=== block 1 ===
$ cat config.mk
export PLATFORM = sky130hd
export DESIGN_NAME = core_scheduler
export DESIGN_NICKNAME = d
export VERILOG_FILES = /design/src/rtl/sched_pkg.sv /design/src/rtl/rr_arb4.sv /design/src/rtl/core_scheduler.sv
export SDC_FILE = /design/constraint.sdc
export NUM_CORES = 1
export LEC_CHECK = 0
export CAP_MARGIN = 5
export CORE_AREA = 2 2 165 167
export DETAILED_ROUTE_END_ITERATION = 16
export DIE_AREA = 0 0 167 169
export PLACE_DENSITY_LB_ADDON = 0.25
export SLEW_MARGIN = 20
export SYNTH_ARGS = -nofsm -noshare
export SYNTH_HDL_FRONTEND = slang
export SYNTH_HIERARCHICAL = 1
export SYNTH_SLANG_ARGS = --single-unit
$ cat constraint.sdc
create_clock -name clk -period 4.17 [get_ports clk]
set_input_delay 0.6255 -clock clk [delete_from_list [all_inputs] [get_ports clk]]
set_output_delay 0.6255 -clock clk [all_outputs]
set_load 0.01 [all_outputs]
$ cat src/rtl/sched_pkg.sv
// Shared types and constants for the core scheduler.
package sched_pkg;

    localparam int unsigned NCORES = 4;
    localparam int unsigned ADDR_W = 15;
    localparam int unsigned DATA_W = 16;
    localparam int unsigned PC_W   = 16;
    localparam int unsigned PR_W   = 4;
    localparam int unsigned AW_W   = 19;
    localparam int unsigned PCP_W  = 17;
    localparam int unsigned STALL_W = 3;

    typedef enum logic [1:0] {
        SLEEP  = 2'd0,
        RUN    = 2'd1,
        PAUSED = 2'd2
    } core_state_e;

    localparam logic [STALL_W-1:0] STALL_NONE = 3'd0;
    localparam logic [STALL_W-1:0] STALL_RD   = 3'd4;
    localparam logic [STALL_W-1:0] STALL_WR   = 3'd6;

    // pauseResume field offsets
    localparam int unsigned PR_VALID_BIT  = 3;
    localparam int unsigned PR_RESUME_BIT = 2;
    localparam int unsigned PR_TGT_LSB    = 0;

    // pc_out field offsets
    localparam int unsigned AW_VALID_BIT = 18;
    localparam int unsigned AW_TGT_LSB   = 16;
    localparam int unsigned AW_PC_LSB    = 0;

    // One-hot grant to core index
    function automatic logic [1:0] onehot_idx(input logic [3:0] g);
        logic [1:0] idx;
        idx = 2'd0;
        for (int i = 0; i < 4; i++) begin
            if (g[i]) idx = 2'(i);
        end
        return idx;
    endfunction

endpackage

$ cat src/rtl/rr_arb4.sv
// Four-way round-robin arbiter; pointer moves past each winner.
module rr_arb4 (
    input  logic       clk,
    input  logic       rst,
    input  logic [3:0] req,
    output logic [3:0] gnt,
    output logic       valid
);

    logic [1:0] ptr_q;
    logic [1:0] ptr_d;
    logic [1:0] idx;

    // Cyclic search for the first requester at or after the pointer
    always_comb begin
        valid = 1'b0;
        idx   = 2'd0;
        for (int i = 0; i < 4; i++) begin
            if (!valid && req[ptr_q + 2'(i)]) begin
                valid = 1'b1;
                idx   = ptr_q + 2'(i);
            end
        end
        gnt   = valid ? (4'b0001 << idx) : 4'b0000;
        ptr_d = valid ? idx + 2'd1 : ptr_q;
    end

    // Pointer register
    always_ff @(posedge clk or posedge rst) begin
        if (rst) ptr_q <= 2'd0;
        else     ptr_q <= ptr_d;
    end

endmodule

$ cat src/rtl/core_scheduler.sv
// Arbitrates shared memory ports among four cores and tracks core run state.
module core_scheduler
    import sched_pkg::*;
(
    input  logic        clk,
    input  logic        rst,
    input  logic [3:0]  ld_req,
    input  logic [59:0] ld_addr,
    input  logic [3:0]  wr_req,
    input  logic [59:0] wr_addr,
    input  logic [63:0] wr_data,
    input  logic [15:0] pr_req,
    input  logic [75:0] aw_req,
    output logic [15:0] mem_raddr,
    output logic        mem_wen,
    output logic [14:0] mem_waddr,
    output logic [15:0] mem_wdata,
    output logic [11:0] stall_num,
    output logic [67:0] pc_passed,
    output logic [7:0]  core_state
);

    core_state_e        state_q [NCORES];
    core_state_e        state_d [NCORES];
    logic [3:0]         run;
    logic [3:0]         ld_elig;
    logic [3:0]         wr_elig;
    logic [3:0]         rd_gnt;
    logic [3:0]         wr_gnt;
    logic               rd_valid;
    logic               wr_valid;
    logic [1:0]         rd_idx;
    logic [1:0]         wr_idx;
    logic [3:0]         aw_hit;
    logic [3:0]         res_hit;
    logic [3:0]         pau_hit;
    logic [PC_W-1:0]    aw_pc [NCORES];
    logic [AW_W-1:0]    aw_w;
    logic [PR_W-1:0]    pr_w;
    logic [1:0]         aw_tgt;
    logic [1:0]         pr_tgt;
    logic [67:0]        pcp_d;

    // Only running cores may compete or issue control requests
    always_comb begin
        run = '0;
        for (int c = 0; c < NCORES; c++) begin
            run[c] = (state_q[c] == RUN);
        end
        ld_elig = ld_req & run;
        wr_elig = wr_req & run;
    end

    rr_arb4 u_rd_arb (
        .clk   (clk),
        .rst   (rst),
        .req   (ld_elig),
        .gnt   (rd_gnt),
        .valid (rd_valid)
    );

    rr_arb4 u_wr_arb (
        .clk   (clk),
        .rst   (rst),
        .req   (wr_elig),
        .gnt   (wr_gnt),
        .valid (wr_valid)
    );

    // Steer the winners onto the memory ports; bit 15 of mem_raddr is the valid flag
    always_comb begin
        rd_idx    = onehot_idx(rd_gnt);
        wr_idx    = onehot_idx(wr_gnt);
        mem_raddr = rd_valid ? {1'b1, ld_addr[ADDR_W*rd_idx +: ADDR_W]} : 16'h0000;
        mem_wen   = wr_valid;
        mem_waddr = wr_valid ? wr_addr[ADDR_W*wr_idx +: ADDR_W] : 15'h0000;
        mem_wdata = wr_valid ? wr_data[DATA_W*wr_idx +: DATA_W] : 16'h0000;
    end

    // Per-core stall: not running, then write loss, then read loss
    always_comb begin
        stall_num = '0;
        for (int c = 0; c < NCORES; c++) begin
            if (!run[c])
                stall_num[STALL_W*c +: STALL_W] = STALL_WR;
            else if (wr_elig[c] && !wr_gnt[c])
                stall_num[STALL_W*c +: STALL_W] = STALL_WR;
            else if (ld_elig[c] && !rd_gnt[c])
                stall_num[STALL_W*c +: STALL_W] = STALL_RD;
            else
                stall_num[STALL_W*c +: STALL_W] = STALL_NONE;
        end
    end

    // Decode awaken / pause / resume per target; lowest awakening requester wins
    always_comb begin
        aw_hit  = '0;
        res_hit = '0;
        pau_hit = '0;
        aw_w    = '0;
        pr_w    = '0;
        aw_tgt  = '0;
        pr_tgt  = '0;
        for (int t = 0; t < NCORES; t++) aw_pc[t] = '0;
        for (int c = 0; c < NCORES; c++) begin
            aw_w   = aw_req[AW_W*c +: AW_W];
            pr_w   = pr_req[PR_W*c +: PR_W];
            aw_tgt = aw_w[AW_TGT_LSB +: 2];
            pr_tgt = pr_w[PR_TGT_LSB +: 2];
            if (run[c] && aw_w[AW_VALID_BIT] && !aw_hit[aw_tgt]) begin
                aw_hit[aw_tgt] = 1'b1;
                aw_pc[aw_tgt]  = aw_w[AW_PC_LSB +: PC_W];
            end
            if (run[c] && pr_w[PR_VALID_BIT]) begin
                if (pr_w[PR_RESUME_BIT]) res_hit[pr_tgt] = 1'b1;
                else                     pau_hit[pr_tgt] = 1'b1;
            end
        end
    end

    // Next run state: awaken over resume over pause
    always_comb begin
        pcp_d = '0;
        for (int t = 0; t < NCORES; t++) begin
            state_d[t] = state_q[t];
            if (aw_hit[t]) begin
                state_d[t] = RUN;
                pcp_d[PCP_W*t +: PCP_W] = {1'b1, aw_pc[t]};
            end else if (res_hit[t]) begin
                if (state_q[t] == PAUSED) state_d[t] = RUN;
            end else if (pau_hit[t]) begin
                if (state_q[t] == RUN) state_d[t] = PAUSED;
            end
        end
    end

    // State and pc_passed registers; core 0 comes out of reset running
    always_ff @(posedge clk or posedge rst) begin
        if (rst) begin
            for (int c = 0; c < NCORES; c++) state_q[c] <= (c == 0) ? RUN : SLEEP;
            pc_passed <= '0;
        end else begin
            for (int c = 0; c < NCORES; c++) state_q[c] <= state_d[c];
            pc_passed <= pcp_d;
        end
    end

    // Pack state for observation
    always_comb begin
        core_state = '0;
        for (int c = 0; c < NCORES; c++) core_state[2*c +: 2] = state_q[c];
    end

endmodule
Figure 1. Signal wires by layer (block 1).
Drawn at 2 px/um.
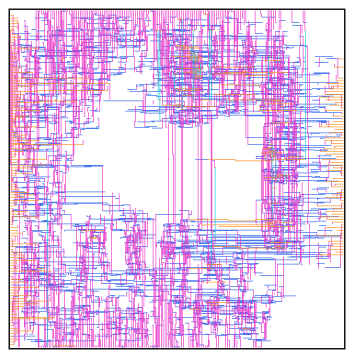
| colour | layer | wire length |
|---|---|---|
| orange | met3 | 2,060 um |
| magenta | met2 | 16,400 um |
| cyan | met4 | 590 um |
| blue | met1 | 11,800 um |
total number of vias: 8,348
overall routed net length: 30,900 um
Routed wire per std cell: 18.4 um

==> results.sh <==
# source this file to load flow results
export IMPL_total_switching_power_uw=2670
export IMPL_synth_top_area_share=0.285
export IMPL_lkg_pwr_uw=0.00497
export IMPL_pin_count_of_the_biggest_net_entering_global_routing=46
export IMPL_dominant_power_group="combinational logic"
export IMPL_post_cts_buffers=0
export IMPL_clkSinkCount=80
export IMPL_setup_tns_ns=0
export IMPL_sequential_cell_area_um2=2000
export IMPL_p_total_uw=6620
export IMPL_run_status="completed"
export IMPL_min_delay_path_class="register to register"
export IMPL_clkSlewWorstSetupHoldPaths_ns=0.06
export IMPL_synthDistinctLibCells=62
export IMPL_placement_io_buffers=417
export IMPL_htreeDepth=3
export IMPL_tritoncts="built"
export IMPL_synthFlopType="dfrtp_1"
export IMPL_gp_congestion=0.845
export IMPL_top_cells_by_count="nand2_1, a21oi_1, dfrtp_1"
export IMPL_grt_first_pass_wirelength_um=46400
export IMPL_insertion_delay_ns=0.35
export IMPL_ctsResizeCount=49
export IMPL_end_of_the_critical_path="stall_num[11]"
export IMPL_cpLargestDelayFamily="buffers and inverters"
export IMPL_yosys_top_cells_area="dfrtp_1, a221o_1, nand2_1, a21oi_1, mux2i_1"
export IMPL_setup_violations_final=0
Figure 2. Routing congestion (block 1).
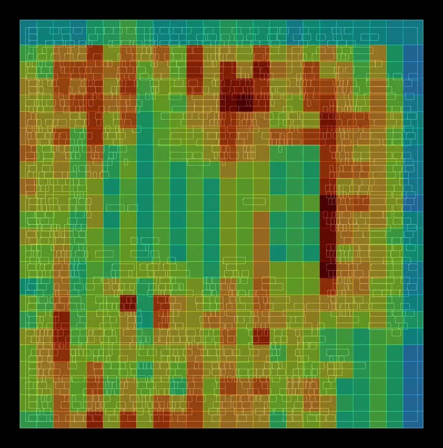
utilization of the core after routing: 0.461
global router's overall resource usage: 0.209
met1 demand-to-capacity share in global routing: 0.239
layer carrying the most global-route usage: met2
met2 routing resource usage after global routing: 0.389


=== block 2 ===
Figure 3. Routing congestion (block 2).
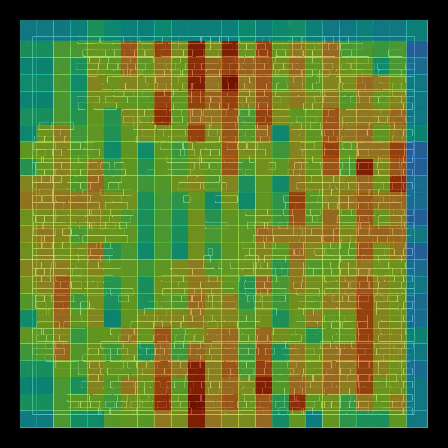
--- src/rtl/adder_operand_loader.sv ---
// rtl/adder_operand_loader.sv - assembles streamed W-bit words into adder operands A/B/c0
// Optional parity checking is enabled by defining PARITY_CHECK_EN.
module adder_operand_loader #(
  parameter int W       = 32,
  parameter int MaxBit  = 128,
  parameter int ADD_LAT = 1
) (
  input  logic              clk,
  input  logic              rst_n,
  input  logic [W-1:0]      in_word,
  input  logic              in_par,
  input  logic              in_cin,
  input  logic              in_valid,
  output logic              in_ready,
  input  logic              clr_err,
  output logic [MaxBit-1:0] op_a,
  output logic [MaxBit-1:0] op_b,
  output logic              op_c0,
  output logic              op_strobe,
  output logic              res_valid,
  output logic              par_err
);

  localparam int N     = MaxBit / W;
  localparam int IDX_W = (N > 1) ? $clog2(N) : 1;
  localparam int CNT_W = (ADD_LAT > 1) ? $clog2(ADD_LAT) : 1;

  typedef enum logic [1:0] {LOAD_A, LOAD_B, PRESENT, WAIT} state_t;

  state_t             state, state_nx;
  logic [IDX_W-1:0]   idx, idx_nx;
  logic [CNT_W-1:0]   cnt, cnt_nx;
  logic               xfer;
  logic               last;
  logic               word_bad;
  logic               pair_bad;

  assign in_ready  = (state == LOAD_A) || (state == LOAD_B);
  assign xfer      = in_valid && in_ready;
  assign last      = (idx == IDX_W'(N - 1));
  assign op_strobe = (state == PRESENT);
  assign res_valid = (state == WAIT) && (cnt == '0);

  always_comb begin
    state_nx = state;
    idx_nx   = idx;
    cnt_nx   = cnt;
    case (state)
      LOAD_A: begin
        if (xfer) begin
          if (last) begin
            idx_nx   = '0;
            state_nx = LOAD_B;
          end else begin
            idx_nx = idx + IDX_W'(1);
          end
        end
      end
      LOAD_B: begin
        if (xfer) begin
          if (last) begin
            idx_nx   = '0;
            // A pair with any corrupted word is dropped without reaching the adder
            state_nx = (pair_bad || word_bad) ? LOAD_A : PRESENT;
          end else begin
            idx_nx = idx + IDX_W'(1);
          end
        end
      end
      PRESENT: begin
        cnt_nx   = CNT_W'(ADD_LAT - 1);
        state_nx = WAIT;
      end
      WAIT: begin
        if (cnt == '0) state_nx = LOAD_A;
        else           cnt_nx   = cnt - CNT_W'(1);
      end
      default: state_nx = LOAD_A;
    endcase
  end

  always_ff @(posedge clk or negedge rst_n) begin
    if (!rst_n) begin
      state <= LOAD_A;
      idx   <= '0;
      cnt   <= '0;
      op_a  <= '0;
      op_b  <= '0;
      op_c0 <= 1'b0;
    end else begin
      state <= state_nx;
      idx   <= idx_nx;
      cnt   <= cnt_nx;
      if (xfer) begin
        for (int i = 0; i < N; i++) begin
          if (idx == IDX_W'(i)) begin
            if (state == LOAD_A) op_a[i*W +: W] <= in_word;
            else                 op_b[i*W +: W] <= in_word;
          end
        end
        if (state == LOAD_B && last) op_c0 <= in_cin;
      end
    end
  end

`ifdef PARITY_CHECK_EN
  assign word_bad = ^{in_par, in_word};

  always_ff @(posedge clk or negedge rst_n) begin
    if (!rst_n) begin
      pair_bad <= 1'b0;
      par_err  <= 1'b0;
    end else begin
      if (xfer) begin
        if (state == LOAD_B && last) pair_bad <= 1'b0;
        else if (word_bad)           pair_bad <= 1'b1;
      end
      if (clr_err)               par_err <= 1'b0;
      else if (xfer && word_bad) par_err <= 1'b1;
    end
  end
`else
  logic unused_inputs;
  assign unused_inputs = in_par ^ clr_err;
  assign word_bad      = 1'b0;
  assign pair_bad      = 1'b0;
  assign par_err       = 1'b0;
`endif

endmodule

--- config.mk ---
export PLATFORM = sky130hd
export DESIGN_NAME = adder_operand_loader
export DESIGN_NICKNAME = d
export VERILOG_FILES = /design/src/rtl/adder_operand_loader.sv
export SDC_FILE = /design/constraint.sdc
export NUM_CORES = 1
export LEC_CHECK = 0
export CORE_MARGIN = 5
export CORE_UTILIZATION = 40
export CTS_BUF_LIST = sky130_fd_sc_hd__clkbuf_16
export DETAILED_ROUTE_END_ITERATION = 7
export GPL_TIMING_DRIVEN = 0
export HOLD_SLACK_MARGIN = 0.03
export PLACE_DENSITY = 0.75
export SKIP_LAST_GASP = 1
export SYNTH_ARGS = -nofsm -noshare
export SYNTH_HDL_FRONTEND = slang
export SYNTH_SLANG_ARGS = --single-unit
--- constraint.sdc ---
create_clock -name clk -period 2 [get_ports clk]
set_clock_uncertainty 0.1 [all_clocks]
set_input_delay 0.3 -clock clk [delete_from_list [all_inputs] [get_ports clk]]
set_output_delay 0.3 -clock clk [all_outputs]
set_load 0.005 [all_outputs]
==> results.sh <==
# source this file to load flow results
export IMPL_sequential_cell_area_um2=6530
export IMPL_logic_family="multiplexers"
export IMPL_detailedPlacementHpwl_um=18900
export IMPL_end_of_the_critical_path="in_ready"
export IMPL_vias_per_cell=4.89
export IMPL_area_share_clock_buf_inv=0.0636
export IMPL_run_status="finished, violations left"
export IMPL_synthesis_area_um2=9900
export IMPL_pwr_share_comb=0.410
export IMPL_nets=956
export IMPL_yosys_stat_seqShare=0.660
export IMPL_synth_cells=577
export IMPL_worstMarginPinSlew_ns=0.565
export IMPL_met2_length_um=13000
export IMPL_tool_warnings=38
export IMPL_powerDensity_nw_per_um2=1680
export IMPL_sequential_cell_fraction_of_total_power=0.379
export IMPL_ctsResizeCount=17
export IMPL_cp_arrival_ns=1.68
export IMPL_worstPathCellList="inv_2, ha_4, buf_8, or2_4, buf_6"
export IMPL_synthMostInstantiatedCell="dfrtp_1"
export IMPL_chip_area_um2=28000
export IMPL_min_delay_path_class="primary input to async pin"
export IMPL_yosysWarnings=0
export IMPL_antenna_cells_inserted=0
export IMPL_placement_io_buffers=295
export IMPL_grt_antenna_before_repair=0
export IMPL_worstRegToRegCells=7
export IMPL_clk_path_buf_depth=3
export IMPL_setup_violations_final=3
export IMPL_detailroute_via_count=6146
export IMPL_hold_viol_final=0
export IMPL_post_route_worst_setup_slack_ns=-0.0834
export IMPL_setup_reg_to_reg_worst_slack_ns=0.02
export IMPL_ys_flops=261
export IMPL_cts_root_buffer_cell="clkbuf_16"
export IMPL_failed_checks="negative setup slack"
export IMPL_cell_internal_pwr_uw=17600
export IMPL_mostFrequentLayoutCells="clkdlybuf4s50_1, dfrtp_1, mux2_2"
export IMPL_wl_per_cell_um=21.2
export IMPL_logic_gates=284
export IMPL_final_cell_area_um2=14400
export IMPL_setup_tns_ns=-0.138
export IMPL_top_cells_by_count="dfrtp_1, mux2_2, buf_2"
export IMPL_synth_net_count=623
export IMPL_drt_first_pass_iters=4
export IMPL_cpLargestDelayFamily="flip-flops"
export IMPL_p_total_uw=24100
export IMPL_worst_reg2reg_path_endpoint="op_a[117]$_DFFE_PN0P_"
About Figure 3:
global router's overall resource usage: 0.186
met2 routing resource usage after global routing: 0.311
met1 demand-to-capacity share in global routing: 0.242


=== block 3 ===
$ cat src/rtl/parity_scan_ctrl_pkg.sv
// Shared types and constants for the parity scan controller.
// Holds the FSM state encoding, check-mode codes and datapath/counter widths.
package parity_scan_ctrl_pkg;

  localparam int DATA_W     = 8;
  localparam int SYN_W      = 4;
  localparam int BYTE_CNT_W = 16;
  localparam int ERR_CNT_W  = 8;

  typedef enum logic [1:0] {
    ST_IDLE = 2'd0,
    ST_SCAN = 2'd1,
    ST_DONE = 2'd2
  } state_e;

  typedef logic [1:0] chk_t;

  localparam chk_t CHK_HI_NIB   = 2'd0;
  localparam chk_t CHK_EVEN_POS = 2'd1;
  localparam chk_t CHK_ODD_POS  = 2'd2;
  localparam chk_t CHK_ALL      = 2'd3;

endpackage

$ cat src/rtl/parity_scan_ctrl_sel.sv
// Combinational per-mode parity evaluation: picks one bit group of the byte,
// XOR-reduces it and inverts the result when even-parity sense is selected.
module parity_sel_unit
  import parity_scan_ctrl_pkg::*;
(
  input  logic [DATA_W-1:0] d_i,
  input  chk_t              chk_i,
  input  logic              even_i,
  output logic              y_o
);

  logic sel;

  always_comb begin
    sel = 1'b0;
    case (chk_i)
      CHK_HI_NIB:   sel = ^d_i[7:4];
      CHK_EVEN_POS: sel = d_i[0] ^ d_i[2] ^ d_i[4] ^ d_i[6];
      CHK_ODD_POS:  sel = d_i[1] ^ d_i[3] ^ d_i[5] ^ d_i[7];
      default:      sel = ^d_i;
    endcase
    y_o = sel ^ even_i;
  end

endmodule

$ cat src/rtl/parity_scan_ctrl.sv
// Byte parity scanner: accepts a byte, evaluates four parity modes one per
// cycle into a syndrome, holds the result for the consumer and keeps counters.
module parity_scan_ctrl
  import parity_scan_ctrl_pkg::*;
(
  input  logic                  clk,
  input  logic                  rst,
  input  logic                  in_valid,
  output logic                  in_ready,
  input  logic [DATA_W-1:0]     in_data,
  input  logic                  in_even,
  input  logic                  in_check_en,
  input  logic [SYN_W-1:0]      in_expect,
  output logic                  out_valid,
  input  logic                  out_ready,
  output logic [DATA_W-1:0]     out_data,
  output logic [SYN_W-1:0]      out_syndrome,
  output logic                  out_err,
  output logic                  busy,
  input  logic                  cnt_clr,
  output logic [BYTE_CNT_W-1:0] byte_cnt,
  output logic [ERR_CNT_W-1:0]  err_cnt
);

  state_e                state_q, state_d;
  chk_t                  chk_q, chk_d;
  logic [SYN_W-1:0]      syn_q, syn_d;
  logic [DATA_W-1:0]     data_q, data_d;
  logic                  even_q, even_d;
  logic                  chken_q, chken_d;
  logic [SYN_W-1:0]      expect_q, expect_d;
  logic [BYTE_CNT_W-1:0] byte_cnt_q, byte_cnt_d;
  logic [ERR_CNT_W-1:0]  err_cnt_q, err_cnt_d;
  logic                  y;
  logic                  hs;

  function automatic logic [ERR_CNT_W-1:0] err_sat_inc(input logic [ERR_CNT_W-1:0] v);
    return (v == '1) ? v : ERR_CNT_W'(v + 1'b1);
  endfunction

  parity_sel_unit u_sel (
    .d_i    (data_q),
    .chk_i  (chk_q),
    .even_i (even_q),
    .y_o    (y)
  );

  always_ff @(posedge clk) begin
    if (rst) begin
      state_q    <= ST_IDLE;
      chk_q      <= CHK_HI_NIB;
      syn_q      <= '0;
      data_q     <= '0;
      even_q     <= 1'b0;
      chken_q    <= 1'b0;
      expect_q   <= '0;
      byte_cnt_q <= '0;
      err_cnt_q  <= '0;
    end else begin
      state_q    <= state_d;
      chk_q      <= chk_d;
      syn_q      <= syn_d;
      data_q     <= data_d;
      even_q     <= even_d;
      chken_q    <= chken_d;
      expect_q   <= expect_d;
      byte_cnt_q <= byte_cnt_d;
      err_cnt_q  <= err_cnt_d;
    end
  end

  always_comb begin
    state_d   = state_q;
    chk_d     = chk_q;
    syn_d     = syn_q;
    data_d    = data_q;
    even_d    = even_q;
    chken_d   = chken_q;
    expect_d  = expect_q;
    in_ready  = 1'b0;
    out_valid = 1'b0;

    case (state_q)
      ST_IDLE: begin
        in_ready = 1'b1;
        if (in_valid) begin
          data_d   = in_data;
          even_d   = in_even;
          chken_d  = in_check_en;
          expect_d = in_expect;
          chk_d    = CHK_HI_NIB;
          syn_d    = '0;
          state_d  = ST_SCAN;
        end
      end
      ST_SCAN: begin
        syn_d[chk_q] = y;
        chk_d        = chk_t'(chk_q + 1'b1);
        if (chk_q == CHK_ALL) state_d = ST_DONE;
      end
      ST_DONE: begin
        out_valid = 1'b1;
        if (out_ready) state_d = ST_IDLE;
      end
      default: state_d = ST_IDLE;
    endcase

    out_err = out_valid & chken_q & (syn_q != expect_q);
    hs      = out_valid & out_ready;

    // Clear takes priority over a coincident result handshake.
    byte_cnt_d = byte_cnt_q;
    err_cnt_d  = err_cnt_q;
    if (cnt_clr) begin
      byte_cnt_d = '0;
      err_cnt_d  = '0;
    end else if (hs) begin
      byte_cnt_d = BYTE_CNT_W'(byte_cnt_q + 1'b1);
      if (out_err) err_cnt_d = err_sat_inc(err_cnt_q);
    end
  end

  assign out_data     = data_q;
  assign out_syndrome = syn_q;
  assign busy         = (state_q != ST_IDLE);
  assign byte_cnt     = byte_cnt_q;
  assign err_cnt      = err_cnt_q;

endmodule

$ cat config.mk
export PLATFORM = sky130hd
export DESIGN_NAME = parity_scan_ctrl
export DESIGN_NICKNAME = d
export VERILOG_FILES = /design/src/rtl/parity_scan_ctrl_pkg.sv /design/src/rtl/parity_scan_ctrl_sel.sv /design/src/rtl/parity_scan_ctrl.sv
export SDC_FILE = /design/constraint.sdc
export NUM_CORES = 1
export LEC_CHECK = 0
export ABC_AREA = 1
export CAP_MARGIN = 20
export CELL_PAD_IN_SITES_DETAIL_PLACEMENT = 0
export CELL_PAD_IN_SITES_GLOBAL_PLACEMENT = 1
export CORE_UTILIZATION = 37
export CTS_CLUSTER_SIZE = 10
export DETAILED_ROUTE_END_ITERATION = 8
export PLACE_DENSITY_LB_ADDON = 0.25
export SYNTH_ARGS = -nofsm -noshare
export SYNTH_HDL_FRONTEND = slang
export SYNTH_SLANG_ARGS = --single-unit
export TNS_END_PERCENT = 100
$ cat constraint.sdc
create_clock -name clk -period 3.7 [get_ports clk]
set_input_delay 0.74 -clock clk [delete_from_list [all_inputs] [get_ports clk]]
set_output_delay 0.74 -clock clk [all_outputs]
set_load 0.1 [all_outputs]
Figure 4. Pin map (block 3).
Drawn at 3 px/um. Pins as bars across the die edge, other pins in grey.
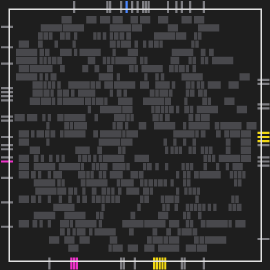
| colour | port | pins | direction | edge |
|---|---|---|---|---|
| magenta | out_syndrome | 4 | output | 3 bottom, 1 left |
| blue | out_ready | 1 | input | top |
| yellow | in_data | 8 | input | 5 bottom, 3 right |
all pins by edge: 17 left, 15 bottom, 15 top, 12 right
die span in x: 83.5 um
vertical extent of the die: 83.5 um
count of port buffers added during placement: 58

Figure 5. Signal wires by layer (block 3).
Drawn at 4 px/um.
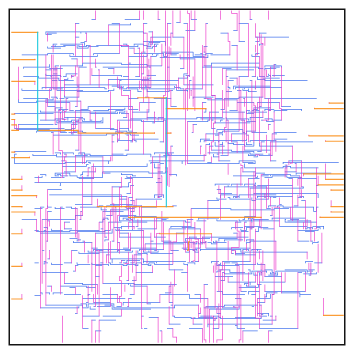
| colour | layer | wire length |
|---|---|---|
| cyan | met4 | 51.7 um |
| orange | met3 | 233 um |
| blue | met1 | 2,900 um |
| magenta | met2 | 2,410 um |
overall routed net length: 5600 um
Routed wire per std cell: 11.0 um
total number of vias: 2,345
global router's overall resource usage: 0.166

==> results.sh <==
# source this file to load flow results
export IMPL_clkSlewWorstSetupHoldPaths_ns=0.09
export IMPL_largest_register_ffs=16
export IMPL_seq_share=0.288
export IMPL_grt_first_pass_wirelength_um=9540
export IMPL_htreeDepth=2
export IMPL_pwr_group_clock_uw=299
export IMPL_core_region_area_um2=6390
export IMPL_min_from="byte_cnt[15]$_SDFFE_PP0P_"
export IMPL_cpLargestDelayFamily="buffers and inverters"
export IMPL_p_seq_uw=531
export IMPL_synth_area_mux_share=0
export IMPL_pin_count_of_the_biggest_net_entering_global_routing=18
export IMPL_worst_reg2reg_path_endpoint="out_data[3]$_SDFFE_PP0P_"
export IMPL_via_count_of_the_first_global_routing_pass=2155
export IMPL_run_status="completed"
export IMPL_drive_gt1_frac=0.0648
export IMPL_tritoncts="built"
export IMPL_pwr_share_comb=0.230
export IMPL_placed_cell_area_um2=3110

=== block 4 ===
$ cat config.mk
export PLATFORM = sky130hd
export DESIGN_NAME = pisa_sequencer
export DESIGN_NICKNAME = d
export VERILOG_FILES = /design/src/rtl/pisa_pkg.sv /design/src/rtl/pisa_branch_eval.sv /design/src/rtl/pisa_sequencer.sv
export SDC_FILE = /design/constraint.sdc
export NUM_CORES = 1
export LEC_CHECK = 0
export CAP_MARGIN = 20
export CORE_ASPECT_RATIO = 0.5
export CORE_MARGIN = 3
export CORE_UTILIZATION = 42
export DETAILED_ROUTE_END_ITERATION = 8
export PLACE_DENSITY = 0.76
export SETUP_SLACK_MARGIN = 0.4
export SYNTH_ARGS = -nofsm -noshare
export SYNTH_HDL_FRONTEND = slang
export SYNTH_SLANG_ARGS = --single-unit
$ cat constraint.sdc
create_clock -name clk -period 1.85 [get_ports clk]
set_input_delay 0.2775 -clock clk [delete_from_list [all_inputs] [get_ports clk]]
set_output_delay 0.2775 -clock clk [all_outputs]
set_load 0.005 [all_outputs]
$ cat src/rtl/pisa_pkg.sv
// Shared PISA core types: decoded control word, its field encodings and the
// multi-cycle sequencer state set. Used by the CU decoder and the sequencer.
package pisa_pkg;

  // Register-file write data source; WR_NONE means no register write.
  typedef enum logic [2:0] {
    WR_NONE      = 3'd0,
    WR_RDEST     = 3'd1,
    WR_MEMORY    = 3'd2,
    WR_IMMEDIATE = 3'd3,
    WR_RSRC      = 3'd4
  } write_register_src_t;

  // Memory write data source; WM_NONE means no memory write.
  typedef enum logic [1:0] {
    WM_NONE  = 2'd0,
    WM_RSRC  = 2'd1,
    WM_RDEST = 2'd2
  } write_memory_src_t;

  // Jump target source; the encoding doubles as the PC source select.
  typedef enum logic [1:0] {
    JS_NONE  = 2'd0,
    JS_RDEST = 2'd1,
    JS_REL   = 2'd2,
    JS_ABS   = 2'd3
  } jmp_src_t;

  // Jump condition; unlisted encodings are never taken.
  typedef enum logic [2:0] {
    JC_ALWAYS = 3'b000,
    JC_ZERO   = 3'b010,
    JC_NZERO  = 3'b011,
    JC_NEG    = 3'b100,
    JC_NNEG   = 3'b101
  } jump_condition_t;

  // Decoded control word produced by the CU.
  typedef struct packed {
    logic                halt;
    write_register_src_t write_register_src;
    write_memory_src_t   write_memory_src;
    jmp_src_t            jmp_src;
    jump_condition_t     jump_condition;
  } control_signal_t;

  // Sequencer states.
  typedef enum logic [2:0] {
    FETCH     = 3'd0,
    DECODE    = 3'd1,
    EXECUTE   = 3'd2,
    MEMORY    = 3'd3,
    WRITEBACK = 3'd4,
    HALT      = 3'd5
  } seq_state_t;

  localparam logic [1:0] PC_SEL_INC = 2'd0;

  // True when a non-jumping instruction needs a data access (loda/stoa).
  function automatic logic needs_memory(input control_signal_t c);
    return (c.write_memory_src != WM_NONE) || (c.write_register_src == WR_MEMORY);
  endfunction

endpackage

$ cat src/rtl/pisa_branch_eval.sv
// Branch decision: combines jump source, jump condition and ALU flags into a
// single taken bit. Purely combinational so a pipelined front end can reuse it.
module pisa_branch_eval
  import pisa_pkg::*;
(
  input  jmp_src_t        jmp_src,
  input  jump_condition_t jump_condition,
  input  logic            alu_zero,
  input  logic            alu_neg,
  output logic            taken
);

  logic cond;

  // Evaluate the condition against the flags; unknown encodings never hold.
  always_comb begin
    cond = 1'b0;
    case (jump_condition)
      JC_ALWAYS: cond = 1'b1;
      JC_ZERO:   cond = alu_zero;
      JC_NZERO:  cond = !alu_zero;
      JC_NEG:    cond = alu_neg;
      JC_NNEG:   cond = !alu_neg;
      default:   cond = 1'b0;
    endcase
  end

  assign taken = (jmp_src != JS_NONE) && cond;

endmodule

$ cat src/rtl/pisa_sequencer.sv
// Multi-cycle control sequencer for the PISA core. Steps each instruction
// through fetch, decode, execute, optional memory access and writeback, and
// arbitrates the shared single-port memory between fetch and loda/stoa.
module pisa_sequencer
  import pisa_pkg::*;
#(
  parameter int PC_W  = 16,
  parameter int CNT_W = 32
) (
  input  logic             clk,
  input  logic             rst_n,
  input  control_signal_t  ctrl,
  input  logic             alu_zero,
  input  logic             alu_neg,
  input  logic             mem_ack,
  output logic             mem_req,
  output logic             mem_we,
  output logic             mem_addr_sel,
  output logic             ir_we,
  output logic             pc_we,
  output logic [1:0]       pc_sel,
  output logic             reg_we,
  output seq_state_t       state,
  output logic             halted,
  output logic [CNT_W-1:0] retired
);

  seq_state_t       state_reg, state_next;
  logic [CNT_W-1:0] retired_reg, retired_next;
  logic             taken;
  logic             retire;

  pisa_branch_eval u_branch_eval (
    .jmp_src        (ctrl.jmp_src),
    .jump_condition (ctrl.jump_condition),
    .alu_zero       (alu_zero),
    .alu_neg        (alu_neg),
    .taken          (taken)
  );

  // State and retired counter; asynchronous reset abandons any pending handshake.
  always_ff @(posedge clk or negedge rst_n) begin
    if (!rst_n) begin
      state_reg   <= FETCH;
      retired_reg <= '0;
    end else begin
      state_reg   <= state_next;
      retired_reg <= retired_next;
    end
  end

  // Next state and enables: Moore per state, except ir_we and FETCH exit on mem_ack.
  always_comb begin
    state_next   = state_reg;
    mem_req      = 1'b0;
    mem_we       = 1'b0;
    mem_addr_sel = 1'b0;
    ir_we        = 1'b0;
    pc_we        = 1'b0;
    pc_sel       = PC_SEL_INC;
    reg_we       = 1'b0;
    halted       = 1'b0;
    retire       = 1'b0;
    case (state_reg)
      FETCH: begin
        // Request is held off while reset is asserted, so an ack then is ignored.
        mem_req = rst_n;
        if (rst_n && mem_ack) begin
          ir_we      = 1'b1;
          state_next = DECODE;
        end
      end
      DECODE: begin
        state_next = ctrl.halt ? HALT : EXECUTE;
      end
      EXECUTE: begin
        if (taken) begin
          pc_we      = 1'b1;
          pc_sel     = ctrl.jmp_src;
          retire     = 1'b1;
          state_next = FETCH;
        end else if (needs_memory(ctrl)) begin
          state_next = MEMORY;
        end else begin
          state_next = WRITEBACK;
        end
      end
      MEMORY: begin
        mem_req      = 1'b1;
        mem_addr_sel = 1'b1;
        mem_we       = (ctrl.write_memory_src != WM_NONE);
        if (mem_ack) begin
          state_next = WRITEBACK;
        end
      end
      WRITEBACK: begin
        reg_we     = (ctrl.write_register_src != WR_NONE);
        pc_we      = 1'b1;
        pc_sel     = PC_SEL_INC;
        retire     = 1'b1;
        state_next = FETCH;
      end
      HALT: begin
        halted = 1'b1;
      end
      default: begin
        state_next = FETCH;
      end
    endcase
    retired_next = retire ? retired_reg + CNT_W'(1) : retired_reg;
  end

  assign state   = state_reg;
  assign retired = retired_reg;

endmodule

Figure 6. Pin map (block 4).
Drawn at 4 px/um. Pins as bars across the die edge, other pins in grey.
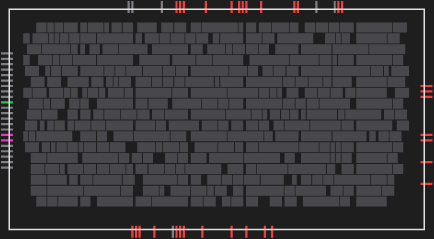
| colour | port | pins | direction | edge |
|---|---|---|---|---|
| magenta | pc_sel | 2 | output | left |
| green | reg_we | 1 | output | left |
| red | retired | 32 | output | 13 top, 12 bottom, 7 right |
count of port buffers added during placement: 59
vertical extent of the die: 54.7 um
die span in x: 103 um

Figure 7. Routing congestion (block 4).
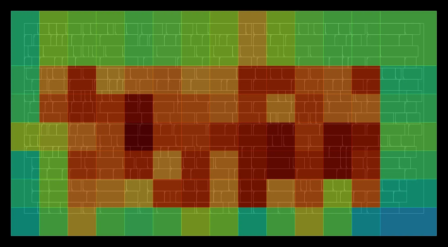
met2 routing resource usage after global routing: 0.525
global router's overall resource usage: 0.280
layer carrying the most global-route usage: met2

==> results.sh <==
# source this file to load flow results
export IMPL_run_status="finished, violations left"
export IMPL_setup_violations_final=5
export IMPL_cp_num_buf_inv=1
export IMPL_setup_tns_ns=-0.0971
export IMPL_synth_net_count=215
export IMPL_clockBufferCount=8
export IMPL_yosys_stat_chipArea_um2=1990
export IMPL_p_clk_frac=0.148
export IMPL_cts_root_buffer_cell="clkbuf_8"
export IMPL_fp_util=0.444
export IMPL_synthFlopType="dfrtp_1"
export IMPL_logic_family="simple AND/OR/NAND/NOR gates"
export IMPL_hold_slack_final_ns=0.515
export IMPL_path_depth=6
export IMPL_cpLargestDelayFamily="simple AND/OR/NAND/NOR gates"
export IMPL_drc=0
export IMPL_comb_share=0.384
export IMPL_max_cap_viol_count=0
export IMPL_failed_checks="negative setup slack"
export IMPL_via_count_of_the_first_global_routing_pass=2260
export IMPL_postLayoutCoreUtil=0.919
export IMPL_numPlacedInstances=337
export IMPL_crit_type="register to register"
export IMPL_grt_first_pass_wirelength_um=11600
export IMPL_tapcell_inserted=66
export IMPL_post_route_worst_setup_slack_ns=-0.0413

=== block 5 ===
## src/rtl/mul_div_unit.sv

```systemverilog
// Iterative unsigned multiply/divide unit for the EX stage.
// MULTU and DIVU each take WIDTH cycles and write the internal HI/LO pair.
// MFHI/MFLO read HI/LO back onto dataOut combinationally.
module mul_div_unit #(
  parameter int WIDTH = 32
) (
  input  logic             clk,
  input  logic             reset,
  input  logic             start,
  input  logic [5:0]       Signal,
  input  logic [WIDTH-1:0] dataA,
  input  logic [WIDTH-1:0] dataB,
  output logic [WIDTH-1:0] dataOut,
  output logic             busy,
  output logic             done
);

  localparam logic [5:0] MULTU = 6'b011001;
  localparam logic [5:0] DIVU  = 6'b011011;
  localparam logic [5:0] MFHI  = 6'b010000;
  localparam logic [5:0] MFLO  = 6'b010010;

  localparam int            CW       = $clog2(WIDTH);
  localparam logic [CW-1:0] CNT_LAST = CW'(WIDTH - 1);
  localparam logic [CW-1:0] CNT_ONE  = CW'(1);

  typedef enum logic [1:0] {
    S_IDLE = 2'd0,
    S_MUL  = 2'd1,
    S_DIV  = 2'd2,
    S_DONE = 2'd3
  } state_t;

  state_t              state_q, state_d;
  logic [CW-1:0]       count_q, count_d;
  // Multiplicand (MUL) or divisor (DIV), held for the whole operation.
  logic [WIDTH-1:0]    opa_q, opa_d;
  // MUL: {acc_hi, multiplier/acc_lo}.  DIV: low half holds dividend/quotient.
  logic [2*WIDTH-1:0]  work_q, work_d;
  // DIV partial remainder; one extra bit so the trial shift never overflows.
  logic [WIDTH:0]      rem_q, rem_d;
  logic [WIDTH-1:0]    hi_q, hi_d;
  logic [WIDTH-1:0]    lo_q, lo_d;

  logic                accept_s;
  logic [WIDTH:0]      mul_sum_s;
  logic [2*WIDTH-1:0]  mul_next_s;
  logic [WIDTH:0]      div_shift_s;
  logic                div_ge_s;
  logic [WIDTH:0]      div_rem_s;
  logic [WIDTH-1:0]    div_quo_s;

  // One datapath step: shift-add multiply bit (LSB first) and restoring divide bit (MSB first).
  always_comb begin
    mul_sum_s   = {1'b0, work_q[2*WIDTH-1:WIDTH]};
    if (work_q[0]) begin
      mul_sum_s = {1'b0, work_q[2*WIDTH-1:WIDTH]} + {1'b0, opa_q};
    end else begin
      mul_sum_s = {1'b0, work_q[2*WIDTH-1:WIDTH]};
    end
    // Right shift of the 65-bit {carry, acc_hi, acc_lo}, dropping the consumed multiplier bit.
    mul_next_s  = {mul_sum_s, work_q[WIDTH-1:1]};

    div_shift_s = {rem_q[WIDTH-1:0], work_q[WIDTH-1]};
    div_ge_s    = (div_shift_s >= {1'b0, opa_q});
    if (div_ge_s) begin
      div_rem_s = div_shift_s - {1'b0, opa_q};
    end else begin
      div_rem_s = div_shift_s;
    end
    div_quo_s   = {work_q[WIDTH-2:0], div_ge_s};
  end

  // Next-state logic: accept new ops in IDLE/DONE, iterate in MUL/DIV, commit HI/LO on the last step.
  always_comb begin
    state_d  = state_q;
    count_d  = count_q;
    opa_d    = opa_q;
    work_d   = work_q;
    rem_d    = rem_q;
    hi_d     = hi_q;
    lo_d     = lo_q;
    accept_s = start && ((Signal == MULTU) || (Signal == DIVU));

    case (state_q)
      S_IDLE, S_DONE: begin
        if (accept_s) begin
          count_d = {CW{1'b0}};
          rem_d   = {(WIDTH+1){1'b0}};
          if (Signal == MULTU) begin
            state_d = S_MUL;
            opa_d   = dataA;
            work_d  = {{WIDTH{1'b0}}, dataB};
          end else begin
            state_d = S_DIV;
            opa_d   = dataB;
            work_d  = {{WIDTH{1'b0}}, dataA};
          end
        end else begin
          state_d = S_IDLE;
        end
      end
      S_MUL: begin
        work_d  = mul_next_s;
        count_d = count_q + CNT_ONE;
        if (count_q == CNT_LAST) begin
          hi_d    = mul_next_s[2*WIDTH-1:WIDTH];
          lo_d    = mul_next_s[WIDTH-1:0];
          state_d = S_DONE;
        end else begin
          state_d = S_MUL;
        end
      end
      S_DIV: begin
        work_d  = {work_q[2*WIDTH-1:WIDTH], div_quo_s};
        rem_d   = div_rem_s;
        count_d = count_q + CNT_ONE;
        if (count_q == CNT_LAST) begin
          hi_d    = div_rem_s[WIDTH-1:0];
          lo_d    = div_quo_s;
          state_d = S_DONE;
        end else begin
          state_d = S_DIV;
        end
      end
      default: begin
        state_d = S_IDLE;
      end
    endcase
  end

  // State and datapath registers; reset aborts any operation and clears everything.
  always_ff @(posedge clk or posedge reset) begin
    if (reset) begin
      state_q <= S_IDLE;
      count_q <= {CW{1'b0}};
      opa_q   <= {WIDTH{1'b0}};
      work_q  <= {(2*WIDTH){1'b0}};
      rem_q   <= {(WIDTH+1){1'b0}};
      hi_q    <= {WIDTH{1'b0}};
      lo_q    <= {WIDTH{1'b0}};
    end else begin
      state_q <= state_d;
      count_q <= count_d;
      opa_q   <= opa_d;
      work_q  <= work_d;
      rem_q   <= rem_d;
      hi_q    <= hi_d;
      lo_q    <= lo_d;
    end
  end

  // Status decode and HI/LO read mux; all forced low while reset is held.
  always_comb begin
    busy    = 1'b0;
    done    = 1'b0;
    dataOut = {WIDTH{1'b0}};
    if (reset) begin
      busy    = 1'b0;
      done    = 1'b0;
      dataOut = {WIDTH{1'b0}};
    end else begin
      busy = (state_q == S_MUL) || (state_q == S_DIV);
      done = (state_q == S_DONE);
      case (Signal)
        MFHI:    dataOut = hi_q;
        MFLO:    dataOut = lo_q;
        default: dataOut = {WIDTH{1'b0}};
      endcase
    end
  end

endmodule

```

## config.mk

```make
export PLATFORM = sky130hd
export DESIGN_NAME = mul_div_unit
export DESIGN_NICKNAME = d
export VERILOG_FILES = /design/src/rtl/mul_div_unit.sv
export SDC_FILE = /design/constraint.sdc
export NUM_CORES = 1
export LEC_CHECK = 0
export ABC_AREA = 1
export CORE_UTILIZATION = 40
export DETAILED_ROUTE_END_ITERATION = 8
export GPL_TIMING_DRIVEN = 0
export PLACE_DENSITY = 0.62
export SETUP_SLACK_MARGIN = 0.15
export SYNTH_ARGS = -nofsm -noshare
export SYNTH_HDL_FRONTEND = slang
export SYNTH_SLANG_ARGS = --single-unit
```

## constraint.sdc

```tcl
create_clock -name clk -period 22.4 [get_ports clk]
set_clock_uncertainty 0.15 [all_clocks]
set_input_delay 4.48 -clock clk [delete_from_list [all_inputs] [get_ports clk]]
set_output_delay 4.48 -clock clk [all_outputs]
set_load 0.05 [all_outputs]
```

Figure 8. Register map, names as in the netlist (block 5).
Drawn at 1.5 px/um. Other sequential cells in the stronger grey, the rest of the logic in the fainter grey.
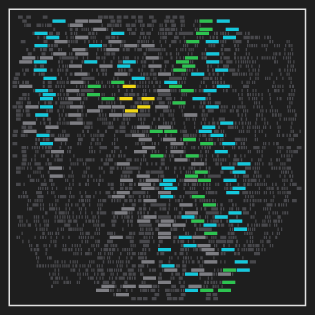
| colour | netlist name | flops |
|---|---|---|
| yellow | count_q | 5 |
| cyan | work_q | 64 |
| green | hi_q | 32 |
Flop area: 4980 um2
utilization of the core after routing: 0.473
Power Sequential: 469 uW

Figure 9. Routing congestion (block 5).
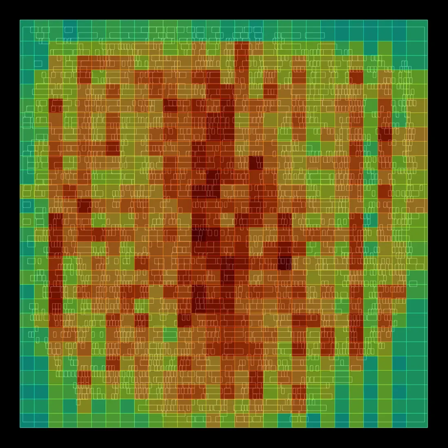
met1 demand-to-capacity share in global routing: 0.416
global-route met3 utilization: 0.0654
layer carrying the most global-route usage: met2
met2 routing resource usage after global routing: 0.523
global router's overall resource usage: 0.319

Figure 10. Pin map (block 5).
Drawn at 1.5 px/um. Pins as bars across the die edge, other pins in grey.
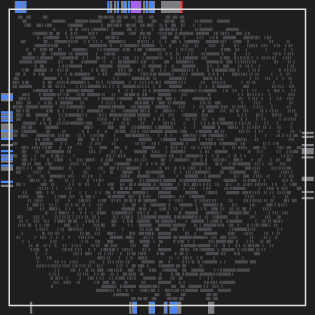
| colour | port | pins | direction | edge |
|---|---|---|---|---|
| red | busy | 1 | output | top |
| purple | Signal | 6 | input | top |
| blue | dataB | 32 | input | 12 left, 11 top, 9 bottom |
all pins by edge: 45 top, 28 left, 23 bottom, 11 right
count of port buffers added during placement: 105
vertical extent of the die: 196 um

==> results.sh <==
# source this file to load flow results
export IMPL_run_status="completed"
export IMPL_netlist_top_cell_by_area="dfrtp_1"
export IMPL_setup_repair_after_global_routing_missed_its_margin="false"
export IMPL_pwr_share_comb=0.449
export IMPL_final_cell_area_um2=17400
export IMPL_clk_path_buf_depth=2
export IMPL_logic_gates=1694
export IMPL_crit_type="primary input to output port"
export IMPL_critical_path_slowest_cell="clkdlybuf4s50_1"
export IMPL_detailroute_via_count=16100
export IMPL_num_fill_cells=3921
export IMPL_adder_share=0.0597
export IMPL_worst_path_largest_cell_delay_ns=0.86
export IMPL_numPlacedInstances=2956
export IMPL_ys_cells=2346
export IMPL_gr_total_overflow=0
export IMPL_ctsResizeCount=0
export IMPL_ir_worst_vdd_mv=0.0456
export IMPL_simple_share=0.349
export IMPL_synth_cells=2346

=== block 6 ===
Figure 11. Pin map (block 6).
Drawn at 2 px/um. Pins as bars across the die edge, other pins in grey.
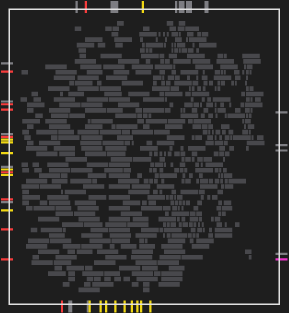
Figure 12. Signal wires by layer (block 6).
Drawn at 2 px/um.
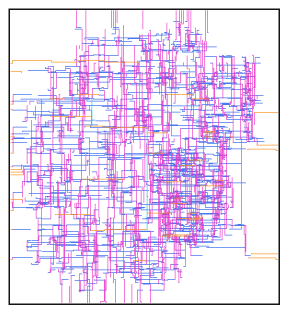
Figure 13. Routing congestion (block 6).
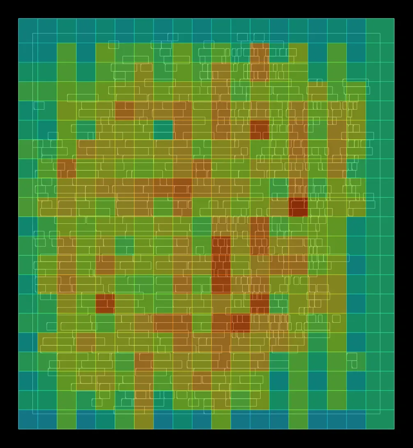
===== src/rtl/note_scheduler.sv =====
// note_scheduler: queues notes and sequences them onto a wavetable address counter.
// Ports:
//    clk_i, rst_ni               clock, asynchronous active-low reset
//    note_valid_i/note_ready_o   note offer handshake (period, mode, len)
//    sample_tick_i               one-cycle strobe at the sample rate
//    stop_i                      abort current note and flush the queue
//    max_count_o, *_en_o         period and octave selects for the address counter
//    counter_clk_en_o            address counter advance strobe
//    playing_o, note_done_o      status: in PLAY, note-complete pulse
//    fifo_count_o                occupied queue entries
module note_scheduler #(
   parameter int FIFO_DEPTH = 4,
   parameter int GAP_TICKS  = 16,
   localparam int AW = $clog2(FIFO_DEPTH),
   localparam int CW = $clog2(FIFO_DEPTH + 1)
) (
   input  logic          clk_i,
   input  logic          rst_ni,
   input  logic          note_valid_i,
   output logic          note_ready_o,
   input  logic [9:0]    note_period_i,
   input  logic [1:0]    note_mode_i,
   input  logic [15:0]   note_len_i,
   input  logic          sample_tick_i,
   input  logic          stop_i,
   output logic [9:0]    max_count_o,
   output logic          treb_en_o,
   output logic          bass_en_o,
   output logic          doublebass_en_o,
   output logic          counter_clk_en_o,
   output logic          playing_o,
   output logic          note_done_o,
   output logic [CW-1:0] fifo_count_o
);
   typedef enum logic [1:0] {IDLE, LOAD, PLAY, GAP} state_t;
   state_t        state_q, state_d;
   logic [27:0]   mem_q [FIFO_DEPTH];
   logic [AW-1:0] wr_q, rd_q;
   logic [CW-1:0] count_q, count_d;
   logic [9:0]    max_count_q, max_count_d;
   logic [2:0]    en_q, en_d;
   logic [15:0]   rem_q, rem_d, gap_q, gap_d;
   logic          push, pop, last_gap;
   logic [9:0]    head_period;
   logic [1:0]    head_mode;
   logic [15:0]   head_len;
   assign {head_period, head_mode, head_len} = mem_q[rd_q];
   assign note_ready_o = count_q < CW'(FIFO_DEPTH);
   // stop wins over everything: no push, no pop, no completion
   assign push = note_valid_i && note_ready_o && !stop_i;
   assign pop = state_q == LOAD && !stop_i;
   assign last_gap = sample_tick_i && gap_q == 16'(GAP_TICKS - 1);
   assign playing_o = state_q == PLAY;
   // en_q is {doublebass, bass, treble}; only visible while playing
   assign {doublebass_en_o, bass_en_o, treb_en_o} = playing_o ? en_q : 3'b000;
   assign counter_clk_en_o = playing_o && sample_tick_i && !stop_i;
   assign max_count_o = max_count_q;
   assign fifo_count_o = count_q;
   always_comb begin
      state_d = state_q;
      count_d = count_q + CW'(push) - CW'(pop);
      max_count_d = max_count_q;
      en_d = en_q;
      rem_d = rem_q;
      gap_d = '0;
      note_done_o = 1'b0;
      if (stop_i) begin
         state_d = IDLE;
         count_d = '0;
      end else begin
         case (state_q)
            IDLE: state_d = |count_q ? LOAD : IDLE;
            LOAD: begin
               max_count_d = head_period;
               en_d = {head_mode == 2'b11, head_mode == 2'b10, head_mode == 2'b01};
               rem_d = head_len;
               state_d = |head_len ? PLAY : GAP;
               note_done_o = ~|head_len;
            end
            PLAY: if (sample_tick_i) begin
               // remaining saturates at 1; the final tick ends the note
               rem_d = rem_q > 16'd1 ? rem_q - 16'd1 : rem_q;
               state_d = rem_q > 16'd1 ? PLAY : GAP;
               note_done_o = rem_q <= 16'd1;
            end
            GAP: begin
               gap_d = last_gap ? '0 : gap_q + 16'(sample_tick_i);
               state_d = !last_gap ? GAP : |count_q ? LOAD : IDLE;
            end
            default: state_d = IDLE;
         endcase
      end
   end
   always_ff @(posedge clk_i or negedge rst_ni) begin
      if (!rst_ni) begin
         state_q <= IDLE;
         count_q <= '0;
         wr_q <= '0;
         rd_q <= '0;
         max_count_q <= '0;
         en_q <= '0;
         rem_q <= '0;
         gap_q <= '0;
      end else begin
         state_q <= state_d;
         count_q <= count_d;
         wr_q <= stop_i ? '0 : wr_q + AW'(push);
         rd_q <= stop_i ? '0 : rd_q + AW'(pop);
         max_count_q <= max_count_d;
         en_q <= en_d;
         rem_q <= rem_d;
         gap_q <= gap_d;
      end
   end
   always_ff @(posedge clk_i) begin
      if (push) mem_q[wr_q] <= {note_period_i, note_mode_i, note_len_i};
   end
endmodule


===== config.mk =====
export PLATFORM = sky130hd
export DESIGN_NAME = note_scheduler
export DESIGN_NICKNAME = d
export VERILOG_FILES = /design/src/rtl/note_scheduler.sv
export SDC_FILE = /design/constraint.sdc
export NUM_CORES = 1
export LEC_CHECK = 0
export CORE_ASPECT_RATIO = 1.1
export CORE_MARGIN = 5
export CORE_UTILIZATION = 42
export DETAILED_ROUTE_END_ITERATION = 16
export MAX_ROUTING_LAYER = met4
export REMOVE_ABC_BUFFERS = 1
export SLEW_MARGIN = 10
export SYNTH_ARGS = -nofsm -noshare
export SYNTH_HDL_FRONTEND = slang
export SYNTH_SLANG_ARGS = --single-unit

===== constraint.sdc =====
create_clock -name clk_i -period 3.7 [get_ports clk_i]
set_input_delay 0.925 -clock clk_i [delete_from_list [all_inputs] [get_ports clk_i]]
set_output_delay 0.925 -clock clk_i [all_outputs]
set_load 0.005 [all_outputs]

==> results.sh <==
# source this file to load flow results
export IMPL_nets=587
export IMPL_min_delay_path_class="primary input to async pin"
export IMPL_highest_signal_layer="met4"
export IMPL_layout_cells_largest_class="registers"
export IMPL_die_span_in_x_um=134
export IMPL_worst_setup_path_end_kind="output port"
export IMPL_pwr_group_clock_uw=1660
export IMPL_yosysWarnings=0
export IMPL_path_depth=6
export IMPL_seq_share=0.553
export IMPL_run_status="completed"
export IMPL_grt_first_pass_wirelength_um=23800
export IMPL_top_cells_by_count="edfxtp_1, dfrtp_1, nor2_1"
export IMPL_cts_buffers_inserted=17
export IMPL_logic_gates=262
export IMPL_max_clk_rate_mhz=281
export IMPL_syn2layout_area_growth_pct=19.5
export IMPL_pwr_share_comb=0.209
export IMPL_gr_total_overflow=0
export IMPL_worst_reg2reg_path_endpoint="state_q[0]$_DFFE_PN0P_"
export IMPL_cts_hold_buffers=0
export IMPL_worstMarginPinSlew_ns=0.694
export IMPL_ys_cells=468
export IMPL_cpLargestDelayFamily="simple AND/OR/NAND/NOR gates"
export IMPL_core_rowCount=50
export IMPL_r2r_start="rd_q[0]$_DFF_PN0_"
export IMPL_synthDistinctLibCells=61
export IMPL_grt_antenna_before_repair=0
export IMPL_area_share_nonclk_buffers=0.0787
export IMPL_end_of_the_critical_path="note_done_o"
export IMPL_die_h_um=147
export IMPL_final_period_minus_worst_setup_slack_ns=3.56
export IMPL_cp_data_required_time_ns=2.77
export IMPL_drt_first_pass_iters=4
export IMPL_lkg_pwr_uw=0.00295
export IMPL_dominant_power_group="registers"
export IMPL_yosys_stat_chipArea_um2=7140
export IMPL_gp_congestion=0.877
export IMPL_vias_per_cell=5.53
export IMPL_critical_path_slowest_cell="or4_4"
export IMPL_yosys_top_cells_area="edfxtp_1, dfrtp_1, mux4_2, mux4_1, ha_1"
export IMPL_mostFrequentLayoutCells="edfxtp_1, dfrtp_1, clkdlybuf4s50_1"
export IMPL_ys_flops=166
export IMPL_route_antenna_remaining_nets=0
export IMPL_p_total_uw=5160
export IMPL_clkSlewWorstSetupHoldPaths_ns=0.07
export IMPL_cp_arrival_ns=2.63
export IMPL_final_common_cell="edfxtp_1"
export IMPL_async_reset_ff_frac=0.325
export IMPL_ioPinCount=53
export IMPL_synth_compound_area_share=0.0699
export IMPL_max_cap_viol_count=0
export IMPL_tritoncts="built"
export IMPL_clockBufferCount=18
export IMPL_drive_gt1_frac=0.186
export IMPL_numPlacedInstances=729
export IMPL_largest_register_ffs=112
export IMPL_logic_family="multiplexers"
export IMPL_area_share_clock_buf_inv=0.0648
export IMPL_pin_count_of_the_biggest_net_entering_global_routing=29
export IMPL_post_route_worst_setup_slack_ns=0.143
export IMPL_tool_warnings=30
export IMPL_sequential_cell_area_um2=4720
export IMPL_setup_worst_path_start_class="register"
export IMPL_fp_util=0.423
export IMPL_wl_met3_um=497
## Picture notes: Figure 11
| colour | port | pins | direction | edge |
|---|---|---|---|---|
| red | note_period_i | 10 | input | 8 left, 1 top, 1 bottom |
| yellow | note_len_i | 16 | input | 9 bottom, 6 left, 1 top |
| magenta | rst_ni | 1 | input | right |

## Picture notes: Figure 12
| colour | layer | wire length |
|---|---|---|
| blue | met1 | 6,310 um |
| magenta | met2 | 7,330 um |
| cyan | met4 | 150 um |
| orange | met3 | 497 um |
global router's overall resource usage: 0.159
total number of vias: 4,216
overall routed net length: 14,300 um
Routed wire per std cell: 18.8 um

## Picture notes: Figure 13
utilization of the core after routing: 0.505
layer carrying the most global-route usage: met2
met2 routing resource usage after global routing: 0.254
global-route met3 utilization: 0.0356
met1 demand-to-capacity share in global routing: 0.207


=== block 7 ===
Figure 14. Signal wires by layer (block 7).
Drawn at 3 px/um.
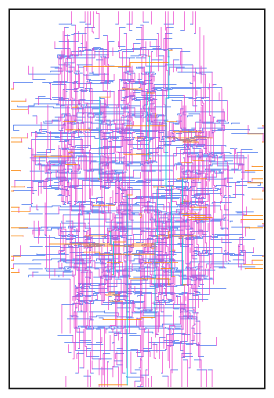
==> src/rtl/timer_counter_if.sv <==
// Bridge-to-timer bus: word address, write strobe/data, combinational read data and irq.
// dbg_state mirrors the timer FSM state for checkers.
interface timer_counter_if;
    logic [31:0] addr;
    logic        we;
    logic [31:0] wdata;
    logic [31:0] rdata;
    logic        irq;
    logic [1:0]  dbg_state;

    // Handshake: no valid/ready; a write happens on every clock edge where we=1.
    // rdata and irq are combinational and valid in the same cycle as addr.
    modport master (
        output addr, we, wdata,
        input  rdata, irq, dbg_state
    );

    modport slave (
        input  addr, we, wdata,
        output rdata, irq, dbg_state
    );
endinterface

==> src/rtl/timer_counter.sv <==
// Memory-mapped 32-bit down-counting timer (CTRL / PRESET / COUNT).
// Optional macro TIMER_AUTORELOAD_EN enables MODE 01 auto-reload; otherwise every mode is one-shot.
module timer_counter (
    input  logic          clk,
    input  logic          reset_n,
    timer_counter_if.slave bus
);
    typedef enum logic [1:0] {
        S_IDLE = 2'd0,
        S_LOAD = 2'd1,
        S_CNT  = 2'd2,
        S_INT  = 2'd3
    } state_t;

    state_t      r_state;
    logic [3:0]  r_ctrl;
    logic [31:0] r_preset;
    logic [31:0] r_count;
    logic        r_flag;

    logic [1:0]  w_sel;
    logic        w_reload;
    logic [31:0] w_rdata;
    logic        w_unused_addr;

    assign w_sel         = bus.addr[3:2];
    assign w_unused_addr = ^{bus.addr[31:4], bus.addr[1:0]};

`ifdef TIMER_AUTORELOAD_EN
    assign w_reload = (r_ctrl[2:1] == 2'b01);
`else
    assign w_reload = 1'b0;
`endif

    // A write cycle updates registers only; the FSM and COUNT hold for that cycle.
    always_ff @(posedge clk or negedge reset_n) begin
        if (!reset_n) begin
            r_state  <= S_IDLE;
            r_ctrl   <= 4'd0;
            r_preset <= 32'd0;
            r_count  <= 32'd0;
            r_flag   <= 1'b0;
        end else if (bus.we) begin
            case (w_sel)
                2'd0:    r_ctrl   <= bus.wdata[3:0];
                2'd1:    r_preset <= bus.wdata;
                default: ;
            endcase
        end else begin
            case (r_state)
                S_IDLE: begin
                    if (r_ctrl[0]) begin
                        r_state <= S_LOAD;
                        r_flag  <= 1'b0;
                    end
                end
                S_LOAD: begin
                    r_count <= r_preset;
                    r_state <= S_CNT;
                end
                S_CNT: begin
                    if (!r_ctrl[0]) begin
                        r_state <= S_IDLE;
                    end else if (r_count > 32'd1) begin
                        r_count <= r_count - 32'd1;
                    end else begin
                        r_count <= 32'd0;
                        r_flag  <= 1'b1;
                        r_state <= S_INT;
                    end
                end
                S_INT: begin
                    // One-shot keeps the flag until software re-enables.
                    if (w_reload) begin
                        r_flag <= 1'b0;
                    end else begin
                        r_ctrl[0] <= 1'b0;
                    end
                    r_state <= S_IDLE;
                end
                default: r_state <= S_IDLE;
            endcase
        end
    end

    always_comb begin
        w_rdata = 32'd0;
        case (w_sel)
            2'd0:    w_rdata = {28'd0, r_ctrl};
            2'd1:    w_rdata = r_preset;
            2'd2:    w_rdata = r_count;
            default: w_rdata = 32'd0;
        endcase
    end

    assign bus.rdata     = w_rdata;
    assign bus.irq       = r_ctrl[3] & r_flag;
    assign bus.dbg_state = r_state;
endmodule

==> src/flat_wrapper.sv <==
// flat-port wrapper written by rule: the top's interface ports become plain ports
module timer_counter_flat 
  (clk, reset_n, bus_addr, bus_we, bus_wdata, bus_rdata, bus_irq, bus_dbg_state);
  timer_counter_if bus_i ();
  input  logic clk;
  input  logic reset_n;
  input wire logic [$bits(bus_i.addr)-1:0] bus_addr;
  input wire logic [$bits(bus_i.we)-1:0] bus_we;
  input wire logic [$bits(bus_i.wdata)-1:0] bus_wdata;
  output wire logic [$bits(bus_i.rdata)-1:0] bus_rdata;
  output wire logic [$bits(bus_i.irq)-1:0] bus_irq;
  output wire logic [$bits(bus_i.dbg_state)-1:0] bus_dbg_state;
  assign bus_i.addr = bus_addr;
  assign bus_i.we = bus_we;
  assign bus_i.wdata = bus_wdata;
  assign bus_rdata = bus_i.rdata;
  assign bus_irq = bus_i.irq;
  assign bus_dbg_state = bus_i.dbg_state;
  timer_counter u_core (.clk(clk), .reset_n(reset_n), .bus(bus_i));
endmodule
==> config.mk <==
export PLATFORM = sky130hd
export DESIGN_NAME = timer_counter_flat
export DESIGN_NICKNAME = d
export VERILOG_FILES = /design/src/rtl/timer_counter_if.sv /design/src/rtl/timer_counter.sv /design/src/flat_wrapper.sv
export SDC_FILE = /design/constraint.sdc
export NUM_CORES = 1
export LEC_CHECK = 0
export CORE_ASPECT_RATIO = 1.5
export CORE_MARGIN = 1
export CORE_UTILIZATION = 40
export CTS_CLUSTER_DIAMETER = 100
export DETAILED_ROUTE_END_ITERATION = 12
export PLACE_DENSITY = 0.76
export SYNTH_ARGS = -nofsm -noshare
export SYNTH_HDL_FRONTEND = slang
export SYNTH_SLANG_ARGS = --single-unit
==> constraint.sdc <==
create_clock -name clk -period 2.4 [get_ports clk]
set_input_delay 0.36 -clock clk [delete_from_list [all_inputs] [get_ports clk]]
set_output_delay 0.36 -clock clk [all_outputs]
set_load 0.02 [all_outputs]
==> results.sh <==
# source this file to load flow results
export IMPL_worstRegToRegCells=6
export IMPL_cts_root_buffer_cell="clkbuf_16"
export IMPL_final_period_minus_worst_setup_slack_ns=2.47
export IMPL_area_share_clock_buf_inv=0.0543
export IMPL_ioPinCount=102
export IMPL_clkSlewWorstSetupHoldPaths_ns=0.06
export IMPL_setup_repair_after_global_routing_missed_its_margin="true"
export IMPL_timing_final_max_slew_violations=0
export IMPL_drt_first_pass_iters=7
export IMPL_crit_path_top_cell_by_count="or4_4"
export IMPL_number_of_flops_mapped_to_enable_cells_by_yosys=0
export IMPL_clk_path_buf_depth=2
export IMPL_syn2layout_area_growth_pct=40.0
export IMPL_yosys_stat_chipArea_um2=4100
export IMPL_nets=585
export IMPL_logic_family="AND-OR/OR-AND gates"
export IMPL_power_in_combinational_cells_uw=2950
export IMPL_gp_congestion=0.869
export IMPL_numPlacedInstances=609
export IMPL_clockBufferCount=14
export IMPL_worstMarginPinSlew_ns=1.09
export IMPL_grt_busiest_layer="met2"
export IMPL_mostFrequentLayoutCells="dfrtp_1, a22o_1, buf_4"
export IMPL_synthDistinctLibCells=48
export IMPL_post_route_worst_setup_slack_ns=-0.0715
export IMPL_setup_violations_final=17
export IMPL_gr_total_overflow=0
export IMPL_htreeDepth=3
export IMPL_tool_warnings=62
export IMPL_cp_data_required_time_ns=2.62
export IMPL_yosys_stat_seqShare=0.434
export IMPL_met2_usage=0.402
export IMPL_comb_share=0.391
export IMPL_met2_length_um=6250
export IMPL_grtUsageMet1=0.273
export IMPL_hold_viol_final=0
export IMPL_seq_cells=71
export IMPL_synth_xor_xnor_area_share=0
export IMPL_sequential_cell_fraction_of_total_power=0.319
export IMPL_totalWireLength_um=11800
export IMPL_r2r_start="u_core.r_count[5]$_DFFE_PN0P_"
export IMPL_worst_path_max_fanout=5
export IMPL_drc=0
export IMPL_buffers_excl_clock=128
export IMPL_via_count_of_the_first_global_routing_pass=3975
export IMPL_detailedPlace_worstSlack_ns=-0.178
export IMPL_ctsResizeCount=51
export IMPL_ir_worst_vdd_mv=0.740
export IMPL_sequential_cell_area_um2=1780
export IMPL_lkg_pwr_uw=0.00250
export IMPL_adder_share=0.0153
export IMPL_cp_num_buf_inv=1
export IMPL_yosysWarnings=0
export IMPL_worst_reg2reg_path_endpoint="u_core.r_count[21]$_DFFE_PN0P_"
export IMPL_synth_cells=409
export IMPL_finalNonFillerCells=633
export IMPL_num_fill_cells=872
export IMPL_synthFlopType="dfrtp_1"
export IMPL_failed_checks="negative setup slack"
export IMPL_postSynthAreaPerCell_um2=10.0
export IMPL_run_status="finished, violations left"
About Figure 14:
| colour | layer | wire length |
|---|---|---|
| orange | met3 | 498 um |
| cyan | met4 | 307 um |
| magenta | met2 | 6,250 um |
| blue | met1 | 4,790 um |
Routed wire per std cell: 18.7 um
global router's overall resource usage: 0.230
total number of vias: 3,935


=== block 8 ===
Figure 15. Pin map (block 8).
Drawn at 4 px/um. Pins as bars across the die edge, other pins in grey.
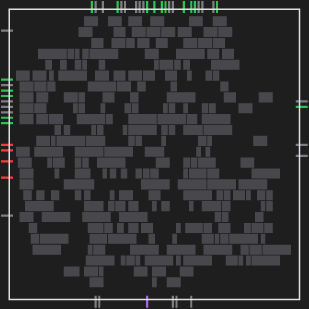
Figure 16. Routing congestion (block 8).
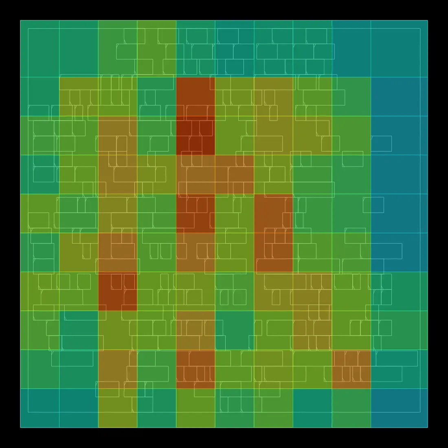
## src/rtl/pin_lockout_controller.sv

```systemverilog
// Keypad PIN checker that unlocks until relock and locks out after repeated failures.
// Define PIN_ENTRY_TIMEOUT_EN to discard a partial entry after ENTRY_TIMEOUT_CYCLES idle cycles.
module pin_lockout_controller #(
   parameter int DIGITS               = 4,
   parameter int MAX_ATTEMPTS         = 3,
   parameter int LOCKOUT_CYCLES       = 1000,
   parameter int ENTRY_TIMEOUT_CYCLES = 500
) (
   input  logic                                clock,
   input  logic                                reset,
   input  logic [3:0]                          key,
   input  logic [4*DIGITS-1:0]                 pinCode,
   input  logic                                relock,
   output logic                                unlock,
   output logic                                lockedOut,
   output logic                                error,
   output logic [4*DIGITS-1:0]                 pinEntry,
   output logic [$clog2(DIGITS+1)-1:0]         digitCount,
   output logic [$clog2(MAX_ATTEMPTS+1)-1:0]   failCount
);
   localparam int DCW = $clog2(DIGITS+1);
   localparam int FCW = $clog2(MAX_ATTEMPTS+1);
   localparam int LCW = (LOCKOUT_CYCLES > 1) ? $clog2(LOCKOUT_CYCLES) : 1;
   localparam logic [DCW-1:0] DIGITS_LAST = DCW'(DIGITS-1);
   localparam logic [FCW-1:0] FAIL_LAST   = FCW'(MAX_ATTEMPTS-1);
   localparam logic [LCW-1:0] LOCK_LAST   = LCW'(LOCKOUT_CYCLES-1);

   typedef enum logic [1:0] {ENTRY, CHECK, UNLOCKED, LOCKOUT} state_t;

   state_t              state_reg, state_next;
   logic [3:0]          key_prev_reg;
   logic [4*DIGITS-1:0] pin_entry_reg, pin_entry_next;
   logic [DCW-1:0]      digit_count_reg, digit_count_next;
   logic [FCW-1:0]      fail_count_reg, fail_count_next;
   logic [LCW-1:0]      lock_count_reg, lock_count_next;
   logic                error_reg, error_next;
   logic                unlock_reg, locked_out_reg;
   logic                press;
   logic [4*DIGITS-1:0] entry_shifted;
   logic [DIGITS-1:0]   digit_match;
   logic                code_match;

   // Only a rising edge out of the all-released state counts as a press
   assign press = (key_prev_reg == 4'b0000) && (key != 4'b0000);

   generate
      if (DIGITS == 1) begin : g_shift_single
         assign entry_shifted = key;
      end else begin : g_shift_multi
         assign entry_shifted = {pin_entry_reg[4*DIGITS-5:0], key};
      end
   endgenerate

   genvar gi;
   generate
      for (gi = 0; gi < DIGITS; gi++) begin : g_digit_cmp
         assign digit_match[gi] = (pin_entry_reg[4*gi +: 4] == pinCode[4*gi +: 4]);
      end
   endgenerate
   assign code_match = &digit_match;

`ifdef PIN_ENTRY_TIMEOUT_EN
   localparam int ICW = $clog2(ENTRY_TIMEOUT_CYCLES+1);
   localparam logic [ICW-1:0] IDLE_LAST = ICW'(ENTRY_TIMEOUT_CYCLES-1);
   logic [ICW-1:0] idle_count_reg, idle_count_next;
`endif

   always_comb begin
      state_next       = state_reg;
      pin_entry_next   = pin_entry_reg;
      digit_count_next = digit_count_reg;
      fail_count_next  = fail_count_reg;
      lock_count_next  = '0;
      error_next       = 1'b0;
`ifdef PIN_ENTRY_TIMEOUT_EN
      idle_count_next  = '0;
`endif
      case (state_reg)
         ENTRY: begin
            if (press) begin
               pin_entry_next   = entry_shifted;
               digit_count_next = digit_count_reg + 1'b1;
               if (digit_count_reg == DIGITS_LAST) begin
                  state_next = CHECK;
               end
            end
`ifdef PIN_ENTRY_TIMEOUT_EN
            else if (digit_count_reg != '0) begin
               if (idle_count_reg == IDLE_LAST) begin
                  pin_entry_next   = '0;
                  digit_count_next = '0;
               end else begin
                  idle_count_next = idle_count_reg + 1'b1;
               end
            end
`endif
         end
         CHECK: begin
            pin_entry_next   = '0;
            digit_count_next = '0;
            if (code_match) begin
               state_next      = UNLOCKED;
               fail_count_next = '0;
            end else begin
               error_next      = 1'b1;
               fail_count_next = fail_count_reg + 1'b1;
               state_next      = (fail_count_reg == FAIL_LAST) ? LOCKOUT : ENTRY;
            end
         end
         UNLOCKED: begin
            if (relock) begin
               state_next = ENTRY;
            end
         end
         LOCKOUT: begin
            if (lock_count_reg == LOCK_LAST) begin
               state_next      = ENTRY;
               fail_count_next = '0;
            end else begin
               lock_count_next = lock_count_reg + 1'b1;
            end
         end
         default: state_next = ENTRY;
      endcase
   end

   always_ff @(posedge clock) begin
      if (reset) begin
         state_reg       <= ENTRY;
         key_prev_reg    <= 4'b0000;
         pin_entry_reg   <= '0;
         digit_count_reg <= '0;
         fail_count_reg  <= '0;
         lock_count_reg  <= '0;
         error_reg       <= 1'b0;
         unlock_reg      <= 1'b0;
         locked_out_reg  <= 1'b0;
`ifdef PIN_ENTRY_TIMEOUT_EN
         idle_count_reg  <= '0;
`endif
      end else begin
         state_reg       <= state_next;
         key_prev_reg    <= key;
         pin_entry_reg   <= pin_entry_next;
         digit_count_reg <= digit_count_next;
         fail_count_reg  <= fail_count_next;
         lock_count_reg  <= lock_count_next;
         error_reg       <= error_next;
         unlock_reg      <= (state_next == UNLOCKED);
         locked_out_reg  <= (state_next == LOCKOUT);
`ifdef PIN_ENTRY_TIMEOUT_EN
         idle_count_reg  <= idle_count_next;
`endif
      end
   end

   assign unlock     = unlock_reg;
   assign lockedOut  = locked_out_reg;
   assign error      = error_reg;
   assign pinEntry   = pin_entry_reg;
   assign digitCount = digit_count_reg;
   assign failCount  = fail_count_reg;

endmodule

```

## config.mk

```make
export PLATFORM = sky130hd
export DESIGN_NAME = pin_lockout_controller
export DESIGN_NICKNAME = d
export VERILOG_FILES = /design/src/rtl/pin_lockout_controller.sv
export SDC_FILE = /design/constraint.sdc
export NUM_CORES = 1
export LEC_CHECK = 0
export ABC_CLOCK_PERIOD_IN_PS = 4600
export CAP_MARGIN = 20
export CELL_PAD_IN_SITES_DETAIL_PLACEMENT = 0
export CELL_PAD_IN_SITES_GLOBAL_PLACEMENT = 1
export CORE_UTILIZATION = 35
export DETAILED_ROUTE_END_ITERATION = 12
export GPL_ROUTABILITY_DRIVEN = 0
export GPL_TIMING_DRIVEN = 1
export PLACE_DENSITY = 0.78
export SLEW_MARGIN = 15
export SYNTH_ARGS = -nofsm -noshare
export SYNTH_HDL_FRONTEND = slang
export SYNTH_SLANG_ARGS = --single-unit
```

## constraint.sdc

```tcl
create_clock -name clock -period 4.6 [get_ports clock]
set_input_delay 0.92 -clock clock [delete_from_list [all_inputs] [get_ports clock]]
set_output_delay 0.92 -clock clock [all_outputs]
set_load 0.03 [all_outputs]
```

==> results.sh <==
# source this file to load flow results
export IMPL_hold_viol_final=0
export IMPL_synth_cells=192
export IMPL_comb_share=0.371
export IMPL_wl_met3_um=179
export IMPL_synthFlopType="dfxtp_1"
export IMPL_run_status="completed"
export IMPL_tritoncts="built"
export IMPL_ctsResizeCount=0
export IMPL_cell_internal_pwr_uw=496
export IMPL_cts_hold_buffers=0
export IMPL_worst_reg2reg_path_endpoint="unlock$_SDFF_PP0_"
export IMPL_multiInputGateArea_um2=853
export IMPL_gr_usage_all_layers=0.152
export IMPL_netlist_top_cell_by_area="dfxtp_1"
export IMPL_wl_met1_um=1690
export IMPL_timing_slew_headroom=0.324
About Figure 15:
| colour | port | pins | direction | edge |
|---|---|---|---|---|
| red | key | 4 | input | left |
| green | pinEntry | 16 | output | 10 top, 5 left, 1 right |
| purple | error | 1 | output | bottom |

About Figure 16:
utilization of the core after routing: 0.487
met1 demand-to-capacity share in global routing: 0.204
met2 routing resource usage after global routing: 0.234


=== block 9 ===
$ cat src/rtl/instr_encoder_fifo_if.sv
// Handshake bundle between the instruction producer, the encoder FIFO and the
// instruction decoder.
//   in_valid/in_ready     : producer offers {in_opcode, in_data1, in_data2}
//   out_valid/out_ready   : packed 19-bit out_instr offered to the decoder
// modport slave  : the encoder FIFO side
// modport master : the environment side (producer + consumer)
interface instr_encoder_fifo_if;
    logic        in_valid;
    logic        in_ready;
    logic [7:0]  in_opcode;
    logic [7:0]  in_data1;
    logic [7:0]  in_data2;
    logic        out_valid;
    logic        out_ready;
    logic [18:0] out_instr;

    modport slave (
        input  in_valid, in_opcode, in_data1, in_data2, out_ready,
        output in_ready, out_valid, out_instr
    );

    modport master (
        output in_valid, in_opcode, in_data1, in_data2, out_ready,
        input  in_ready, out_valid, out_instr
    );
endinterface

$ cat src/rtl/instr_encoder_fifo.sv
// One-hot opcode encoder feeding a small instruction FIFO.
// Packs {enc(opcode)[2:0], data1, data2} into 19-bit words, buffers up to DEPTH
// of them and issues them in order. Opcodes that are not exactly one-hot are
// dropped, flagged for one cycle and counted (saturating).
// Ports:
//   clk, rst   : clock, synchronous active-high reset
//   bus        : handshake bundle (slave modport)
//   count      : FIFO occupancy 0..DEPTH
//   err_onehot : one-cycle pulse after a malformed opcode is rejected
//   err_count  : saturating count of rejected opcodes
module instr_encoder_fifo #(
    parameter int DEPTH = 4,
    parameter int CNTW  = 3
) (
    input  logic                 clk,
    input  logic                 rst,
    instr_encoder_fifo_if.slave  bus,
    output logic [CNTW-1:0]      count,
    output logic                 err_onehot,
    output logic [7:0]           err_count
);
    localparam int AW = $clog2(DEPTH);

    logic [18:0]   mem [DEPTH];
    logic [AW-1:0] wr_ptr;
    logic [AW-1:0] rd_ptr;

    logic [2:0] enc;
    logic [3:0] ones;
    logic       well_formed;
    logic       accept;
    logic       push;
    logic       pop;
    logic       full;

    // Encode and count set bits in one pass; enc is only meaningful when
    // exactly one bit is set.
    always_comb begin
        enc  = '0;
        ones = '0;
        for (int k = 0; k < 8; k++) begin
            if (bus.in_opcode[k]) begin
                enc  = 3'(k);
                ones = ones + 4'd1;
            end
        end
    end

    assign well_formed = (ones == 4'd1);
    assign full        = (count == CNTW'(DEPTH));

    // in_ready depends on state only, so a pop never frees a slot in the
    // same cycle it happens.
    assign bus.in_ready  = !rst && !full;
    assign bus.out_valid = (count != '0);
    assign bus.out_instr = bus.out_valid ? mem[rd_ptr] : 19'h0;

    assign accept = bus.in_valid && bus.in_ready;
    assign push   = accept && well_formed;
    assign pop    = bus.out_valid && bus.out_ready;

    // Storage is not reset; only pointers and count qualify its contents.
    always_ff @(posedge clk) begin
        if (push) begin
            mem[wr_ptr] <= {enc, bus.in_data1, bus.in_data2};
        end
    end

    always_ff @(posedge clk) begin
        if (rst) begin
            wr_ptr     <= '0;
            rd_ptr     <= '0;
            count      <= '0;
            err_onehot <= 1'b0;
            err_count  <= '0;
        end else begin
            // DEPTH is a power of two, so pointers wrap naturally.
            if (push) wr_ptr <= wr_ptr + AW'(1);
            if (pop)  rd_ptr <= rd_ptr + AW'(1);

            case ({push, pop})
                2'b10:   count <= count + CNTW'(1);
                2'b01:   count <= count - CNTW'(1);
                default: count <= count;
            endcase

            err_onehot <= accept && !well_formed;
            if (accept && !well_formed && err_count != 8'hFF) begin
                err_count <= err_count + 8'd1;
            end
        end
    end
endmodule

$ cat src/flat_wrapper.sv
// flat-port wrapper written by rule: the top's interface ports become plain ports
module instr_encoder_fifo_flat 
#(
    parameter int DEPTH = 4,
    parameter int CNTW  = 3
)
  (clk, rst, count, err_onehot, err_count, bus_in_valid, bus_in_opcode, bus_in_data1, bus_in_data2, bus_out_ready, bus_in_ready, bus_out_valid, bus_out_instr);
  instr_encoder_fifo_if bus_i ();
  input  logic clk;
  input  logic rst;
  output logic [CNTW-1:0] count;
  output logic err_onehot;
  output logic [7:0] err_count;
  input wire logic [$bits(bus_i.in_valid)-1:0] bus_in_valid;
  input wire logic [$bits(bus_i.in_opcode)-1:0] bus_in_opcode;
  input wire logic [$bits(bus_i.in_data1)-1:0] bus_in_data1;
  input wire logic [$bits(bus_i.in_data2)-1:0] bus_in_data2;
  input wire logic [$bits(bus_i.out_ready)-1:0] bus_out_ready;
  output wire logic [$bits(bus_i.in_ready)-1:0] bus_in_ready;
  output wire logic [$bits(bus_i.out_valid)-1:0] bus_out_valid;
  output wire logic [$bits(bus_i.out_instr)-1:0] bus_out_instr;
  assign bus_i.in_valid = bus_in_valid;
  assign bus_i.in_opcode = bus_in_opcode;
  assign bus_i.in_data1 = bus_in_data1;
  assign bus_i.in_data2 = bus_in_data2;
  assign bus_i.out_ready = bus_out_ready;
  assign bus_in_ready = bus_i.in_ready;
  assign bus_out_valid = bus_i.out_valid;
  assign bus_out_instr = bus_i.out_instr;
  instr_encoder_fifo #(.DEPTH(DEPTH), .CNTW(CNTW)) u_core (.clk(clk), .rst(rst), .bus(bus_i), .count(count), .err_onehot(err_onehot), .err_count(err_count));
endmodule
$ cat config.mk
export PLATFORM = sky130hd
export DESIGN_NAME = instr_encoder_fifo_flat
export DESIGN_NICKNAME = d
export VERILOG_FILES = /design/src/rtl/instr_encoder_fifo_if.sv /design/src/rtl/instr_encoder_fifo.sv /design/src/flat_wrapper.sv
export SDC_FILE = /design/constraint.sdc
export NUM_CORES = 1
export LEC_CHECK = 0
export ABC_AREA = 1
export CELL_PAD_IN_SITES_DETAIL_PLACEMENT = 0
export CELL_PAD_IN_SITES_GLOBAL_PLACEMENT = 1
export CORE_UTILIZATION = 46
export CTS_CLUSTER_SIZE = 40
export DETAILED_ROUTE_END_ITERATION = 8
export PLACE_DENSITY = 0.94
export SLEW_MARGIN = 20
export SYNTH_ARGS = -nofsm -noshare
export SYNTH_HDL_FRONTEND = slang
export SYNTH_SLANG_ARGS = --single-unit
$ cat constraint.sdc
create_clock -name clk -period 10.47 [get_ports clk]
set_clock_uncertainty 0.15 [all_clocks]
set_input_delay 1.047 -clock clk [delete_from_list [all_inputs] [get_ports clk]]
set_output_delay 1.047 -clock clk [all_outputs]
set_load 0.05 [all_outputs]
Figure 17. Signal wires by layer (block 9).
Drawn at 4 px/um.
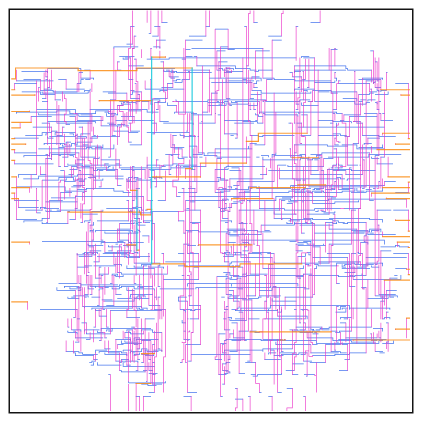
| colour | layer | wire length |
|---|---|---|
| orange | met3 | 386 um |
| blue | met1 | 3,880 um |
| cyan | met4 | 91.8 um |
| magenta | met2 | 4,500 um |
overall routed net length: 8850 um
total number of vias: 3,279
global router's overall resource usage: 0.187
Routed wire per std cell: 13.6 um

==> results.sh <==
# source this file to load flow results
export IMPL_largest_register_ffs=76
export IMPL_ioPinCount=61
export IMPL_ir_worst_vdd_mv=0.110
export IMPL_min_to="u_core.rd_ptr[1]$_SDFFE_PP0P_"
export IMPL_min_delay_path_class="register to register"
export IMPL_p_seq_uw=431
export IMPL_clockBufferCount=9
export IMPL_worst_path_largest_cell_delay_ns=0.85
export IMPL_crit_type="primary input to register"
export IMPL_fp_util=0.479
export IMPL_pwr_share_comb=0.458
export IMPL_netlist_top_cell_by_area="edfxtp_1"
export IMPL_run_status="completed"
export IMPL_num_fill_cells=825
export IMPL_simple_share=0.209
export IMPL_final_period_minus_worst_setup_slack_ns=6.16
export IMPL_setup_reg_to_reg_worst_slack_ns=7.77
export IMPL_clk_path_buf_depth=2
export IMPL_clkSinkCount=94
export IMPL_worst_path_max_fanout=19
export IMPL_yosys_top_cells_area="edfxtp_1, dfxtp_1, nor2_1, o21ai_0, a21oi_1"
export IMPL_synth_area_mux_share=0
export IMPL_cp_data_required_time_ns=10.30
export IMPL_end_of_the_critical_path="u_core.mem[3][16]$_DFFE_PP_"
export IMPL_inverters_excl_clock=45
export IMPL_seq_share=0.490
export IMPL_synth_cells=456
export IMPL_async_reset_ff_frac=0
export IMPL_power_in_combinational_cells_uw=553
export IMPL_grtUsageMet1=0.227
export IMPL_vias_per_cell=5.04
export IMPL_r2r_start="u_core.count[1]$_SDFFE_PP0P_"
export IMPL_wl_met3_um=386
export IMPL_chip_area_um2=10100
export IMPL_core_region_area_um2=9330
export IMPL_switching_share=0.440
export IMPL_logic_family="simple AND/OR/NAND/NOR gates"
export IMPL_critical_path_slowest_cell="nor2_2"
export IMPL_cpLargestDelayFamily="simple AND/OR/NAND/NOR gates"
export IMPL_synthMostInstantiatedCell="nor2_1"
export IMPL_lkg_pwr_uw=0.00202
export IMPL_area_share_clock_buf_inv=0.0334
export IMPL_timing_hold_worst_path_depth=2
export IMPL_synth_net_count=498
export IMPL_detailedPlacementHpwl_um=5970

=== block 10 ===
Figure 18. Wires at chosen ports, followed through buffers (block 10).
Drawn at 2 px/um.
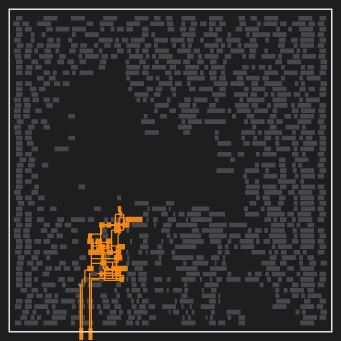
Figure 19. Routing congestion (block 10).
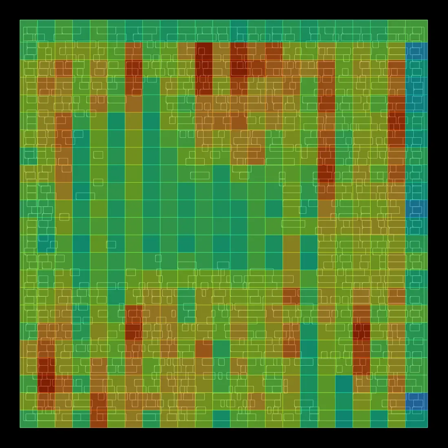
**src/rtl/imem_fetch_arbiter_pkg.sv**
```systemverilog
// -----------------------------------------------------------------------------
// imem_fetch_arbiter_pkg
// Shared parameters and types for the instruction-memory fetch arbiter.
//   NUM_SIMD_CORES  : number of fetch units sharing the IMEM port
//   LOG2_SIMD_CORES : width of a core ID
//   MAX_OUTSTANDING : depth of the in-flight ID FIFO (power of two, >= 2)
// -----------------------------------------------------------------------------
package imem_fetch_arbiter_pkg;

  localparam int NUM_SIMD_CORES  = 4;
  localparam int LOG2_SIMD_CORES = 2;
  localparam int MAX_OUTSTANDING = 4;

  // FIFO pointer width and occupancy counter width (counter must reach MAX).
  localparam int FIFO_PTR_W = $clog2(MAX_OUTSTANDING);
  localparam int FIFO_CNT_W = FIFO_PTR_W + 1;

  typedef logic [LOG2_SIMD_CORES-1:0] core_id_t;

  typedef struct packed {
    logic        valid;
    logic [31:0] data;
  } fetch_rsp_t;

endpackage

```
**src/rtl/imem_fetch_arbiter_if.sv**
```systemverilog
// -----------------------------------------------------------------------------
// imem_fetch_arbiter_if
// Bundles the per-core fetch ports and the single IMEM port.
//   fetch_req/fetch_addr       : core requests (held until granted)
//   fetch_gnt                  : one-hot grant, same cycle as the memory fire
//   fetch_rvalid/fetch_rdata   : routed instruction return, one-hot
//   mem_req_valid/ready/addr   : request channel to IMEM
//   mem_rvalid/mem_rdata       : in-order read response from IMEM
//   protocol_error             : sticky, response with nothing outstanding
// Modports: slave = arbiter side, master = cores + memory side.
// -----------------------------------------------------------------------------
interface imem_fetch_arbiter_if;
  import imem_fetch_arbiter_pkg::*;

  logic [NUM_SIMD_CORES-1:0] fetch_req;
  logic [31:0]               fetch_addr  [NUM_SIMD_CORES];
  logic [NUM_SIMD_CORES-1:0] fetch_gnt;
  logic [NUM_SIMD_CORES-1:0] fetch_rvalid;
  logic [31:0]               fetch_rdata [NUM_SIMD_CORES];
  logic                      mem_req_valid;
  logic                      mem_req_ready;
  logic [31:0]               mem_addr;
  logic                      mem_rvalid;
  logic [31:0]               mem_rdata;
  logic                      protocol_error;

  modport slave (
    input  fetch_req, fetch_addr, mem_req_ready, mem_rvalid, mem_rdata,
    output fetch_gnt, fetch_rvalid, fetch_rdata, mem_req_valid, mem_addr,
           protocol_error
  );

  modport master (
    output fetch_req, fetch_addr, mem_req_ready, mem_rvalid, mem_rdata,
    input  fetch_gnt, fetch_rvalid, fetch_rdata, mem_req_valid, mem_addr,
           protocol_error
  );

endinterface

```
**src/rtl/imem_fetch_arbiter_rr_arbiter.sv**
```systemverilog
// -----------------------------------------------------------------------------
// imem_fetch_arbiter_rr_arbiter
// Combinational round-robin selector. Scans requesters starting one past
// i_ptr (wrapping) and picks the first active one.
//   i_req : request vector
//   i_ptr : last served index
//   o_gnt : one-hot selection (zero when no request)
//   o_sel : encoded selection (zero when no request)
// -----------------------------------------------------------------------------
module imem_fetch_arbiter_rr_arbiter #(
  parameter int N = 4,
  parameter int W = 2
) (
  input  logic [N-1:0] i_req,
  input  logic [W-1:0] i_ptr,
  output logic [N-1:0] o_gnt,
  output logic [W-1:0] o_sel
);

  logic         w_found;
  logic [W-1:0] w_idx;

  always_comb begin
    o_gnt   = '0;
    o_sel   = '0;
    w_found = 1'b0;
    w_idx   = '0;
    // Offset 1..N so the last-served core is considered last.
    for (int k = 1; k <= N; k++) begin
      w_idx = W'((int'(i_ptr) + k) % N);
      if (!w_found && i_req[w_idx]) begin
        w_found      = 1'b1;
        o_gnt[w_idx] = 1'b1;
        o_sel        = w_idx;
      end
    end
  end

endmodule

```
**src/rtl/imem_fetch_arbiter.sv**
```systemverilog
// -----------------------------------------------------------------------------
// imem_fetch_arbiter
// Shares one IMEM port among the SIMD cores' fetch units. At most one request
// is issued per cycle (round-robin, work-conserving); issued core IDs are
// queued in order and each returning word is routed to its requester one
// cycle after mem_rvalid.
//   clk : clock, rising edge
//   rst : synchronous active-high reset
//   bus : imem_fetch_arbiter_if.slave (fetch ports + IMEM port)
// -----------------------------------------------------------------------------
module imem_fetch_arbiter
  import imem_fetch_arbiter_pkg::*;
(
  input  logic                 clk,
  input  logic                 rst,
  imem_fetch_arbiter_if.slave  bus
);

  core_id_t                  r_rr_ptr;
  logic [FIFO_PTR_W-1:0]     r_head;
  logic [FIFO_PTR_W-1:0]     r_tail;
  logic [FIFO_CNT_W-1:0]     r_count;
  core_id_t                  r_id_mem [MAX_OUTSTANDING];
  fetch_rsp_t                r_rsp    [NUM_SIMD_CORES];
  logic                      r_protocol_error;

  logic                      w_can_issue;
  logic                      w_req_valid;
  logic                      w_fire;
  logic                      w_pop;
  logic                      w_spurious;
  logic [NUM_SIMD_CORES-1:0] w_arb_gnt;
  core_id_t                  w_arb_sel;
  core_id_t                  w_head_id;

  imem_fetch_arbiter_rr_arbiter #(
    .N (NUM_SIMD_CORES),
    .W (LOG2_SIMD_CORES)
  ) u_rr (
    .i_req (bus.fetch_req),
    .i_ptr (r_rr_ptr),
    .o_gnt (w_arb_gnt),
    .o_sel (w_arb_sel)
  );

  // Occupancy before this cycle's pop: a returning word does not free a slot
  // for a request in the same cycle.
  assign w_can_issue = (r_count < FIFO_CNT_W'(MAX_OUTSTANDING));
  assign w_req_valid = w_can_issue && (|bus.fetch_req);
  assign w_fire      = w_req_valid && bus.mem_req_ready;
  assign w_pop       = bus.mem_rvalid && (r_count != '0);
  assign w_spurious  = bus.mem_rvalid && (r_count == '0);
  assign w_head_id   = r_id_mem[r_head];

  assign bus.mem_req_valid  = w_req_valid;
  assign bus.mem_addr       = w_req_valid ? bus.fetch_addr[w_arb_sel] : 32'd0;
  assign bus.fetch_gnt      = w_fire ? w_arb_gnt : '0;
  assign bus.protocol_error = r_protocol_error;

  // ID storage: contents are only meaningful below r_count, so no reset.
  always_ff @(posedge clk) begin
    if (w_fire) begin
      r_id_mem[r_tail] <= w_arb_sel;
    end
  end

  always_ff @(posedge clk) begin
    if (rst) begin
      r_rr_ptr         <= core_id_t'(NUM_SIMD_CORES - 1);
      r_head           <= '0;
      r_tail           <= '0;
      r_count          <= '0;
      r_protocol_error <= 1'b0;
      for (int i = 0; i < NUM_SIMD_CORES; i++) begin
        r_rsp[i] <= '0;
      end
    end else begin
      if (w_fire) begin
        r_tail   <= r_tail + 1'b1;   // power-of-two depth: natural wrap
        r_rr_ptr <= w_arb_sel;
      end
      if (w_pop) begin
        r_head <= r_head + 1'b1;
      end
      unique case ({w_fire, w_pop})
        2'b10:   r_count <= r_count + 1'b1;
        2'b01:   r_count <= r_count - 1'b1;
        default: r_count <= r_count;
      endcase
      if (w_spurious) begin
        r_protocol_error <= 1'b1;
      end
      // Return lanes are single-cycle pulses; idle lanes carry zero data.
      for (int i = 0; i < NUM_SIMD_CORES; i++) begin
        r_rsp[i] <= '0;
      end
      if (w_pop) begin
        r_rsp[w_head_id] <= '{valid: 1'b1, data: bus.mem_rdata};
      end
    end
  end

  generate
    for (genvar gi = 0; gi < NUM_SIMD_CORES; gi++) begin : g_lane
      assign bus.fetch_rvalid[gi] = r_rsp[gi].valid;
      assign bus.fetch_rdata[gi]  = r_rsp[gi].data;
    end
  endgenerate

endmodule

```
**src/flat_wrapper.sv**
```systemverilog
// flat-port wrapper written by rule: the top's interface ports become plain ports
module imem_fetch_arbiter_flat import imem_fetch_arbiter_pkg::*;
  (clk, rst, bus_fetch_req, bus_fetch_addr, bus_mem_req_ready, bus_mem_rvalid, bus_mem_rdata, bus_fetch_gnt, bus_fetch_rvalid, bus_fetch_rdata, bus_mem_req_valid, bus_mem_addr, bus_protocol_error);
  imem_fetch_arbiter_if bus_i ();
  input  logic clk;
  input  logic rst;
  input wire logic [$bits(bus_i.fetch_req)-1:0] bus_fetch_req;
  input wire logic [$bits(bus_i.fetch_addr)-1:0] bus_fetch_addr;
  input wire logic [$bits(bus_i.mem_req_ready)-1:0] bus_mem_req_ready;
  input wire logic [$bits(bus_i.mem_rvalid)-1:0] bus_mem_rvalid;
  input wire logic [$bits(bus_i.mem_rdata)-1:0] bus_mem_rdata;
  output wire logic [$bits(bus_i.fetch_gnt)-1:0] bus_fetch_gnt;
  output wire logic [$bits(bus_i.fetch_rvalid)-1:0] bus_fetch_rvalid;
  output wire logic [$bits(bus_i.fetch_rdata)-1:0] bus_fetch_rdata;
  output wire logic [$bits(bus_i.mem_req_valid)-1:0] bus_mem_req_valid;
  output wire logic [$bits(bus_i.mem_addr)-1:0] bus_mem_addr;
  output wire logic [$bits(bus_i.protocol_error)-1:0] bus_protocol_error;
  assign bus_i.fetch_req = bus_fetch_req;
  assign bus_i.fetch_addr = {>>{bus_fetch_addr}};
  assign bus_i.mem_req_ready = bus_mem_req_ready;
  assign bus_i.mem_rvalid = bus_mem_rvalid;
  assign bus_i.mem_rdata = bus_mem_rdata;
  assign bus_fetch_gnt = bus_i.fetch_gnt;
  assign bus_fetch_rvalid = bus_i.fetch_rvalid;
  assign bus_fetch_rdata = {>>{bus_i.fetch_rdata}};
  assign bus_mem_req_valid = bus_i.mem_req_valid;
  assign bus_mem_addr = bus_i.mem_addr;
  assign bus_protocol_error = bus_i.protocol_error;
  imem_fetch_arbiter u_core (.clk(clk), .rst(rst), .bus(bus_i));
endmodule
```
**config.mk**
```make
export PLATFORM = sky130hd
export DESIGN_NAME = imem_fetch_arbiter_flat
export DESIGN_NICKNAME = d
export VERILOG_FILES = /design/src/rtl/imem_fetch_arbiter_pkg.sv /design/src/rtl/imem_fetch_arbiter_if.sv /design/src/rtl/imem_fetch_arbiter_rr_arbiter.sv /design/src/rtl/imem_fetch_arbiter.sv /design/src/flat_wrapper.sv
export SDC_FILE = /design/constraint.sdc
export NUM_CORES = 1
export LEC_CHECK = 0
export CAP_MARGIN = 15
export CELL_PAD_IN_SITES_DETAIL_PLACEMENT = 1
export CELL_PAD_IN_SITES_GLOBAL_PLACEMENT = 2
export CORE_UTILIZATION = 24
export DETAILED_ROUTE_END_ITERATION = 7
export PLACE_DENSITY = 0.82
export SYNTH_ARGS = -nofsm -noshare
export SYNTH_HDL_FRONTEND = slang
export SYNTH_SLANG_ARGS = --single-unit
```
**constraint.sdc**
```tcl
create_clock -name clk -period 4.3 [get_ports clk]
set_input_delay 0.43 -clock clk [delete_from_list [all_inputs] [get_ports clk]]
set_output_delay 0.43 -clock clk [all_outputs]
set_load 0.05 [all_outputs]
```
==> results.sh <==
# source this file to load flow results
export IMPL_comb_share=0.247
export IMPL_setup_reg_to_reg_worst_slack_ns=1.57
export IMPL_met2_usage=0.297
export IMPL_cts_buffers_inserted=17
export IMPL_yosys_stat_chipArea_um2=6030
export IMPL_worst_reg2reg_path_endpoint="u_core.r_rr_ptr[0]$_SDFFE_PP1P_"
export IMPL_cp_arrival_ns=3.49
export IMPL_lkg_pwr_uw=0.00431
export IMPL_run_status="completed"
export IMPL_synth_cells=537
export IMPL_worst_path_max_fanout=32
export IMPL_setup_worst_path_start_class="register"
export IMPL_crit_type="register to output port"
export IMPL_worstPathCellList="inv_2, ha_1, mux4_2, a211oi_1, a311oi_1, o32a_4, nand2_2, o22ai_1, buf_12"
export IMPL_pwr_share_comb=0.554
export IMPL_wl_met3_um=1670
export IMPL_numPlacedInstances=1173
export IMPL_synth_compound_area_share=0.0730
export IMPL_route_antenna_remaining_nets=0
export IMPL_cpLargestDelayFamily="AND-OR/OR-AND gates"
export IMPL_r2r_start="u_core.r_rr_ptr[0]$_SDFFE_PP1P_"
export IMPL_pin_count_of_the_biggest_net_entering_global_routing=34
export IMPL_finalNonFillerCells=1206
Notes on Figure 18 above:
| colour | port | direction | edge | end cells | buffers | wire |
|---|---|---|---|---|---|---|
| orange | bus_fetch_req | input | bottom | 28 | 4 | 471 um |
count of port buffers added during placement: 337
boundary pin count: 338

Notes on Figure 19 above:
utilization of the core after routing: 0.433
met1 demand-to-capacity share in global routing: 0.174
Routed wire per std cell: 17.3 um


=== block 11 ===
Figure 20. Register map, names as in the netlist (block 11).
Drawn at 4 px/um. Other sequential cells in the stronger grey, the rest of the logic in the fainter grey.
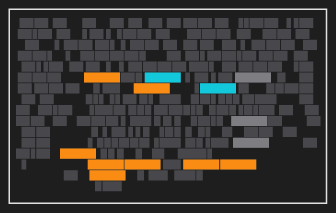
Figure 21. Wires at chosen ports, followed through buffers (block 11).
Drawn at 6 px/um.
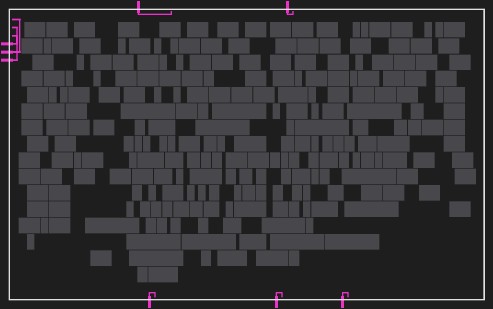
`src/rtl/sram_port_arbiter.sv`:
```
// N-port arbiter in front of a single-port SRAM: fixed-priority or round-robin
// grants with burst limiting and lock, plus a read-tag pipeline driving rvalid.
module sram_port_arbiter #(
  parameter int N_PORTS    = 2,
  parameter int ADDR_BITS  = 16,
  parameter int DATA_BITS  = 8,
  parameter int RD_LATENCY = 1,
  parameter int ARB_MODE   = 0,
  parameter int MAX_BURST  = 16,
  localparam int OW = (N_PORTS > 1) ? $clog2(N_PORTS) : 1
) (
  input  logic                           clk,
  input  logic                           aclr_n,
  input  logic [N_PORTS-1:0]             req,
  input  logic [N_PORTS-1:0]             lock,
  input  logic [N_PORTS-1:0]             we,
  input  logic [N_PORTS*ADDR_BITS-1:0]   addr,
  input  logic [N_PORTS*DATA_BITS-1:0]   wdata,
  output logic [N_PORTS-1:0]             gnt,
  output logic [DATA_BITS-1:0]           rdata,
  output logic [N_PORTS-1:0]             rvalid,
  output logic [OW-1:0]                  owner,
  output logic                           busy,
  output logic                           mem_we,
  output logic [ADDR_BITS-1:0]           mem_addr,
  output logic [DATA_BITS-1:0]           mem_wdata,
  input  logic [DATA_BITS-1:0]           mem_rdata
);

  typedef enum logic {IDLE, OWNED} state_e;

  localparam logic [N_PORTS-1:0] ONE = {{(N_PORTS-1){1'b0}}, 1'b1};

  state_e               state_q, state_d;
  logic [N_PORTS-1:0]   gnt_q, gnt_d;
  logic [OW-1:0]        owner_q, owner_d;
  logic [OW-1:0]        rr_ptr_q, rr_ptr_d;
  logic [7:0]           burst_cnt_q, burst_cnt_d;
  logic [RD_LATENCY-1:0] tag_valid_q, tag_valid_d;
  logic [OW-1:0]        tag_port_q [RD_LATENCY];
  logic [OW-1:0]        tag_port_d [RD_LATENCY];

  logic                 accept, own_req, own_lock, grant_en;
  logic [OW-1:0]        winner;
  logic [8:0]           burst_next;
  logic [N_PORTS-1:0]   others;

  function automatic logic [OW-1:0] pick(input logic [N_PORTS-1:0] mask,
                                         input logic [OW-1:0] ptr);
    logic [OW-1:0] w;
    logic          found;
    int unsigned   idx;
    w     = '0;
    found = 1'b0;
    if (ARB_MODE == 0) begin
      for (int unsigned k = 0; k < N_PORTS; k++) begin
        if (!found && mask[k]) begin
          w     = OW'(k);
          found = 1'b1;
        end
      end
    end else begin
      for (int unsigned k = 0; k < N_PORTS; k++) begin
        idx = (32'(ptr) + k) % 32'(N_PORTS);
        if (!found && mask[idx]) begin
          w     = OW'(idx);
          found = 1'b1;
        end
      end
    end
    return w;
  endfunction

  assign accept     = |(gnt_q & req);
  assign own_req    = req[owner_q];
  assign own_lock   = lock[owner_q];
  assign burst_next = {1'b0, burst_cnt_q} + {8'd0, accept};
  assign others     = req & ~gnt_q;

  always_comb begin
    state_d     = state_q;
    gnt_d       = gnt_q;
    owner_d     = owner_q;
    burst_cnt_d = burst_cnt_q;
    rr_ptr_d    = rr_ptr_q;
    grant_en    = 1'b0;
    winner      = '0;
    case (state_q)
      IDLE: begin
        if (|req) begin
          grant_en = 1'b1;
          winner   = pick(req, rr_ptr_q);
        end
      end
      OWNED: begin
        if (!own_lock && !own_req) begin
          if (|req) begin
            grant_en = 1'b1;
            winner   = pick(req, rr_ptr_q);
          end else begin
            state_d     = IDLE;
            gnt_d       = '0;
            owner_d     = '0;
            burst_cnt_d = '0;
          end
        end else if (!own_lock && accept && burst_next >= 9'(MAX_BURST)) begin
          // Burst limit: hand over to someone else if possible, else restart the tenure.
          grant_en = 1'b1;
          winner   = (|others) ? pick(others, rr_ptr_q) : owner_q;
        end else begin
          // Saturate so a long locked tenure cannot wrap back onto the limit.
          burst_cnt_d = burst_next[8] ? 8'hFF : burst_next[7:0];
        end
      end
      default: state_d = IDLE;
    endcase
    if (grant_en) begin
      state_d     = OWNED;
      gnt_d       = ONE << winner;
      owner_d     = winner;
      burst_cnt_d = '0;
      rr_ptr_d    = (winner == OW'(N_PORTS - 1)) ? '0 : winner + 1'b1;
    end
  end

  always_comb begin
    tag_valid_d = '0;
    for (int unsigned s = 0; s < RD_LATENCY; s++) tag_port_d[s] = '0;
    tag_valid_d[0] = accept & ~we[owner_q];
    tag_port_d[0]  = owner_q;
    for (int unsigned s = 1; s < RD_LATENCY; s++) begin
      tag_valid_d[s] = tag_valid_q[s-1];
      tag_port_d[s]  = tag_port_q[s-1];
    end
  end

  always_ff @(posedge clk or negedge aclr_n) begin
    if (!aclr_n) begin
      state_q     <= IDLE;
      gnt_q       <= '0;
      owner_q     <= '0;
      rr_ptr_q    <= '0;
      burst_cnt_q <= '0;
      tag_valid_q <= '0;
      for (int unsigned s = 0; s < RD_LATENCY; s++) tag_port_q[s] <= '0;
    end else begin
      state_q     <= state_d;
      gnt_q       <= gnt_d;
      owner_q     <= owner_d;
      rr_ptr_q    <= rr_ptr_d;
      burst_cnt_q <= burst_cnt_d;
      tag_valid_q <= tag_valid_d;
      for (int unsigned s = 0; s < RD_LATENCY; s++) tag_port_q[s] <= tag_port_d[s];
    end
  end

  assign gnt       = gnt_q;
  assign owner     = owner_q;
  assign busy      = |gnt_q;
  assign rdata     = mem_rdata;
  assign rvalid    = tag_valid_q[RD_LATENCY-1] ? (ONE << tag_port_q[RD_LATENCY-1]) : '0;
  assign mem_we    = accept & we[owner_q];
  assign mem_addr  = accept ? addr[owner_q*ADDR_BITS +: ADDR_BITS] : '0;
  assign mem_wdata = accept ? wdata[owner_q*DATA_BITS +: DATA_BITS] : '0;

endmodule

```
`config.mk`:
```
export PLATFORM = sky130hd
export DESIGN_NAME = sram_port_arbiter
export DESIGN_NICKNAME = d
export VERILOG_FILES = /design/src/rtl/sram_port_arbiter.sv
export SDC_FILE = /design/constraint.sdc
export NUM_CORES = 1
export LEC_CHECK = 0
export CAP_MARGIN = 40
export CORE_ASPECT_RATIO = 0.6
export CORE_MARGIN = 1
export CORE_UTILIZATION = 38
export CTS_BUF_LIST = sky130_fd_sc_hd__clkbuf_8
export CTS_CLUSTER_DIAMETER = 200
export DETAILED_ROUTE_END_ITERATION = 6
export MAX_ROUTING_LAYER = met4
export PLACE_DENSITY = 0.95
export SLEW_MARGIN = 10
export SYNTH_ARGS = -nofsm -noshare
export SYNTH_HDL_FRONTEND = slang
export SYNTH_SLANG_ARGS = --single-unit
```
`constraint.sdc`:
```
create_clock -name clk -period 9.35 [get_ports clk]
set_clock_uncertainty 0.2 [all_clocks]
set_input_delay 1.87 -clock clk [delete_from_list [all_inputs] [get_ports clk]]
set_output_delay 1.87 -clock clk [all_outputs]
set_load 0.01 [all_outputs]
```
==> results.sh <==
# source this file to load flow results
export IMPL_gp_congestion=0.946
export IMPL_vias_per_cell=5.31
export IMPL_detailroute_via_count=1530
export IMPL_p_total_uw=348
export IMPL_path_depth=5
export IMPL_multiInputGateArea_um2=877
export IMPL_grtUsageMet1=0.301
export IMPL_ctsResizeCount=0
export IMPL_timing_slew_headroom=0.417
export IMPL_min_from="burst_cnt_q[0]$_DFFE_PN0P_"
export IMPL_cts_root_buffer_cell="clkbuf_8"
export IMPL_cts_hold_buffers=0
export IMPL_final_period_minus_worst_setup_slack_ns=5.84
export IMPL_async_reset_ff_frac=1.00
export IMPL_antenna_cells_inserted=0
export IMPL_cts_buffers_inserted=3
export IMPL_fp_util=0.406
export IMPL_run_status="completed"
## Picture notes: Figure 20
| colour | netlist name | flops |
|---|---|---|
| cyan | gnt | 2 |
| orange | burst_cnt_q | 8 |
utilization of the core after routing: 0.665
share of cell area taken by flip-flops and latches: 0.147
Power Sequential: 74.9 uW

## Picture notes: Figure 21
| colour | port | direction | edge | end cells | buffers | wire |
|---|---|---|---|---|---|---|
| magenta | mem_rdata | input | 3 left, 3 bottom, 2 top | 0 | 0 | 32.6 um |


=== block 12 ===
Figure 22. Register map, names as in the netlist (block 12).
Drawn at 6 px/um. Other sequential cells in the stronger grey, the rest of the logic in the fainter grey.
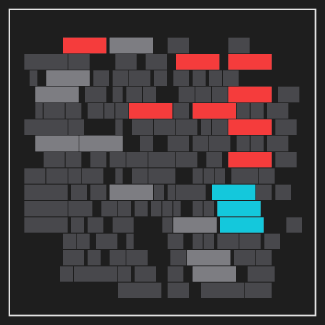
**src/rtl/alu_demux_collector.sv**
```systemverilog
// Bit-serial 1:8 demultiplexer: steers accepted bits into an 8-lane accumulator
// and presents each completed word through a one-deep valid/ready slot. Optional: ALU_DEMUX_ADDR_EN.
module alu_demux_collector #(
   parameter int LANES = 8,
   parameter int SEL_W = 3
) (
   input  logic             clk,
   input  logic             reset,
   input  logic             in_valid,
   output logic             in_ready,
   input  logic             in_bit,
`ifdef ALU_DEMUX_ADDR_EN
   input  logic [SEL_W-1:0] in_sel,
   input  logic [0:0]       in_last,
`endif
   output logic [LANES-1:0] out_data,
   output logic             out_valid,
   input  logic             out_ready,
   output logic [LANES-1:0] lane_strobe,
   output logic [SEL_W-1:0] lane_count
);

   localparam logic [SEL_W-1:0] LAST_LANE = SEL_W'(LANES - 1);

   logic [LANES-1:0] acc_q, acc_d;
   logic [SEL_W-1:0] lane_count_q, lane_count_d;
   logic [LANES-1:0] out_data_q, out_data_d;
   logic             out_valid_q, out_valid_d;

   logic             pop_s;
   logic             stall_s;
   logic             accept_s;
   logic             last_s;
   logic [SEL_W-1:0] wr_idx_s;
   logic [SEL_W-1:0] cnt_inc_s;
   logic [LANES-1:0] word_s;

   // Handshake decode, write-lane selection and one-hot demux strobe.
   always_comb begin
      pop_s = out_valid_q && out_ready;
`ifdef ALU_DEMUX_ADDR_EN
      wr_idx_s  = in_sel;
      last_s    = in_last[0];
      stall_s   = in_valid && in_last[0] && out_valid_q && !out_ready;
      cnt_inc_s = (lane_count_q == LAST_LANE) ? LAST_LANE : lane_count_q + SEL_W'(1);
`else
      wr_idx_s  = lane_count_q;
      last_s    = (lane_count_q == LAST_LANE);
      stall_s   = last_s && out_valid_q && !out_ready;
      cnt_inc_s = lane_count_q + SEL_W'(1);
`endif
      in_ready    = !stall_s;
      accept_s    = in_valid && in_ready && !reset;
      lane_strobe = {LANES{1'b0}};
      if (accept_s) begin
         lane_strobe[wr_idx_s] = 1'b1;
      end else begin
         lane_strobe = {LANES{1'b0}};
      end
   end

   // Next state: a completion moves the merged word to the output slot in the
   // same cycle a pop frees it, so back-to-back words see no bubble.
   always_comb begin
      acc_d        = acc_q;
      lane_count_d = lane_count_q;
      out_data_d   = out_data_q;
      out_valid_d  = out_valid_q;
      word_s       = acc_q;
      word_s[wr_idx_s] = in_bit;
      if (pop_s) begin
         out_valid_d = 1'b0;
      end else begin
         out_valid_d = out_valid_q;
      end
      if (accept_s && last_s) begin
         out_data_d   = word_s;
         out_valid_d  = 1'b1;
         acc_d        = {LANES{1'b0}};
         lane_count_d = {SEL_W{1'b0}};
      end else if (accept_s) begin
         acc_d        = word_s;
         lane_count_d = cnt_inc_s;
      end else begin
         acc_d        = acc_q;
         lane_count_d = lane_count_q;
      end
   end

   // State registers with synchronous reset.
   always_ff @(posedge clk) begin
      if (reset) begin
         acc_q        <= {LANES{1'b0}};
         lane_count_q <= {SEL_W{1'b0}};
         out_data_q   <= {LANES{1'b0}};
         out_valid_q  <= 1'b0;
      end else begin
         acc_q        <= acc_d;
         lane_count_q <= lane_count_d;
         out_data_q   <= out_data_d;
         out_valid_q  <= out_valid_d;
      end
   end

   assign out_data   = out_data_q;
   assign out_valid  = out_valid_q;
   assign lane_count = lane_count_q;

endmodule
```
**config.mk**
```make
export PLATFORM = sky130hd
export DESIGN_NAME = alu_demux_collector
export DESIGN_NICKNAME = d
export VERILOG_FILES = /design/src/rtl/alu_demux_collector.sv
export SDC_FILE = /design/constraint.sdc
export NUM_CORES = 1
export LEC_CHECK = 0
export CAP_MARGIN = 25
export CORE_MARGIN = 2
export CORE_UTILIZATION = 50
export CTS_CLUSTER_DIAMETER = 100
export CTS_CLUSTER_SIZE = 24
export DETAILED_ROUTE_END_ITERATION = 10
export PLACE_DENSITY = 0.78
export SYNTH_ARGS = -nofsm -noshare
export SYNTH_HDL_FRONTEND = slang
export SYNTH_SLANG_ARGS = --single-unit
```
**constraint.sdc**
```tcl
create_clock -name clk -period 2.55 [get_ports clk]
set_clock_uncertainty 0.15 [all_clocks]
set_input_delay 0.255 -clock clk [delete_from_list [all_inputs] [get_ports clk]]
set_output_delay 0.255 -clock clk [all_outputs]
set_load 0.05 [all_outputs]
```
==> results.sh <==
# source this file to load flow results
export IMPL_drc=0
export IMPL_netlist_top_cell_by_area="dfxtp_1"
export IMPL_met2_usage=0.388
export IMPL_drive_gt1_frac=0.184
export IMPL_numPlacedInstances=164
export IMPL_pwr_group_clock_uw=186
export IMPL_grt_busiest_layer="met2"
export IMPL_run_status="completed"
export IMPL_worst_setup_path_end_kind="output port"
export IMPL_gr_total_overflow=0
export IMPL_post_cts_buffers=0
export IMPL_synth_xor_xnor_area_share=0
export IMPL_final_period_minus_worst_setup_slack_ns=2.33
export IMPL_detailroute_via_count=1015
export IMPL_worstMarginPinSlew_ns=0.567
export IMPL_grtUsageMet1=0.304
export IMPL_tritoncts="built"
export IMPL_min_to="acc_q[1]$_SDFFE_PP0P_"
export IMPL_highest_signal_layer="met4"
export IMPL_sequential_cell_area_um2=400
export IMPL_nets=149
export IMPL_logic_gates=82
export IMPL_dominant_power_group="registers"
export IMPL_setup_violations_final=0
export IMPL_detailedPlacementHpwl_um=1960
export IMPL_worst_path_max_fanout=6
export IMPL_setup_worst_path_start_class="register"
export IMPL_die_h_um=50.8
export IMPL_final_cell_area_um2=1480
export IMPL_clkSlewWorstSetupHoldPaths_ns=0.11
export IMPL_area_share_clock_buf_inv=0.0246
Notes on Figure 22 above:
| colour | netlist name | flops |
|---|---|---|
| red | out_data | 8 |
| cyan | lane_count | 3 |


=== block 13 ===
Figure 23. Wires at chosen ports, followed through buffers (block 13).
Drawn at 3 px/um.
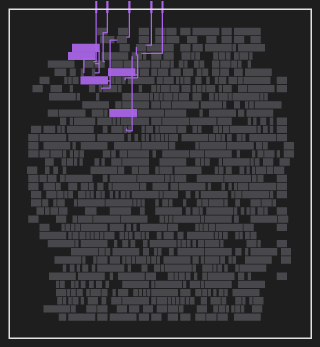
Figure 24. Pin map (block 13).
Drawn at 2 px/um. Pins as bars across the die edge, other pins in grey.
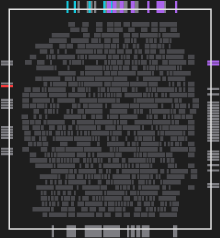
Figure 25. Routing congestion (block 13).
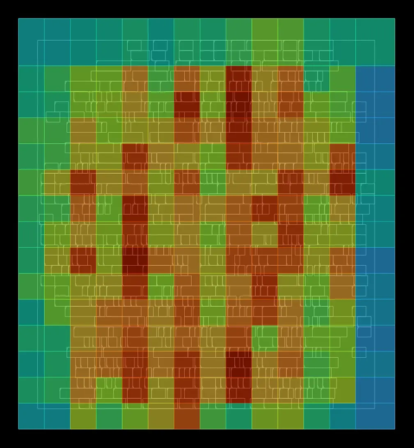
===== config.mk =====
export PLATFORM = sky130hd
export DESIGN_NAME = add_cmp_stage
export DESIGN_NICKNAME = d
export VERILOG_FILES = /design/src/rtl/add_cmp_stage.sv
export SDC_FILE = /design/constraint.sdc
export NUM_CORES = 1
export LEC_CHECK = 0
export CORE_ASPECT_RATIO = 1.1
export CORE_MARGIN = 5
export CORE_UTILIZATION = 54
export DETAILED_ROUTE_END_ITERATION = 10
export PLACE_DENSITY = 0.91
export SETUP_SLACK_MARGIN = 0.3
export SYNTH_ARGS = -nofsm -noshare
export SYNTH_HDL_FRONTEND = slang
export SYNTH_SLANG_ARGS = --single-unit
export TNS_END_PERCENT = 30

===== constraint.sdc =====
create_clock -name clk -period 2.68 [get_ports clk]
set_input_delay 0.268 -clock clk [delete_from_list [all_inputs] [get_ports clk]]
set_output_delay 0.268 -clock clk [all_outputs]
set_load 0.005 [all_outputs]

===== src/rtl/add_cmp_stage.sv =====
// rtl/add_cmp_stage.sv - registered adder post-processing stage: ALU result, branch decision, NZCV flags
// Two-entry skid buffer on the output plus a saturating taken-branch counter.
module add_cmp_stage #(
    parameter int CNT_W = 16
) (
    input  logic             clk,
    input  logic             rst_n,
    input  logic             in_valid,
    output logic             in_ready,
    input  logic [3:0]       in_op,
    input  logic [31:0]      in_sum,
    input  logic             in_v,
    input  logic             in_cout,
    input  logic [4:0]       in_rd,
    output logic             out_valid,
    input  logic             out_ready,
    output logic [31:0]      out_result,
    output logic             out_taken,
    output logic [3:0]       out_flags,
    output logic             out_illegal,
    output logic [4:0]       out_rd,
    input  logic             cnt_clr,
    output logic [CNT_W-1:0] taken_cnt
);

    typedef struct packed {
        logic [31:0] result;
        logic        taken;
        logic [3:0]  flags;
        logic        illegal;
        logic [4:0]  rd;
    } entry_t;

    entry_t main_q, skid_q, in_entry;
    logic   main_valid, skid_valid;
    logic   accept, drain;
    logic   flag_n, flag_z, lt, ltu;

    assign flag_n = in_sum[31];
    assign flag_z = (in_sum == 32'd0);
    assign lt     = flag_n ^ in_v;
    assign ltu    = ~in_cout;

    always_comb begin
        in_entry         = '0;
        in_entry.result  = in_sum;
        in_entry.flags   = {flag_n, flag_z, in_cout, in_v};
        in_entry.rd      = in_rd;
        case (in_op)
            4'd0, 4'd1: ;
            4'd2: in_entry.result = {31'b0, lt};
            4'd3: in_entry.result = {31'b0, ltu};
            4'd4: in_entry.taken  = flag_z;
            4'd5: in_entry.taken  = ~flag_z;
            4'd6: in_entry.taken  = lt;
            4'd7: in_entry.taken  = ~lt;
            4'd8: in_entry.taken  = ltu;
            4'd9: in_entry.taken  = ~ltu;
            default: in_entry.illegal = 1'b1;
        endcase
    end

    assign accept = in_valid & in_ready;
    assign drain  = main_valid & out_ready;

    // in_ready mirrors ~skid_valid, so an accept never coincides with a full skid.
    always_ff @(posedge clk or negedge rst_n) begin
        if (!rst_n) begin
            main_q     <= '0;
            skid_q     <= '0;
            main_valid <= 1'b0;
            skid_valid <= 1'b0;
            in_ready   <= 1'b1;
        end else if (drain && skid_valid) begin
            main_q     <= skid_q;
            main_valid <= 1'b1;
            skid_valid <= 1'b0;
            in_ready   <= 1'b1;
        end else if (!main_valid || drain) begin
            if (accept)
                main_q <= in_entry;
            main_valid <= accept;
        end else if (accept) begin
            skid_q     <= in_entry;
            skid_valid <= 1'b1;
            in_ready   <= 1'b0;
        end
    end

    always_ff @(posedge clk or negedge rst_n) begin
        if (!rst_n)
            taken_cnt <= '0;
        else if (cnt_clr)
            taken_cnt <= '0;
        else if (drain && main_q.taken && taken_cnt != {CNT_W{1'b1}})
            taken_cnt <= taken_cnt + {{(CNT_W-1){1'b0}}, 1'b1};
    end

    assign out_valid   = main_valid;
    assign out_result  = main_q.result;
    assign out_taken   = main_q.taken;
    assign out_flags   = main_q.flags;
    assign out_illegal = main_q.illegal;
    assign out_rd      = main_q.rd;

endmodule


==> results.sh <==
# source this file to load flow results
export IMPL_run_status="completed"
export IMPL_grt_first_pass_wirelength_um=20600
export IMPL_async_reset_ff_frac=1.00
export IMPL_cell_internal_pwr_uw=2190
export IMPL_worst_path_largest_cell_delay_ns=0.56
export IMPL_netlist_top_cell_by_area="dfrtp_1"
export IMPL_ys_flops=105
export IMPL_gr_usage_all_layers=0.236
export IMPL_numPlacedInstances=733
export IMPL_min_delay_path_class="primary input to async pin"
export IMPL_post_route_worst_setup_slack_ns=0.606
export IMPL_r2r_start="taken_cnt[0]$_DFFE_PN0P_"
export IMPL_max_clk_rate_mhz=482
export IMPL_wl_met3_um=701
export IMPL_area_share_clock_buf_inv=0.0279
export IMPL_setup_repair_after_global_routing_missed_its_margin="false"
export IMPL_cp_data_required_time_ns=2.95
export IMPL_skew_ns=0.0134
export IMPL_ctsResizeCount=0
export IMPL_tool_warnings=26
export IMPL_finalNonFillerCells=750
export IMPL_gp_congestion=0.874
export IMPL_final_period_minus_worst_setup_slack_ns=2.07
export IMPL_cpLargestDelayFamily="simple AND/OR/NAND/NOR gates"
export IMPL_synthesis_area_um2=4830
export IMPL_adder_share=0.00259
export IMPL_antenna_cells_inserted=0
export IMPL_critical_path_slowest_cell="clkdlybuf4s50_1"
export IMPL_core_rowCount=36
export IMPL_final_cell_area_um2=6220
export IMPL_clkSinkCount=105
export IMPL_final_min_period_over_clock_period=0.774
export IMPL_clockBufferCount=13
export IMPL_total_switching_power_uw=696
export IMPL_p_clk_frac=0.313
export IMPL_placed_cell_area_um2=6040
export IMPL_yosys_stat_seqShare=0.545
export IMPL_yosys_top_cells_area="dfrtp_1, nand2_1, a31oi_1, nor2_1, nand3_1"
export IMPL_cp_startpoint="in_sum[31]"
export IMPL_worstRegToRegCells=6
export IMPL_worst_setup_path_end_kind="register"
export IMPL_switching_share=0.241
export IMPL_hold_viol_final=0
export IMPL_highest_signal_layer="met4"
export IMPL_cp_arrival_ns=2.35
export IMPL_synth_cells=541
export IMPL_simple_share=0.244
export IMPL_logic_family="simple AND/OR/NAND/NOR gates"
export IMPL_synth_top_area_share=0.539
export IMPL_final_common_cell="nand2_1"
export IMPL_mostFrequentLayoutCells="nand2_1, clkdlybuf4s50_1, dfrtp_1"
export IMPL_pwr_group_clock_uw=904
export IMPL_synth_compound_area_share=0.123
export IMPL_worstMarginPinSlew_ns=0.700
export IMPL_worstPathCellList="clkdlybuf4s50_1, nor4_1, nand4_1, nor2_1, mux2_4, o21ai_0"
export IMPL_totalWireLength_um=12400
export IMPL_crit_type="primary input to register"
export IMPL_post_cts_buffers=0
export IMPL_lkg_pwr_uw=0.00267
export IMPL_ir_worst_vdd_mv=0.258
export IMPL_chip_area_um2=10900
export IMPL_cts_buffers_inserted=9
## Picture notes: Figure 23
| colour | port | direction | edge | end cells | buffers | wire |
|---|---|---|---|---|---|---|
| purple | out_rd | output | top | 5 | 5 | 167 um |

## Picture notes: Figure 24
| colour | port | pins | direction | edge |
|---|---|---|---|---|
| purple | taken_cnt | 16 | output | 14 top, 2 right |
| cyan | out_rd | 5 | output | top |
| red | in_v | 1 | input | left |
vertical extent of the die: 109 um
count of port buffers added during placement: 108

## Picture notes: Figure 25
Routed wire per std cell: 16.6 um
met2 routing resource usage after global routing: 0.384
utilization of the core after routing: 0.709
global-route met3 utilization: 0.0313
layer carrying the most global-route usage: met2


=== block 14 ===
Figure 26. Signal wires on met2 (block 14).
Drawn at 1.5 px/um.
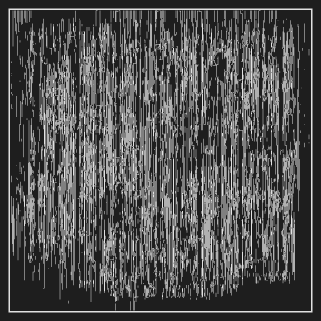
Figure 27. Wires at chosen ports, followed through buffers (block 14).
Drawn at 2 px/um.
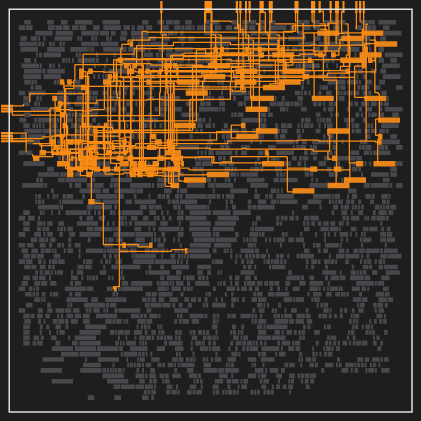
Figure 28. Signal wires by layer (block 14).
Drawn at 2 px/um.
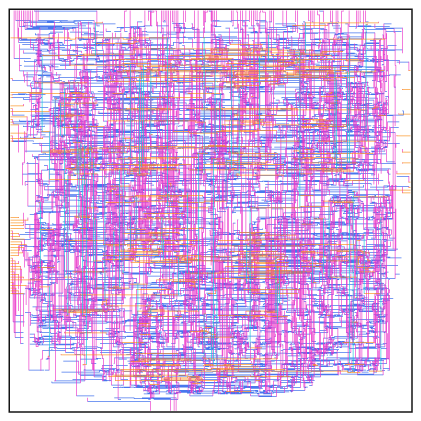
==> config.mk <==
export PLATFORM = sky130hd
export DESIGN_NAME = muldiv_seq
export DESIGN_NICKNAME = d
export VERILOG_FILES = /design/src/rtl/muldiv_seq.sv
export SDC_FILE = /design/constraint.sdc
export NUM_CORES = 1
export LEC_CHECK = 0
export CORE_MARGIN = 4
export CORE_UTILIZATION = 44
export CTS_CLUSTER_SIZE = 14
export DETAILED_ROUTE_END_ITERATION = 12
export GPL_TIMING_DRIVEN = 0
export PLACE_DENSITY = 0.61
export SKIP_LAST_GASP = 1
export SLEW_MARGIN = 25
export SYNTH_ARGS = -nofsm -noshare
export SYNTH_HDL_FRONTEND = slang
export SYNTH_SLANG_ARGS = --single-unit
==> constraint.sdc <==
create_clock -name clk -period 4.5 [get_ports clk]
set_input_delay 0.675 -clock clk [delete_from_list [all_inputs] [get_ports clk]]
set_output_delay 0.675 -clock clk [all_outputs]
set_load 0.02 [all_outputs]
==> src/rtl/muldiv_seq.sv <==
// muldiv_seq: iterative radix-2 multiply/divide unit that owns HI/LO.
// One MULT/MULTU/DIV/DIVU is accepted in IDLE. It runs 32 RUN iterations on
// unsigned magnitudes, and FIX then applies the signs and writes HI/LO.
// MdStall holds execute while an operation is in flight and execute wants
// HI/LO or wants to start a new operation.
module muldiv_seq #(
   parameter int XLEN = 32
) (
   input  logic            clk,
   input  logic            flush,
   input  logic            MdStart_EX,
   input  logic            MdOp_EX,
   input  logic            MdSigned_EX,
   input  logic [XLEN-1:0] SrcA_EX,
   input  logic [XLEN-1:0] SrcB_EX,
   input  logic            ReadHi_EX,
   input  logic            ReadLo_EX,
   input  logic            WriteHi_EX,
   input  logic            WriteLo_EX,
   output logic [XLEN-1:0] Hi,
   output logic [XLEN-1:0] Lo,
   output logic            MdBusy,
   output logic            MdStall,
   output logic            MdDone
);

   localparam int CNT_W = $clog2(XLEN);

   typedef enum logic [1:0] {IDLE, RUN, FIX} state_t;

   state_t            state, state_nxt;
   logic [CNT_W-1:0]  cnt;

   // Datapath registers. acc is the product high half or the remainder.
   // shreg is the multiplier, shifting out into the product low half, or
   // the dividend, shifting into the quotient. opnd is the multiplicand or
   // the divisor.
   logic [XLEN-1:0]   acc, shreg, opnd, orig_a;
   logic              div_op, res_neg, rem_neg;

   logic              start_go;
   logic              sign_a, sign_b;
   logic [XLEN:0]     mul_sum;
   logic [XLEN:0]     div_sh;
   logic              div_ge;
   logic [XLEN-1:0]   div_sub;
   logic [2*XLEN-1:0] prod_fix;
   logic [XLEN-1:0]   quo_fix, rem_fix, hi_fix, lo_fix;

   // Magnitude of a two's complement value. The value is used raw when the
   // operation is unsigned.
   function automatic logic [XLEN-1:0] mag(input logic signed [XLEN-1:0] v, input logic sgn);
      if (sgn && v[XLEN-1])
         return -v;
      return v;
   endfunction

   function automatic logic [XLEN-1:0] neg_w(input logic [XLEN-1:0] v, input logic en);
      return en ? (~v + 1'b1) : v;
   endfunction

   function automatic logic [2*XLEN-1:0] neg_2w(input logic [2*XLEN-1:0] v, input logic en);
      return en ? (~v + 1'b1) : v;
   endfunction

   assign start_go = (state == IDLE) && MdStart_EX;
   assign sign_a   = MdSigned_EX & SrcA_EX[XLEN-1];
   assign sign_b   = MdSigned_EX & SrcB_EX[XLEN-1];

   // Multiply step: add the multiplicand when the current multiplier bit is
   // set. The carry is kept so that it shifts into the top of acc.
   assign mul_sum = {1'b0, acc} + {1'b0, (shreg[0] ? opnd : '0)};

   // Restoring divide step. The shifted remainder needs one extra bit for
   // the compare. The difference always fits XLEN bits because rem < divisor.
   assign div_sh  = {acc, shreg[XLEN-1]};
   assign div_ge  = div_sh >= {1'b0, opnd};
   assign div_sub = div_sh[XLEN-1:0] - opnd;

   // Sign correction. A zero divisor overrides the datapath: the quotient
   // becomes all ones and the remainder becomes the original dividend.
   assign prod_fix = neg_2w({acc, shreg}, res_neg);
   assign quo_fix  = (opnd == '0) ? '1     : neg_w(shreg, res_neg);
   assign rem_fix  = (opnd == '0) ? orig_a : neg_w(acc, rem_neg);
   assign hi_fix   = div_op ? rem_fix : prod_fix[2*XLEN-1:XLEN];
   assign lo_fix   = div_op ? quo_fix : prod_fix[XLEN-1:0];

   // State register
   always_ff @(posedge clk or posedge flush) begin
      if (flush)
         state <= IDLE;
      else
         state <= state_nxt;
   end

   // Next state, busy and stall decode
   always_comb begin
      state_nxt = state;
      MdBusy    = (state != IDLE);
      MdStall   = MdBusy & (MdStart_EX | ReadHi_EX | ReadLo_EX | WriteHi_EX | WriteLo_EX);
      case (state)
         IDLE:    if (MdStart_EX) state_nxt = RUN;
         RUN:     if (cnt == CNT_W'(XLEN-1)) state_nxt = FIX;
         FIX:     state_nxt = IDLE;
         default: state_nxt = IDLE;
      endcase
   end

   // Iteration counter, done pulse and architectural HI/LO
   always_ff @(posedge clk or posedge flush) begin
      if (flush) begin
         cnt    <= '0;
         MdDone <= 1'b0;
         Hi     <= '0;
         Lo     <= '0;
      end else begin
         MdDone <= (state == FIX);
         if (state == RUN)
            cnt <= cnt + 1'b1;
         else
            cnt <= '0;
         if (state == FIX) begin
            Hi <= hi_fix;
            Lo <= lo_fix;
         end else if (state == IDLE) begin
            if (WriteHi_EX) Hi <= SrcA_EX;
            if (WriteLo_EX) Lo <= SrcA_EX;
         end
      end
   end

   // Operand capture at start and one radix-2 iteration per RUN cycle
   always_ff @(posedge clk) begin
      if (start_go) begin
         acc     <= '0;
         shreg   <= MdOp_EX ? mag(SrcA_EX, MdSigned_EX) : mag(SrcB_EX, MdSigned_EX);
         opnd    <= MdOp_EX ? mag(SrcB_EX, MdSigned_EX) : mag(SrcA_EX, MdSigned_EX);
         orig_a  <= SrcA_EX;
         div_op  <= MdOp_EX;
         res_neg <= sign_a ^ sign_b;
         rem_neg <= sign_a;
      end else if (state == RUN) begin
         if (div_op) begin
            if (div_ge) begin
               acc   <= div_sub;
               shreg <= {shreg[XLEN-2:0], 1'b1};
            end else begin
               acc   <= div_sh[XLEN-1:0];
               shreg <= {shreg[XLEN-2:0], 1'b0};
            end
         end else begin
            acc   <= mul_sum[XLEN:1];
            shreg <= {mul_sum[0], shreg[XLEN-1:1]};
         end
      end
   end

endmodule

==> results.sh <==
# source this file to load flow results
export IMPL_crit_path_top_cell_by_count="o21ai_1"
export IMPL_p_seq_uw=3410
export IMPL_pin_count_of_the_biggest_net_entering_global_routing=52
export IMPL_cpLargestDelayFamily="AND-OR/OR-AND gates"
export IMPL_dominant_power_group="combinational logic"
export IMPL_ir_worst_vdd_mv=0.312
export IMPL_core_rowCount=70
export IMPL_cp_num_buf_inv=2
export IMPL_final_cell_area_um2=19300
export IMPL_synth_xor_xnor_area_share=0.111
export IMPL_max_clk_rate_mhz=231
export IMPL_hold_viol_final=0
export IMPL_core_region_area_um2=36600
export IMPL_wl_met1_um=28600
export IMPL_run_status="completed"
export IMPL_logic_gates=1552
export IMPL_synthesis_area_um2=16300
export IMPL_final_common_cell="nand2_1"
export IMPL_synth_area_mux_share=0.0465
export IMPL_lkg_pwr_uw=0.00747
export IMPL_post_cts_buffers=0
export IMPL_simple_share=0.177
export IMPL_sequential_cell_fraction_of_total_power=0.272
export IMPL_grt_antenna_before_repair=2
export IMPL_grt_busiest_layer="met2"
export IMPL_seq_share=0.281
export IMPL_end_of_the_critical_path="acc[28]$_SDFFE_PP0P_"
export IMPL_ys_cells=1938
export IMPL_ys_flops=203
Notes on Figure 26 above:
nets with wire on the layer: 1,907
share of all routed wire: 46%
longest straight run: 81.3 um
wire length on this layer: 31.6 mm
main direction: vertical
total number of vias: 16.5k
overall routed net length: 69,400 um
met2 routing resource usage after global routing: 0.529

Notes on Figure 27 above:
| colour | port | direction | edge | end cells | buffers | wire |
|---|---|---|---|---|---|---|
| orange | SrcA_EX | input | 25 top, 7 left | 159 | 34 | 6,640 um |

Notes on Figure 28 above:
| colour | layer | wire length |
|---|---|---|
| magenta | met2 | 31.6 mm |
| blue | met1 | 28.6 mm |
| orange | met3 | 6,310 um |
| cyan | met4 | 2,840 um |
Routed wire per std cell: 26.7 um
global router's overall resource usage: 0.329


=== block 15 ===
===== src/rtl/bist_vector_gen_pkg.sv =====
// Shared types, sizes and LFSR step function for the BIST vector generator.
package bist_pkg;
  localparam int VEC_W  = 4;
  localparam int SIG_W  = 16;
  localparam int N_EXH  = 16;
  localparam int N_LFSR = 15;

  typedef enum logic [1:0] {IDLE, DRIVE, DONE} state_t;

  // x^4 + x^3 + 1, maximal length over the 15 non-zero states
  function automatic logic [VEC_W-1:0] lfsr_next(input logic [VEC_W-1:0] s);
    return {s[2:0], s[3] ^ s[2]};
  endfunction
endpackage


===== src/rtl/bist_vector_gen_if.sv =====
// Stimulus/response bundle between the generator and its logic under test.
interface bist_vector_gen_if;
  import bist_pkg::*;

  logic             start;
  logic             mode;
  logic             a;
  logic             b;
  logic             c;
  logic             d;
  logic             y;
  logic             busy;
  logic             done;
  logic [SIG_W-1:0] signature;
  logic [4:0]       ones_count;

  modport master (
    output start, mode, y,
    input  a, b, c, d, busy, done, signature, ones_count
  );

  modport slave (
    input  start, mode, y,
    output a, b, c, d, busy, done, signature, ones_count
  );
endinterface


===== src/rtl/bist_vector_gen_lfsr4.sv =====
// 4-bit Fibonacci LFSR with synchronous load and step enable.
module bist_lfsr4
  import bist_pkg::*;
(
  input  logic             clk,
  input  logic             rst,
  input  logic             load,
  input  logic             en,
  input  logic [VEC_W-1:0] load_val,
  output logic [VEC_W-1:0] q
);
  always_ff @(posedge clk) begin
    if (rst)       q <= '0;
    else if (load) q <= load_val;
    else if (en)   q <= lfsr_next(q);
  end
endmodule


===== src/rtl/bist_vector_gen.sv =====
// BIST stage: applies exhaustive or LFSR vectors to a 4-input block and
// compacts its response into a shift signature and a saturating ones count.
module bist_vector_gen
  import bist_pkg::*;
#(
  parameter int unsigned     HOLD_CYCLES = 10,
  parameter logic [VEC_W-1:0] SEED       = 4'b0001
)(
  input  logic             clk,
  input  logic             rst,
  bist_vector_gen_if.slave bus
);
  localparam logic [7:0]       HOLD_LAST = 8'(HOLD_CYCLES - 1);
  localparam logic [VEC_W-1:0] SEED_EFF  = (SEED == '0) ? 4'b0001 : SEED;

  state_t           state;
  logic             mode_r;
  logic             busy_r;
  logic             done_r;
  logic [7:0]       hold_cnt;
  logic [VEC_W-1:0] vec_idx;
  logic [SIG_W-1:0] sig_r;
  logic [4:0]       ones_r;
  logic [VEC_W-1:0] lfsr_q;
  logic [VEC_W-1:0] cur_vec;
  logic             accept;
  logic             sample;
  logic             last;

  assign accept = (state != DRIVE) && bus.start;
  assign sample = (state == DRIVE) && (hold_cnt == HOLD_LAST);
  assign last   = vec_idx == (mode_r ? 4'(N_LFSR - 1) : 4'(N_EXH - 1));

  bist_lfsr4 u_lfsr (
    .clk      (clk),
    .rst      (rst),
    .load     (accept),
    .en       (sample && mode_r),
    .load_val (SEED_EFF),
    .q        (lfsr_q)
  );

  // Exhaustive mode reuses the vector index as the vector itself
  assign cur_vec = mode_r ? lfsr_q : vec_idx;

  always_ff @(posedge clk) begin
    if (rst) begin
      state    <= IDLE;
      mode_r   <= 1'b0;
      busy_r   <= 1'b0;
      done_r   <= 1'b0;
      hold_cnt <= '0;
      vec_idx  <= '0;
      sig_r    <= '0;
      ones_r   <= '0;
    end else begin
      case (state)
        IDLE, DONE: begin
          if (bus.start) begin
            state    <= DRIVE;
            mode_r   <= bus.mode;
            busy_r   <= 1'b1;
            done_r   <= 1'b0;
            hold_cnt <= '0;
            vec_idx  <= '0;
            sig_r    <= '0;
            ones_r   <= '0;
          end
        end
        DRIVE: begin
          if (sample) begin
            hold_cnt <= '0;
            sig_r    <= {sig_r[SIG_W-2:0], bus.y};
            ones_r   <= (ones_r == 5'd16) ? ones_r : ones_r + 5'(bus.y);
            if (last) begin
              state  <= DONE;
              busy_r <= 1'b0;
              done_r <= 1'b1;
            end else begin
              vec_idx <= vec_idx + 4'd1;
            end
          end else begin
            hold_cnt <= hold_cnt + 8'd1;
          end
        end
        default: state <= IDLE;
      endcase
    end
  end

  assign {bus.a, bus.b, bus.c, bus.d} = cur_vec & {VEC_W{busy_r}};
  assign bus.busy       = busy_r;
  assign bus.done       = done_r;
  assign bus.signature  = sig_r;
  assign bus.ones_count = ones_r;
endmodule


===== src/flat_wrapper.sv =====
// flat-port wrapper written by rule: the top's interface ports become plain ports
module bist_vector_gen_flat import bist_pkg::*;
#(
  parameter int unsigned     HOLD_CYCLES = 10,
  parameter logic [VEC_W-1:0] SEED       = 4'b0001
)
  (clk, rst, bus_start, bus_mode, bus_y, bus_a, bus_b, bus_c, bus_d, bus_busy, bus_done, bus_signature, bus_ones_count);
  bist_vector_gen_if bus_i ();
  input  logic clk;
  input  logic rst;
  input wire logic [$bits(bus_i.start)-1:0] bus_start;
  input wire logic [$bits(bus_i.mode)-1:0] bus_mode;
  input wire logic [$bits(bus_i.y)-1:0] bus_y;
  output wire logic [$bits(bus_i.a)-1:0] bus_a;
  output wire logic [$bits(bus_i.b)-1:0] bus_b;
  output wire logic [$bits(bus_i.c)-1:0] bus_c;
  output wire logic [$bits(bus_i.d)-1:0] bus_d;
  output wire logic [$bits(bus_i.busy)-1:0] bus_busy;
  output wire logic [$bits(bus_i.done)-1:0] bus_done;
  output wire logic [$bits(bus_i.signature)-1:0] bus_signature;
  output wire logic [$bits(bus_i.ones_count)-1:0] bus_ones_count;
  assign bus_i.start = bus_start;
  assign bus_i.mode = bus_mode;
  assign bus_i.y = bus_y;
  assign bus_a = bus_i.a;
  assign bus_b = bus_i.b;
  assign bus_c = bus_i.c;
  assign bus_d = bus_i.d;
  assign bus_busy = bus_i.busy;
  assign bus_done = bus_i.done;
  assign bus_signature = bus_i.signature;
  assign bus_ones_count = bus_i.ones_count;
  bist_vector_gen #(.HOLD_CYCLES(HOLD_CYCLES), .SEED(SEED)) u_core (.clk(clk), .rst(rst), .bus(bus_i));
endmodule

===== config.mk =====
export PLATFORM = sky130hd
export DESIGN_NAME = bist_vector_gen_flat
export DESIGN_NICKNAME = d
export VERILOG_FILES = /design/src/rtl/bist_vector_gen_pkg.sv /design/src/rtl/bist_vector_gen_if.sv /design/src/rtl/bist_vector_gen_lfsr4.sv /design/src/rtl/bist_vector_gen.sv /design/src/flat_wrapper.sv
export SDC_FILE = /design/constraint.sdc
export NUM_CORES = 1
export LEC_CHECK = 0
export CAP_MARGIN = 25
export CORE_MARGIN = 5
export CORE_UTILIZATION = 40
export DETAILED_ROUTE_END_ITERATION = 16
export PLACE_DENSITY = 0.73
export SETUP_SLACK_MARGIN = 0.05
export SLEW_MARGIN = 40
export SYNTH_ARGS = -nofsm -noshare
export SYNTH_HDL_FRONTEND = slang
export SYNTH_SLANG_ARGS = --single-unit

===== constraint.sdc =====
create_clock -name clk -period 1.9 [get_ports clk]
set_input_delay 0.38 -clock clk [delete_from_list [all_inputs] [get_ports clk]]
set_output_delay 0.38 -clock clk [all_outputs]
set_load 0.02 [all_outputs]

Figure 29. Routing congestion (block 15).
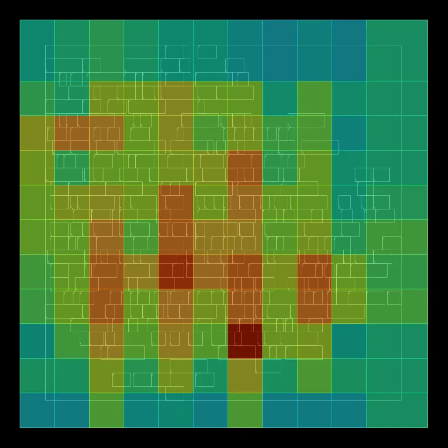
Routed wire per std cell: 12.8 um
met2 routing resource usage after global routing: 0.222

==> results.sh <==
# source this file to load flow results
export IMPL_worstRegToRegCells=5
export IMPL_wl_met1_um=2220
export IMPL_dominant_power_group="registers"
export IMPL_cp_data_required_time_ns=1.52
export IMPL_gr_usage_all_layers=0.149
export IMPL_logic_gates=178
export IMPL_synthMostInstantiatedCell="dfxtp_1"
export IMPL_skew_ns=0.0136
export IMPL_inverters_excl_clock=3
export IMPL_worstMarginPinSlew_ns=0.438
export IMPL_synth_area_mux_share=0.0939
export IMPL_seq_share=0.324
export IMPL_clockBufferCount=5
export IMPL_gr_total_overflow=0
export IMPL_total_switching_power_uw=444
export IMPL_yosys_top_cells_area="dfxtp_1, mux2i_1, and2_1, nor2_1, a21oi_1"
export IMPL_number_of_flops_mapped_to_enable_cells_by_yosys=0
export IMPL_pwr_group_clock_uw=598
export IMPL_numPlacedInstances=340
export IMPL_cp_startpoint="u_core.bus.ones_count[2]$_SDFFE_PP0P_"
export IMPL_ys_flops=42
export IMPL_run_status="completed"
export IMPL_max_cap_viol_count=0
export IMPL_worst_path_max_fanout=6
export IMPL_cp_num_buf_inv=1
export IMPL_lkg_pwr_uw=0.00108
export IMPL_yosysWarnings=0
export IMPL_cts_hold_buffers=0

=== block 16 ===
[src/rtl/alu_pkg.sv]
// Shared definitions for the pipelined ALU: operation codes and FSM state encoding.
package alu_pkg;

    typedef enum logic [2:0] {
        ALU_ADD = 3'b000,
        ALU_SUB = 3'b001,
        ALU_AND = 3'b010,
        ALU_OR  = 3'b011,
        ALU_XOR = 3'b100,
        ALU_SLT = 3'b101,
        ALU_SLL = 3'b110,
        ALU_MUL = 3'b111
    } alu_op_e;

    typedef enum logic {
        ST_IDLE = 1'b0,
        ST_MUL  = 1'b1
    } state_e;

endpackage

[src/rtl/alu_pipe_if.sv]
// Operand/result handshake bundle for alu_pipe; the ALU is the slave, the producer/consumer the master.
interface alu_pipe_if #(
    parameter int WIDTH  = 8,
    parameter int OPCODE = 3
);
    logic              in_valid;
    logic              in_ready;
    logic [WIDTH-1:0]  data_in1;
    logic [WIDTH-1:0]  data_in2;
    logic [OPCODE-1:0] op_code;
    logic              out_valid;
    logic              out_ready;
    logic [WIDTH-1:0]  data_out;
    logic              carry_out;
    logic              zero_flag;
    logic              slt_flag;
    logic              busy;

    modport slave (
        input  in_valid, data_in1, data_in2, op_code, out_ready,
        output in_ready, out_valid, data_out, carry_out, zero_flag, slt_flag, busy
    );

    modport master (
        output in_valid, data_in1, data_in2, op_code, out_ready,
        input  in_ready, out_valid, data_out, carry_out, zero_flag, slt_flag, busy
    );
endinterface

[src/rtl/alu_mul_seq.sv]
// Shift-add unsigned multiplier: latches operands on start, retires one multiplier bit per cycle,
// and holds the product with done high until the next start.
module alu_mul_seq #(
    parameter int WIDTH = 8
) (
    input  logic               clk,
    input  logic               rst,
    input  logic               start,
    input  logic [WIDTH-1:0]   a,
    input  logic [WIDTH-1:0]   b,
    output logic               done,
    output logic               busy,
    output logic [2*WIDTH-1:0] product
);
    localparam int CW = $clog2(WIDTH + 1);

    logic [2*WIDTH-1:0] mcand_q;
    logic [2*WIDTH-1:0] acc_q;
    logic [WIDTH-1:0]   mplier_q;
    logic [CW-1:0]      cnt_q;
    logic               done_q;

    // NOTE: state registers use non-blocking assignments so every flop samples pre-edge values.
    always_ff @(posedge clk or posedge rst) begin
        if (rst) begin
            mcand_q  <= '0;
            acc_q    <= '0;
            mplier_q <= '0;
            cnt_q    <= '0;
            done_q   <= 1'b0;
        end else if (start) begin
            mcand_q  <= {{WIDTH{1'b0}}, a};
            mplier_q <= b;
            acc_q    <= '0;
            cnt_q    <= CW'(WIDTH);
            done_q   <= 1'b0;
        end else if (cnt_q != '0) begin
            if (mplier_q[0]) begin
                acc_q <= acc_q + mcand_q;
            end
            mcand_q  <= mcand_q << 1;
            mplier_q <= mplier_q >> 1;
            cnt_q    <= cnt_q - CW'(1);
            if (cnt_q == CW'(1)) begin
                done_q <= 1'b1;
            end
        end
    end

    assign busy    = (cnt_q != '0);
    assign done    = done_q;
    assign product = acc_q;

endmodule

[src/rtl/alu_pipe.sv]
// Single-stage ALU with valid/ready handshakes; MUL is handed to an iterative multiplier
// while the FSM blocks new operands until the product reaches the output register.
module alu_pipe
    import alu_pkg::*;
#(
    parameter int WIDTH  = 8,
    parameter int OPCODE = 3
) (
    input logic   clk,
    input logic   rst,
    alu_pipe_if.slave bus
);
    localparam int SHW = $clog2(WIDTH);

    state_e              state_q, state_d;
    logic                out_valid_q, out_valid_d;
    logic [WIDTH-1:0]    data_q, data_d;
    logic                carry_q, carry_d;
    logic                zero_q, zero_d;
    logic                slt_q, slt_d;
    logic                mul_slt_q, mul_slt_d;

    logic [OPCODE-1:0]   op_raw;
    alu_op_e             op;
    logic [WIDTH-1:0]    a, b;
    logic [WIDTH:0]      sum, diff;
    logic [2*WIDTH-1:0]  shl;
    logic [SHW-1:0]      shamt;
    logic [WIDTH-1:0]    res;
    logic                res_carry;
    logic                slt;
    logic                accept, consume, in_ready;
    logic                mul_start, mul_done, mul_busy;
    logic [2*WIDTH-1:0]  mul_product;

    assign op_raw = bus.op_code;
    assign op     = alu_op_e'(op_raw);
    assign a      = bus.data_in1;
    assign b      = bus.data_in2;
    assign shamt  = b[SHW-1:0];
    assign slt    = ($signed(a) < $signed(b));

    always_comb begin
        sum       = {1'b0, a} + {1'b0, b};
        diff      = {1'b0, a} - {1'b0, b};
        shl       = {{WIDTH{1'b0}}, a} << shamt;
        res       = '0;
        res_carry = 1'b0;
        unique case (op)
            ALU_ADD: begin res = sum[WIDTH-1:0];  res_carry = sum[WIDTH];  end
            ALU_SUB: begin res = diff[WIDTH-1:0]; res_carry = diff[WIDTH]; end
            ALU_AND: res = a & b;
            ALU_OR:  res = a | b;
            ALU_XOR: res = a ^ b;
            ALU_SLT: res = {{(WIDTH-1){1'b0}}, slt};
            // Bit WIDTH of the widened shift is the last bit pushed out of the result.
            ALU_SLL: begin res = shl[WIDTH-1:0]; res_carry = (shamt != '0) && shl[WIDTH]; end
            ALU_MUL: res = '0;
        endcase
    end

    assign consume  = out_valid_q && bus.out_ready;
    assign in_ready = (state_q == ST_IDLE) && (!out_valid_q || bus.out_ready);
    assign accept   = bus.in_valid && in_ready;

    // NOTE: every always_comb output gets a default first, so no path can infer a latch.
    always_comb begin
        state_d     = state_q;
        out_valid_d = consume ? 1'b0 : out_valid_q;
        data_d      = data_q;
        carry_d     = carry_q;
        zero_d      = zero_q;
        slt_d       = slt_q;
        mul_slt_d   = mul_slt_q;
        mul_start   = 1'b0;
        unique case (state_q)
            ST_IDLE: begin
                if (accept && op == ALU_MUL) begin
                    mul_start = 1'b1;
                    mul_slt_d = slt;
                    state_d   = ST_MUL;
                end else if (accept) begin
                    out_valid_d = 1'b1;
                    data_d      = res;
                    carry_d     = res_carry;
                    zero_d      = (res == '0);
                    slt_d       = slt;
                end
            end
            ST_MUL: begin
                // The finished product waits here until the output register is free.
                if (mul_done && (!out_valid_q || bus.out_ready)) begin
                    out_valid_d = 1'b1;
                    data_d      = mul_product[WIDTH-1:0];
                    carry_d     = |mul_product[2*WIDTH-1:WIDTH];
                    zero_d      = (mul_product[WIDTH-1:0] == '0);
                    slt_d       = mul_slt_q;
                    state_d     = ST_IDLE;
                end
            end
        endcase
    end

    always_ff @(posedge clk or posedge rst) begin
        if (rst) begin
            state_q     <= ST_IDLE;
            out_valid_q <= 1'b0;
            data_q      <= '0;
            carry_q     <= 1'b0;
            zero_q      <= 1'b0;
            slt_q       <= 1'b0;
            mul_slt_q   <= 1'b0;
        end else begin
            state_q     <= state_d;
            out_valid_q <= out_valid_d;
            data_q      <= data_d;
            carry_q     <= carry_d;
            zero_q      <= zero_d;
            slt_q       <= slt_d;
            mul_slt_q   <= mul_slt_d;
        end
    end

    alu_mul_seq #(.WIDTH(WIDTH)) u_mul (
        .clk     (clk),
        .rst     (rst),
        .start   (mul_start),
        .a       (a),
        .b       (b),
        .done    (mul_done),
        .busy    (mul_busy),
        .product (mul_product)
    );

    assign bus.in_ready  = in_ready;
    assign bus.out_valid = out_valid_q;
    assign bus.data_out  = data_q;
    assign bus.carry_out = carry_q;
    assign bus.zero_flag = zero_q;
    assign bus.slt_flag  = slt_q;
    assign bus.busy      = mul_busy;

endmodule

[src/flat_wrapper.sv]
// flat-port wrapper written by rule: the top's interface ports become plain ports
module alu_pipe_flat import alu_pkg::*;
#(
    parameter int WIDTH  = 8,
    parameter int OPCODE = 3
)
  (clk, rst, bus_in_valid, bus_data_in1, bus_data_in2, bus_op_code, bus_out_ready, bus_in_ready, bus_out_valid, bus_data_out, bus_carry_out, bus_zero_flag, bus_slt_flag, bus_busy);
  alu_pipe_if #(.WIDTH(WIDTH), .OPCODE(OPCODE)) bus_i ();
  input logic clk;
  input logic rst;
  input wire logic [$bits(bus_i.in_valid)-1:0] bus_in_valid;
  input wire logic [$bits(bus_i.data_in1)-1:0] bus_data_in1;
  input wire logic [$bits(bus_i.data_in2)-1:0] bus_data_in2;
  input wire logic [$bits(bus_i.op_code)-1:0] bus_op_code;
  input wire logic [$bits(bus_i.out_ready)-1:0] bus_out_ready;
  output wire logic [$bits(bus_i.in_ready)-1:0] bus_in_ready;
  output wire logic [$bits(bus_i.out_valid)-1:0] bus_out_valid;
  output wire logic [$bits(bus_i.data_out)-1:0] bus_data_out;
  output wire logic [$bits(bus_i.carry_out)-1:0] bus_carry_out;
  output wire logic [$bits(bus_i.zero_flag)-1:0] bus_zero_flag;
  output wire logic [$bits(bus_i.slt_flag)-1:0] bus_slt_flag;
  output wire logic [$bits(bus_i.busy)-1:0] bus_busy;
  assign bus_i.in_valid = bus_in_valid;
  assign bus_i.data_in1 = bus_data_in1;
  assign bus_i.data_in2 = bus_data_in2;
  assign bus_i.op_code = bus_op_code;
  assign bus_i.out_ready = bus_out_ready;
  assign bus_in_ready = bus_i.in_ready;
  assign bus_out_valid = bus_i.out_valid;
  assign bus_data_out = bus_i.data_out;
  assign bus_carry_out = bus_i.carry_out;
  assign bus_zero_flag = bus_i.zero_flag;
  assign bus_slt_flag = bus_i.slt_flag;
  assign bus_busy = bus_i.busy;
  alu_pipe #(.WIDTH(WIDTH), .OPCODE(OPCODE)) u_core (.clk(clk), .rst(rst), .bus(bus_i));
endmodule
[config.mk]
export PLATFORM = sky130hd
export DESIGN_NAME = alu_pipe_flat
export DESIGN_NICKNAME = d
export VERILOG_FILES = /design/src/rtl/alu_pkg.sv /design/src/rtl/alu_pipe_if.sv /design/src/rtl/alu_mul_seq.sv /design/src/rtl/alu_pipe.sv /design/src/flat_wrapper.sv
export SDC_FILE = /design/constraint.sdc
export NUM_CORES = 1
export LEC_CHECK = 0
export CAP_MARGIN = 10
export CORE_MARGIN = 4
export CORE_UTILIZATION = 25
export DETAILED_ROUTE_END_ITERATION = 7
export PLACE_DENSITY = 0.53
export SLEW_MARGIN = 20
export SYNTH_ARGS = -nofsm -noshare
export SYNTH_HDL_FRONTEND = slang
export SYNTH_HIERARCHICAL = 1
export SYNTH_SLANG_ARGS = --single-unit
[constraint.sdc]
create_clock -name clk -period 2.1 [get_ports clk]
set_input_delay 0.63 -clock clk [delete_from_list [all_inputs] [get_ports clk]]
set_output_delay 0.63 -clock clk [all_outputs]
set_load 0.05 [all_outputs]
Figure 30. Routing congestion (block 16).
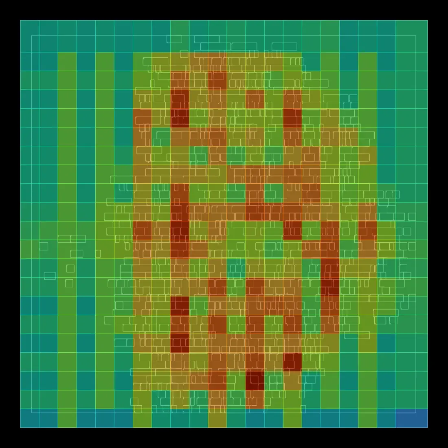
utilization of the core after routing: 0.410
Routed wire per std cell: 16.0 um
global-route met3 utilization: 0.0276

Figure 31. Wires at chosen ports, followed through buffers (block 16).
Drawn at 2 px/um.
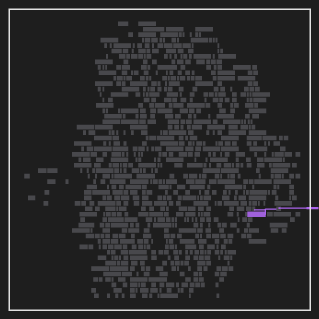
| colour | port | direction | edge | end cells | buffers | wire |
|---|---|---|---|---|---|---|
| purple | bus_zero_flag | output | right | 1 | 1 | 29.2 um |
count of port buffers added during placement: 36
boundary pin count: 37

==> results.sh <==
# source this file to load flow results
export IMPL_failed_checks="negative setup slack"
export IMPL_number_of_flops_mapped_to_enable_cells_by_yosys=0
export IMPL_cp_data_required_time_ns=2.31
export IMPL_setup_repair_after_global_routing_missed_its_margin="true"
export IMPL_pin_count_of_the_biggest_net_entering_global_routing=46
export IMPL_drt_first_pass_iters=5
export IMPL_worst_path_largest_cell_delay_ns=0.40
export IMPL_cp_num_buf_inv=2
export IMPL_worst_path_max_fanout=2
export IMPL_worst_reg2reg_path_endpoint="u_core/u_mul/product[12]$_DFFE_PP0P_"
export IMPL_grtUsageMet1=0.214
export IMPL_logic_gates=463
export IMPL_clkSinkCount=59
export IMPL_skew_ns=0.00588
export IMPL_postSynthAreaPerCell_um2=8.48
export IMPL_r2r_start="u_core/u_mul/mcand_q[0]$_DFFE_PP0P_"
export IMPL_path_depth=11
export IMPL_min_from="u_core/bus.data_out[2]$_DFFE_PP0P_"
export IMPL_p_clk_frac=0.203
export IMPL_gr_usage_all_layers=0.152
export IMPL_cp_arrival_ns=2.76
export IMPL_wl_met3_um=966
export IMPL_ys_cells=592
export IMPL_total_switching_power_uw=3030
export IMPL_nets=860
export IMPL_synth_top_area_share=0.294
export IMPL_first_iter_violations=277
export IMPL_final_period_minus_worst_setup_slack_ns=2.55
export IMPL_buffers_excl_clock=222
export IMPL_final_common_cell="buf_4"
export IMPL_run_status="finished, violations left"
export IMPL_placed_cell_area_um2=6720
export IMPL_async_reset_ff_frac=1.00
export IMPL_timing_final_max_slew_violations=0
export IMPL_inverters_excl_clock=37
export IMPL_route_antenna_remaining_nets=0
export IMPL_post_route_worst_setup_slack_ns=-0.445
export IMPL_detailedPlace_worstSlack_ns=-1.37
export IMPL_min_to="u_core/bus.data_out[2]$_DFFE_PP0P_"
export IMPL_tool_warnings=47
export IMPL_logic_family="simple AND/OR/NAND/NOR gates"
export IMPL_synthFlopType="dfrtp_1"
export IMPL_max_cap_viol_count=0
export IMPL_p_seq_uw=1820
export IMPL_cpLargestDelayFamily="simple AND/OR/NAND/NOR gates"
export IMPL_highest_signal_layer="met4"
export IMPL_gr_total_overflow=0
export IMPL_insertion_delay_ns=0.33
export IMPL_finalNonFillerCells=1062
export IMPL_setup_violations_final=15
export IMPL_grt_antenna_before_repair=0
export IMPL_tritoncts="built"
export IMPL_setup_tns_ns=-3.00
export IMPL_area_share_nonclk_buffers=0.224
export IMPL_synth_cells=592
export IMPL_syn2layout_area_growth_pct=59.8
export IMPL_ctsResizeCount=137
export IMPL_adder_share=0.117
export IMPL_drive_gt1_frac=0.458
export IMPL_clkSlewWorstSetupHoldPaths_ns=0.05
export IMPL_synth_compound_area_share=0.203
export IMPL_multiInputGateArea_um2=3960
export IMPL_antenna_cells_inserted=0
export IMPL_lkg_pwr_uw=0.00358
export IMPL_synthDistinctLibCells=79
Figure 32. Pin map (block 16).
Drawn at 2 px/um. Pins as bars across the die edge, other pins in grey.
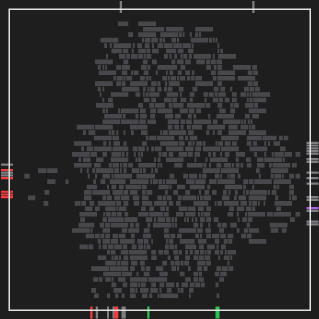
| colour | port | pins | direction | edge |
|---|---|---|---|---|
| red | bus_data_in2 | 8 | input | 5 left, 3 bottom |
| green | bus_op_code | 3 | input | bottom |
| purple | bus_zero_flag | 1 | output | right |
die span in x: 150 um
vertical extent of the die: 150 um


=== block 17 ===
Figure 33. Register map, names as in the netlist (block 17).
Drawn at 3 px/um. Other sequential cells in the stronger grey, the rest of the logic in the fainter grey.
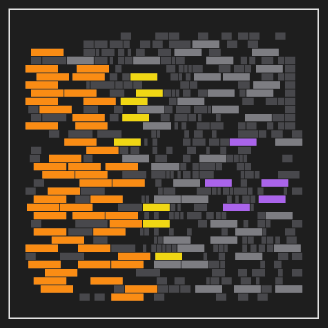
<file path="config.mk">
export PLATFORM = sky130hd
export DESIGN_NAME = tmon_master
export DESIGN_NICKNAME = d
export VERILOG_FILES = /design/src/rtl/tmon_pkg.sv /design/src/rtl/tmon_cmd_fifo.sv /design/src/rtl/tmon_master.sv
export SDC_FILE = /design/constraint.sdc
export NUM_CORES = 1
export LEC_CHECK = 0
export CAP_MARGIN = 20
export CORE_MARGIN = 5
export CORE_UTILIZATION = 49
export CTS_CLUSTER_SIZE = 14
export DETAILED_ROUTE_END_ITERATION = 10
export PLACE_DENSITY_LB_ADDON = 0.08
export SYNTH_ARGS = -nofsm -noshare
export SYNTH_HDL_FRONTEND = slang
export SYNTH_SLANG_ARGS = --single-unit
</file>
<file path="constraint.sdc">
create_clock -name clk -period 2.3 [get_ports clk]
set_input_delay 0.46 -clock clk [delete_from_list [all_inputs] [get_ports clk]]
set_output_delay 0.46 -clock clk [all_outputs]
set_load 0.03 [all_outputs]
</file>
<file path="src/rtl/tmon_pkg.sv">
// Shared opcode/status encodings and command record for the temperature-monitor master.
// Latency: n/a (types and constants only).
// Backpressure: n/a.
package tmon_pkg;

    typedef enum logic [3:0] {
        OP_RESET         = 4'd0,
        OP_SET_FRQ       = 4'd1,
        OP_SET_HIGH_TEMP = 4'd2,
        OP_SET_LOW_TEMP  = 4'd3,
        OP_OUT_MAX       = 4'd4,
        OP_OUT_MIN       = 4'd5,
        OP_OUT_ADDR      = 4'd6,
        OP_OUT_AVG       = 4'd7
    } tmon_op_e;

    typedef enum logic [1:0] {
        ST_OK   = 2'd0,
        ST_HIGH = 2'd1,
        ST_LOW  = 2'd2
    } tmon_status_e;

    // Idle value driven on the slave opcode bus; any 8..15 opcode is a NOOP.
    localparam logic [3:0] TMON_NOOP = 4'b1000;

    typedef struct packed {
        logic [3:0] op;
        logic [7:0] opnd;
    } cmd_t;

    // Reads are opcodes 4..7.
    function automatic logic is_read_op(input logic [3:0] op);
        return op[3:2] == 2'b01;
    endfunction

endpackage

</file>
<file path="src/rtl/tmon_cmd_fifo.sv">
// Command FIFO: DEPTH x WIDTH, combinational head read, pointers wrap modulo DEPTH.
// Latency: a pushed entry is visible at the head the cycle after the push.
// Backpressure: full blocks push (ignored), empty blocks pop (ignored).
// Ports: clk, reset (async high), push/push_data, pop/pop_data, full, empty.
module tmon_cmd_fifo #(
    parameter int DEPTH = 4,
    parameter int WIDTH = 12
) (
    input  logic             clk,
    input  logic             reset,
    input  logic             push,
    input  logic [WIDTH-1:0] push_data,
    input  logic             pop,
    output logic [WIDTH-1:0] pop_data,
    output logic             full,
    output logic             empty
);
    localparam int AW = $clog2(DEPTH);

    logic [WIDTH-1:0] mem [DEPTH];
    logic [AW-1:0]    wr_ptr;
    logic [AW-1:0]    rd_ptr;
    logic [AW:0]      count;
    logic             push_ok;
    logic             pop_ok;

    assign full     = count == (AW+1)'(DEPTH);
    assign empty    = count == '0;
    assign push_ok  = push && !full;
    assign pop_ok   = pop && !empty;
    assign pop_data = mem[rd_ptr];

    always_ff @(posedge clk) begin
        if (push_ok) begin
            mem[wr_ptr] <= push_data;
        end
    end

    always_ff @(posedge clk or posedge reset) begin
        if (reset) begin
            wr_ptr <= '0;
            rd_ptr <= '0;
            count  <= '0;
        end else begin
            if (push_ok) wr_ptr <= wr_ptr + AW'(1);
            if (pop_ok)  rd_ptr <= rd_ptr + AW'(1);
            // Simultaneous push and pop leaves occupancy unchanged.
            case ({push_ok, pop_ok})
                2'b10:   count <= count + (AW+1)'(1);
                2'b01:   count <= count - (AW+1)'(1);
                default: count <= count;
            endcase
        end
    end

endmodule

</file>
<file path="src/rtl/tmon_master.sv">
// Temperature-monitor bus master: queues host commands, issues them to the slave, returns one response each.
// Latency: write/NOOP response 2 cycles after pop; read response 1 cycle after bus_valid, or error after TIMEOUT wait cycles.
// Backpressure: cmd_ready low when the FIFO is full (offered commands are dropped); issue waits for bus_ready.
// Ports: host side cmd_*/rsp_*, slave side bus_*, alarm/alarm_count status outputs.
module tmon_master
    import tmon_pkg::*;
#(
    parameter int DEPTH   = 4,
    parameter int TIMEOUT = 16
) (
    input  logic       clk,
    input  logic       reset,
    input  logic       cmd_valid,
    input  logic [3:0] cmd_op,
    input  logic [7:0] cmd_opnd,
    output logic       cmd_ready,
    output logic       rsp_valid,
    output logic [7:0] rsp_data,
    output logic       rsp_err,
    output logic [3:0] bus_op,
    output logic [7:0] bus_opnd,
    input  logic       bus_ready,
    input  logic       bus_valid,
    input  logic [7:0] bus_data,
    input  logic [1:0] bus_status,
    output logic [1:0] alarm,
    output logic [7:0] alarm_count
);
    localparam int TW = $clog2(TIMEOUT + 1);

    typedef enum logic [1:0] {IDLE, ISSUE, WAIT_RSP, DONE} state_e;

    state_e        state;
    cmd_t          head;
    logic [3:0]    cur_op;
    logic [TW-1:0] timer;
    logic          fifo_full;
    logic          fifo_empty;
    logic          pop;
    logic          alarm_clear;

    assign cmd_ready = !fifo_full;
    assign pop       = (state == IDLE) && !fifo_empty && bus_ready;

    tmon_cmd_fifo #(
        .DEPTH (DEPTH),
        .WIDTH (12)
    ) u_fifo (
        .clk       (clk),
        .reset     (reset),
        .push      (cmd_valid),
        .push_data ({cmd_op, cmd_opnd}),
        .pop       (pop),
        .pop_data  (head),
        .full      (fifo_full),
        .empty     (fifo_empty)
    );

    always_ff @(posedge clk or posedge reset) begin
        if (reset) begin
            state     <= IDLE;
            cur_op    <= TMON_NOOP;
            timer     <= '0;
            rsp_valid <= 1'b0;
            rsp_data  <= '0;
            rsp_err   <= 1'b0;
            bus_op    <= TMON_NOOP;
            bus_opnd  <= '0;
        end else begin
            case (state)
                IDLE: begin
                    if (pop) begin
                        // Bus outputs are registered, so loading them here makes them
                        // visible for exactly the ISSUE cycle.
                        cur_op   <= head.op;
                        bus_op   <= head.op;
                        bus_opnd <= head.opnd;
                        state    <= ISSUE;
                    end
                end
                ISSUE: begin
                    bus_op   <= TMON_NOOP;
                    bus_opnd <= '0;
                    if (is_read_op(cur_op)) begin
                        timer <= '0;
                        state <= WAIT_RSP;
                    end else begin
                        rsp_valid <= 1'b1;
                        rsp_data  <= '0;
                        rsp_err   <= 1'b0;
                        state     <= DONE;
                    end
                end
                WAIT_RSP: begin
                    // Data arriving on the final timer cycle still counts as success.
                    if (bus_valid) begin
                        rsp_valid <= 1'b1;
                        rsp_data  <= bus_data;
                        rsp_err   <= 1'b0;
                        state     <= DONE;
                    end else if (timer == TW'(TIMEOUT - 1)) begin
                        rsp_valid <= 1'b1;
                        rsp_data  <= '0;
                        rsp_err   <= 1'b1;
                        state     <= DONE;
                    end else begin
                        timer <= timer + TW'(1);
                    end
                end
                DONE: begin
                    rsp_valid <= 1'b0;
                    state     <= IDLE;
                end
                default: state <= IDLE;
            endcase
        end
    end

    assign alarm_clear = (state == ISSUE) && (cur_op == 4'(OP_RESET));

    always_ff @(posedge clk or posedge reset) begin
        if (reset) begin
            alarm       <= 2'(ST_OK);
            alarm_count <= '0;
        end else begin
            alarm <= bus_status;
            // Clear takes priority over a same-cycle OK->alarm transition.
            if (alarm_clear) begin
                alarm_count <= '0;
            end else if (alarm == 2'(ST_OK) &&
                         (bus_status == 2'(ST_HIGH) || bus_status == 2'(ST_LOW)) &&
                         alarm_count != 8'hFF) begin
                alarm_count <= alarm_count + 8'd1;
            end
        end
    end

endmodule

</file>
==> results.sh <==
# source this file to load flow results
export IMPL_top_cells_by_count="dfrtp_1, edfxtp_1, o21ai_0"
export IMPL_yosys_stat_seqShare=0.642
export IMPL_switching_share=0.362
export IMPL_wl_met3_um=351
export IMPL_power_in_combinational_cells_uw=2570
export IMPL_pin_count_of_the_biggest_net_entering_global_routing=26
export IMPL_htreeDepth=3
export IMPL_grt_first_pass_wirelength_um=12400
export IMPL_ir_worst_vdd_mv=0.660
export IMPL_comb_share=0.267
export IMPL_run_status="completed"
export IMPL_placement_io_buffers=59
export IMPL_synth_net_count=329
export IMPL_cts_hold_buffers=0
export IMPL_final_period_minus_worst_setup_slack_ns=2.03
export IMPL_logic_family="multiplexers"
export IMPL_detailroute_via_count=2519
export IMPL_antenna_cells_inserted=0
export IMPL_nets=407
export IMPL_synth_area_mux_share=0.0987
export IMPL_number_of_flops_mapped_to_enable_cells_by_yosys=48
export IMPL_end_of_the_critical_path="bus_op[3]"
export IMPL_cpLargestDelayFamily="buffers and inverters"
export IMPL_postLayoutCoreUtil=0.625
About Figure 33:
| colour | netlist name | flops |
|---|---|---|
| purple | timer | 5 |
| yellow | bus_opnd | 8 |
| orange | u_fifo.mem | 48 |
not coloured: 37


=== block 18 ===
Figure 34. Routing congestion (block 18).
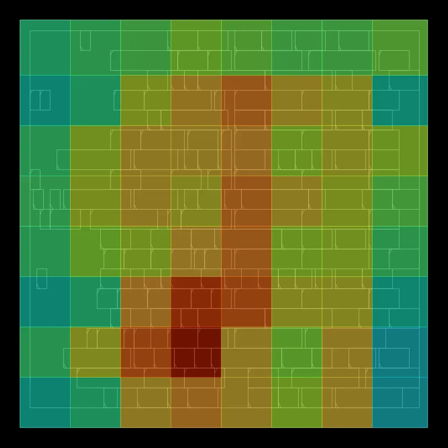
Figure 35. Signal wires by layer (block 18).
Drawn at 6 px/um.
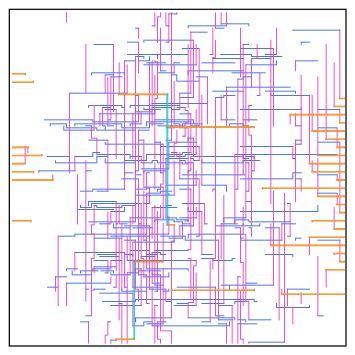
Figure 36. Register map, names as in the netlist (block 18).
Drawn at 4 px/um. Other sequential cells in the stronger grey, the rest of the logic in the fainter grey.
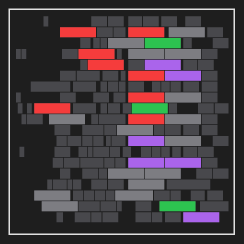
[src/rtl/cu_pkg.sv]
// ----------------------------------------------------------------------------
// cu_pkg
//   Shared definitions for the processor control unit: instruction field
//   widths, opcode values, function-unit (g_select) codes, B-operand mux
//   (mb_select) codes and the bundled control word passed from the decoder
//   to the output register bank.
// ----------------------------------------------------------------------------
package cu_pkg;

    localparam int CU_INSTR_W  = 10;
    localparam int CU_DATA_W   = 8;
    localparam int CU_NUM_REGS = 8;
    localparam int CU_OP_W     = 4;
    localparam int CU_SEL_W    = 3;

    // Opcodes (instruction[9:6])
    localparam logic [CU_OP_W-1:0] OP_ADD   = 4'b0000;
    localparam logic [CU_OP_W-1:0] OP_SUB   = 4'b0001;
    localparam logic [CU_OP_W-1:0] OP_ADDI  = 4'b0010;
    localparam logic [CU_OP_W-1:0] OP_SUBI  = 4'b0011;
    localparam logic [CU_OP_W-1:0] OP_MUL2  = 4'b0100;
    localparam logic [CU_OP_W-1:0] OP_DIV2  = 4'b0101;
    localparam logic [CU_OP_W-1:0] OP_CLR   = 4'b0110;
    localparam logic [CU_OP_W-1:0] OP_RST   = 4'b0111;
    localparam logic [CU_OP_W-1:0] OP_MOV   = 4'b1000;
    localparam logic [CU_OP_W-1:0] OP_JMP   = 4'b1001;
    localparam logic [CU_OP_W-1:0] OP_OUT   = 4'b1010;
    localparam logic [CU_OP_W-1:0] OP_LOAD  = 4'b1011;
    localparam logic [CU_OP_W-1:0] OP_STORE = 4'b1100;

    // Function-unit codes
    localparam logic [3:0] G_PASS_A = 4'b0000;
    localparam logic [3:0] G_ADD    = 4'b0001;
    localparam logic [3:0] G_SUB    = 4'b0010;
    localparam logic [3:0] G_SHL    = 4'b0011;
    localparam logic [3:0] G_SHR    = 4'b0100;
    localparam logic [3:0] G_PASS_B = 4'b0101;

    // B-operand mux codes
    localparam logic [1:0] MB_REG   = 2'b00;
    localparam logic [1:0] MB_CONST = 2'b01;
    localparam logic [1:0] MB_ZERO  = 2'b10;

    typedef struct packed {
        logic [CU_SEL_W-1:0]    reg_a_select;
        logic [CU_SEL_W-1:0]    reg_b_select;
        logic [CU_NUM_REGS-1:0] write_enable;
        logic [3:0]             g_select;
        logic                   mem_read;
        logic                   mem_write;
        logic [1:0]             mb_select;
        logic                   mf_select;
        logic                   md_select;
        logic                   load;
        logic [CU_DATA_W-1:0]   set_value;
        logic [CU_DATA_W-1:0]   constant_in;
    } cu_ctrl_t;

    // One-hot register write strobe for destination field A
    function automatic logic [CU_NUM_REGS-1:0] onehot(input logic [CU_SEL_W-1:0] sel);
        onehot = CU_NUM_REGS'(1) << sel;
    endfunction

endpackage

[src/rtl/cu_decode.sv]
// ----------------------------------------------------------------------------
// cu_decode
//   Purely combinational opcode decoder.
//   Ports:
//     instruction  in   10-bit instruction word {opcode, field A, field B}
//     ctrl         out  decoded control word (cu_ctrl_t)
// ----------------------------------------------------------------------------
module cu_decode
    import cu_pkg::*;
(
    input  logic [CU_INSTR_W-1:0] instruction,
    output cu_ctrl_t              ctrl
);

    logic [CU_OP_W-1:0]  opcode;
    logic [CU_SEL_W-1:0] field_a;
    logic [CU_SEL_W-1:0] field_b;

    assign opcode  = instruction[9:6];
    assign field_a = instruction[5:3];
    assign field_b = instruction[2:0];

    always_comb begin
        ctrl              = '0;
        ctrl.reg_a_select = field_a;
        ctrl.reg_b_select = field_b;

        case (opcode)
            OP_ADD: begin
                ctrl.write_enable = onehot(field_a);
                ctrl.g_select     = G_ADD;
                ctrl.mb_select    = MB_REG;
            end
            OP_SUB: begin
                ctrl.write_enable = onehot(field_a);
                ctrl.g_select     = G_SUB;
                ctrl.mb_select    = MB_REG;
            end
            OP_ADDI: begin
                ctrl.write_enable = onehot(field_a);
                ctrl.g_select     = G_ADD;
                ctrl.mb_select    = MB_CONST;
                ctrl.constant_in  = {5'b0, field_b};
            end
            OP_SUBI: begin
                ctrl.write_enable = onehot(field_a);
                ctrl.g_select     = G_SUB;
                ctrl.mb_select    = MB_CONST;
                ctrl.constant_in  = {5'b0, field_b};
            end
            OP_MUL2: begin
                ctrl.write_enable = onehot(field_a);
                ctrl.g_select     = G_SHL;
                ctrl.mf_select    = 1'b1;
            end
            OP_DIV2: begin
                ctrl.write_enable = onehot(field_a);
                ctrl.g_select     = G_SHR;
                ctrl.mf_select    = 1'b1;
            end
            OP_CLR: begin
                ctrl.write_enable = onehot(field_a);
                ctrl.g_select     = G_PASS_B;
                ctrl.mb_select    = MB_ZERO;
            end
            OP_RST: begin
                // Zero operand written into every register at once
                ctrl.write_enable = '1;
                ctrl.g_select     = G_PASS_B;
                ctrl.mb_select    = MB_ZERO;
            end
            OP_MOV: begin
                ctrl.write_enable = onehot(field_a);
                ctrl.g_select     = G_PASS_B;
                ctrl.mb_select    = MB_REG;
            end
            OP_JMP: begin
                ctrl.load      = 1'b1;
                ctrl.set_value = {2'b0, instruction[5:0]};
            end
            OP_OUT: begin
                ctrl.g_select = G_PASS_A;
            end
            OP_LOAD: begin
                ctrl.write_enable = onehot(field_a);
                ctrl.mem_read     = 1'b1;
                ctrl.md_select    = 1'b1;
            end
            OP_STORE: begin
                ctrl.mem_write = 1'b1;
            end
            default: begin
                // NOP: only the raw register selects pass through
            end
        endcase
    end

endmodule

[src/rtl/control_unit.sv]
// ----------------------------------------------------------------------------
// control_unit
//   Instruction decoder for the 8-bit single-cycle processor. The decoded
//   control word is registered, so every output reflects the instruction
//   presented on the previous rising clk edge. rst_n clears all outputs
//   asynchronously.
//   Ports:
//     clk, rst_n      clock (rising edge), async active-low reset
//     instruction     10-bit instruction word
//     reg_a_select    register-file read port A select (field A)
//     reg_b_select    register-file read port B select (field B)
//     write_enable    one-hot / all-ones register write strobe
//     g_select        function code
//     mem_read        data-memory read strobe
//     mem_write       data-memory write strobe
//     mb_select       B-operand mux select
//     mf_select       function unit select (0 ALU, 1 shifter)
//     md_select       writeback select (0 function unit, 1 memory)
//     load, set_value PC load strobe and value
//     constant_in     immediate operand
// ----------------------------------------------------------------------------
module control_unit
    import cu_pkg::*;
#(
    parameter int INSTR_W  = CU_INSTR_W,
    parameter int DATA_W   = CU_DATA_W,
    parameter int NUM_REGS = CU_NUM_REGS
) (
    input  logic                clk,
    input  logic                rst_n,
    input  logic [INSTR_W-1:0]  instruction,
    output logic [2:0]          reg_a_select,
    output logic [2:0]          reg_b_select,
    output logic [NUM_REGS-1:0] write_enable,
    output logic [3:0]          g_select,
    output logic                mem_read,
    output logic                mem_write,
    output logic [1:0]          mb_select,
    output logic                mf_select,
    output logic                md_select,
    output logic                load,
    output logic [DATA_W-1:0]   set_value,
    output logic [DATA_W-1:0]   constant_in
);

    cu_ctrl_t ctrl_p0;
    cu_ctrl_t ctrl_p1;

    // Stage 0: combinational decode
    cu_decode u_decode (
        .instruction (instruction),
        .ctrl        (ctrl_p0)
    );

    // Stage 1: output register bank
    always_ff @(posedge clk or negedge rst_n) begin
        if (!rst_n) begin
            ctrl_p1 <= '0;
        end else begin
            ctrl_p1 <= ctrl_p0;
        end
    end

    assign reg_a_select = ctrl_p1.reg_a_select;
    assign reg_b_select = ctrl_p1.reg_b_select;
    assign write_enable = ctrl_p1.write_enable;
    assign g_select     = ctrl_p1.g_select;
    assign mem_read     = ctrl_p1.mem_read;
    assign mem_write    = ctrl_p1.mem_write;
    assign mb_select    = ctrl_p1.mb_select;
    assign mf_select    = ctrl_p1.mf_select;
    assign md_select    = ctrl_p1.md_select;
    assign load         = ctrl_p1.load;
    assign set_value    = ctrl_p1.set_value;
    assign constant_in  = ctrl_p1.constant_in;

endmodule

[config.mk]
export PLATFORM = sky130hd
export DESIGN_NAME = control_unit
export DESIGN_NICKNAME = d
export VERILOG_FILES = /design/src/rtl/cu_pkg.sv /design/src/rtl/cu_decode.sv /design/src/rtl/control_unit.sv
export SDC_FILE = /design/constraint.sdc
export NUM_CORES = 1
export LEC_CHECK = 0
export CAP_MARGIN = 40
export CORE_MARGIN = 1
export CORE_UTILIZATION = 40
export DETAILED_ROUTE_END_ITERATION = 12
export PLACE_DENSITY = 0.83
export SETUP_SLACK_MARGIN = 0.2
export SLEW_MARGIN = 15
export SYNTH_ARGS = -nofsm -noshare
export SYNTH_HDL_FRONTEND = slang
export SYNTH_SLANG_ARGS = --single-unit
[constraint.sdc]
create_clock -name clk -period 0.8 [get_ports clk]
set_input_delay 0.12 -clock clk [delete_from_list [all_inputs] [get_ports clk]]
set_output_delay 0.12 -clock clk [all_outputs]
set_load 0.02 [all_outputs]
==> results.sh <==
# source this file to load flow results
export IMPL_lkg_pwr_uw=0.00102
export IMPL_failed_checks="negative hold slack, negative setup slack"
export IMPL_logic_family="simple AND/OR/NAND/NOR gates"
export IMPL_largest_register_ffs=8
export IMPL_setup_repair_after_global_routing_missed_its_margin="true"
export IMPL_async_reset_ff_frac=1.00
export IMPL_post_route_worst_setup_slack_ns=-0.230
export IMPL_run_status="finished, violations left"
export IMPL_htreeDepth=2
export IMPL_inverters_excl_clock=3
export IMPL_hold_slack_final_ns=-0.0145
export IMPL_post_cts_buffers=6
export IMPL_clockBufferCount=5
export IMPL_tapcell_inserted=31
export IMPL_setup_violations_final=33
export IMPL_yosysWarnings=0
export IMPL_logic_gates=47
export IMPL_hold_viol_final=1
export IMPL_max_clk_rate_mhz=971
export IMPL_synthesis_area_um2=1160
export IMPL_worst_path_max_fanout=2
export IMPL_end_of_the_critical_path="mem_read"
export IMPL_nets=167
export IMPL_netlist_top_cell_by_area="dfrtp_1"
export IMPL_tritoncts="built"
export IMPL_min_delay_path_class="primary input to register"
Notes on Figure 34 above:
met2 routing resource usage after global routing: 0.324
global-route met3 utilization: 0.0558

Notes on Figure 35 above:
| colour | layer | wire length |
|---|---|---|
| orange | met3 | 172 um |
| blue | met1 | 1,110 um |
| magenta | met2 | 1,470 um |
| cyan | met4 | 34.7 um |
total number of vias: 900
overall routed net length: 2780 um
global router's overall resource usage: 0.188
Routed wire per std cell: 14.9 um

Notes on Figure 36 above:
| colour | netlist name | flops |
|---|---|---|
| green | constant_in | 3 |
| purple | set_value | 6 |
| red | write_enable | 8 |


=== block 19 ===
Figure 37. Pin map (block 19).
Drawn at 1.5 px/um. Pins as bars across the die edge, other pins in grey.
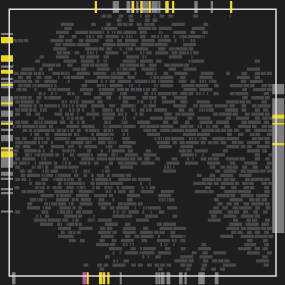
Figure 38. Signal wires by layer (block 19).
Drawn at 2 px/um.
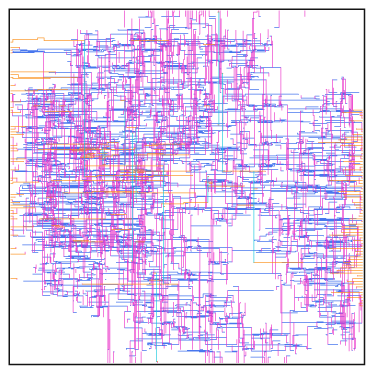
Figure 39. Register map, names as in the netlist (block 19).
Drawn at 1.5 px/um. Other sequential cells in the stronger grey, the rest of the logic in the fainter grey.
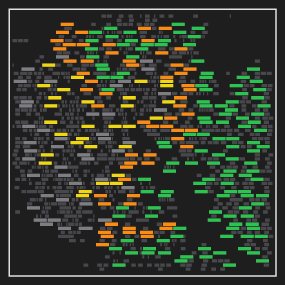
## src/rtl/ifu_pcgen.sv

```systemverilog
// Small circular FIFO with flush; head is read combinationally from storage.
// Latency: a push is visible at the head the cycle after it is written.
// Backpressure: none internally; the caller must never push when full or pop when empty.
module ifu_pcgen_fifo #(
    parameter int  W     = 32,
    parameter int  DEPTH = 2,
    localparam int CW    = $clog2(DEPTH + 1)
) (
    input  logic          clk,
    input  logic          rstn,
    input  logic          i_push,
    input  logic [W-1:0]  i_push_dat,
    input  logic          i_pop,
    input  logic          i_flush,
    output logic [W-1:0]  o_head_dat,
    output logic [CW-1:0] o_count
);
    localparam int AW = (DEPTH > 1) ? $clog2(DEPTH) : 1;

    logic [W-1:0]  r_mem [DEPTH];
    logic [AW-1:0] r_rd_ptr;
    logic [AW-1:0] r_wr_ptr;
    logic [CW-1:0] r_count;

    assign o_head_dat = r_mem[r_rd_ptr];
    assign o_count    = r_count;

    // Storage, pointers and occupancy; a flush empties the queue and also drops a same-cycle push.
    always_ff @(posedge clk or negedge rstn) begin
        if (!rstn) begin
            for (int i = 0; i < DEPTH; i++) r_mem[i] <= '0;
            r_rd_ptr <= '0;
            r_wr_ptr <= '0;
            r_count  <= '0;
        end else begin
            if (i_push) begin
                r_mem[r_wr_ptr] <= i_push_dat;
                r_wr_ptr        <= r_wr_ptr + AW'(1);
            end
            if (i_flush) begin
                r_rd_ptr <= r_wr_ptr + AW'(i_push);
                r_count  <= '0;
            end else begin
                if (i_pop) r_rd_ptr <= r_rd_ptr + AW'(1);
                r_count <= r_count + CW'(i_push) - CW'(i_pop);
            end
        end
    end
endmodule

// Fetch PC generator: issues word-aligned fetches on an in-order imem port, buffers responses for decode.
// Latency: redirect -> new fetch address next cycle; imem response -> if_valid the following cycle.
// Backpressure: in-flight + buffered never exceeds MAX_OUT; a stalled if_ready eventually stops fetching.
module ifu_pcgen #(
    parameter int              XLEN      = 32,
    parameter logic [XLEN-1:0] RESET_VEC = '0,
    parameter int              MAX_OUT   = 2
) (
    input  logic            clk,
    input  logic            rstn,
    input  logic            redirect_valid,
    input  logic [XLEN-1:0] redirect_pc,
    output logic            imem_req,
    output logic [XLEN-1:0] imem_addr,
    input  logic            imem_gnt,
    input  logic            imem_rvalid,
    input  logic [31:0]     imem_rdata,
    output logic            if_valid,
    output logic [XLEN-1:0] if_pc,
    output logic [31:0]     if_inst,
    input  logic            if_ready
);
    localparam int              CW         = $clog2(MAX_OUT + 1);
    localparam logic [XLEN-1:0] ALIGN_MASK = ~XLEN'(3);

    typedef enum logic {BOOT, FETCH} state_e;

    state_e          r_state;
    logic [XLEN-1:0] r_pc;
    logic [XLEN-1:0] r_pend_pc;
    logic            r_pend_vld;
    logic            r_hold;     // request was offered last cycle and not granted
    logic [CW-1:0]   r_kill;     // responses still to arrive that belong to a squashed path

    logic [CW-1:0]        w_out;       // granted but not yet returned (depth of the PC queue)
    logic [CW-1:0]        w_cnt;       // instructions buffered for decode
    logic [XLEN-1:0]      w_rsp_pc;
    logic [XLEN+31:0]     w_head;
    logic                 w_gnt;
    logic                 w_wait;
    logic                 w_rsp;
    logic                 w_drop;
    logic                 w_push;
    logic                 w_pop;
    logic [CW:0]          w_load;
    logic                 w_room;
    logic [XLEN-1:0]      w_redir_pc;

    assign w_gnt      = imem_req & imem_gnt;
    assign w_wait     = imem_req & ~imem_gnt;
    assign w_rsp      = imem_rvalid & (w_out != '0);   // stray rvalid with nothing in flight is ignored
    assign w_drop     = (r_kill != '0);
    assign w_push     = w_rsp & ~w_drop & ~redirect_valid;
    assign w_pop      = if_valid & if_ready;
    assign w_redir_pc = redirect_pc & ALIGN_MASK;

    // A head being consumed this cycle frees its slot, which keeps single-cycle memories at full rate.
    assign w_load   = {1'b0, w_out} + {1'b0, w_cnt} - {{CW{1'b0}}, w_pop};
    assign w_room   = (w_load < (CW + 1)'(MAX_OUT));
    assign imem_req = (r_state == FETCH) && (r_hold || (w_room && !r_pend_vld));
    assign imem_addr = r_pc;

    assign if_valid = (w_cnt != '0);
    assign if_pc    = w_head[XLEN+31:32];
    assign if_inst  = w_head[31:0];

    ifu_pcgen_fifo #(.W(XLEN), .DEPTH(MAX_OUT)) u_pc_q (
        .clk        (clk),
        .rstn       (rstn),
        .i_push     (w_gnt),
        .i_push_dat (imem_addr),
        .i_pop      (w_rsp),
        .i_flush    (1'b0),
        .o_head_dat (w_rsp_pc),
        .o_count    (w_out)
    );

    ifu_pcgen_fifo #(.W(XLEN + 32), .DEPTH(MAX_OUT)) u_inst_q (
        .clk        (clk),
        .rstn       (rstn),
        .i_push     (w_push),
        .i_push_dat ({w_rsp_pc, imem_rdata}),
        .i_pop      (w_pop),
        .i_flush    (redirect_valid),
        .o_head_dat (w_head),
        .o_count    (w_cnt)
    );

    // Boot/fetch sequencing, next-PC selection, held-request tracking and squash accounting.
    always_ff @(posedge clk or negedge rstn) begin
        if (!rstn) begin
            r_state    <= BOOT;
            r_pc       <= RESET_VEC & ALIGN_MASK;
            r_pend_pc  <= '0;
            r_pend_vld <= 1'b0;
            r_hold     <= 1'b0;
            r_kill     <= '0;
        end else begin
            r_state <= FETCH;
            r_hold  <= w_wait;

            if (redirect_valid) begin
                if (w_wait) begin
                    // The offered address must stay on the bus; park the target until the grant.
                    r_pend_pc  <= w_redir_pc;
                    r_pend_vld <= 1'b1;
                end else begin
                    r_pc       <= w_redir_pc;
                    r_pend_vld <= 1'b0;
                end
            end else if (w_gnt) begin
                if (r_pend_vld) begin
                    r_pc       <= r_pend_pc;
                    r_pend_vld <= 1'b0;
                end else begin
                    r_pc <= r_pc + XLEN'(4);
                end
            end

            // Everything in flight after this edge is wrong-path once a redirect is seen;
            // the grant of a parked request is wrong-path as well.
            if (redirect_valid) begin
                r_kill <= w_out - CW'(w_rsp) + CW'(w_gnt);
            end else begin
                r_kill <= r_kill - CW'(w_rsp & w_drop) + CW'(w_gnt & r_pend_vld);
            end
        end
    end
endmodule

```

## config.mk

```make
export PLATFORM = sky130hd
export DESIGN_NAME = ifu_pcgen
export DESIGN_NICKNAME = d
export VERILOG_FILES = /design/src/rtl/ifu_pcgen.sv
export SDC_FILE = /design/constraint.sdc
export NUM_CORES = 1
export LEC_CHECK = 0
export CAP_MARGIN = 20
export CORE_UTILIZATION = 40
export CTS_CLUSTER_DIAMETER = 150
export CTS_CLUSTER_SIZE = 40
export DETAILED_ROUTE_END_ITERATION = 10
export GPL_ROUTABILITY_DRIVEN = 0
export PLACE_DENSITY = 0.67
export SETUP_SLACK_MARGIN = 0.1
export SYNTH_ARGS = -nofsm -noshare
export SYNTH_HDL_FRONTEND = slang
export SYNTH_SLANG_ARGS = --single-unit
export TNS_END_PERCENT = 10
```

## constraint.sdc

```tcl
create_clock -name clk -period 4.1 [get_ports clk]
set_clock_uncertainty 0.15 [all_clocks]
set_input_delay 1.025 -clock clk [delete_from_list [all_inputs] [get_ports clk]]
set_output_delay 1.025 -clock clk [all_outputs]
set_load 0.005 [all_outputs]
```

==> results.sh <==
# source this file to load flow results
export IMPL_run_status="completed"
export IMPL_buffers_excl_clock=194
export IMPL_clockBufferCount=12
export IMPL_cpLargestDelayFamily="buffers and inverters"
export IMPL_core_region_area_um2=29900
export IMPL_comb_share=0.370
export IMPL_sequential_cell_area_um2=6430
export IMPL_nets=1215
export IMPL_final_period_minus_worst_setup_slack_ns=3.87
export IMPL_ys_cells=995
export IMPL_drive_gt1_frac=0.258
export IMPL_synthMostInstantiatedCell="dfrtp_1"
export IMPL_synth_top_area_share=0.526
export IMPL_gr_total_overflow=0
export IMPL_logic_family="multiplexers"
export IMPL_final_common_cell="dfrtp_1"
export IMPL_netlist_top_cell_by_area="dfrtp_1"
export IMPL_ys_flops=257
export IMPL_finalNonFillerCells=1527
export IMPL_dominant_power_group="combinational logic"
export IMPL_final_min_period_over_clock_period=0.943
export IMPL_synth_cells=995
export IMPL_setup_tns_ns=0
export IMPL_cell_internal_pwr_uw=7460
export IMPL_total_switching_power_uw=3890
export IMPL_synthesis_area_um2=12200
export IMPL_r2r_start="u_inst_q.o_count[0]$_DFF_PN0_"
export IMPL_worstPathCellList="dlygate4sd2_1, buf_4, nor2b_4, o21ai_2, fa_2, xor2_2, a31oi_4, nand2b_4, inv_2, clkbuf_2"
export IMPL_timing_final_max_slew_violations=0
export IMPL_detailedPlace_worstSlack_ns=-0.455
export IMPL_worst_path_max_fanout=2
export IMPL_crit_type="primary input to output port"
export IMPL_max_clk_rate_mhz=259
export IMPL_tapcell_inserted=390
export IMPL_seq_cells=257
export IMPL_mostFrequentLayoutCells="dfrtp_1, mux2_2, clkdlybuf4s50_1"
export IMPL_largest_registers="u_inst_q.r_mem (124), u_pc_q.r_mem (60)"
export IMPL_grt_first_pass_wirelength_um=46600
export IMPL_antenna_cells_inserted=0
export IMPL_min_delay_path_class="primary input to async pin"
export IMPL_ir_worst_vdd_mv=0.407
export IMPL_setup_worst_path_start_class="primary input"
Notes on Figure 37 above:
| colour | port | pins | direction | edge |
|---|---|---|---|---|
| yellow | imem_addr | 32 | output | 15 left, 8 top, 5 bottom, 4 right |
| magenta | if_valid | 1 | output | bottom |
all pins by edge: 71 right, 44 left, 28 top, 25 bottom
count of port buffers added during placement: 161
die span in x: 177 um
vertical extent of the die: 177 um

Notes on Figure 38 above:
| colour | layer | wire length |
|---|---|---|
| orange | met3 | 1,510 um |
| cyan | met4 | 478 um |
| blue | met1 | 13,800 um |
| magenta | met2 | 13,000 um |
overall routed net length: 28,800 um
Routed wire per std cell: 18.9 um
global router's overall resource usage: 0.188

Notes on Figure 39 above:
| colour | netlist name | flops |
|---|---|---|
| green | u_inst_q.r_mem | 124 |
| yellow | imem_addr | 30 |
| orange | u_pc_q.r_mem | 60 |
not coloured: 43


=== block 20 ===
Figure 40. Signal wires by layer (block 20).
Drawn at 6 px/um.
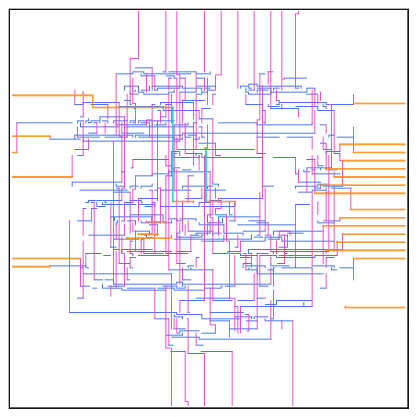
Figure 41. Routing congestion (block 20).
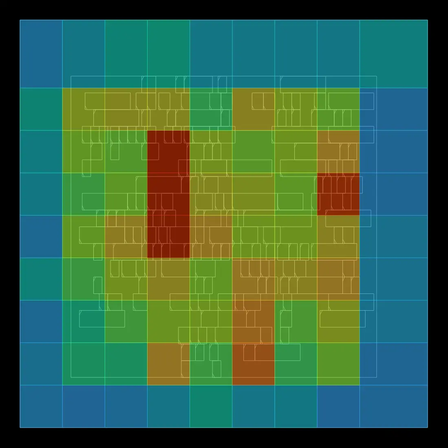
Figure 42. Register map, names as in the netlist (block 20).
Drawn at 4 px/um. Other sequential cells in the stronger grey, the rest of the logic in the fainter grey.
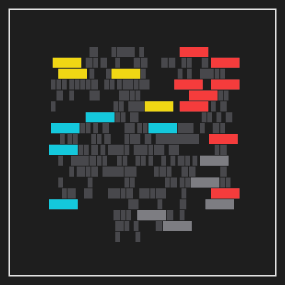
**config.mk**
```make
export PLATFORM = sky130hd
export DESIGN_NAME = ram_stream_reader
export DESIGN_NICKNAME = d
export VERILOG_FILES = /design/src/rtl/ram_stream_reader.sv
export SDC_FILE = /design/constraint.sdc
export NUM_CORES = 1
export LEC_CHECK = 0
export ABC_AREA = 1
export CAP_MARGIN = 20
export CORE_MARGIN = 8
export CORE_UTILIZATION = 45
export DETAILED_ROUTE_END_ITERATION = 12
export DONT_BUFFER_PORTS = 1
export SYNTH_ARGS = -nofsm -noshare
export SYNTH_HDL_FRONTEND = slang
export SYNTH_SLANG_ARGS = --single-unit
```
**constraint.sdc**
```tcl
create_clock -name clk -period 1.5 [get_ports clk]
set_input_delay 0.225 -clock clk [delete_from_list [all_inputs] [get_ports clk]]
set_output_delay 0.225 -clock clk [all_outputs]
set_load 0.005 [all_outputs]
```
**src/rtl/ram_stream_reader.sv**
```systemverilog
// Sweeps an address window of an async-read RAM and streams each word on a valid/ready port.
// Optional READER_REPEAT_EN adds repeat_mode to restart the window after each pass.
module ram_stream_reader #(
   parameter int RAM_WIDTH     = 8,
   parameter int RAM_ADDR_BITS = 4
) (
   input  logic                     clk,
   input  logic                     resetn,
   input  logic                     start,
   input  logic [RAM_ADDR_BITS-1:0] base_addr,
   input  logic [RAM_ADDR_BITS:0]   length,
`ifdef READER_REPEAT_EN
   input  logic                     repeat_mode,
`endif
   output logic [RAM_ADDR_BITS-1:0] read_addr,
   input  logic [RAM_WIDTH-1:0]     ram_data,
   output logic [RAM_WIDTH-1:0]     m_tdata,
   output logic                     m_tvalid,
   input  logic                     m_tready,
   output logic                     m_tlast,
   output logic                     busy,
   output logic                     done
);

   typedef enum logic {IDLE, STREAM} state_t;

   localparam logic [RAM_ADDR_BITS:0] DEPTH = {1'b1, {RAM_ADDR_BITS{1'b0}}};

   state_t                   state_q, state_d;
   logic [RAM_ADDR_BITS-1:0] addr_q, addr_d;
   logic [RAM_ADDR_BITS:0]   rem_q, rem_d;
   logic [RAM_WIDTH-1:0]     tdata_q, tdata_d;
   logic                     tvalid_q, tvalid_d;
   logic                     tlast_q, tlast_d;
   logic                     busy_q, busy_d;
   logic                     done_q, done_d;
   logic [RAM_ADDR_BITS:0]   len_clamped;
   logic                     hs;
`ifdef READER_REPEAT_EN
   logic [RAM_ADDR_BITS-1:0] base_q, base_d;
   logic [RAM_ADDR_BITS:0]   len_q, len_d;
`endif

   assign len_clamped = (length > DEPTH) ? DEPTH : length;
   assign hs          = tvalid_q & m_tready;

   always_comb begin
      state_d  = state_q;
      addr_d   = addr_q;
      rem_d    = rem_q;
      tdata_d  = tdata_q;
      tvalid_d = tvalid_q;
      tlast_d  = tlast_q;
      busy_d   = busy_q;
      done_d   = 1'b0;
`ifdef READER_REPEAT_EN
      base_d   = base_q;
      len_d    = len_q;
`endif
      unique case (state_q)
         IDLE: begin
            if (start) begin
               if (length == '0) begin
                  done_d = 1'b1;
               end else begin
                  addr_d  = base_addr;
                  rem_d   = len_clamped;
                  busy_d  = 1'b1;
                  state_d = STREAM;
`ifdef READER_REPEAT_EN
                  base_d  = base_addr;
                  len_d   = len_clamped;
`endif
               end
            end
         end
         STREAM: begin
            if ((rem_q != '0) && (!tvalid_q || m_tready)) begin
               tdata_d  = ram_data;
               tvalid_d = 1'b1;
               tlast_d  = (rem_q == {{RAM_ADDR_BITS{1'b0}}, 1'b1});
               addr_d   = addr_q + 1'b1;
               rem_d    = rem_q - 1'b1;
            end else if (hs) begin
               tvalid_d = 1'b0;
               tlast_d  = 1'b0;
            end
            // rem is already 0 on the last handshake, so a reload here yields one bubble cycle
            if (hs && tlast_q) begin
`ifdef READER_REPEAT_EN
               if (repeat_mode) begin
                  addr_d = base_q;
                  rem_d  = len_q;
               end else begin
                  state_d = IDLE;
                  busy_d  = 1'b0;
                  done_d  = 1'b1;
               end
`else
               state_d = IDLE;
               busy_d  = 1'b0;
               done_d  = 1'b1;
`endif
            end
         end
         default: state_d = IDLE;
      endcase
   end

   always_ff @(posedge clk) begin
      if (!resetn) begin
         state_q  <= IDLE;
         addr_q   <= '0;
         rem_q    <= '0;
         tdata_q  <= '0;
         tvalid_q <= 1'b0;
         tlast_q  <= 1'b0;
         busy_q   <= 1'b0;
         done_q   <= 1'b0;
`ifdef READER_REPEAT_EN
         base_q   <= '0;
         len_q    <= '0;
`endif
      end else begin
         state_q  <= state_d;
         addr_q   <= addr_d;
         rem_q    <= rem_d;
         tdata_q  <= tdata_d;
         tvalid_q <= tvalid_d;
         tlast_q  <= tlast_d;
         busy_q   <= busy_d;
         done_q   <= done_d;
`ifdef READER_REPEAT_EN
         base_q   <= base_d;
         len_q    <= len_d;
`endif
      end
   end

   assign read_addr = addr_q;
   assign m_tdata   = tdata_q;
   assign m_tvalid  = tvalid_q;
   assign m_tlast   = tlast_q;
   assign busy      = busy_q;
   assign done      = done_q;

endmodule

```
==> results.sh <==
# source this file to load flow results
export IMPL_wl_met1_um=1150
export IMPL_ys_cells=170
export IMPL_power_in_combinational_cells_uw=367
export IMPL_setup_reg_to_reg_worst_slack_ns=0.14
export IMPL_met2_length_um=1130
export IMPL_worstMarginPinSlew_ns=0.232
export IMPL_grt_first_pass_wirelength_um=4440
export IMPL_run_status="completed"
export IMPL_seq_cells=22
export IMPL_worst_setup_path_end_kind="register"
export IMPL_buffers_excl_clock=7
export IMPL_ys_flops=22
export IMPL_detailedPlace_worstSlack_ns=0.0674
export IMPL_cp_arrival_ns=1.62
export IMPL_yosysWarnings=0
export IMPL_mostFrequentLayoutCells="nor2_1, nand2_1, dfxtp_1"
export IMPL_placed_cell_area_um2=1170
export IMPL_core_rowCount=18
export IMPL_tapcell_inserted=30
export IMPL_simple_share=0.382
export IMPL_clockBufferCount=3
export IMPL_die_span_in_x_um=66.2
export IMPL_timing_final_max_slew_violations=0
export IMPL_cp_num_buf_inv=3
export IMPL_max_cap_viol_count=0
export IMPL_inverters_excl_clock=16
export IMPL_antenna_cells_inserted=0
export IMPL_min_from="resetn"
## Picture notes: Figure 40
| colour | layer | wire length |
|---|---|---|
| magenta | met2 | 1,130 um |
| blue | met1 | 1,150 um |
| orange | met3 | 264 um |
| cyan | met4 | 24.5 um |

## Picture notes: Figure 41
Routed wire per std cell: 12.6 um
layer carrying the most global-route usage: met2

## Picture notes: Figure 42
| colour | netlist name | flops |
|---|---|---|
| yellow | read_addr | 4 |
| cyan | rem_q | 5 |
| red | m_tdata | 8 |
not coloured: 5
share of cell area taken by flip-flops and latches: 0.354
utilization of the core after routing: 0.511
Flop area: 440 um2
Power Sequential: 736 uW


=== block 21 ===
--- config.mk ---
export PLATFORM = sky130hd
export DESIGN_NAME = alu_pipe
export DESIGN_NICKNAME = d
export VERILOG_FILES = /design/src/rtl/alu_pkg.sv /design/src/rtl/alu_pipe_mul.sv /design/src/rtl/alu_pipe.sv
export SDC_FILE = /design/constraint.sdc
export NUM_CORES = 1
export LEC_CHECK = 0
export CORE_UTILIZATION = 45
export CTS_BUF_LIST = sky130_fd_sc_hd__clkbuf_4 sky130_fd_sc_hd__clkbuf_8
export DETAILED_ROUTE_END_ITERATION = 6
export GPL_TIMING_DRIVEN = 0
export PLACE_DENSITY = 0.7
export SYNTH_ARGS = -nofsm -noshare
export SYNTH_HDL_FRONTEND = slang
export SYNTH_SLANG_ARGS = --single-unit
--- constraint.sdc ---
create_clock -name clk -period 2.8 [get_ports clk]
set_clock_uncertainty 0.2 [all_clocks]
set_input_delay 0.28 -clock clk [delete_from_list [all_inputs] [get_ports clk]]
set_output_delay 0.28 -clock clk [all_outputs]
set_load 0.05 [all_outputs]
--- src/rtl/alu_pkg.sv ---
// Shared opcode encodings, FSM state type and result-flag bundle for alu_pipe.
package alu_pkg;

  localparam logic [3:0] OP_AND  = 4'b0000;
  localparam logic [3:0] OP_OR   = 4'b0001;
  localparam logic [3:0] OP_ADD  = 4'b0010;
  localparam logic [3:0] OP_XOR  = 4'b0011;
  localparam logic [3:0] OP_SLL  = 4'b0100;
  localparam logic [3:0] OP_SRL  = 4'b0101;
  localparam logic [3:0] OP_SUB  = 4'b0110;
  localparam logic [3:0] OP_SLT  = 4'b0111;
  localparam logic [3:0] OP_SRA  = 4'b1000;
  localparam logic [3:0] OP_SLTU = 4'b1001;
  localparam logic [3:0] OP_MUL  = 4'b1010;
  localparam logic [3:0] OP_NOR  = 4'b1100;
  localparam logic [3:0] OP_EQ   = 4'b1111;

  typedef enum logic {
    IDLE,
    MUL_BUSY
  } state_e;

  typedef struct packed {
    logic carry;
    logic zero;
    logic overflow;
    logic neg;
    logic err;
  } flags_t;

endpackage

--- src/rtl/alu_pipe_mul.sv ---
// Shift-add iterative unsigned multiplier: one partial product per cycle, WIDTH cycles per op.
module alu_pipe_mul #(
  parameter int unsigned WIDTH = 32
) (
  input  logic               clk,
  input  logic               rst,
  input  logic               start,
  input  logic [WIDTH-1:0]   a,
  input  logic [WIDTH-1:0]   b,
  output logic               done,
  output logic [2*WIDTH-1:0] product
);

  localparam int unsigned CNT_W = $clog2(WIDTH + 1);

  logic [2*WIDTH-1:0] mcand_q;
  logic [2*WIDTH-1:0] acc_q;
  logic [2*WIDTH-1:0] acc_next;
  logic [WIDTH-1:0]   mplier_q;
  logic [CNT_W-1:0]   cnt_q;

  assign acc_next = mplier_q[0] ? (acc_q + mcand_q) : acc_q;
  // The final partial product is folded in combinationally so the result lands on the last edge.
  assign product  = acc_next;
  assign done     = (cnt_q == CNT_W'(1));

  always_ff @(posedge clk or posedge rst) begin
    if (rst) begin
      mcand_q  <= '0;
      acc_q    <= '0;
      mplier_q <= '0;
      cnt_q    <= '0;
    end else if (start) begin
      mcand_q  <= {{WIDTH{1'b0}}, a};
      acc_q    <= '0;
      mplier_q <= b;
      cnt_q    <= CNT_W'(WIDTH);
    end else if (cnt_q != '0) begin
      acc_q    <= acc_next;
      mcand_q  <= mcand_q << 1;
      mplier_q <= mplier_q >> 1;
      cnt_q    <= cnt_q - CNT_W'(1);
    end
  end

endmodule

--- src/rtl/alu_pipe.sv ---
// Registered ALU with valid/ready handshakes and tag pass-through.
// Define ALU_PIPE_MUL_EN to enable the iterative multiply (opcode 1010).
module alu_pipe
  import alu_pkg::*;
#(
  parameter int unsigned WIDTH = 32,
  parameter int unsigned TAG_W = 4
) (
  input  logic             clk,
  input  logic             rst,
  input  logic             in_valid,
  output logic             in_ready,
  input  logic [3:0]       in_op,
  input  logic [WIDTH-1:0] in_a,
  input  logic [WIDTH-1:0] in_b,
  input  logic [TAG_W-1:0] in_tag,
  output logic             out_valid,
  input  logic             out_ready,
  output logic [WIDTH-1:0] out_result,
  output logic             out_carry,
  output logic             out_zero,
  output logic             out_overflow,
  output logic             out_neg,
  output logic             out_err,
  output logic [TAG_W-1:0] out_tag,
  output logic             busy
);

  localparam int unsigned SHAMT_W = $clog2(WIDTH);

  logic [SHAMT_W-1:0] shamt;
  logic [WIDTH:0]     sum;
  logic [WIDTH:0]     diff;
  logic [WIDTH-1:0]   alu_res;
  flags_t             alu_flags;

  assign shamt = in_b[SHAMT_W-1:0];
  assign sum   = {1'b0, in_a} + {1'b0, in_b};
  assign diff  = {1'b0, in_a} + {1'b0, ~in_b} + {{WIDTH{1'b0}}, 1'b1};

  always_comb begin
    alu_res   = '0;
    alu_flags = '0;
    case (in_op)
      OP_AND:  alu_res = in_a & in_b;
      OP_OR:   alu_res = in_a | in_b;
      OP_XOR:  alu_res = in_a ^ in_b;
      OP_NOR:  alu_res = ~(in_a | in_b);
      OP_ADD: begin
        alu_res            = sum[WIDTH-1:0];
        alu_flags.carry    = sum[WIDTH];
        alu_flags.overflow = (in_a[WIDTH-1] == in_b[WIDTH-1]) &&
                             (sum[WIDTH-1] != in_a[WIDTH-1]);
      end
      OP_SUB: begin
        alu_res            = diff[WIDTH-1:0];
        alu_flags.carry    = diff[WIDTH];
        alu_flags.overflow = (in_a[WIDTH-1] != in_b[WIDTH-1]) &&
                             (diff[WIDTH-1] != in_a[WIDTH-1]);
      end
      OP_SLT:  alu_res = {{(WIDTH-1){1'b0}}, ($signed(in_a) < $signed(in_b))};
      OP_SLTU: alu_res = {{(WIDTH-1){1'b0}}, (in_a < in_b)};
      OP_SLL:  alu_res = in_a << shamt;
      OP_SRL:  alu_res = in_a >> shamt;
      OP_SRA:  alu_res = $signed(in_a) >>> shamt;
      OP_EQ:   alu_res = {{(WIDTH-1){1'b0}}, (in_a == in_b)};
      // MUL is handled by the multiplier path; without it, it lands here as illegal.
      default: alu_flags.err = 1'b1;
    endcase
    alu_flags.zero = (alu_res == '0);
    alu_flags.neg  = alu_res[WIDTH-1];
  end

  logic             accept;
  logic             is_mul;
  logic             load;
  logic [WIDTH-1:0] load_res;
  flags_t           load_flags;
  logic [TAG_W-1:0] load_tag;

  assign accept = in_valid && in_ready;

`ifdef ALU_PIPE_MUL_EN
  state_e             state_q, state_d;
  logic               mul_start;
  logic               mul_done;
  logic [2*WIDTH-1:0] mul_prod;
  logic [TAG_W-1:0]   mul_tag_q;

  assign is_mul    = (in_op == OP_MUL);
  assign mul_start = accept && is_mul;
  assign busy      = (state_q == MUL_BUSY);
  assign in_ready  = !rst && (state_q == IDLE) && (!out_valid || out_ready);

  alu_pipe_mul #(
    .WIDTH (WIDTH)
  ) u_mul (
    .clk     (clk),
    .rst     (rst),
    .start   (mul_start),
    .a       (in_a),
    .b       (in_b),
    .done    (mul_done),
    .product (mul_prod)
  );

  always_comb begin
    state_d = state_q;
    case (state_q)
      IDLE:     if (mul_start) state_d = MUL_BUSY;
      MUL_BUSY: if (mul_done) state_d = IDLE;
      default:  state_d = IDLE;
    endcase
  end

  always_ff @(posedge clk or posedge rst) begin
    if (rst) begin
      state_q   <= IDLE;
      mul_tag_q <= '0;
    end else begin
      state_q <= state_d;
      if (mul_start) mul_tag_q <= in_tag;
    end
  end
`else
  assign is_mul   = 1'b0;
  assign busy     = 1'b0;
  assign in_ready = !rst && (!out_valid || out_ready);
`endif

  always_comb begin
    load       = accept && !is_mul;
    load_res   = alu_res;
    load_flags = alu_flags;
    load_tag   = in_tag;
`ifdef ALU_PIPE_MUL_EN
    // Output register is empty here: acceptance required it to be empty or draining.
    if (busy && mul_done) begin
      load                = 1'b1;
      load_res            = mul_prod[WIDTH-1:0];
      load_flags          = '0;
      load_flags.overflow = (mul_prod[2*WIDTH-1:WIDTH] != '0);
      load_flags.zero     = (mul_prod[WIDTH-1:0] == '0);
      load_flags.neg      = mul_prod[WIDTH-1];
      load_tag            = mul_tag_q;
    end
`endif
  end

  flags_t flags_q;

  always_ff @(posedge clk or posedge rst) begin
    if (rst) begin
      out_valid  <= 1'b0;
      out_result <= '0;
      flags_q    <= '0;
      out_tag    <= '0;
    end else if (load) begin
      out_valid  <= 1'b1;
      out_result <= load_res;
      flags_q    <= load_flags;
      out_tag    <= load_tag;
    end else if (out_ready) begin
      out_valid <= 1'b0;
    end
  end

  assign out_carry    = flags_q.carry;
  assign out_zero     = flags_q.zero;
  assign out_overflow = flags_q.overflow;
  assign out_neg      = flags_q.neg;
  assign out_err      = flags_q.err;

endmodule

Figure 43. Routing congestion (block 21).
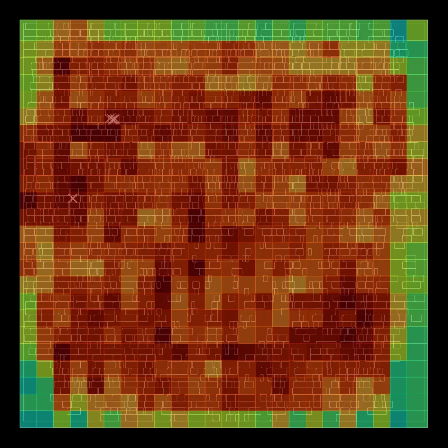
met2 routing resource usage after global routing: 0.747
met1 demand-to-capacity share in global routing: 0.680
layer carrying the most global-route usage: met2
utilization of the core after routing: 0.683
Routed wire per std cell: 35.2 um

==> results.sh <==
# source this file to load flow results
export IMPL_run_status="finished, violations left"
export IMPL_first_iter_violations=3141
export IMPL_ys_cells=1606
export IMPL_setup_tns_ns=-11.01
export IMPL_gr_usage_all_layers=0.536
export IMPL_top_cells_by_count="nor2_1, a21oi_1, nand2_1"
export IMPL_nets=2061
export IMPL_synthMostInstantiatedCell="nor2_1"
export IMPL_final_min_period_over_clock_period=1.37
export IMPL_post_route_worst_setup_slack_ns=-1.03
export IMPL_drc=34
export IMPL_simple_share=0.184
export IMPL_synthesis_area_um2=12300
export IMPL_yosys_stat_seqShare=0.0836
export IMPL_wl_met1_um=27600
export IMPL_setup_repair_after_global_routing_missed_its_margin="true"
export IMPL_setup_violations_final=28
export IMPL_met2_length_um=30300
export IMPL_r2r_start="out_valid$_DFFE_PP0P_"
export IMPL_failed_checks="design-rule violations, negative setup slack"
export IMPL_antenna_cells_inserted=3
Figure 44. Register map, names as in the netlist (block 21).
Drawn at 1.5 px/um. Other sequential cells in the stronger grey, the rest of the logic in the fainter grey.
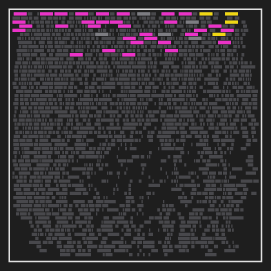
| colour | netlist name | flops | where |
|---|---|---|---|
| magenta | out_result | 32 | a horizontal strip, top |
| yellow | out_tag | 4 | upper right |
not coloured: 5
share of cell area taken by flip-flops and latches: 0.0559
Flop area: 1030 um2
Power Sequential: 778 uW


=== block 22 ===
Figure 45. Pin map (block 22).
Drawn at 2 px/um. Pins as bars across the die edge, other pins in grey.
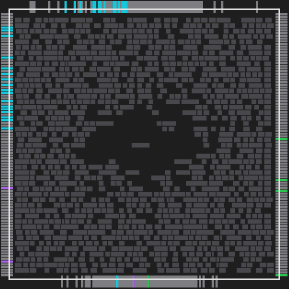
Figure 46. Wires at chosen ports, followed through buffers (block 22).
Drawn at 3 px/um.
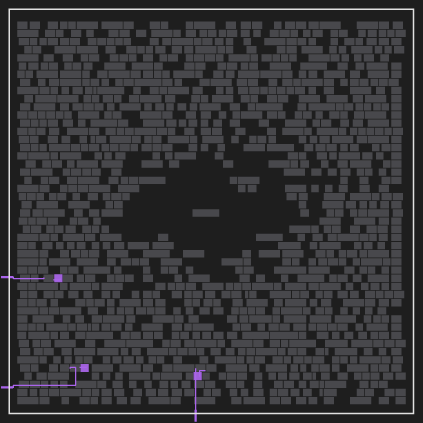
$ cat src/rtl/id_ex_reg_if.sv
// id_ex_reg_if: control encodings and the ID->EX bundle (master = ID/hazard side, slave = ID/EX register)
package id_ex_pkg;
  typedef enum logic [2:0] {BR_NOP, BR_EQ, BR_NE, BR_LT, BR_GE, BR_LTU, BR_GEU} comp_op_t;
  typedef enum logic [1:0] {WRSRC_ALURES, WRSRC_MEMDATA, WRSRC_PC4, WRSRC_IMM} reg_wr_src_t;
  typedef enum logic [1:0] {SRC1_REG1, SRC1_PC, SRC1_ZERO} alu_src1_t;
  typedef enum logic {SRC2_REG2, SRC2_IMM} alu_src2_t;
  typedef enum logic [3:0] {ALU_NOP, ALU_ADD, ALU_SUB, ALU_AND, ALU_OR, ALU_XOR, ALU_SLL, ALU_SRL, ALU_SRA, ALU_SLT, ALU_SLTU} alu_op_t;
  typedef enum logic [3:0] {MEM_NOP, MEM_LB, MEM_LH, MEM_LW, MEM_LBU, MEM_LHU, MEM_SB, MEM_SH, MEM_SW} mem_op_t;
endpackage

interface id_ex_reg_if #(parameter int XLEN = 32);
  import id_ex_pkg::*;
  logic id_valid, id_reg_do_write, id_mem_do_write, id_mem_do_read, id_do_branch, id_do_jump;
  comp_op_t id_comp_ctrl;
  reg_wr_src_t id_reg_wr_src;
  alu_src1_t id_alu_src1;
  alu_src2_t id_alu_src2;
  alu_op_t id_alu_ctrl;
  mem_op_t id_mem_ctrl;
  logic [XLEN-1:0] id_pc, id_rs1_data, id_rs2_data, id_imm;
  logic [4:0] id_rs1_addr, id_rs2_addr, id_rd_addr;
  logic ex_redirect, ex_stall;
  logic ex_valid, ex_reg_do_write, ex_mem_do_write, ex_mem_do_read, ex_do_branch, ex_do_jump;
  comp_op_t ex_comp_ctrl;
  reg_wr_src_t ex_reg_wr_src;
  alu_src1_t ex_alu_src1;
  alu_src2_t ex_alu_src2;
  alu_op_t ex_alu_ctrl;
  mem_op_t ex_mem_ctrl;
  logic [XLEN-1:0] ex_pc, ex_rs1_data, ex_rs2_data, ex_imm;
  logic [4:0] ex_rs1_addr, ex_rs2_addr, ex_rd_addr;
  logic id_stall, load_use;
  modport master (
    output id_valid, id_reg_do_write, id_mem_do_write, id_mem_do_read, id_do_branch, id_do_jump,
           id_comp_ctrl, id_reg_wr_src, id_alu_src1, id_alu_src2, id_alu_ctrl, id_mem_ctrl,
           id_pc, id_rs1_data, id_rs2_data, id_imm, id_rs1_addr, id_rs2_addr, id_rd_addr,
           ex_redirect, ex_stall,
    input  ex_valid, ex_reg_do_write, ex_mem_do_write, ex_mem_do_read, ex_do_branch, ex_do_jump,
           ex_comp_ctrl, ex_reg_wr_src, ex_alu_src1, ex_alu_src2, ex_alu_ctrl, ex_mem_ctrl,
           ex_pc, ex_rs1_data, ex_rs2_data, ex_imm, ex_rs1_addr, ex_rs2_addr, ex_rd_addr,
           id_stall, load_use
  );
  modport slave (
    input  id_valid, id_reg_do_write, id_mem_do_write, id_mem_do_read, id_do_branch, id_do_jump,
           id_comp_ctrl, id_reg_wr_src, id_alu_src1, id_alu_src2, id_alu_ctrl, id_mem_ctrl,
           id_pc, id_rs1_data, id_rs2_data, id_imm, id_rs1_addr, id_rs2_addr, id_rd_addr,
           ex_redirect, ex_stall,
    output ex_valid, ex_reg_do_write, ex_mem_do_write, ex_mem_do_read, ex_do_branch, ex_do_jump,
           ex_comp_ctrl, ex_reg_wr_src, ex_alu_src1, ex_alu_src2, ex_alu_ctrl, ex_mem_ctrl,
           ex_pc, ex_rs1_data, ex_rs2_data, ex_imm, ex_rs1_addr, ex_rs2_addr, ex_rd_addr,
           id_stall, load_use
  );
endinterface

$ cat src/rtl/id_ex_reg.sv
// id_ex_reg: ID/EX pipeline register with load-use detection, flush and hold; ID_EX_PERF_CNT_EN adds perf counters
module id_ex_reg import id_ex_pkg::*; #(
  parameter int XLEN = 32,
  parameter int PERF_W = 32
) (
  input logic clk,
  input logic rst,
  id_ex_reg_if.slave bus
`ifdef ID_EX_PERF_CNT_EN
  ,
  output logic [PERF_W-1:0] perf_bubbles,
  output logic [PERF_W-1:0] perf_flushes,
  output logic [PERF_W-1:0] perf_hold_cycles
`endif
);
  typedef struct packed {
    logic valid;
    logic reg_do_write;
    logic mem_do_write;
    logic mem_do_read;
    logic do_branch;
    logic do_jump;
    comp_op_t comp_ctrl;
    reg_wr_src_t reg_wr_src;
    alu_src1_t alu_src1;
    alu_src2_t alu_src2;
    alu_op_t alu_ctrl;
    mem_op_t mem_ctrl;
    logic [XLEN-1:0] pc;
    logic [XLEN-1:0] rs1_data;
    logic [XLEN-1:0] rs2_data;
    logic [XLEN-1:0] imm;
    logic [4:0] rs1_addr;
    logic [4:0] rs2_addr;
    logic [4:0] rd_addr;
  } stage_t;
  localparam stage_t BUBBLE = '0;
  stage_t id_s, ex_q, ex_d;
  logic load_use;
  assign id_s = '{
    valid: bus.id_valid, reg_do_write: bus.id_reg_do_write, mem_do_write: bus.id_mem_do_write,
    mem_do_read: bus.id_mem_do_read, do_branch: bus.id_do_branch, do_jump: bus.id_do_jump,
    comp_ctrl: bus.id_comp_ctrl, reg_wr_src: bus.id_reg_wr_src, alu_src1: bus.id_alu_src1,
    alu_src2: bus.id_alu_src2, alu_ctrl: bus.id_alu_ctrl, mem_ctrl: bus.id_mem_ctrl,
    pc: bus.id_pc, rs1_data: bus.id_rs1_data, rs2_data: bus.id_rs2_data, imm: bus.id_imm,
    rs1_addr: bus.id_rs1_addr, rs2_addr: bus.id_rs2_addr, rd_addr: bus.id_rd_addr
  };
  assign load_use = bus.id_valid & ex_q.valid & ex_q.mem_do_read & (|ex_q.rd_addr) &
                    (ex_q.rd_addr == bus.id_rs1_addr | ex_q.rd_addr == bus.id_rs2_addr);
  assign bus.load_use = load_use;
  assign bus.id_stall = !bus.ex_redirect & (bus.ex_stall | load_use);
  // next EX contents: flush beats hold, hold beats hazard bubble, otherwise take ID
  always_comb
    ex_d = bus.ex_redirect ? BUBBLE : bus.ex_stall ? ex_q : (load_use || !bus.id_valid) ? BUBBLE : id_s;
  // EX stage register
  always_ff @(posedge clk)
    ex_q <= rst ? BUBBLE : ex_d;
  assign bus.ex_valid = ex_q.valid;
  assign bus.ex_reg_do_write = ex_q.reg_do_write;
  assign bus.ex_mem_do_write = ex_q.mem_do_write;
  assign bus.ex_mem_do_read = ex_q.mem_do_read;
  assign bus.ex_do_branch = ex_q.do_branch;
  assign bus.ex_do_jump = ex_q.do_jump;
  assign bus.ex_comp_ctrl = ex_q.comp_ctrl;
  assign bus.ex_reg_wr_src = ex_q.reg_wr_src;
  assign bus.ex_alu_src1 = ex_q.alu_src1;
  assign bus.ex_alu_src2 = ex_q.alu_src2;
  assign bus.ex_alu_ctrl = ex_q.alu_ctrl;
  assign bus.ex_mem_ctrl = ex_q.mem_ctrl;
  assign bus.ex_pc = ex_q.pc;
  assign bus.ex_rs1_data = ex_q.rs1_data;
  assign bus.ex_rs2_data = ex_q.rs2_data;
  assign bus.ex_imm = ex_q.imm;
  assign bus.ex_rs1_addr = ex_q.rs1_addr;
  assign bus.ex_rs2_addr = ex_q.rs2_addr;
  assign bus.ex_rd_addr = ex_q.rd_addr;
`ifdef ID_EX_PERF_CNT_EN
  logic bubble_evt, flush_evt, hold_evt;
  assign bubble_evt = !bus.ex_redirect & !bus.ex_stall & load_use;
  assign flush_evt = bus.ex_redirect & (ex_q.valid | bus.id_valid);
  assign hold_evt = bus.ex_stall & !bus.ex_redirect;
  // event counters, wrapping
  always_ff @(posedge clk)
    if (rst) begin
      perf_bubbles <= '0;
      perf_flushes <= '0;
      perf_hold_cycles <= '0;
    end else begin
      perf_bubbles <= perf_bubbles + PERF_W'(bubble_evt);
      perf_flushes <= perf_flushes + PERF_W'(flush_evt);
      perf_hold_cycles <= perf_hold_cycles + PERF_W'(hold_evt);
    end
`endif
endmodule

$ cat src/flat_wrapper.sv
// flat-port wrapper written by rule: the top's interface ports become plain ports
module id_ex_reg_flat import id_ex_pkg::*;
#(
  parameter int XLEN = 32,
  parameter int PERF_W = 32
)
  (clk, rst, bus_id_valid, bus_id_reg_do_write, bus_id_mem_do_write, bus_id_mem_do_read, bus_id_do_branch, bus_id_do_jump, bus_id_comp_ctrl, bus_id_reg_wr_src, bus_id_alu_src1, bus_id_alu_src2, bus_id_alu_ctrl, bus_id_mem_ctrl, bus_id_pc, bus_id_rs1_data, bus_id_rs2_data, bus_id_imm, bus_id_rs1_addr, bus_id_rs2_addr, bus_id_rd_addr, bus_ex_redirect, bus_ex_stall, bus_ex_valid, bus_ex_reg_do_write, bus_ex_mem_do_write, bus_ex_mem_do_read, bus_ex_do_branch, bus_ex_do_jump, bus_ex_comp_ctrl, bus_ex_reg_wr_src, bus_ex_alu_src1, bus_ex_alu_src2, bus_ex_alu_ctrl, bus_ex_mem_ctrl, bus_ex_pc, bus_ex_rs1_data, bus_ex_rs2_data, bus_ex_imm, bus_ex_rs1_addr, bus_ex_rs2_addr, bus_ex_rd_addr, bus_id_stall, bus_load_use);
  id_ex_reg_if #(.XLEN(XLEN)) bus_i ();
  input logic clk;
  input logic rst;
  input wire logic [$bits(bus_i.id_valid)-1:0] bus_id_valid;
  input wire logic [$bits(bus_i.id_reg_do_write)-1:0] bus_id_reg_do_write;
  input wire logic [$bits(bus_i.id_mem_do_write)-1:0] bus_id_mem_do_write;
  input wire logic [$bits(bus_i.id_mem_do_read)-1:0] bus_id_mem_do_read;
  input wire logic [$bits(bus_i.id_do_branch)-1:0] bus_id_do_branch;
  input wire logic [$bits(bus_i.id_do_jump)-1:0] bus_id_do_jump;
  input wire logic [$bits(bus_i.id_comp_ctrl)-1:0] bus_id_comp_ctrl;
  input wire logic [$bits(bus_i.id_reg_wr_src)-1:0] bus_id_reg_wr_src;
  input wire logic [$bits(bus_i.id_alu_src1)-1:0] bus_id_alu_src1;
  input wire logic [$bits(bus_i.id_alu_src2)-1:0] bus_id_alu_src2;
  input wire logic [$bits(bus_i.id_alu_ctrl)-1:0] bus_id_alu_ctrl;
  input wire logic [$bits(bus_i.id_mem_ctrl)-1:0] bus_id_mem_ctrl;
  input wire logic [$bits(bus_i.id_pc)-1:0] bus_id_pc;
  input wire logic [$bits(bus_i.id_rs1_data)-1:0] bus_id_rs1_data;
  input wire logic [$bits(bus_i.id_rs2_data)-1:0] bus_id_rs2_data;
  input wire logic [$bits(bus_i.id_imm)-1:0] bus_id_imm;
  input wire logic [$bits(bus_i.id_rs1_addr)-1:0] bus_id_rs1_addr;
  input wire logic [$bits(bus_i.id_rs2_addr)-1:0] bus_id_rs2_addr;
  input wire logic [$bits(bus_i.id_rd_addr)-1:0] bus_id_rd_addr;
  input wire logic [$bits(bus_i.ex_redirect)-1:0] bus_ex_redirect;
  input wire logic [$bits(bus_i.ex_stall)-1:0] bus_ex_stall;
  output wire logic [$bits(bus_i.ex_valid)-1:0] bus_ex_valid;
  output wire logic [$bits(bus_i.ex_reg_do_write)-1:0] bus_ex_reg_do_write;
  output wire logic [$bits(bus_i.ex_mem_do_write)-1:0] bus_ex_mem_do_write;
  output wire logic [$bits(bus_i.ex_mem_do_read)-1:0] bus_ex_mem_do_read;
  output wire logic [$bits(bus_i.ex_do_branch)-1:0] bus_ex_do_branch;
  output wire logic [$bits(bus_i.ex_do_jump)-1:0] bus_ex_do_jump;
  output wire logic [$bits(bus_i.ex_comp_ctrl)-1:0] bus_ex_comp_ctrl;
  output wire logic [$bits(bus_i.ex_reg_wr_src)-1:0] bus_ex_reg_wr_src;
  output wire logic [$bits(bus_i.ex_alu_src1)-1:0] bus_ex_alu_src1;
  output wire logic [$bits(bus_i.ex_alu_src2)-1:0] bus_ex_alu_src2;
  output wire logic [$bits(bus_i.ex_alu_ctrl)-1:0] bus_ex_alu_ctrl;
  output wire logic [$bits(bus_i.ex_mem_ctrl)-1:0] bus_ex_mem_ctrl;
  output wire logic [$bits(bus_i.ex_pc)-1:0] bus_ex_pc;
  output wire logic [$bits(bus_i.ex_rs1_data)-1:0] bus_ex_rs1_data;
  output wire logic [$bits(bus_i.ex_rs2_data)-1:0] bus_ex_rs2_data;
  output wire logic [$bits(bus_i.ex_imm)-1:0] bus_ex_imm;
  output wire logic [$bits(bus_i.ex_rs1_addr)-1:0] bus_ex_rs1_addr;
  output wire logic [$bits(bus_i.ex_rs2_addr)-1:0] bus_ex_rs2_addr;
  output wire logic [$bits(bus_i.ex_rd_addr)-1:0] bus_ex_rd_addr;
  output wire logic [$bits(bus_i.id_stall)-1:0] bus_id_stall;
  output wire logic [$bits(bus_i.load_use)-1:0] bus_load_use;
  assign bus_i.id_valid = bus_id_valid;
  assign bus_i.id_reg_do_write = bus_id_reg_do_write;
  assign bus_i.id_mem_do_write = bus_id_mem_do_write;
  assign bus_i.id_mem_do_read = bus_id_mem_do_read;
  assign bus_i.id_do_branch = bus_id_do_branch;
  assign bus_i.id_do_jump = bus_id_do_jump;
  assign bus_i.id_comp_ctrl = bus_id_comp_ctrl;
  assign bus_i.id_reg_wr_src = bus_id_reg_wr_src;
  assign bus_i.id_alu_src1 = bus_id_alu_src1;
  assign bus_i.id_alu_src2 = bus_id_alu_src2;
  assign bus_i.id_alu_ctrl = bus_id_alu_ctrl;
  assign bus_i.id_mem_ctrl = bus_id_mem_ctrl;
  assign bus_i.id_pc = bus_id_pc;
  assign bus_i.id_rs1_data = bus_id_rs1_data;
  assign bus_i.id_rs2_data = bus_id_rs2_data;
  assign bus_i.id_imm = bus_id_imm;
  assign bus_i.id_rs1_addr = bus_id_rs1_addr;
  assign bus_i.id_rs2_addr = bus_id_rs2_addr;
  assign bus_i.id_rd_addr = bus_id_rd_addr;
  assign bus_i.ex_redirect = bus_ex_redirect;
  assign bus_i.ex_stall = bus_ex_stall;
  assign bus_ex_valid = bus_i.ex_valid;
  assign bus_ex_reg_do_write = bus_i.ex_reg_do_write;
  assign bus_ex_mem_do_write = bus_i.ex_mem_do_write;
  assign bus_ex_mem_do_read = bus_i.ex_mem_do_read;
  assign bus_ex_do_branch = bus_i.ex_do_branch;
  assign bus_ex_do_jump = bus_i.ex_do_jump;
  assign bus_ex_comp_ctrl = bus_i.ex_comp_ctrl;
  assign bus_ex_reg_wr_src = bus_i.ex_reg_wr_src;
  assign bus_ex_alu_src1 = bus_i.ex_alu_src1;
  assign bus_ex_alu_src2 = bus_i.ex_alu_src2;
  assign bus_ex_alu_ctrl = bus_i.ex_alu_ctrl;
  assign bus_ex_mem_ctrl = bus_i.ex_mem_ctrl;
  assign bus_ex_pc = bus_i.ex_pc;
  assign bus_ex_rs1_data = bus_i.ex_rs1_data;
  assign bus_ex_rs2_data = bus_i.ex_rs2_data;
  assign bus_ex_imm = bus_i.ex_imm;
  assign bus_ex_rs1_addr = bus_i.ex_rs1_addr;
  assign bus_ex_rs2_addr = bus_i.ex_rs2_addr;
  assign bus_ex_rd_addr = bus_i.ex_rd_addr;
  assign bus_id_stall = bus_i.id_stall;
  assign bus_load_use = bus_i.load_use;
  id_ex_reg #(.XLEN(XLEN), .PERF_W(PERF_W)) u_core (.clk(clk), .rst(rst), .bus(bus_i));
endmodule
$ cat config.mk
export PLATFORM = sky130hd
export DESIGN_NAME = id_ex_reg_flat
export DESIGN_NICKNAME = d
export VERILOG_FILES = /design/src/rtl/id_ex_reg_if.sv /design/src/rtl/id_ex_reg.sv /design/src/flat_wrapper.sv
export SDC_FILE = /design/constraint.sdc
export NUM_CORES = 1
export LEC_CHECK = 0
export CAP_MARGIN = 20
export CORE_MARGIN = 2
export CORE_UTILIZATION = 46
export DETAILED_ROUTE_END_ITERATION = 12
export PLACE_DENSITY = 0.86
export SLEW_MARGIN = 0
export SYNTH_ARGS = -nofsm -noshare
export SYNTH_HDL_FRONTEND = slang
export SYNTH_SLANG_ARGS = --single-unit
export TNS_END_PERCENT = 30
$ cat constraint.sdc
create_clock -name clk -period 2.4 [get_ports clk]
set_input_delay 0.24 -clock clk [delete_from_list [all_inputs] [get_ports clk]]
set_output_delay 0.24 -clock clk [all_outputs]
set_load 0.005 [all_outputs]
==> results.sh <==
# source this file to load flow results
export IMPL_yosys_top_cells_area="dfxtp_1, a22o_1, a21o_1, nor3b_1, clkbuf_1"
export IMPL_area_share_clock_buf_inv=0.0472
export IMPL_cp_arrival_ns=2.06
export IMPL_switching_share=0.243
export IMPL_min_to="u_core.bus.ex_rs2_addr[3]$_SDFFE_PP0N_"
export IMPL_synth_top_area_share=0.423
export IMPL_area_share_nonclk_buffers=0.301
export IMPL_ys_flops=165
export IMPL_run_status="completed"
export IMPL_yosysWarnings=0
export IMPL_buffers_excl_clock=352
export IMPL_cp_data_required_time_ns=2.16
export IMPL_final_period_minus_worst_setup_slack_ns=2.30
export IMPL_wl_per_cell_um=19.1
export IMPL_met2_usage=0.419
export IMPL_setup_violations_final=0
export IMPL_final_common_cell="clkdlybuf4s50_1"
export IMPL_simple_share=0.165
export IMPL_grt_first_pass_wirelength_um=37800
export IMPL_synth_net_count=942
export IMPL_clockBufferCount=19
## Picture notes: Figure 45
| colour | port | pins | direction | edge |
|---|---|---|---|---|
| green | bus_ex_rs1_addr | 5 | output | 4 right, 1 bottom |
| cyan | bus_ex_rs1_data | 32 | output | 17 left, 14 top, 1 bottom |
| purple | bus_id_comp_ctrl | 3 | input | 2 left, 1 bottom |
all pins by edge: 97 left, 97 right, 74 top, 68 bottom
vertical extent of the die: 134 um
count of port buffers added during placement: 335
die span in x: 134 um

## Picture notes: Figure 46
| colour | port | direction | edge | end cells | buffers | wire |
|---|---|---|---|---|---|---|
| purple | bus_id_comp_ctrl | input | 2 left, 1 bottom | 3 | 3 | 65.1 um |
boundary pin count: 336


=== block 23 ===
Figure 47. Pin map (block 23).
Drawn at 3 px/um. Pins as bars across the die edge, other pins in grey.
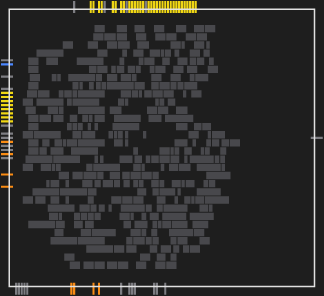
Figure 48. Signal wires by layer (block 23).
Drawn at 4 px/um.
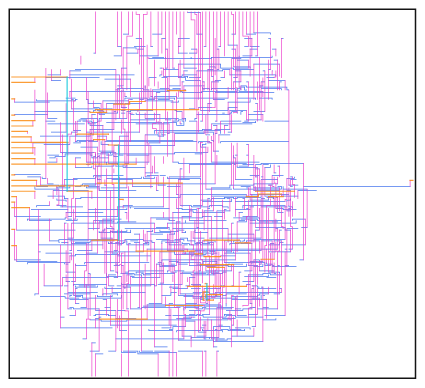
`config.mk`:
```
export PLATFORM = sky130hd
export DESIGN_NAME = alu_issue_scheduler_flat
export DESIGN_NICKNAME = d
export VERILOG_FILES = /design/src/rtl/alu_issue_scheduler_if.sv /design/src/rtl/alu_issue_scheduler.sv /design/src/flat_wrapper.sv
export SDC_FILE = /design/constraint.sdc
export NUM_CORES = 1
export LEC_CHECK = 0
export CORE_ASPECT_RATIO = 0.9
export CORE_MARGIN = 4
export CORE_UTILIZATION = 30
export CTS_BUF_LIST = sky130_fd_sc_hd__clkbuf_16
export DETAILED_ROUTE_END_ITERATION = 12
export PLACE_DENSITY = 0.64
export SETUP_SLACK_MARGIN = 0.1
export SLEW_MARGIN = 20
export SYNTH_ARGS = -nofsm -noshare
export SYNTH_HDL_FRONTEND = slang
export SYNTH_SLANG_ARGS = --single-unit
```
`constraint.sdc`:
```
create_clock -name clk_in -period 4.25 [get_ports clk_in]
set_input_delay 0.425 -clock clk_in [delete_from_list [all_inputs] [get_ports clk_in]]
set_output_delay 0.425 -clock clk_in [all_outputs]
set_load 0.005 [all_outputs]
```
`src/rtl/alu_issue_scheduler_if.sv`:
```
// Request/grant bundle between the reservation station and the ALU issue scheduler.
`ifndef ROB_BIT
`define ROB_BIT 5
`endif

interface alu_issue_scheduler_if #(
    parameter int RS_SIZE = 8,
    parameter int IDX_W   = 3
);
    logic [RS_SIZE-1:0]          req_valid;
    logic [RS_SIZE*`ROB_BIT-1:0] req_rob;
    logic [`ROB_BIT-1:0]         rob_head;
    logic [RS_SIZE-1:0]          grant;
    logic                        alu_valid;
    logic [IDX_W-1:0]            alu_rs_idx;
    logic [`ROB_BIT-1:0]         alu_rob_entry;

    // Reservation station side: presents requests, consumes the grant.
    modport master (
        output req_valid, req_rob, rob_head,
        input  grant, alu_valid, alu_rs_idx, alu_rob_entry
    );

    modport slave (
        input  req_valid, req_rob, rob_head,
        output grant, alu_valid, alu_rs_idx, alu_rob_entry
    );
endinterface

```
`src/rtl/alu_issue_scheduler.sv`:
```
// Single-ALU issue scheduler: grants one ready reservation-station entry per cycle.
// Define ALU_SCHED_OLDEST_EN for oldest-first selection; the default build is round-robin.
`ifndef ROB_BIT
`define ROB_BIT 5
`endif

module alu_issue_scheduler #(
    parameter int RS_SIZE = 8,
    parameter int IDX_W   = 3
) (
    input  logic                 clk_in,
    input  logic                 rst_in,
    input  logic                 rdy_in,
    input  logic                 clear,
    input  logic                 cdb_stall,
    alu_issue_scheduler_if.slave bus
);

    logic [RS_SIZE-1:0]  r_grant;
    logic                r_alu_valid;
    logic [IDX_W-1:0]    r_alu_rs_idx;
    logic [`ROB_BIT-1:0] r_alu_rob_entry;
    logic [IDX_W-1:0]    r_ptr;

    logic [RS_SIZE-1:0]  w_elig;
    logic [IDX_W-1:0]    w_sel;
    logic                w_any;
    logic [`ROB_BIT-1:0] w_sel_rob;

    // The entry granted last cycle sits out one cycle so its operands can be freed.
    assign w_elig = bus.req_valid & ~r_grant;

`ifdef ALU_SCHED_OLDEST_EN
    logic [`ROB_BIT-1:0] w_age;
    logic [`ROB_BIT-1:0] w_best_age;

    // Age is distance from the ROB head; strict compare keeps the lowest index on ties.
    always_comb begin
        w_sel      = '0;
        w_any      = 1'b0;
        w_age      = '0;
        w_best_age = '1;
        for (int i = 0; i < RS_SIZE; i++) begin
            w_age = bus.req_rob[i*`ROB_BIT +: `ROB_BIT] - bus.rob_head;
            if (w_elig[i] && (!w_any || (w_age < w_best_age))) begin
                w_best_age = w_age;
                w_sel      = IDX_W'(i);
                w_any      = 1'b1;
            end
        end
    end
`else
    logic [IDX_W-1:0] w_scan;
    logic             w_unused_head;

    assign w_unused_head = ^bus.rob_head;

    // Scanning offsets high to low leaves the first eligible entry after ptr in w_sel.
    always_comb begin
        w_sel  = '0;
        w_any  = 1'b0;
        w_scan = '0;
        for (int k = RS_SIZE - 1; k >= 0; k--) begin
            w_scan = r_ptr + IDX_W'(k);
            if (w_elig[w_scan]) begin
                w_sel = w_scan;
                w_any = 1'b1;
            end
        end
    end
`endif

    assign w_sel_rob = bus.req_rob[int'(w_sel)*`ROB_BIT +: `ROB_BIT];

    always_ff @(posedge clk_in or negedge rst_in) begin
        if (!rst_in) begin
            r_grant         <= '0;
            r_alu_valid     <= 1'b0;
            r_alu_rs_idx    <= '0;
            r_alu_rob_entry <= '0;
            r_ptr           <= '0;
        end else if (rdy_in) begin
            if (clear) begin
                r_grant     <= '0;
                r_alu_valid <= 1'b0;
                r_ptr       <= '0;
            end else if (cdb_stall || !w_any) begin
                r_grant     <= '0;
                r_alu_valid <= 1'b0;
            end else begin
                r_grant         <= RS_SIZE'(1) << w_sel;
                r_alu_valid     <= 1'b1;
                r_alu_rs_idx    <= w_sel;
                r_alu_rob_entry <= w_sel_rob;
`ifdef ALU_SCHED_OLDEST_EN
                r_ptr           <= '0;
`else
                r_ptr           <= w_sel + IDX_W'(1);
`endif
            end
        end
    end

    assign bus.grant         = r_grant;
    assign bus.alu_valid     = r_alu_valid;
    assign bus.alu_rs_idx    = r_alu_rs_idx;
    assign bus.alu_rob_entry = r_alu_rob_entry;

endmodule

```
`src/flat_wrapper.sv`:
```
// flat-port wrapper written by rule: the top's interface ports become plain ports
module alu_issue_scheduler_flat 
#(
    parameter int RS_SIZE = 8,
    parameter int IDX_W   = 3
)
  (clk_in, rst_in, rdy_in, clear, cdb_stall, bus_req_valid, bus_req_rob, bus_rob_head, bus_grant, bus_alu_valid, bus_alu_rs_idx, bus_alu_rob_entry);
  alu_issue_scheduler_if #(.RS_SIZE(RS_SIZE), .IDX_W(IDX_W)) bus_i ();
  input  logic clk_in;
  input  logic rst_in;
  input  logic rdy_in;
  input  logic clear;
  input  logic cdb_stall;
  input wire logic [$bits(bus_i.req_valid)-1:0] bus_req_valid;
  input wire logic [$bits(bus_i.req_rob)-1:0] bus_req_rob;
  input wire logic [$bits(bus_i.rob_head)-1:0] bus_rob_head;
  output wire logic [$bits(bus_i.grant)-1:0] bus_grant;
  output wire logic [$bits(bus_i.alu_valid)-1:0] bus_alu_valid;
  output wire logic [$bits(bus_i.alu_rs_idx)-1:0] bus_alu_rs_idx;
  output wire logic [$bits(bus_i.alu_rob_entry)-1:0] bus_alu_rob_entry;
  assign bus_i.req_valid = bus_req_valid;
  assign bus_i.req_rob = bus_req_rob;
  assign bus_i.rob_head = bus_rob_head;
  assign bus_grant = bus_i.grant;
  assign bus_alu_valid = bus_i.alu_valid;
  assign bus_alu_rs_idx = bus_i.alu_rs_idx;
  assign bus_alu_rob_entry = bus_i.alu_rob_entry;
  alu_issue_scheduler #(.RS_SIZE(RS_SIZE), .IDX_W(IDX_W)) u_core (.clk_in(clk_in), .rst_in(rst_in), .rdy_in(rdy_in), .clear(clear), .cdb_stall(cdb_stall), .bus(bus_i));
endmodule
```
==> results.sh <==
# source this file to load flow results
export IMPL_cell_internal_pwr_uw=1350
export IMPL_ctsResizeCount=0
export IMPL_clk_path_buf_depth=2
export IMPL_cpLargestDelayFamily="simple AND/OR/NAND/NOR gates"
export IMPL_clockBufferCount=3
export IMPL_totalWireLength_um=7200
export IMPL_cp_startpoint="u_core.r_ptr[0]$_DFFE_PN0P_"
export IMPL_r2r_start="u_core.r_ptr[0]$_DFFE_PN0P_"
export IMPL_placed_cell_area_um2=3110
export IMPL_min_from="u_core.bus.alu_valid$_DFFE_PN0P_"
export IMPL_post_route_worst_setup_slack_ns=0.672
export IMPL_p_clk_frac=0.072
export IMPL_setup_repair_after_global_routing_missed_its_margin="false"
export IMPL_highest_signal_layer="met4"
export IMPL_buffers_excl_clock=78
export IMPL_synthDistinctLibCells=67
export IMPL_seq_cells=20
export IMPL_crit_path_top_cell_by_count="buf_4"
export IMPL_sequential_cell_fraction_of_total_power=0.122
export IMPL_seq_share=0.157
export IMPL_synth_cells=252
export IMPL_skew_ns=0.00228
export IMPL_hold_slack_final_ns=0.494
export IMPL_yosys_stat_seqShare=0.213
export IMPL_detailedPlace_worstSlack_ns=0.538
export IMPL_num_fill_cells=752
export IMPL_logic_family="AND-OR/OR-AND gates"
export IMPL_route_antenna_remaining_nets=0
export IMPL_switching_share=0.496
export IMPL_gr_total_overflow=0
export IMPL_synth_area_mux_share=0.198
export IMPL_dominant_power_group="combinational logic"
export IMPL_critical_path_slowest_cell="or3_4"
export IMPL_wl_met1_um=3250
export IMPL_area_share_clock_buf_inv=0.0248
export IMPL_synth_top_area_share=0.213
export IMPL_timing_final_max_slew_violations=0
export IMPL_ys_cells=252
export IMPL_max_clk_rate_mhz=279
export IMPL_final_common_cell="clkdlybuf4s50_1"
export IMPL_final_period_minus_worst_setup_slack_ns=3.58
export IMPL_synth_xor_xnor_area_share=0.0112
export IMPL_gr_usage_all_layers=0.155
export IMPL_synthFlopType="dfrtp_1"
export IMPL_ir_worst_vdd_mv=0.387
export IMPL_fp_util=0.309
export IMPL_adder_share=0.0160
export IMPL_drt_first_pass_iters=5
export IMPL_run_status="completed"
export IMPL_wl_per_cell_um=17.4
export IMPL_total_switching_power_uw=1330
export IMPL_inverters_excl_clock=8
export IMPL_synthesis_area_um2=2350
export IMPL_pwr_group_clock_uw=194
export IMPL_cp_num_buf_inv=2
export IMPL_ys_flops=20
export IMPL_netlist_top_cell_by_area="dfrtp_1"
export IMPL_cts_root_buffer_cell="clkbuf_16"
export IMPL_mostFrequentLayoutCells="clkdlybuf4s50_1, dfrtp_1, nand2_1"
export IMPL_comb_share=0.532
export IMPL_detailedPlacementHpwl_um=5680
export IMPL_pwr_share_comb=0.806
export IMPL_tool_warnings=32
export IMPL_timing_hold_worst_path_depth=1
About Figure 47:
| colour | port | pins | direction | edge |
|---|---|---|---|---|
| blue | rst_in | 1 | input | left |
| orange | bus_grant | 8 | output | 4 left, 4 bottom |
| yellow | bus_req_rob | 40 | input | 32 top, 8 left |
all pins by edge: 36 top, 22 left, 16 bottom, 1 right
die span in x: 101 um
vertical extent of the die: 91.9 um

About Figure 48:
| colour | layer | wire length |
|---|---|---|
| orange | met3 | 352 um |
| blue | met1 | 3,250 um |
| cyan | met4 | 56.4 um |
| magenta | met2 | 3,540 um |


=== block 24 ===
Figure 49. Signal wires by layer (block 24).
Drawn at 4 px/um.
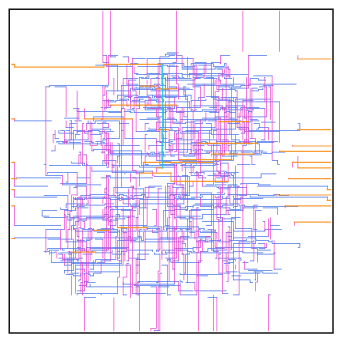
Figure 50. Register map, names as in the netlist (block 24).
Drawn at 3 px/um. Other sequential cells in the stronger grey, the rest of the logic in the fainter grey.
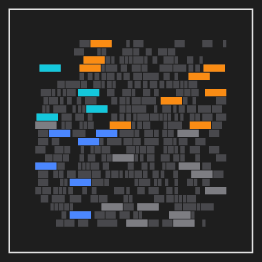
==> config.mk <==
export PLATFORM = sky130hd
export DESIGN_NAME = player_action_fsm_flat
export DESIGN_NICKNAME = d
export VERILOG_FILES = /design/src/rtl/player_action_fsm_if.sv /design/src/rtl/player_action_fsm.sv /design/src/flat_wrapper.sv
export SDC_FILE = /design/constraint.sdc
export NUM_CORES = 1
export LEC_CHECK = 0
export CAP_MARGIN = 15
export CORE_MARGIN = 8
export CORE_UTILIZATION = 53
export CTS_CLUSTER_DIAMETER = 30
export CTS_CLUSTER_SIZE = 14
export DETAILED_ROUTE_END_ITERATION = 12
export PLACE_DENSITY_LB_ADDON = 0.15
export SYNTH_ARGS = -nofsm -noshare
export SYNTH_HDL_FRONTEND = slang
export SYNTH_SLANG_ARGS = --single-unit
==> constraint.sdc <==
create_clock -name clk -period 3.9 [get_ports clk]
set_input_delay 0.585 -clock clk [delete_from_list [all_inputs] [get_ports clk]]
set_output_delay 0.585 -clock clk [all_outputs]
set_load 0.01 [all_outputs]
==> src/rtl/player_action_fsm_if.sv <==
// Controller-to-fighter bus: tick/controller vector in, fighter state out.
// PROTOCOL_CHECK_EN adds the sticky proto_err flag.
interface player_action_fsm_if;
    logic       frame_tick;
    logic [6:0] controller_inputs;
    logic [9:0] pos_x;
    logic [7:0] jump_y;
    logic [2:0] action;
    logic       attack_active;
    logic       shield_active;
    logic       facing_right;
`ifdef PROTOCOL_CHECK_EN
    logic       proto_err;
`endif

    modport master (
`ifdef PROTOCOL_CHECK_EN
        input  proto_err,
`endif
        output frame_tick, controller_inputs,
        input  pos_x, jump_y, action, attack_active, shield_active, facing_right
    );

    modport slave (
`ifdef PROTOCOL_CHECK_EN
        output proto_err,
`endif
        input  frame_tick, controller_inputs,
        output pos_x, jump_y, action, attack_active, shield_active, facing_right
    );
endinterface

==> src/rtl/player_action_fsm.sv <==
// Per-player fighter action FSM: decodes controller vector into action/position/jump, once per frame.
// Optional macro PROTOCOL_CHECK_EN adds a sticky non-one-hot movement flag (proto_err).
module player_action_fsm #(
    parameter int unsigned X_MIN           = 0,
    parameter int unsigned X_MAX           = 575,
    parameter int unsigned X_INIT          = 100,
    parameter int unsigned WALK_STEP       = 4,
    parameter int unsigned JUMP_HEIGHT     = 64,
    parameter int unsigned JUMP_STEP       = 4,
    parameter int unsigned ATTACK_FRAMES   = 12,
    parameter int unsigned COOLDOWN_FRAMES = 8
) (
    input  logic                 clk,
    input  logic                 reset,
    player_action_fsm_if.slave   bus
);

    localparam int unsigned PW  = 10;
    localparam int unsigned PXW = PW + 1;
    localparam int unsigned JW  = 8;
    localparam int unsigned ACW = (ATTACK_FRAMES > 1) ? $clog2(ATTACK_FRAMES) : 1;
    localparam int unsigned CDW = $clog2(COOLDOWN_FRAMES + 1);

    typedef enum logic [2:0] {
        ST_IDLE      = 3'd0,
        ST_WALK      = 3'd1,
        ST_CROUCH    = 3'd2,
        ST_JUMP_UP   = 3'd3,
        ST_JUMP_DOWN = 3'd4,
        ST_ATTACK    = 3'd5,
        ST_SHIELD    = 3'd6
    } state_t;

    state_t         state, state_n;
    logic [PW-1:0]  pos_x_q, pos_n;
    logic [JW-1:0]  jump_q, jump_n;
    logic           facing_q, facing_n;
    logic           attack_active_q, shield_active_q;
    logic [ACW-1:0] attack_cnt, attack_cnt_n;
    logic [CDW-1:0] cooldown, cooldown_n;
    logic           attack_prev;

    logic [4:0]     mv;
    logic           mv_onehot, mv_down, mv_right, mv_up, mv_left;
    logic           attack_edge;
    logic [PXW-1:0] pos_ext, pos_right_sum;
    logic [PW-1:0]  pos_right, pos_left;
    logic [JW:0]    jump_up_sum;

    // Movement decode: anything other than exactly one bit set counts as center
    assign mv          = bus.controller_inputs[4:0];
    assign mv_onehot   = (mv != 5'd0) && ((mv & (mv - 5'd1)) == 5'd0);
    assign mv_down     = mv_onehot & mv[1];
    assign mv_right    = mv_onehot & mv[2];
    assign mv_up       = mv_onehot & mv[3];
    assign mv_left     = mv_onehot & mv[4];
    assign attack_edge = bus.controller_inputs[5] & ~attack_prev;

    // 11-bit position math so stepping left of X_MIN cannot wrap before clamping
    assign pos_ext       = {1'b0, pos_x_q};
    assign pos_right_sum = pos_ext + PXW'(WALK_STEP);
    assign pos_right     = (pos_right_sum > PXW'(X_MAX)) ? PW'(X_MAX) : pos_right_sum[PW-1:0];
    assign pos_left      = (pos_ext < PXW'(X_MIN + WALK_STEP)) ? PW'(X_MIN)
                                                               : PW'(pos_ext - PXW'(WALK_STEP));
    assign jump_up_sum   = {1'b0, jump_q} + (JW+1)'(JUMP_STEP);

    always_comb begin
        state_n      = state;
        pos_n        = pos_x_q;
        jump_n       = jump_q;
        facing_n     = facing_q;
        attack_cnt_n = attack_cnt;
        cooldown_n   = (cooldown != '0) ? cooldown - CDW'(1) : cooldown;

        case (state)
            ST_IDLE, ST_WALK, ST_CROUCH, ST_SHIELD: begin
                if (attack_edge && (cooldown == '0)) begin
                    state_n      = ST_ATTACK;
                    attack_cnt_n = ACW'(ATTACK_FRAMES - 1);
                end else if (bus.controller_inputs[6]) begin
                    state_n = ST_SHIELD;
                    if (mv_right || mv_left) facing_n = mv_right;
                end else if (mv_up) begin
                    state_n = ST_JUMP_UP;
                    jump_n  = JW'(JUMP_STEP);
                end else if (mv_right || mv_left) begin
                    state_n  = ST_WALK;
                    facing_n = mv_right;
                    // Leaving shield, the first horizontal press only turns the fighter
                    if (state != ST_SHIELD) pos_n = mv_right ? pos_right : pos_left;
                end else if (mv_down) begin
                    state_n = ST_CROUCH;
                end else begin
                    state_n = ST_IDLE;
                end
            end
            ST_JUMP_UP, ST_JUMP_DOWN: begin
                if (state == ST_JUMP_UP) begin
                    if (jump_up_sum >= (JW+1)'(JUMP_HEIGHT)) begin
                        jump_n  = JW'(JUMP_HEIGHT);
                        state_n = ST_JUMP_DOWN;
                    end else begin
                        jump_n = jump_up_sum[JW-1:0];
                    end
                end else if (jump_q <= JW'(JUMP_STEP)) begin
                    jump_n  = '0;
                    state_n = ST_IDLE;
                end else begin
                    jump_n = jump_q - JW'(JUMP_STEP);
                end
                if (mv_right) begin
                    pos_n    = pos_right;
                    facing_n = 1'b1;
                end else if (mv_left) begin
                    pos_n    = pos_left;
                    facing_n = 1'b0;
                end
            end
            ST_ATTACK: begin
                if (attack_cnt == '0) begin
                    state_n    = ST_IDLE;
                    cooldown_n = CDW'(COOLDOWN_FRAMES);
                end else begin
                    attack_cnt_n = attack_cnt - ACW'(1);
                end
            end
            default: state_n = ST_IDLE;
        endcase
    end

    always_ff @(posedge clk) begin
        if (reset) begin
            state           <= ST_IDLE;
            pos_x_q         <= PW'(X_INIT);
            jump_q          <= '0;
            facing_q        <= 1'b1;
            attack_active_q <= 1'b0;
            shield_active_q <= 1'b0;
            attack_cnt      <= '0;
            cooldown        <= '0;
            attack_prev     <= 1'b1;
        end else if (bus.frame_tick) begin
            state           <= state_n;
            pos_x_q         <= pos_n;
            jump_q          <= jump_n;
            facing_q        <= facing_n;
            attack_active_q <= (state_n == ST_ATTACK);
            shield_active_q <= (state_n == ST_SHIELD);
            attack_cnt      <= attack_cnt_n;
            cooldown        <= cooldown_n;
            attack_prev     <= bus.controller_inputs[5];
        end
    end

`ifdef PROTOCOL_CHECK_EN
    logic proto_err_q;

    always_ff @(posedge clk) begin
        if (reset)               proto_err_q <= 1'b0;
        else if (bus.frame_tick) proto_err_q <= proto_err_q | ~mv_onehot;
    end

    assign bus.proto_err = proto_err_q;
`endif

    assign bus.pos_x         = pos_x_q;
    assign bus.jump_y        = jump_q;
    assign bus.action        = state;
    assign bus.attack_active = attack_active_q;
    assign bus.shield_active = shield_active_q;
    assign bus.facing_right  = facing_q;

endmodule

==> src/flat_wrapper.sv <==
// flat-port wrapper written by rule: the top's interface ports become plain ports
module player_action_fsm_flat 
#(
    parameter int unsigned X_MIN           = 0,
    parameter int unsigned X_MAX           = 575,
    parameter int unsigned X_INIT          = 100,
    parameter int unsigned WALK_STEP       = 4,
    parameter int unsigned JUMP_HEIGHT     = 64,
    parameter int unsigned JUMP_STEP       = 4,
    parameter int unsigned ATTACK_FRAMES   = 12,
    parameter int unsigned COOLDOWN_FRAMES = 8
)
  (clk, reset, bus_frame_tick, bus_controller_inputs, bus_pos_x, bus_jump_y, bus_action, bus_attack_active, bus_shield_active, bus_facing_right);
  player_action_fsm_if bus_i ();
  input  logic clk;
  input  logic reset;
  input wire logic [$bits(bus_i.frame_tick)-1:0] bus_frame_tick;
  input wire logic [$bits(bus_i.controller_inputs)-1:0] bus_controller_inputs;
  output wire logic [$bits(bus_i.pos_x)-1:0] bus_pos_x;
  output wire logic [$bits(bus_i.jump_y)-1:0] bus_jump_y;
  output wire logic [$bits(bus_i.action)-1:0] bus_action;
  output wire logic [$bits(bus_i.attack_active)-1:0] bus_attack_active;
  output wire logic [$bits(bus_i.shield_active)-1:0] bus_shield_active;
  output wire logic [$bits(bus_i.facing_right)-1:0] bus_facing_right;
  assign bus_i.frame_tick = bus_frame_tick;
  assign bus_i.controller_inputs = bus_controller_inputs;
  assign bus_pos_x = bus_i.pos_x;
  assign bus_jump_y = bus_i.jump_y;
  assign bus_action = bus_i.action;
  assign bus_attack_active = bus_i.attack_active;
  assign bus_shield_active = bus_i.shield_active;
  assign bus_facing_right = bus_i.facing_right;
  player_action_fsm #(.X_MIN(X_MIN), .X_MAX(X_MAX), .X_INIT(X_INIT), .WALK_STEP(WALK_STEP), .JUMP_HEIGHT(JUMP_HEIGHT), .JUMP_STEP(JUMP_STEP), .ATTACK_FRAMES(ATTACK_FRAMES), .COOLDOWN_FRAMES(COOLDOWN_FRAMES)) u_core (.clk(clk), .reset(reset), .bus(bus_i));
endmodule
==> results.sh <==
# source this file to load flow results
export IMPL_yosys_top_cells_area="dfxtp_1, nand2_1, nor2_1, ha_1, a21oi_1"
export IMPL_synthDistinctLibCells=63
export IMPL_setup_worst_path_start_class="primary input"
export IMPL_num_fill_cells=376
export IMPL_number_of_flops_mapped_to_enable_cells_by_yosys=0
export IMPL_die_h_um=80.6
export IMPL_ioPinCount=34
export IMPL_sequential_cell_area_um2=601
export IMPL_p_total_uw=827
export IMPL_via_count_of_the_first_global_routing_pass=1982
export IMPL_yosys_stat_seqShare=0.272
export IMPL_clockBufferCount=7
export IMPL_drive_gt1_frac=0.0609
export IMPL_first_iter_violations=156
export IMPL_ir_worst_vdd_mv=0.290
export IMPL_clkSlewWorstSetupHoldPaths_ns=0.06
export IMPL_cts_root_buffer_cell="clkbuf_8"
export IMPL_highest_signal_layer="met4"
export IMPL_clkSinkCount=30
export IMPL_finalNonFillerCells=362
export IMPL_syn2layout_area_growth_pct=16.1
export IMPL_run_status="completed"
export IMPL_wl_met1_um=2700
export IMPL_mostFrequentLayoutCells="nor2_1, nand2_1, clkdlybuf4s50_1"
export IMPL_adder_share=0.0509
export IMPL_gr_usage_all_layers=0.174
export IMPL_hold_viol_final=0
export IMPL_worstRegToRegCells=6
export IMPL_netlist_top_cell_by_area="dfxtp_1"
export IMPL_logic_family="simple AND/OR/NAND/NOR gates"
export IMPL_antenna_cells_inserted=0
export IMPL_seq_share=0.234
export IMPL_top_cells_by_count="nand2_1, nor2_1, dfxtp_1"
About Figure 49:
| colour | layer | wire length |
|---|---|---|
| magenta | met2 | 2,410 um |
| orange | met3 | 293 um |
| cyan | met4 | 25.8 um |
| blue | met1 | 2,700 um |
overall routed net length: 5430 um
total number of vias: 2,175

About Figure 50:
| colour | netlist name | flops |
|---|---|---|
| blue | u_core.bus.jump_y | 6 |
| orange | u_core.bus.pos_x | 9 |
| cyan | u_core.cooldown | 4 |
not coloured: 11


=== block 25 ===
Figure 51. Register map, names as in the netlist (block 25).
Drawn at 2 px/um. Other sequential cells in the stronger grey, the rest of the logic in the fainter grey.
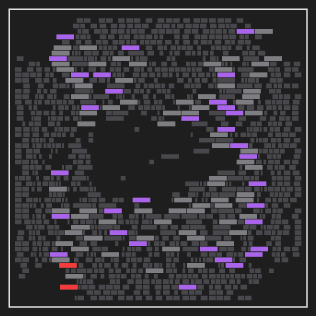
### src/rtl/adder_arbiter.sv
// Round-robin arbiter sharing one 32-bit ripple-carry adder among NREQ requesters.
// Optional saturation of the returned sum on signed overflow: define ADDER_ARB_SAT_EN.

module ripple_carry_adder (
    input  logic [31:0] a,
    input  logic [31:0] b,
    input  logic        cin,
    output logic [31:0] sum,
    output logic        cout
);
    logic carry;

    always_comb begin
        carry = cin;
        sum   = '0;
        for (int i = 0; i < 32; i++) begin
            sum[i] = a[i] ^ b[i] ^ carry;
            carry  = (a[i] & b[i]) | (carry & (a[i] ^ b[i]));
        end
        cout = carry;
    end
endmodule

module adder_arbiter #(
    parameter int NREQ = 4,
    parameter int IDW  = 2
) (
    input  logic               clk,
    input  logic               rst_n,
    input  logic [NREQ-1:0]    req_valid,
    output logic [NREQ-1:0]    req_ready,
    input  logic [NREQ*32-1:0] req_a,
    input  logic [NREQ*32-1:0] req_b,
    input  logic [NREQ-1:0]    req_cin,
    output logic               rsp_valid,
    input  logic               rsp_ready,
    output logic [IDW-1:0]     rsp_id,
    output logic [31:0]        rsp_sum,
    output logic               rsp_cout,
    output logic               rsp_ovf,
    output logic               busy,
    output logic [1:0]         dbg_state
);
    // Handshakes: a transfer happens on a rising edge where valid & ready are both high;
    // a producer keeps valid and its payload stable until then, ready may depend on valid.
    typedef enum logic [1:0] {IDLE = 2'd0, CALC = 2'd1, RESP = 2'd2} state_t;

    state_t         state, state_nx;
    logic [IDW-1:0] last_grant, grant_idx, id_q;
    logic           grant_found, accept;
    logic [31:0]    sel_a, sel_b, a_q, b_q, add_sum, sum_final;
    logic           sel_cin, cin_q, add_cout, ovf;

    // Two passes: indices above last_grant first, then wrap around to the rest.
    always_comb begin
        grant_found = 1'b0;
        grant_idx   = '0;
        sel_a       = '0;
        sel_b       = '0;
        sel_cin     = 1'b0;
        for (int i = 0; i < NREQ; i++) begin
            if (!grant_found && (i > int'(last_grant)) && req_valid[i]) begin
                grant_found = 1'b1;
                grant_idx   = IDW'(i);
                sel_a       = req_a[32*i +: 32];
                sel_b       = req_b[32*i +: 32];
                sel_cin     = req_cin[i];
            end
        end
        for (int i = 0; i < NREQ; i++) begin
            if (!grant_found && (i <= int'(last_grant)) && req_valid[i]) begin
                grant_found = 1'b1;
                grant_idx   = IDW'(i);
                sel_a       = req_a[32*i +: 32];
                sel_b       = req_b[32*i +: 32];
                sel_cin     = req_cin[i];
            end
        end
    end

    ripple_carry_adder u_adder (
        .a    (a_q),
        .b    (b_q),
        .cin  (cin_q),
        .sum  (add_sum),
        .cout (add_cout)
    );

    assign ovf = (a_q[31] == b_q[31]) && (add_sum[31] != a_q[31]);

`ifdef ADDER_ARB_SAT_EN
    assign sum_final = ovf ? (a_q[31] ? 32'h8000_0000 : 32'h7FFF_FFFF) : add_sum;
`else
    assign sum_final = add_sum;
`endif

    always_ff @(posedge clk or negedge rst_n) begin
        if (!rst_n) state <= IDLE;
        else        state <= state_nx;
    end

    always_comb begin
        state_nx = state;
        case (state)
            IDLE:    if (accept) state_nx = CALC;
            CALC:    state_nx = RESP;
            RESP:    if (rsp_ready) state_nx = IDLE;
            default: state_nx = IDLE;
        endcase
    end

    // rst_n gates the grant so nothing is accepted while reset is held.
    always_comb begin
        req_ready = '0;
        for (int i = 0; i < NREQ; i++) begin
            req_ready[i] = (state == IDLE) && grant_found && rst_n && (grant_idx == IDW'(i));
        end
        busy      = (state != IDLE);
        dbg_state = state;
    end

    assign accept = |(req_ready & req_valid);

    always_ff @(posedge clk or negedge rst_n) begin
        if (!rst_n) begin
            a_q        <= '0;
            b_q        <= '0;
            cin_q      <= 1'b0;
            id_q       <= '0;
            last_grant <= IDW'(NREQ - 1);
            rsp_valid  <= 1'b0;
            rsp_id     <= '0;
            rsp_sum    <= '0;
            rsp_cout   <= 1'b0;
            rsp_ovf    <= 1'b0;
        end else begin
            if (accept) begin
                a_q   <= sel_a;
                b_q   <= sel_b;
                cin_q <= sel_cin;
                id_q  <= grant_idx;
            end
            if (state == CALC) begin
                rsp_valid <= 1'b1;
                rsp_id    <= id_q;
                rsp_sum   <= sum_final;
                rsp_cout  <= add_cout;
                rsp_ovf   <= ovf;
            end
            if (state == RESP && rsp_ready) begin
                rsp_valid  <= 1'b0;
                last_grant <= rsp_id;
            end
        end
    end
endmodule

### config.mk
export PLATFORM = sky130hd
export DESIGN_NAME = adder_arbiter
export DESIGN_NICKNAME = d
export VERILOG_FILES = /design/src/rtl/adder_arbiter.sv
export SDC_FILE = /design/constraint.sdc
export NUM_CORES = 1
export LEC_CHECK = 0
export CAP_MARGIN = 20
export CORE_MARGIN = 2
export CORE_UTILIZATION = 42
export DETAILED_ROUTE_END_ITERATION = 8
export PLACE_DENSITY = 0.88
export SLEW_MARGIN = 20
export SYNTH_ARGS = -nofsm -noshare
export SYNTH_HDL_FRONTEND = slang
export SYNTH_HIERARCHICAL = 1
export SYNTH_SLANG_ARGS = --single-unit
### constraint.sdc
create_clock -name clk -period 11.97 [get_ports clk]
set_clock_uncertainty 0.15 [all_clocks]
set_input_delay 1.7955 -clock clk [delete_from_list [all_inputs] [get_ports clk]]
set_output_delay 1.7955 -clock clk [all_outputs]
set_load 0.03 [all_outputs]
==> results.sh <==
# source this file to load flow results
export IMPL_groute_layer_met3_usage=0.0785
export IMPL_final_cell_area_um2=12200
export IMPL_run_status="finished, violations left"
export IMPL_numPlacedInstances=1438
export IMPL_inverters_excl_clock=14
export IMPL_grt_first_pass_wirelength_um=56700
export IMPL_number_of_flops_mapped_to_enable_cells_by_yosys=0
export IMPL_clockBufferCount=10
export IMPL_setup_violations_final=3
export IMPL_drive_gt1_frac=0.109
export IMPL_post_route_worst_setup_slack_ns=-0.411
export IMPL_async_reset_ff_frac=1.00
export IMPL_syn2layout_area_growth_pct=39.9
export IMPL_powerDensity_nw_per_um2=233
export IMPL_core_rowCount=52
export IMPL_failed_checks="negative setup slack"
export IMPL_htreeDepth=3
export IMPL_area_share_nonclk_buffers=0.267
export IMPL_ir_worst_vdd_mv=0.109
export IMPL_sequential_cell_fraction_of_total_power=0.263
export IMPL_tritoncts="built"
export IMPL_max_cap_viol_count=0
export IMPL_synthDistinctLibCells=48
export IMPL_finalNonFillerCells=1455
export IMPL_wl_met1_um=13800
export IMPL_chip_area_um2=21900
## Picture notes: Figure 51
| colour | netlist name | flops |
|---|---|---|
| red | dbg_state | 2 |
| purple | a_q | 32 |
not coloured: 74



## Gallery

Routing congestion.
Plate I
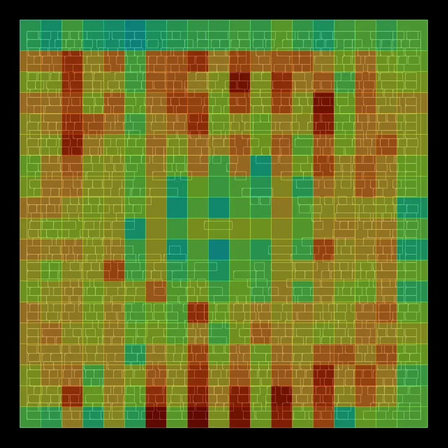
Plate II
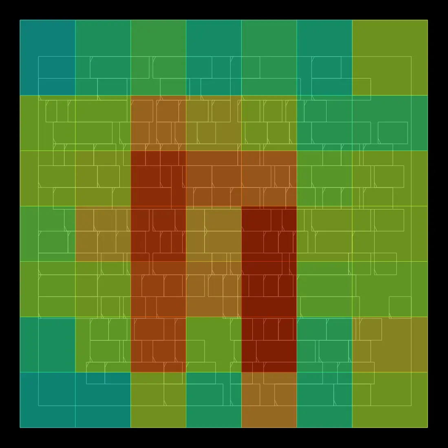
Plate III
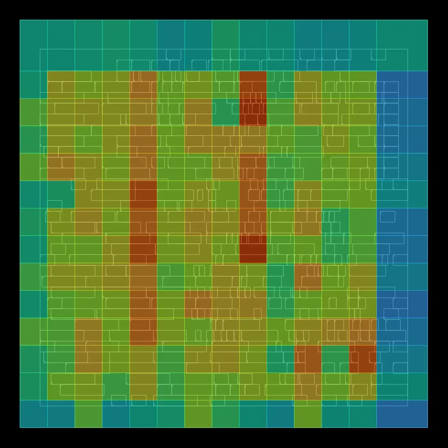
Plate IV
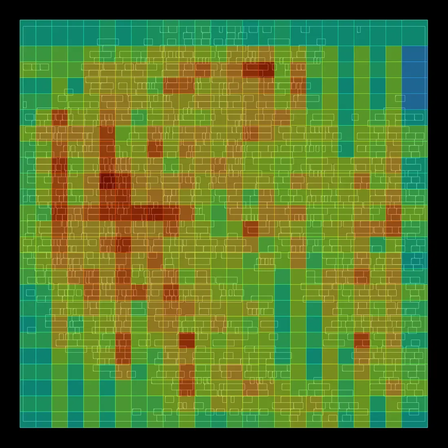
Plate V
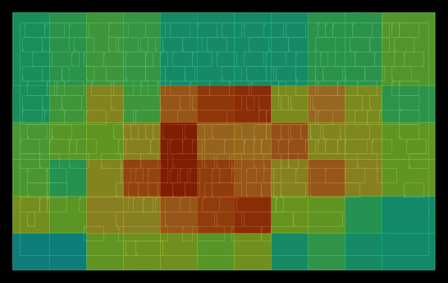
Plate VI
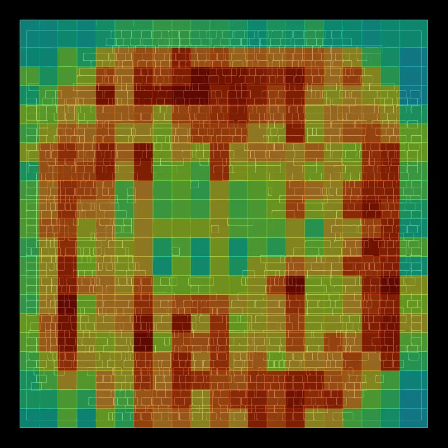
Of these, lowest utilization: Plate IV
Of these, most wire per cell: Plate VI
| picture | from |
|---|---|
| Plate VI | block 25 |
| Plate I | block 22 |
| Plate III | block 17 |
| Plate IV | block 19 |
| Plate II | block 12 |
| Plate V | block 11 |


==> layout pictures side by side <==
Routing congestion.
picture 1
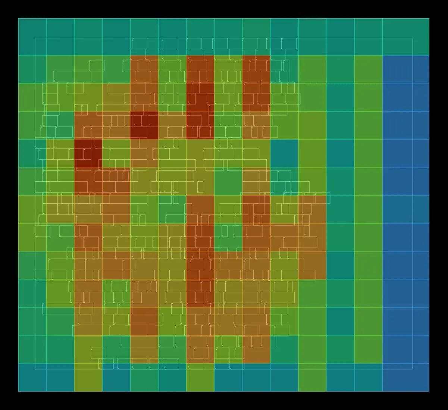
picture 2
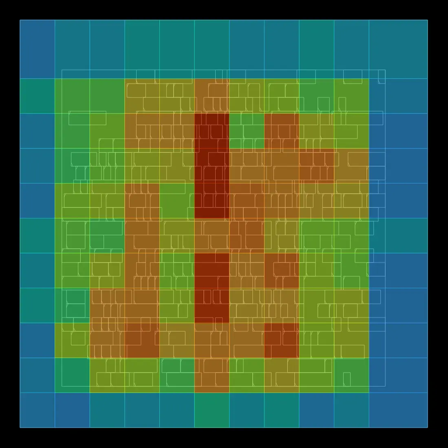
picture 3
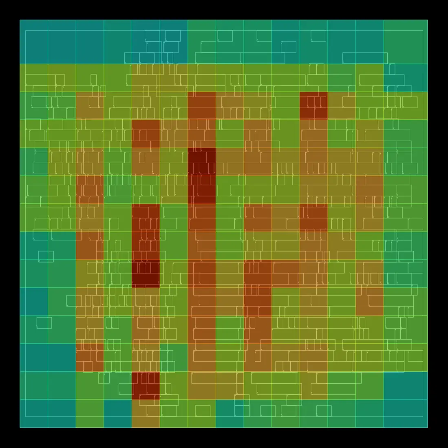
picture 4
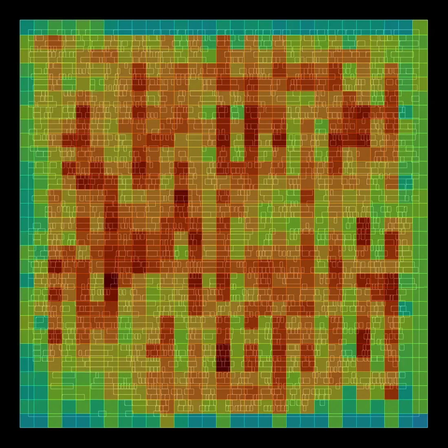
picture 5
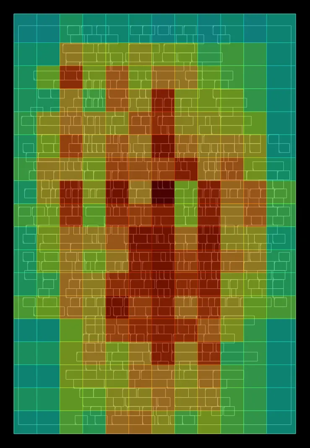
picture 6
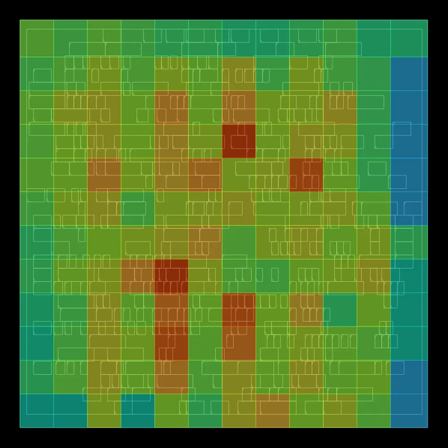
The one with the least wire per cell is picture 6.
The one with the most wire per cell is picture 4.
block 3: picture 6
block 14: picture 4
block 24: picture 2
block 23: picture 1
block 7: picture 5
block 9: picture 3

No activity file was given, so power comes from the tool's default toggle rates.
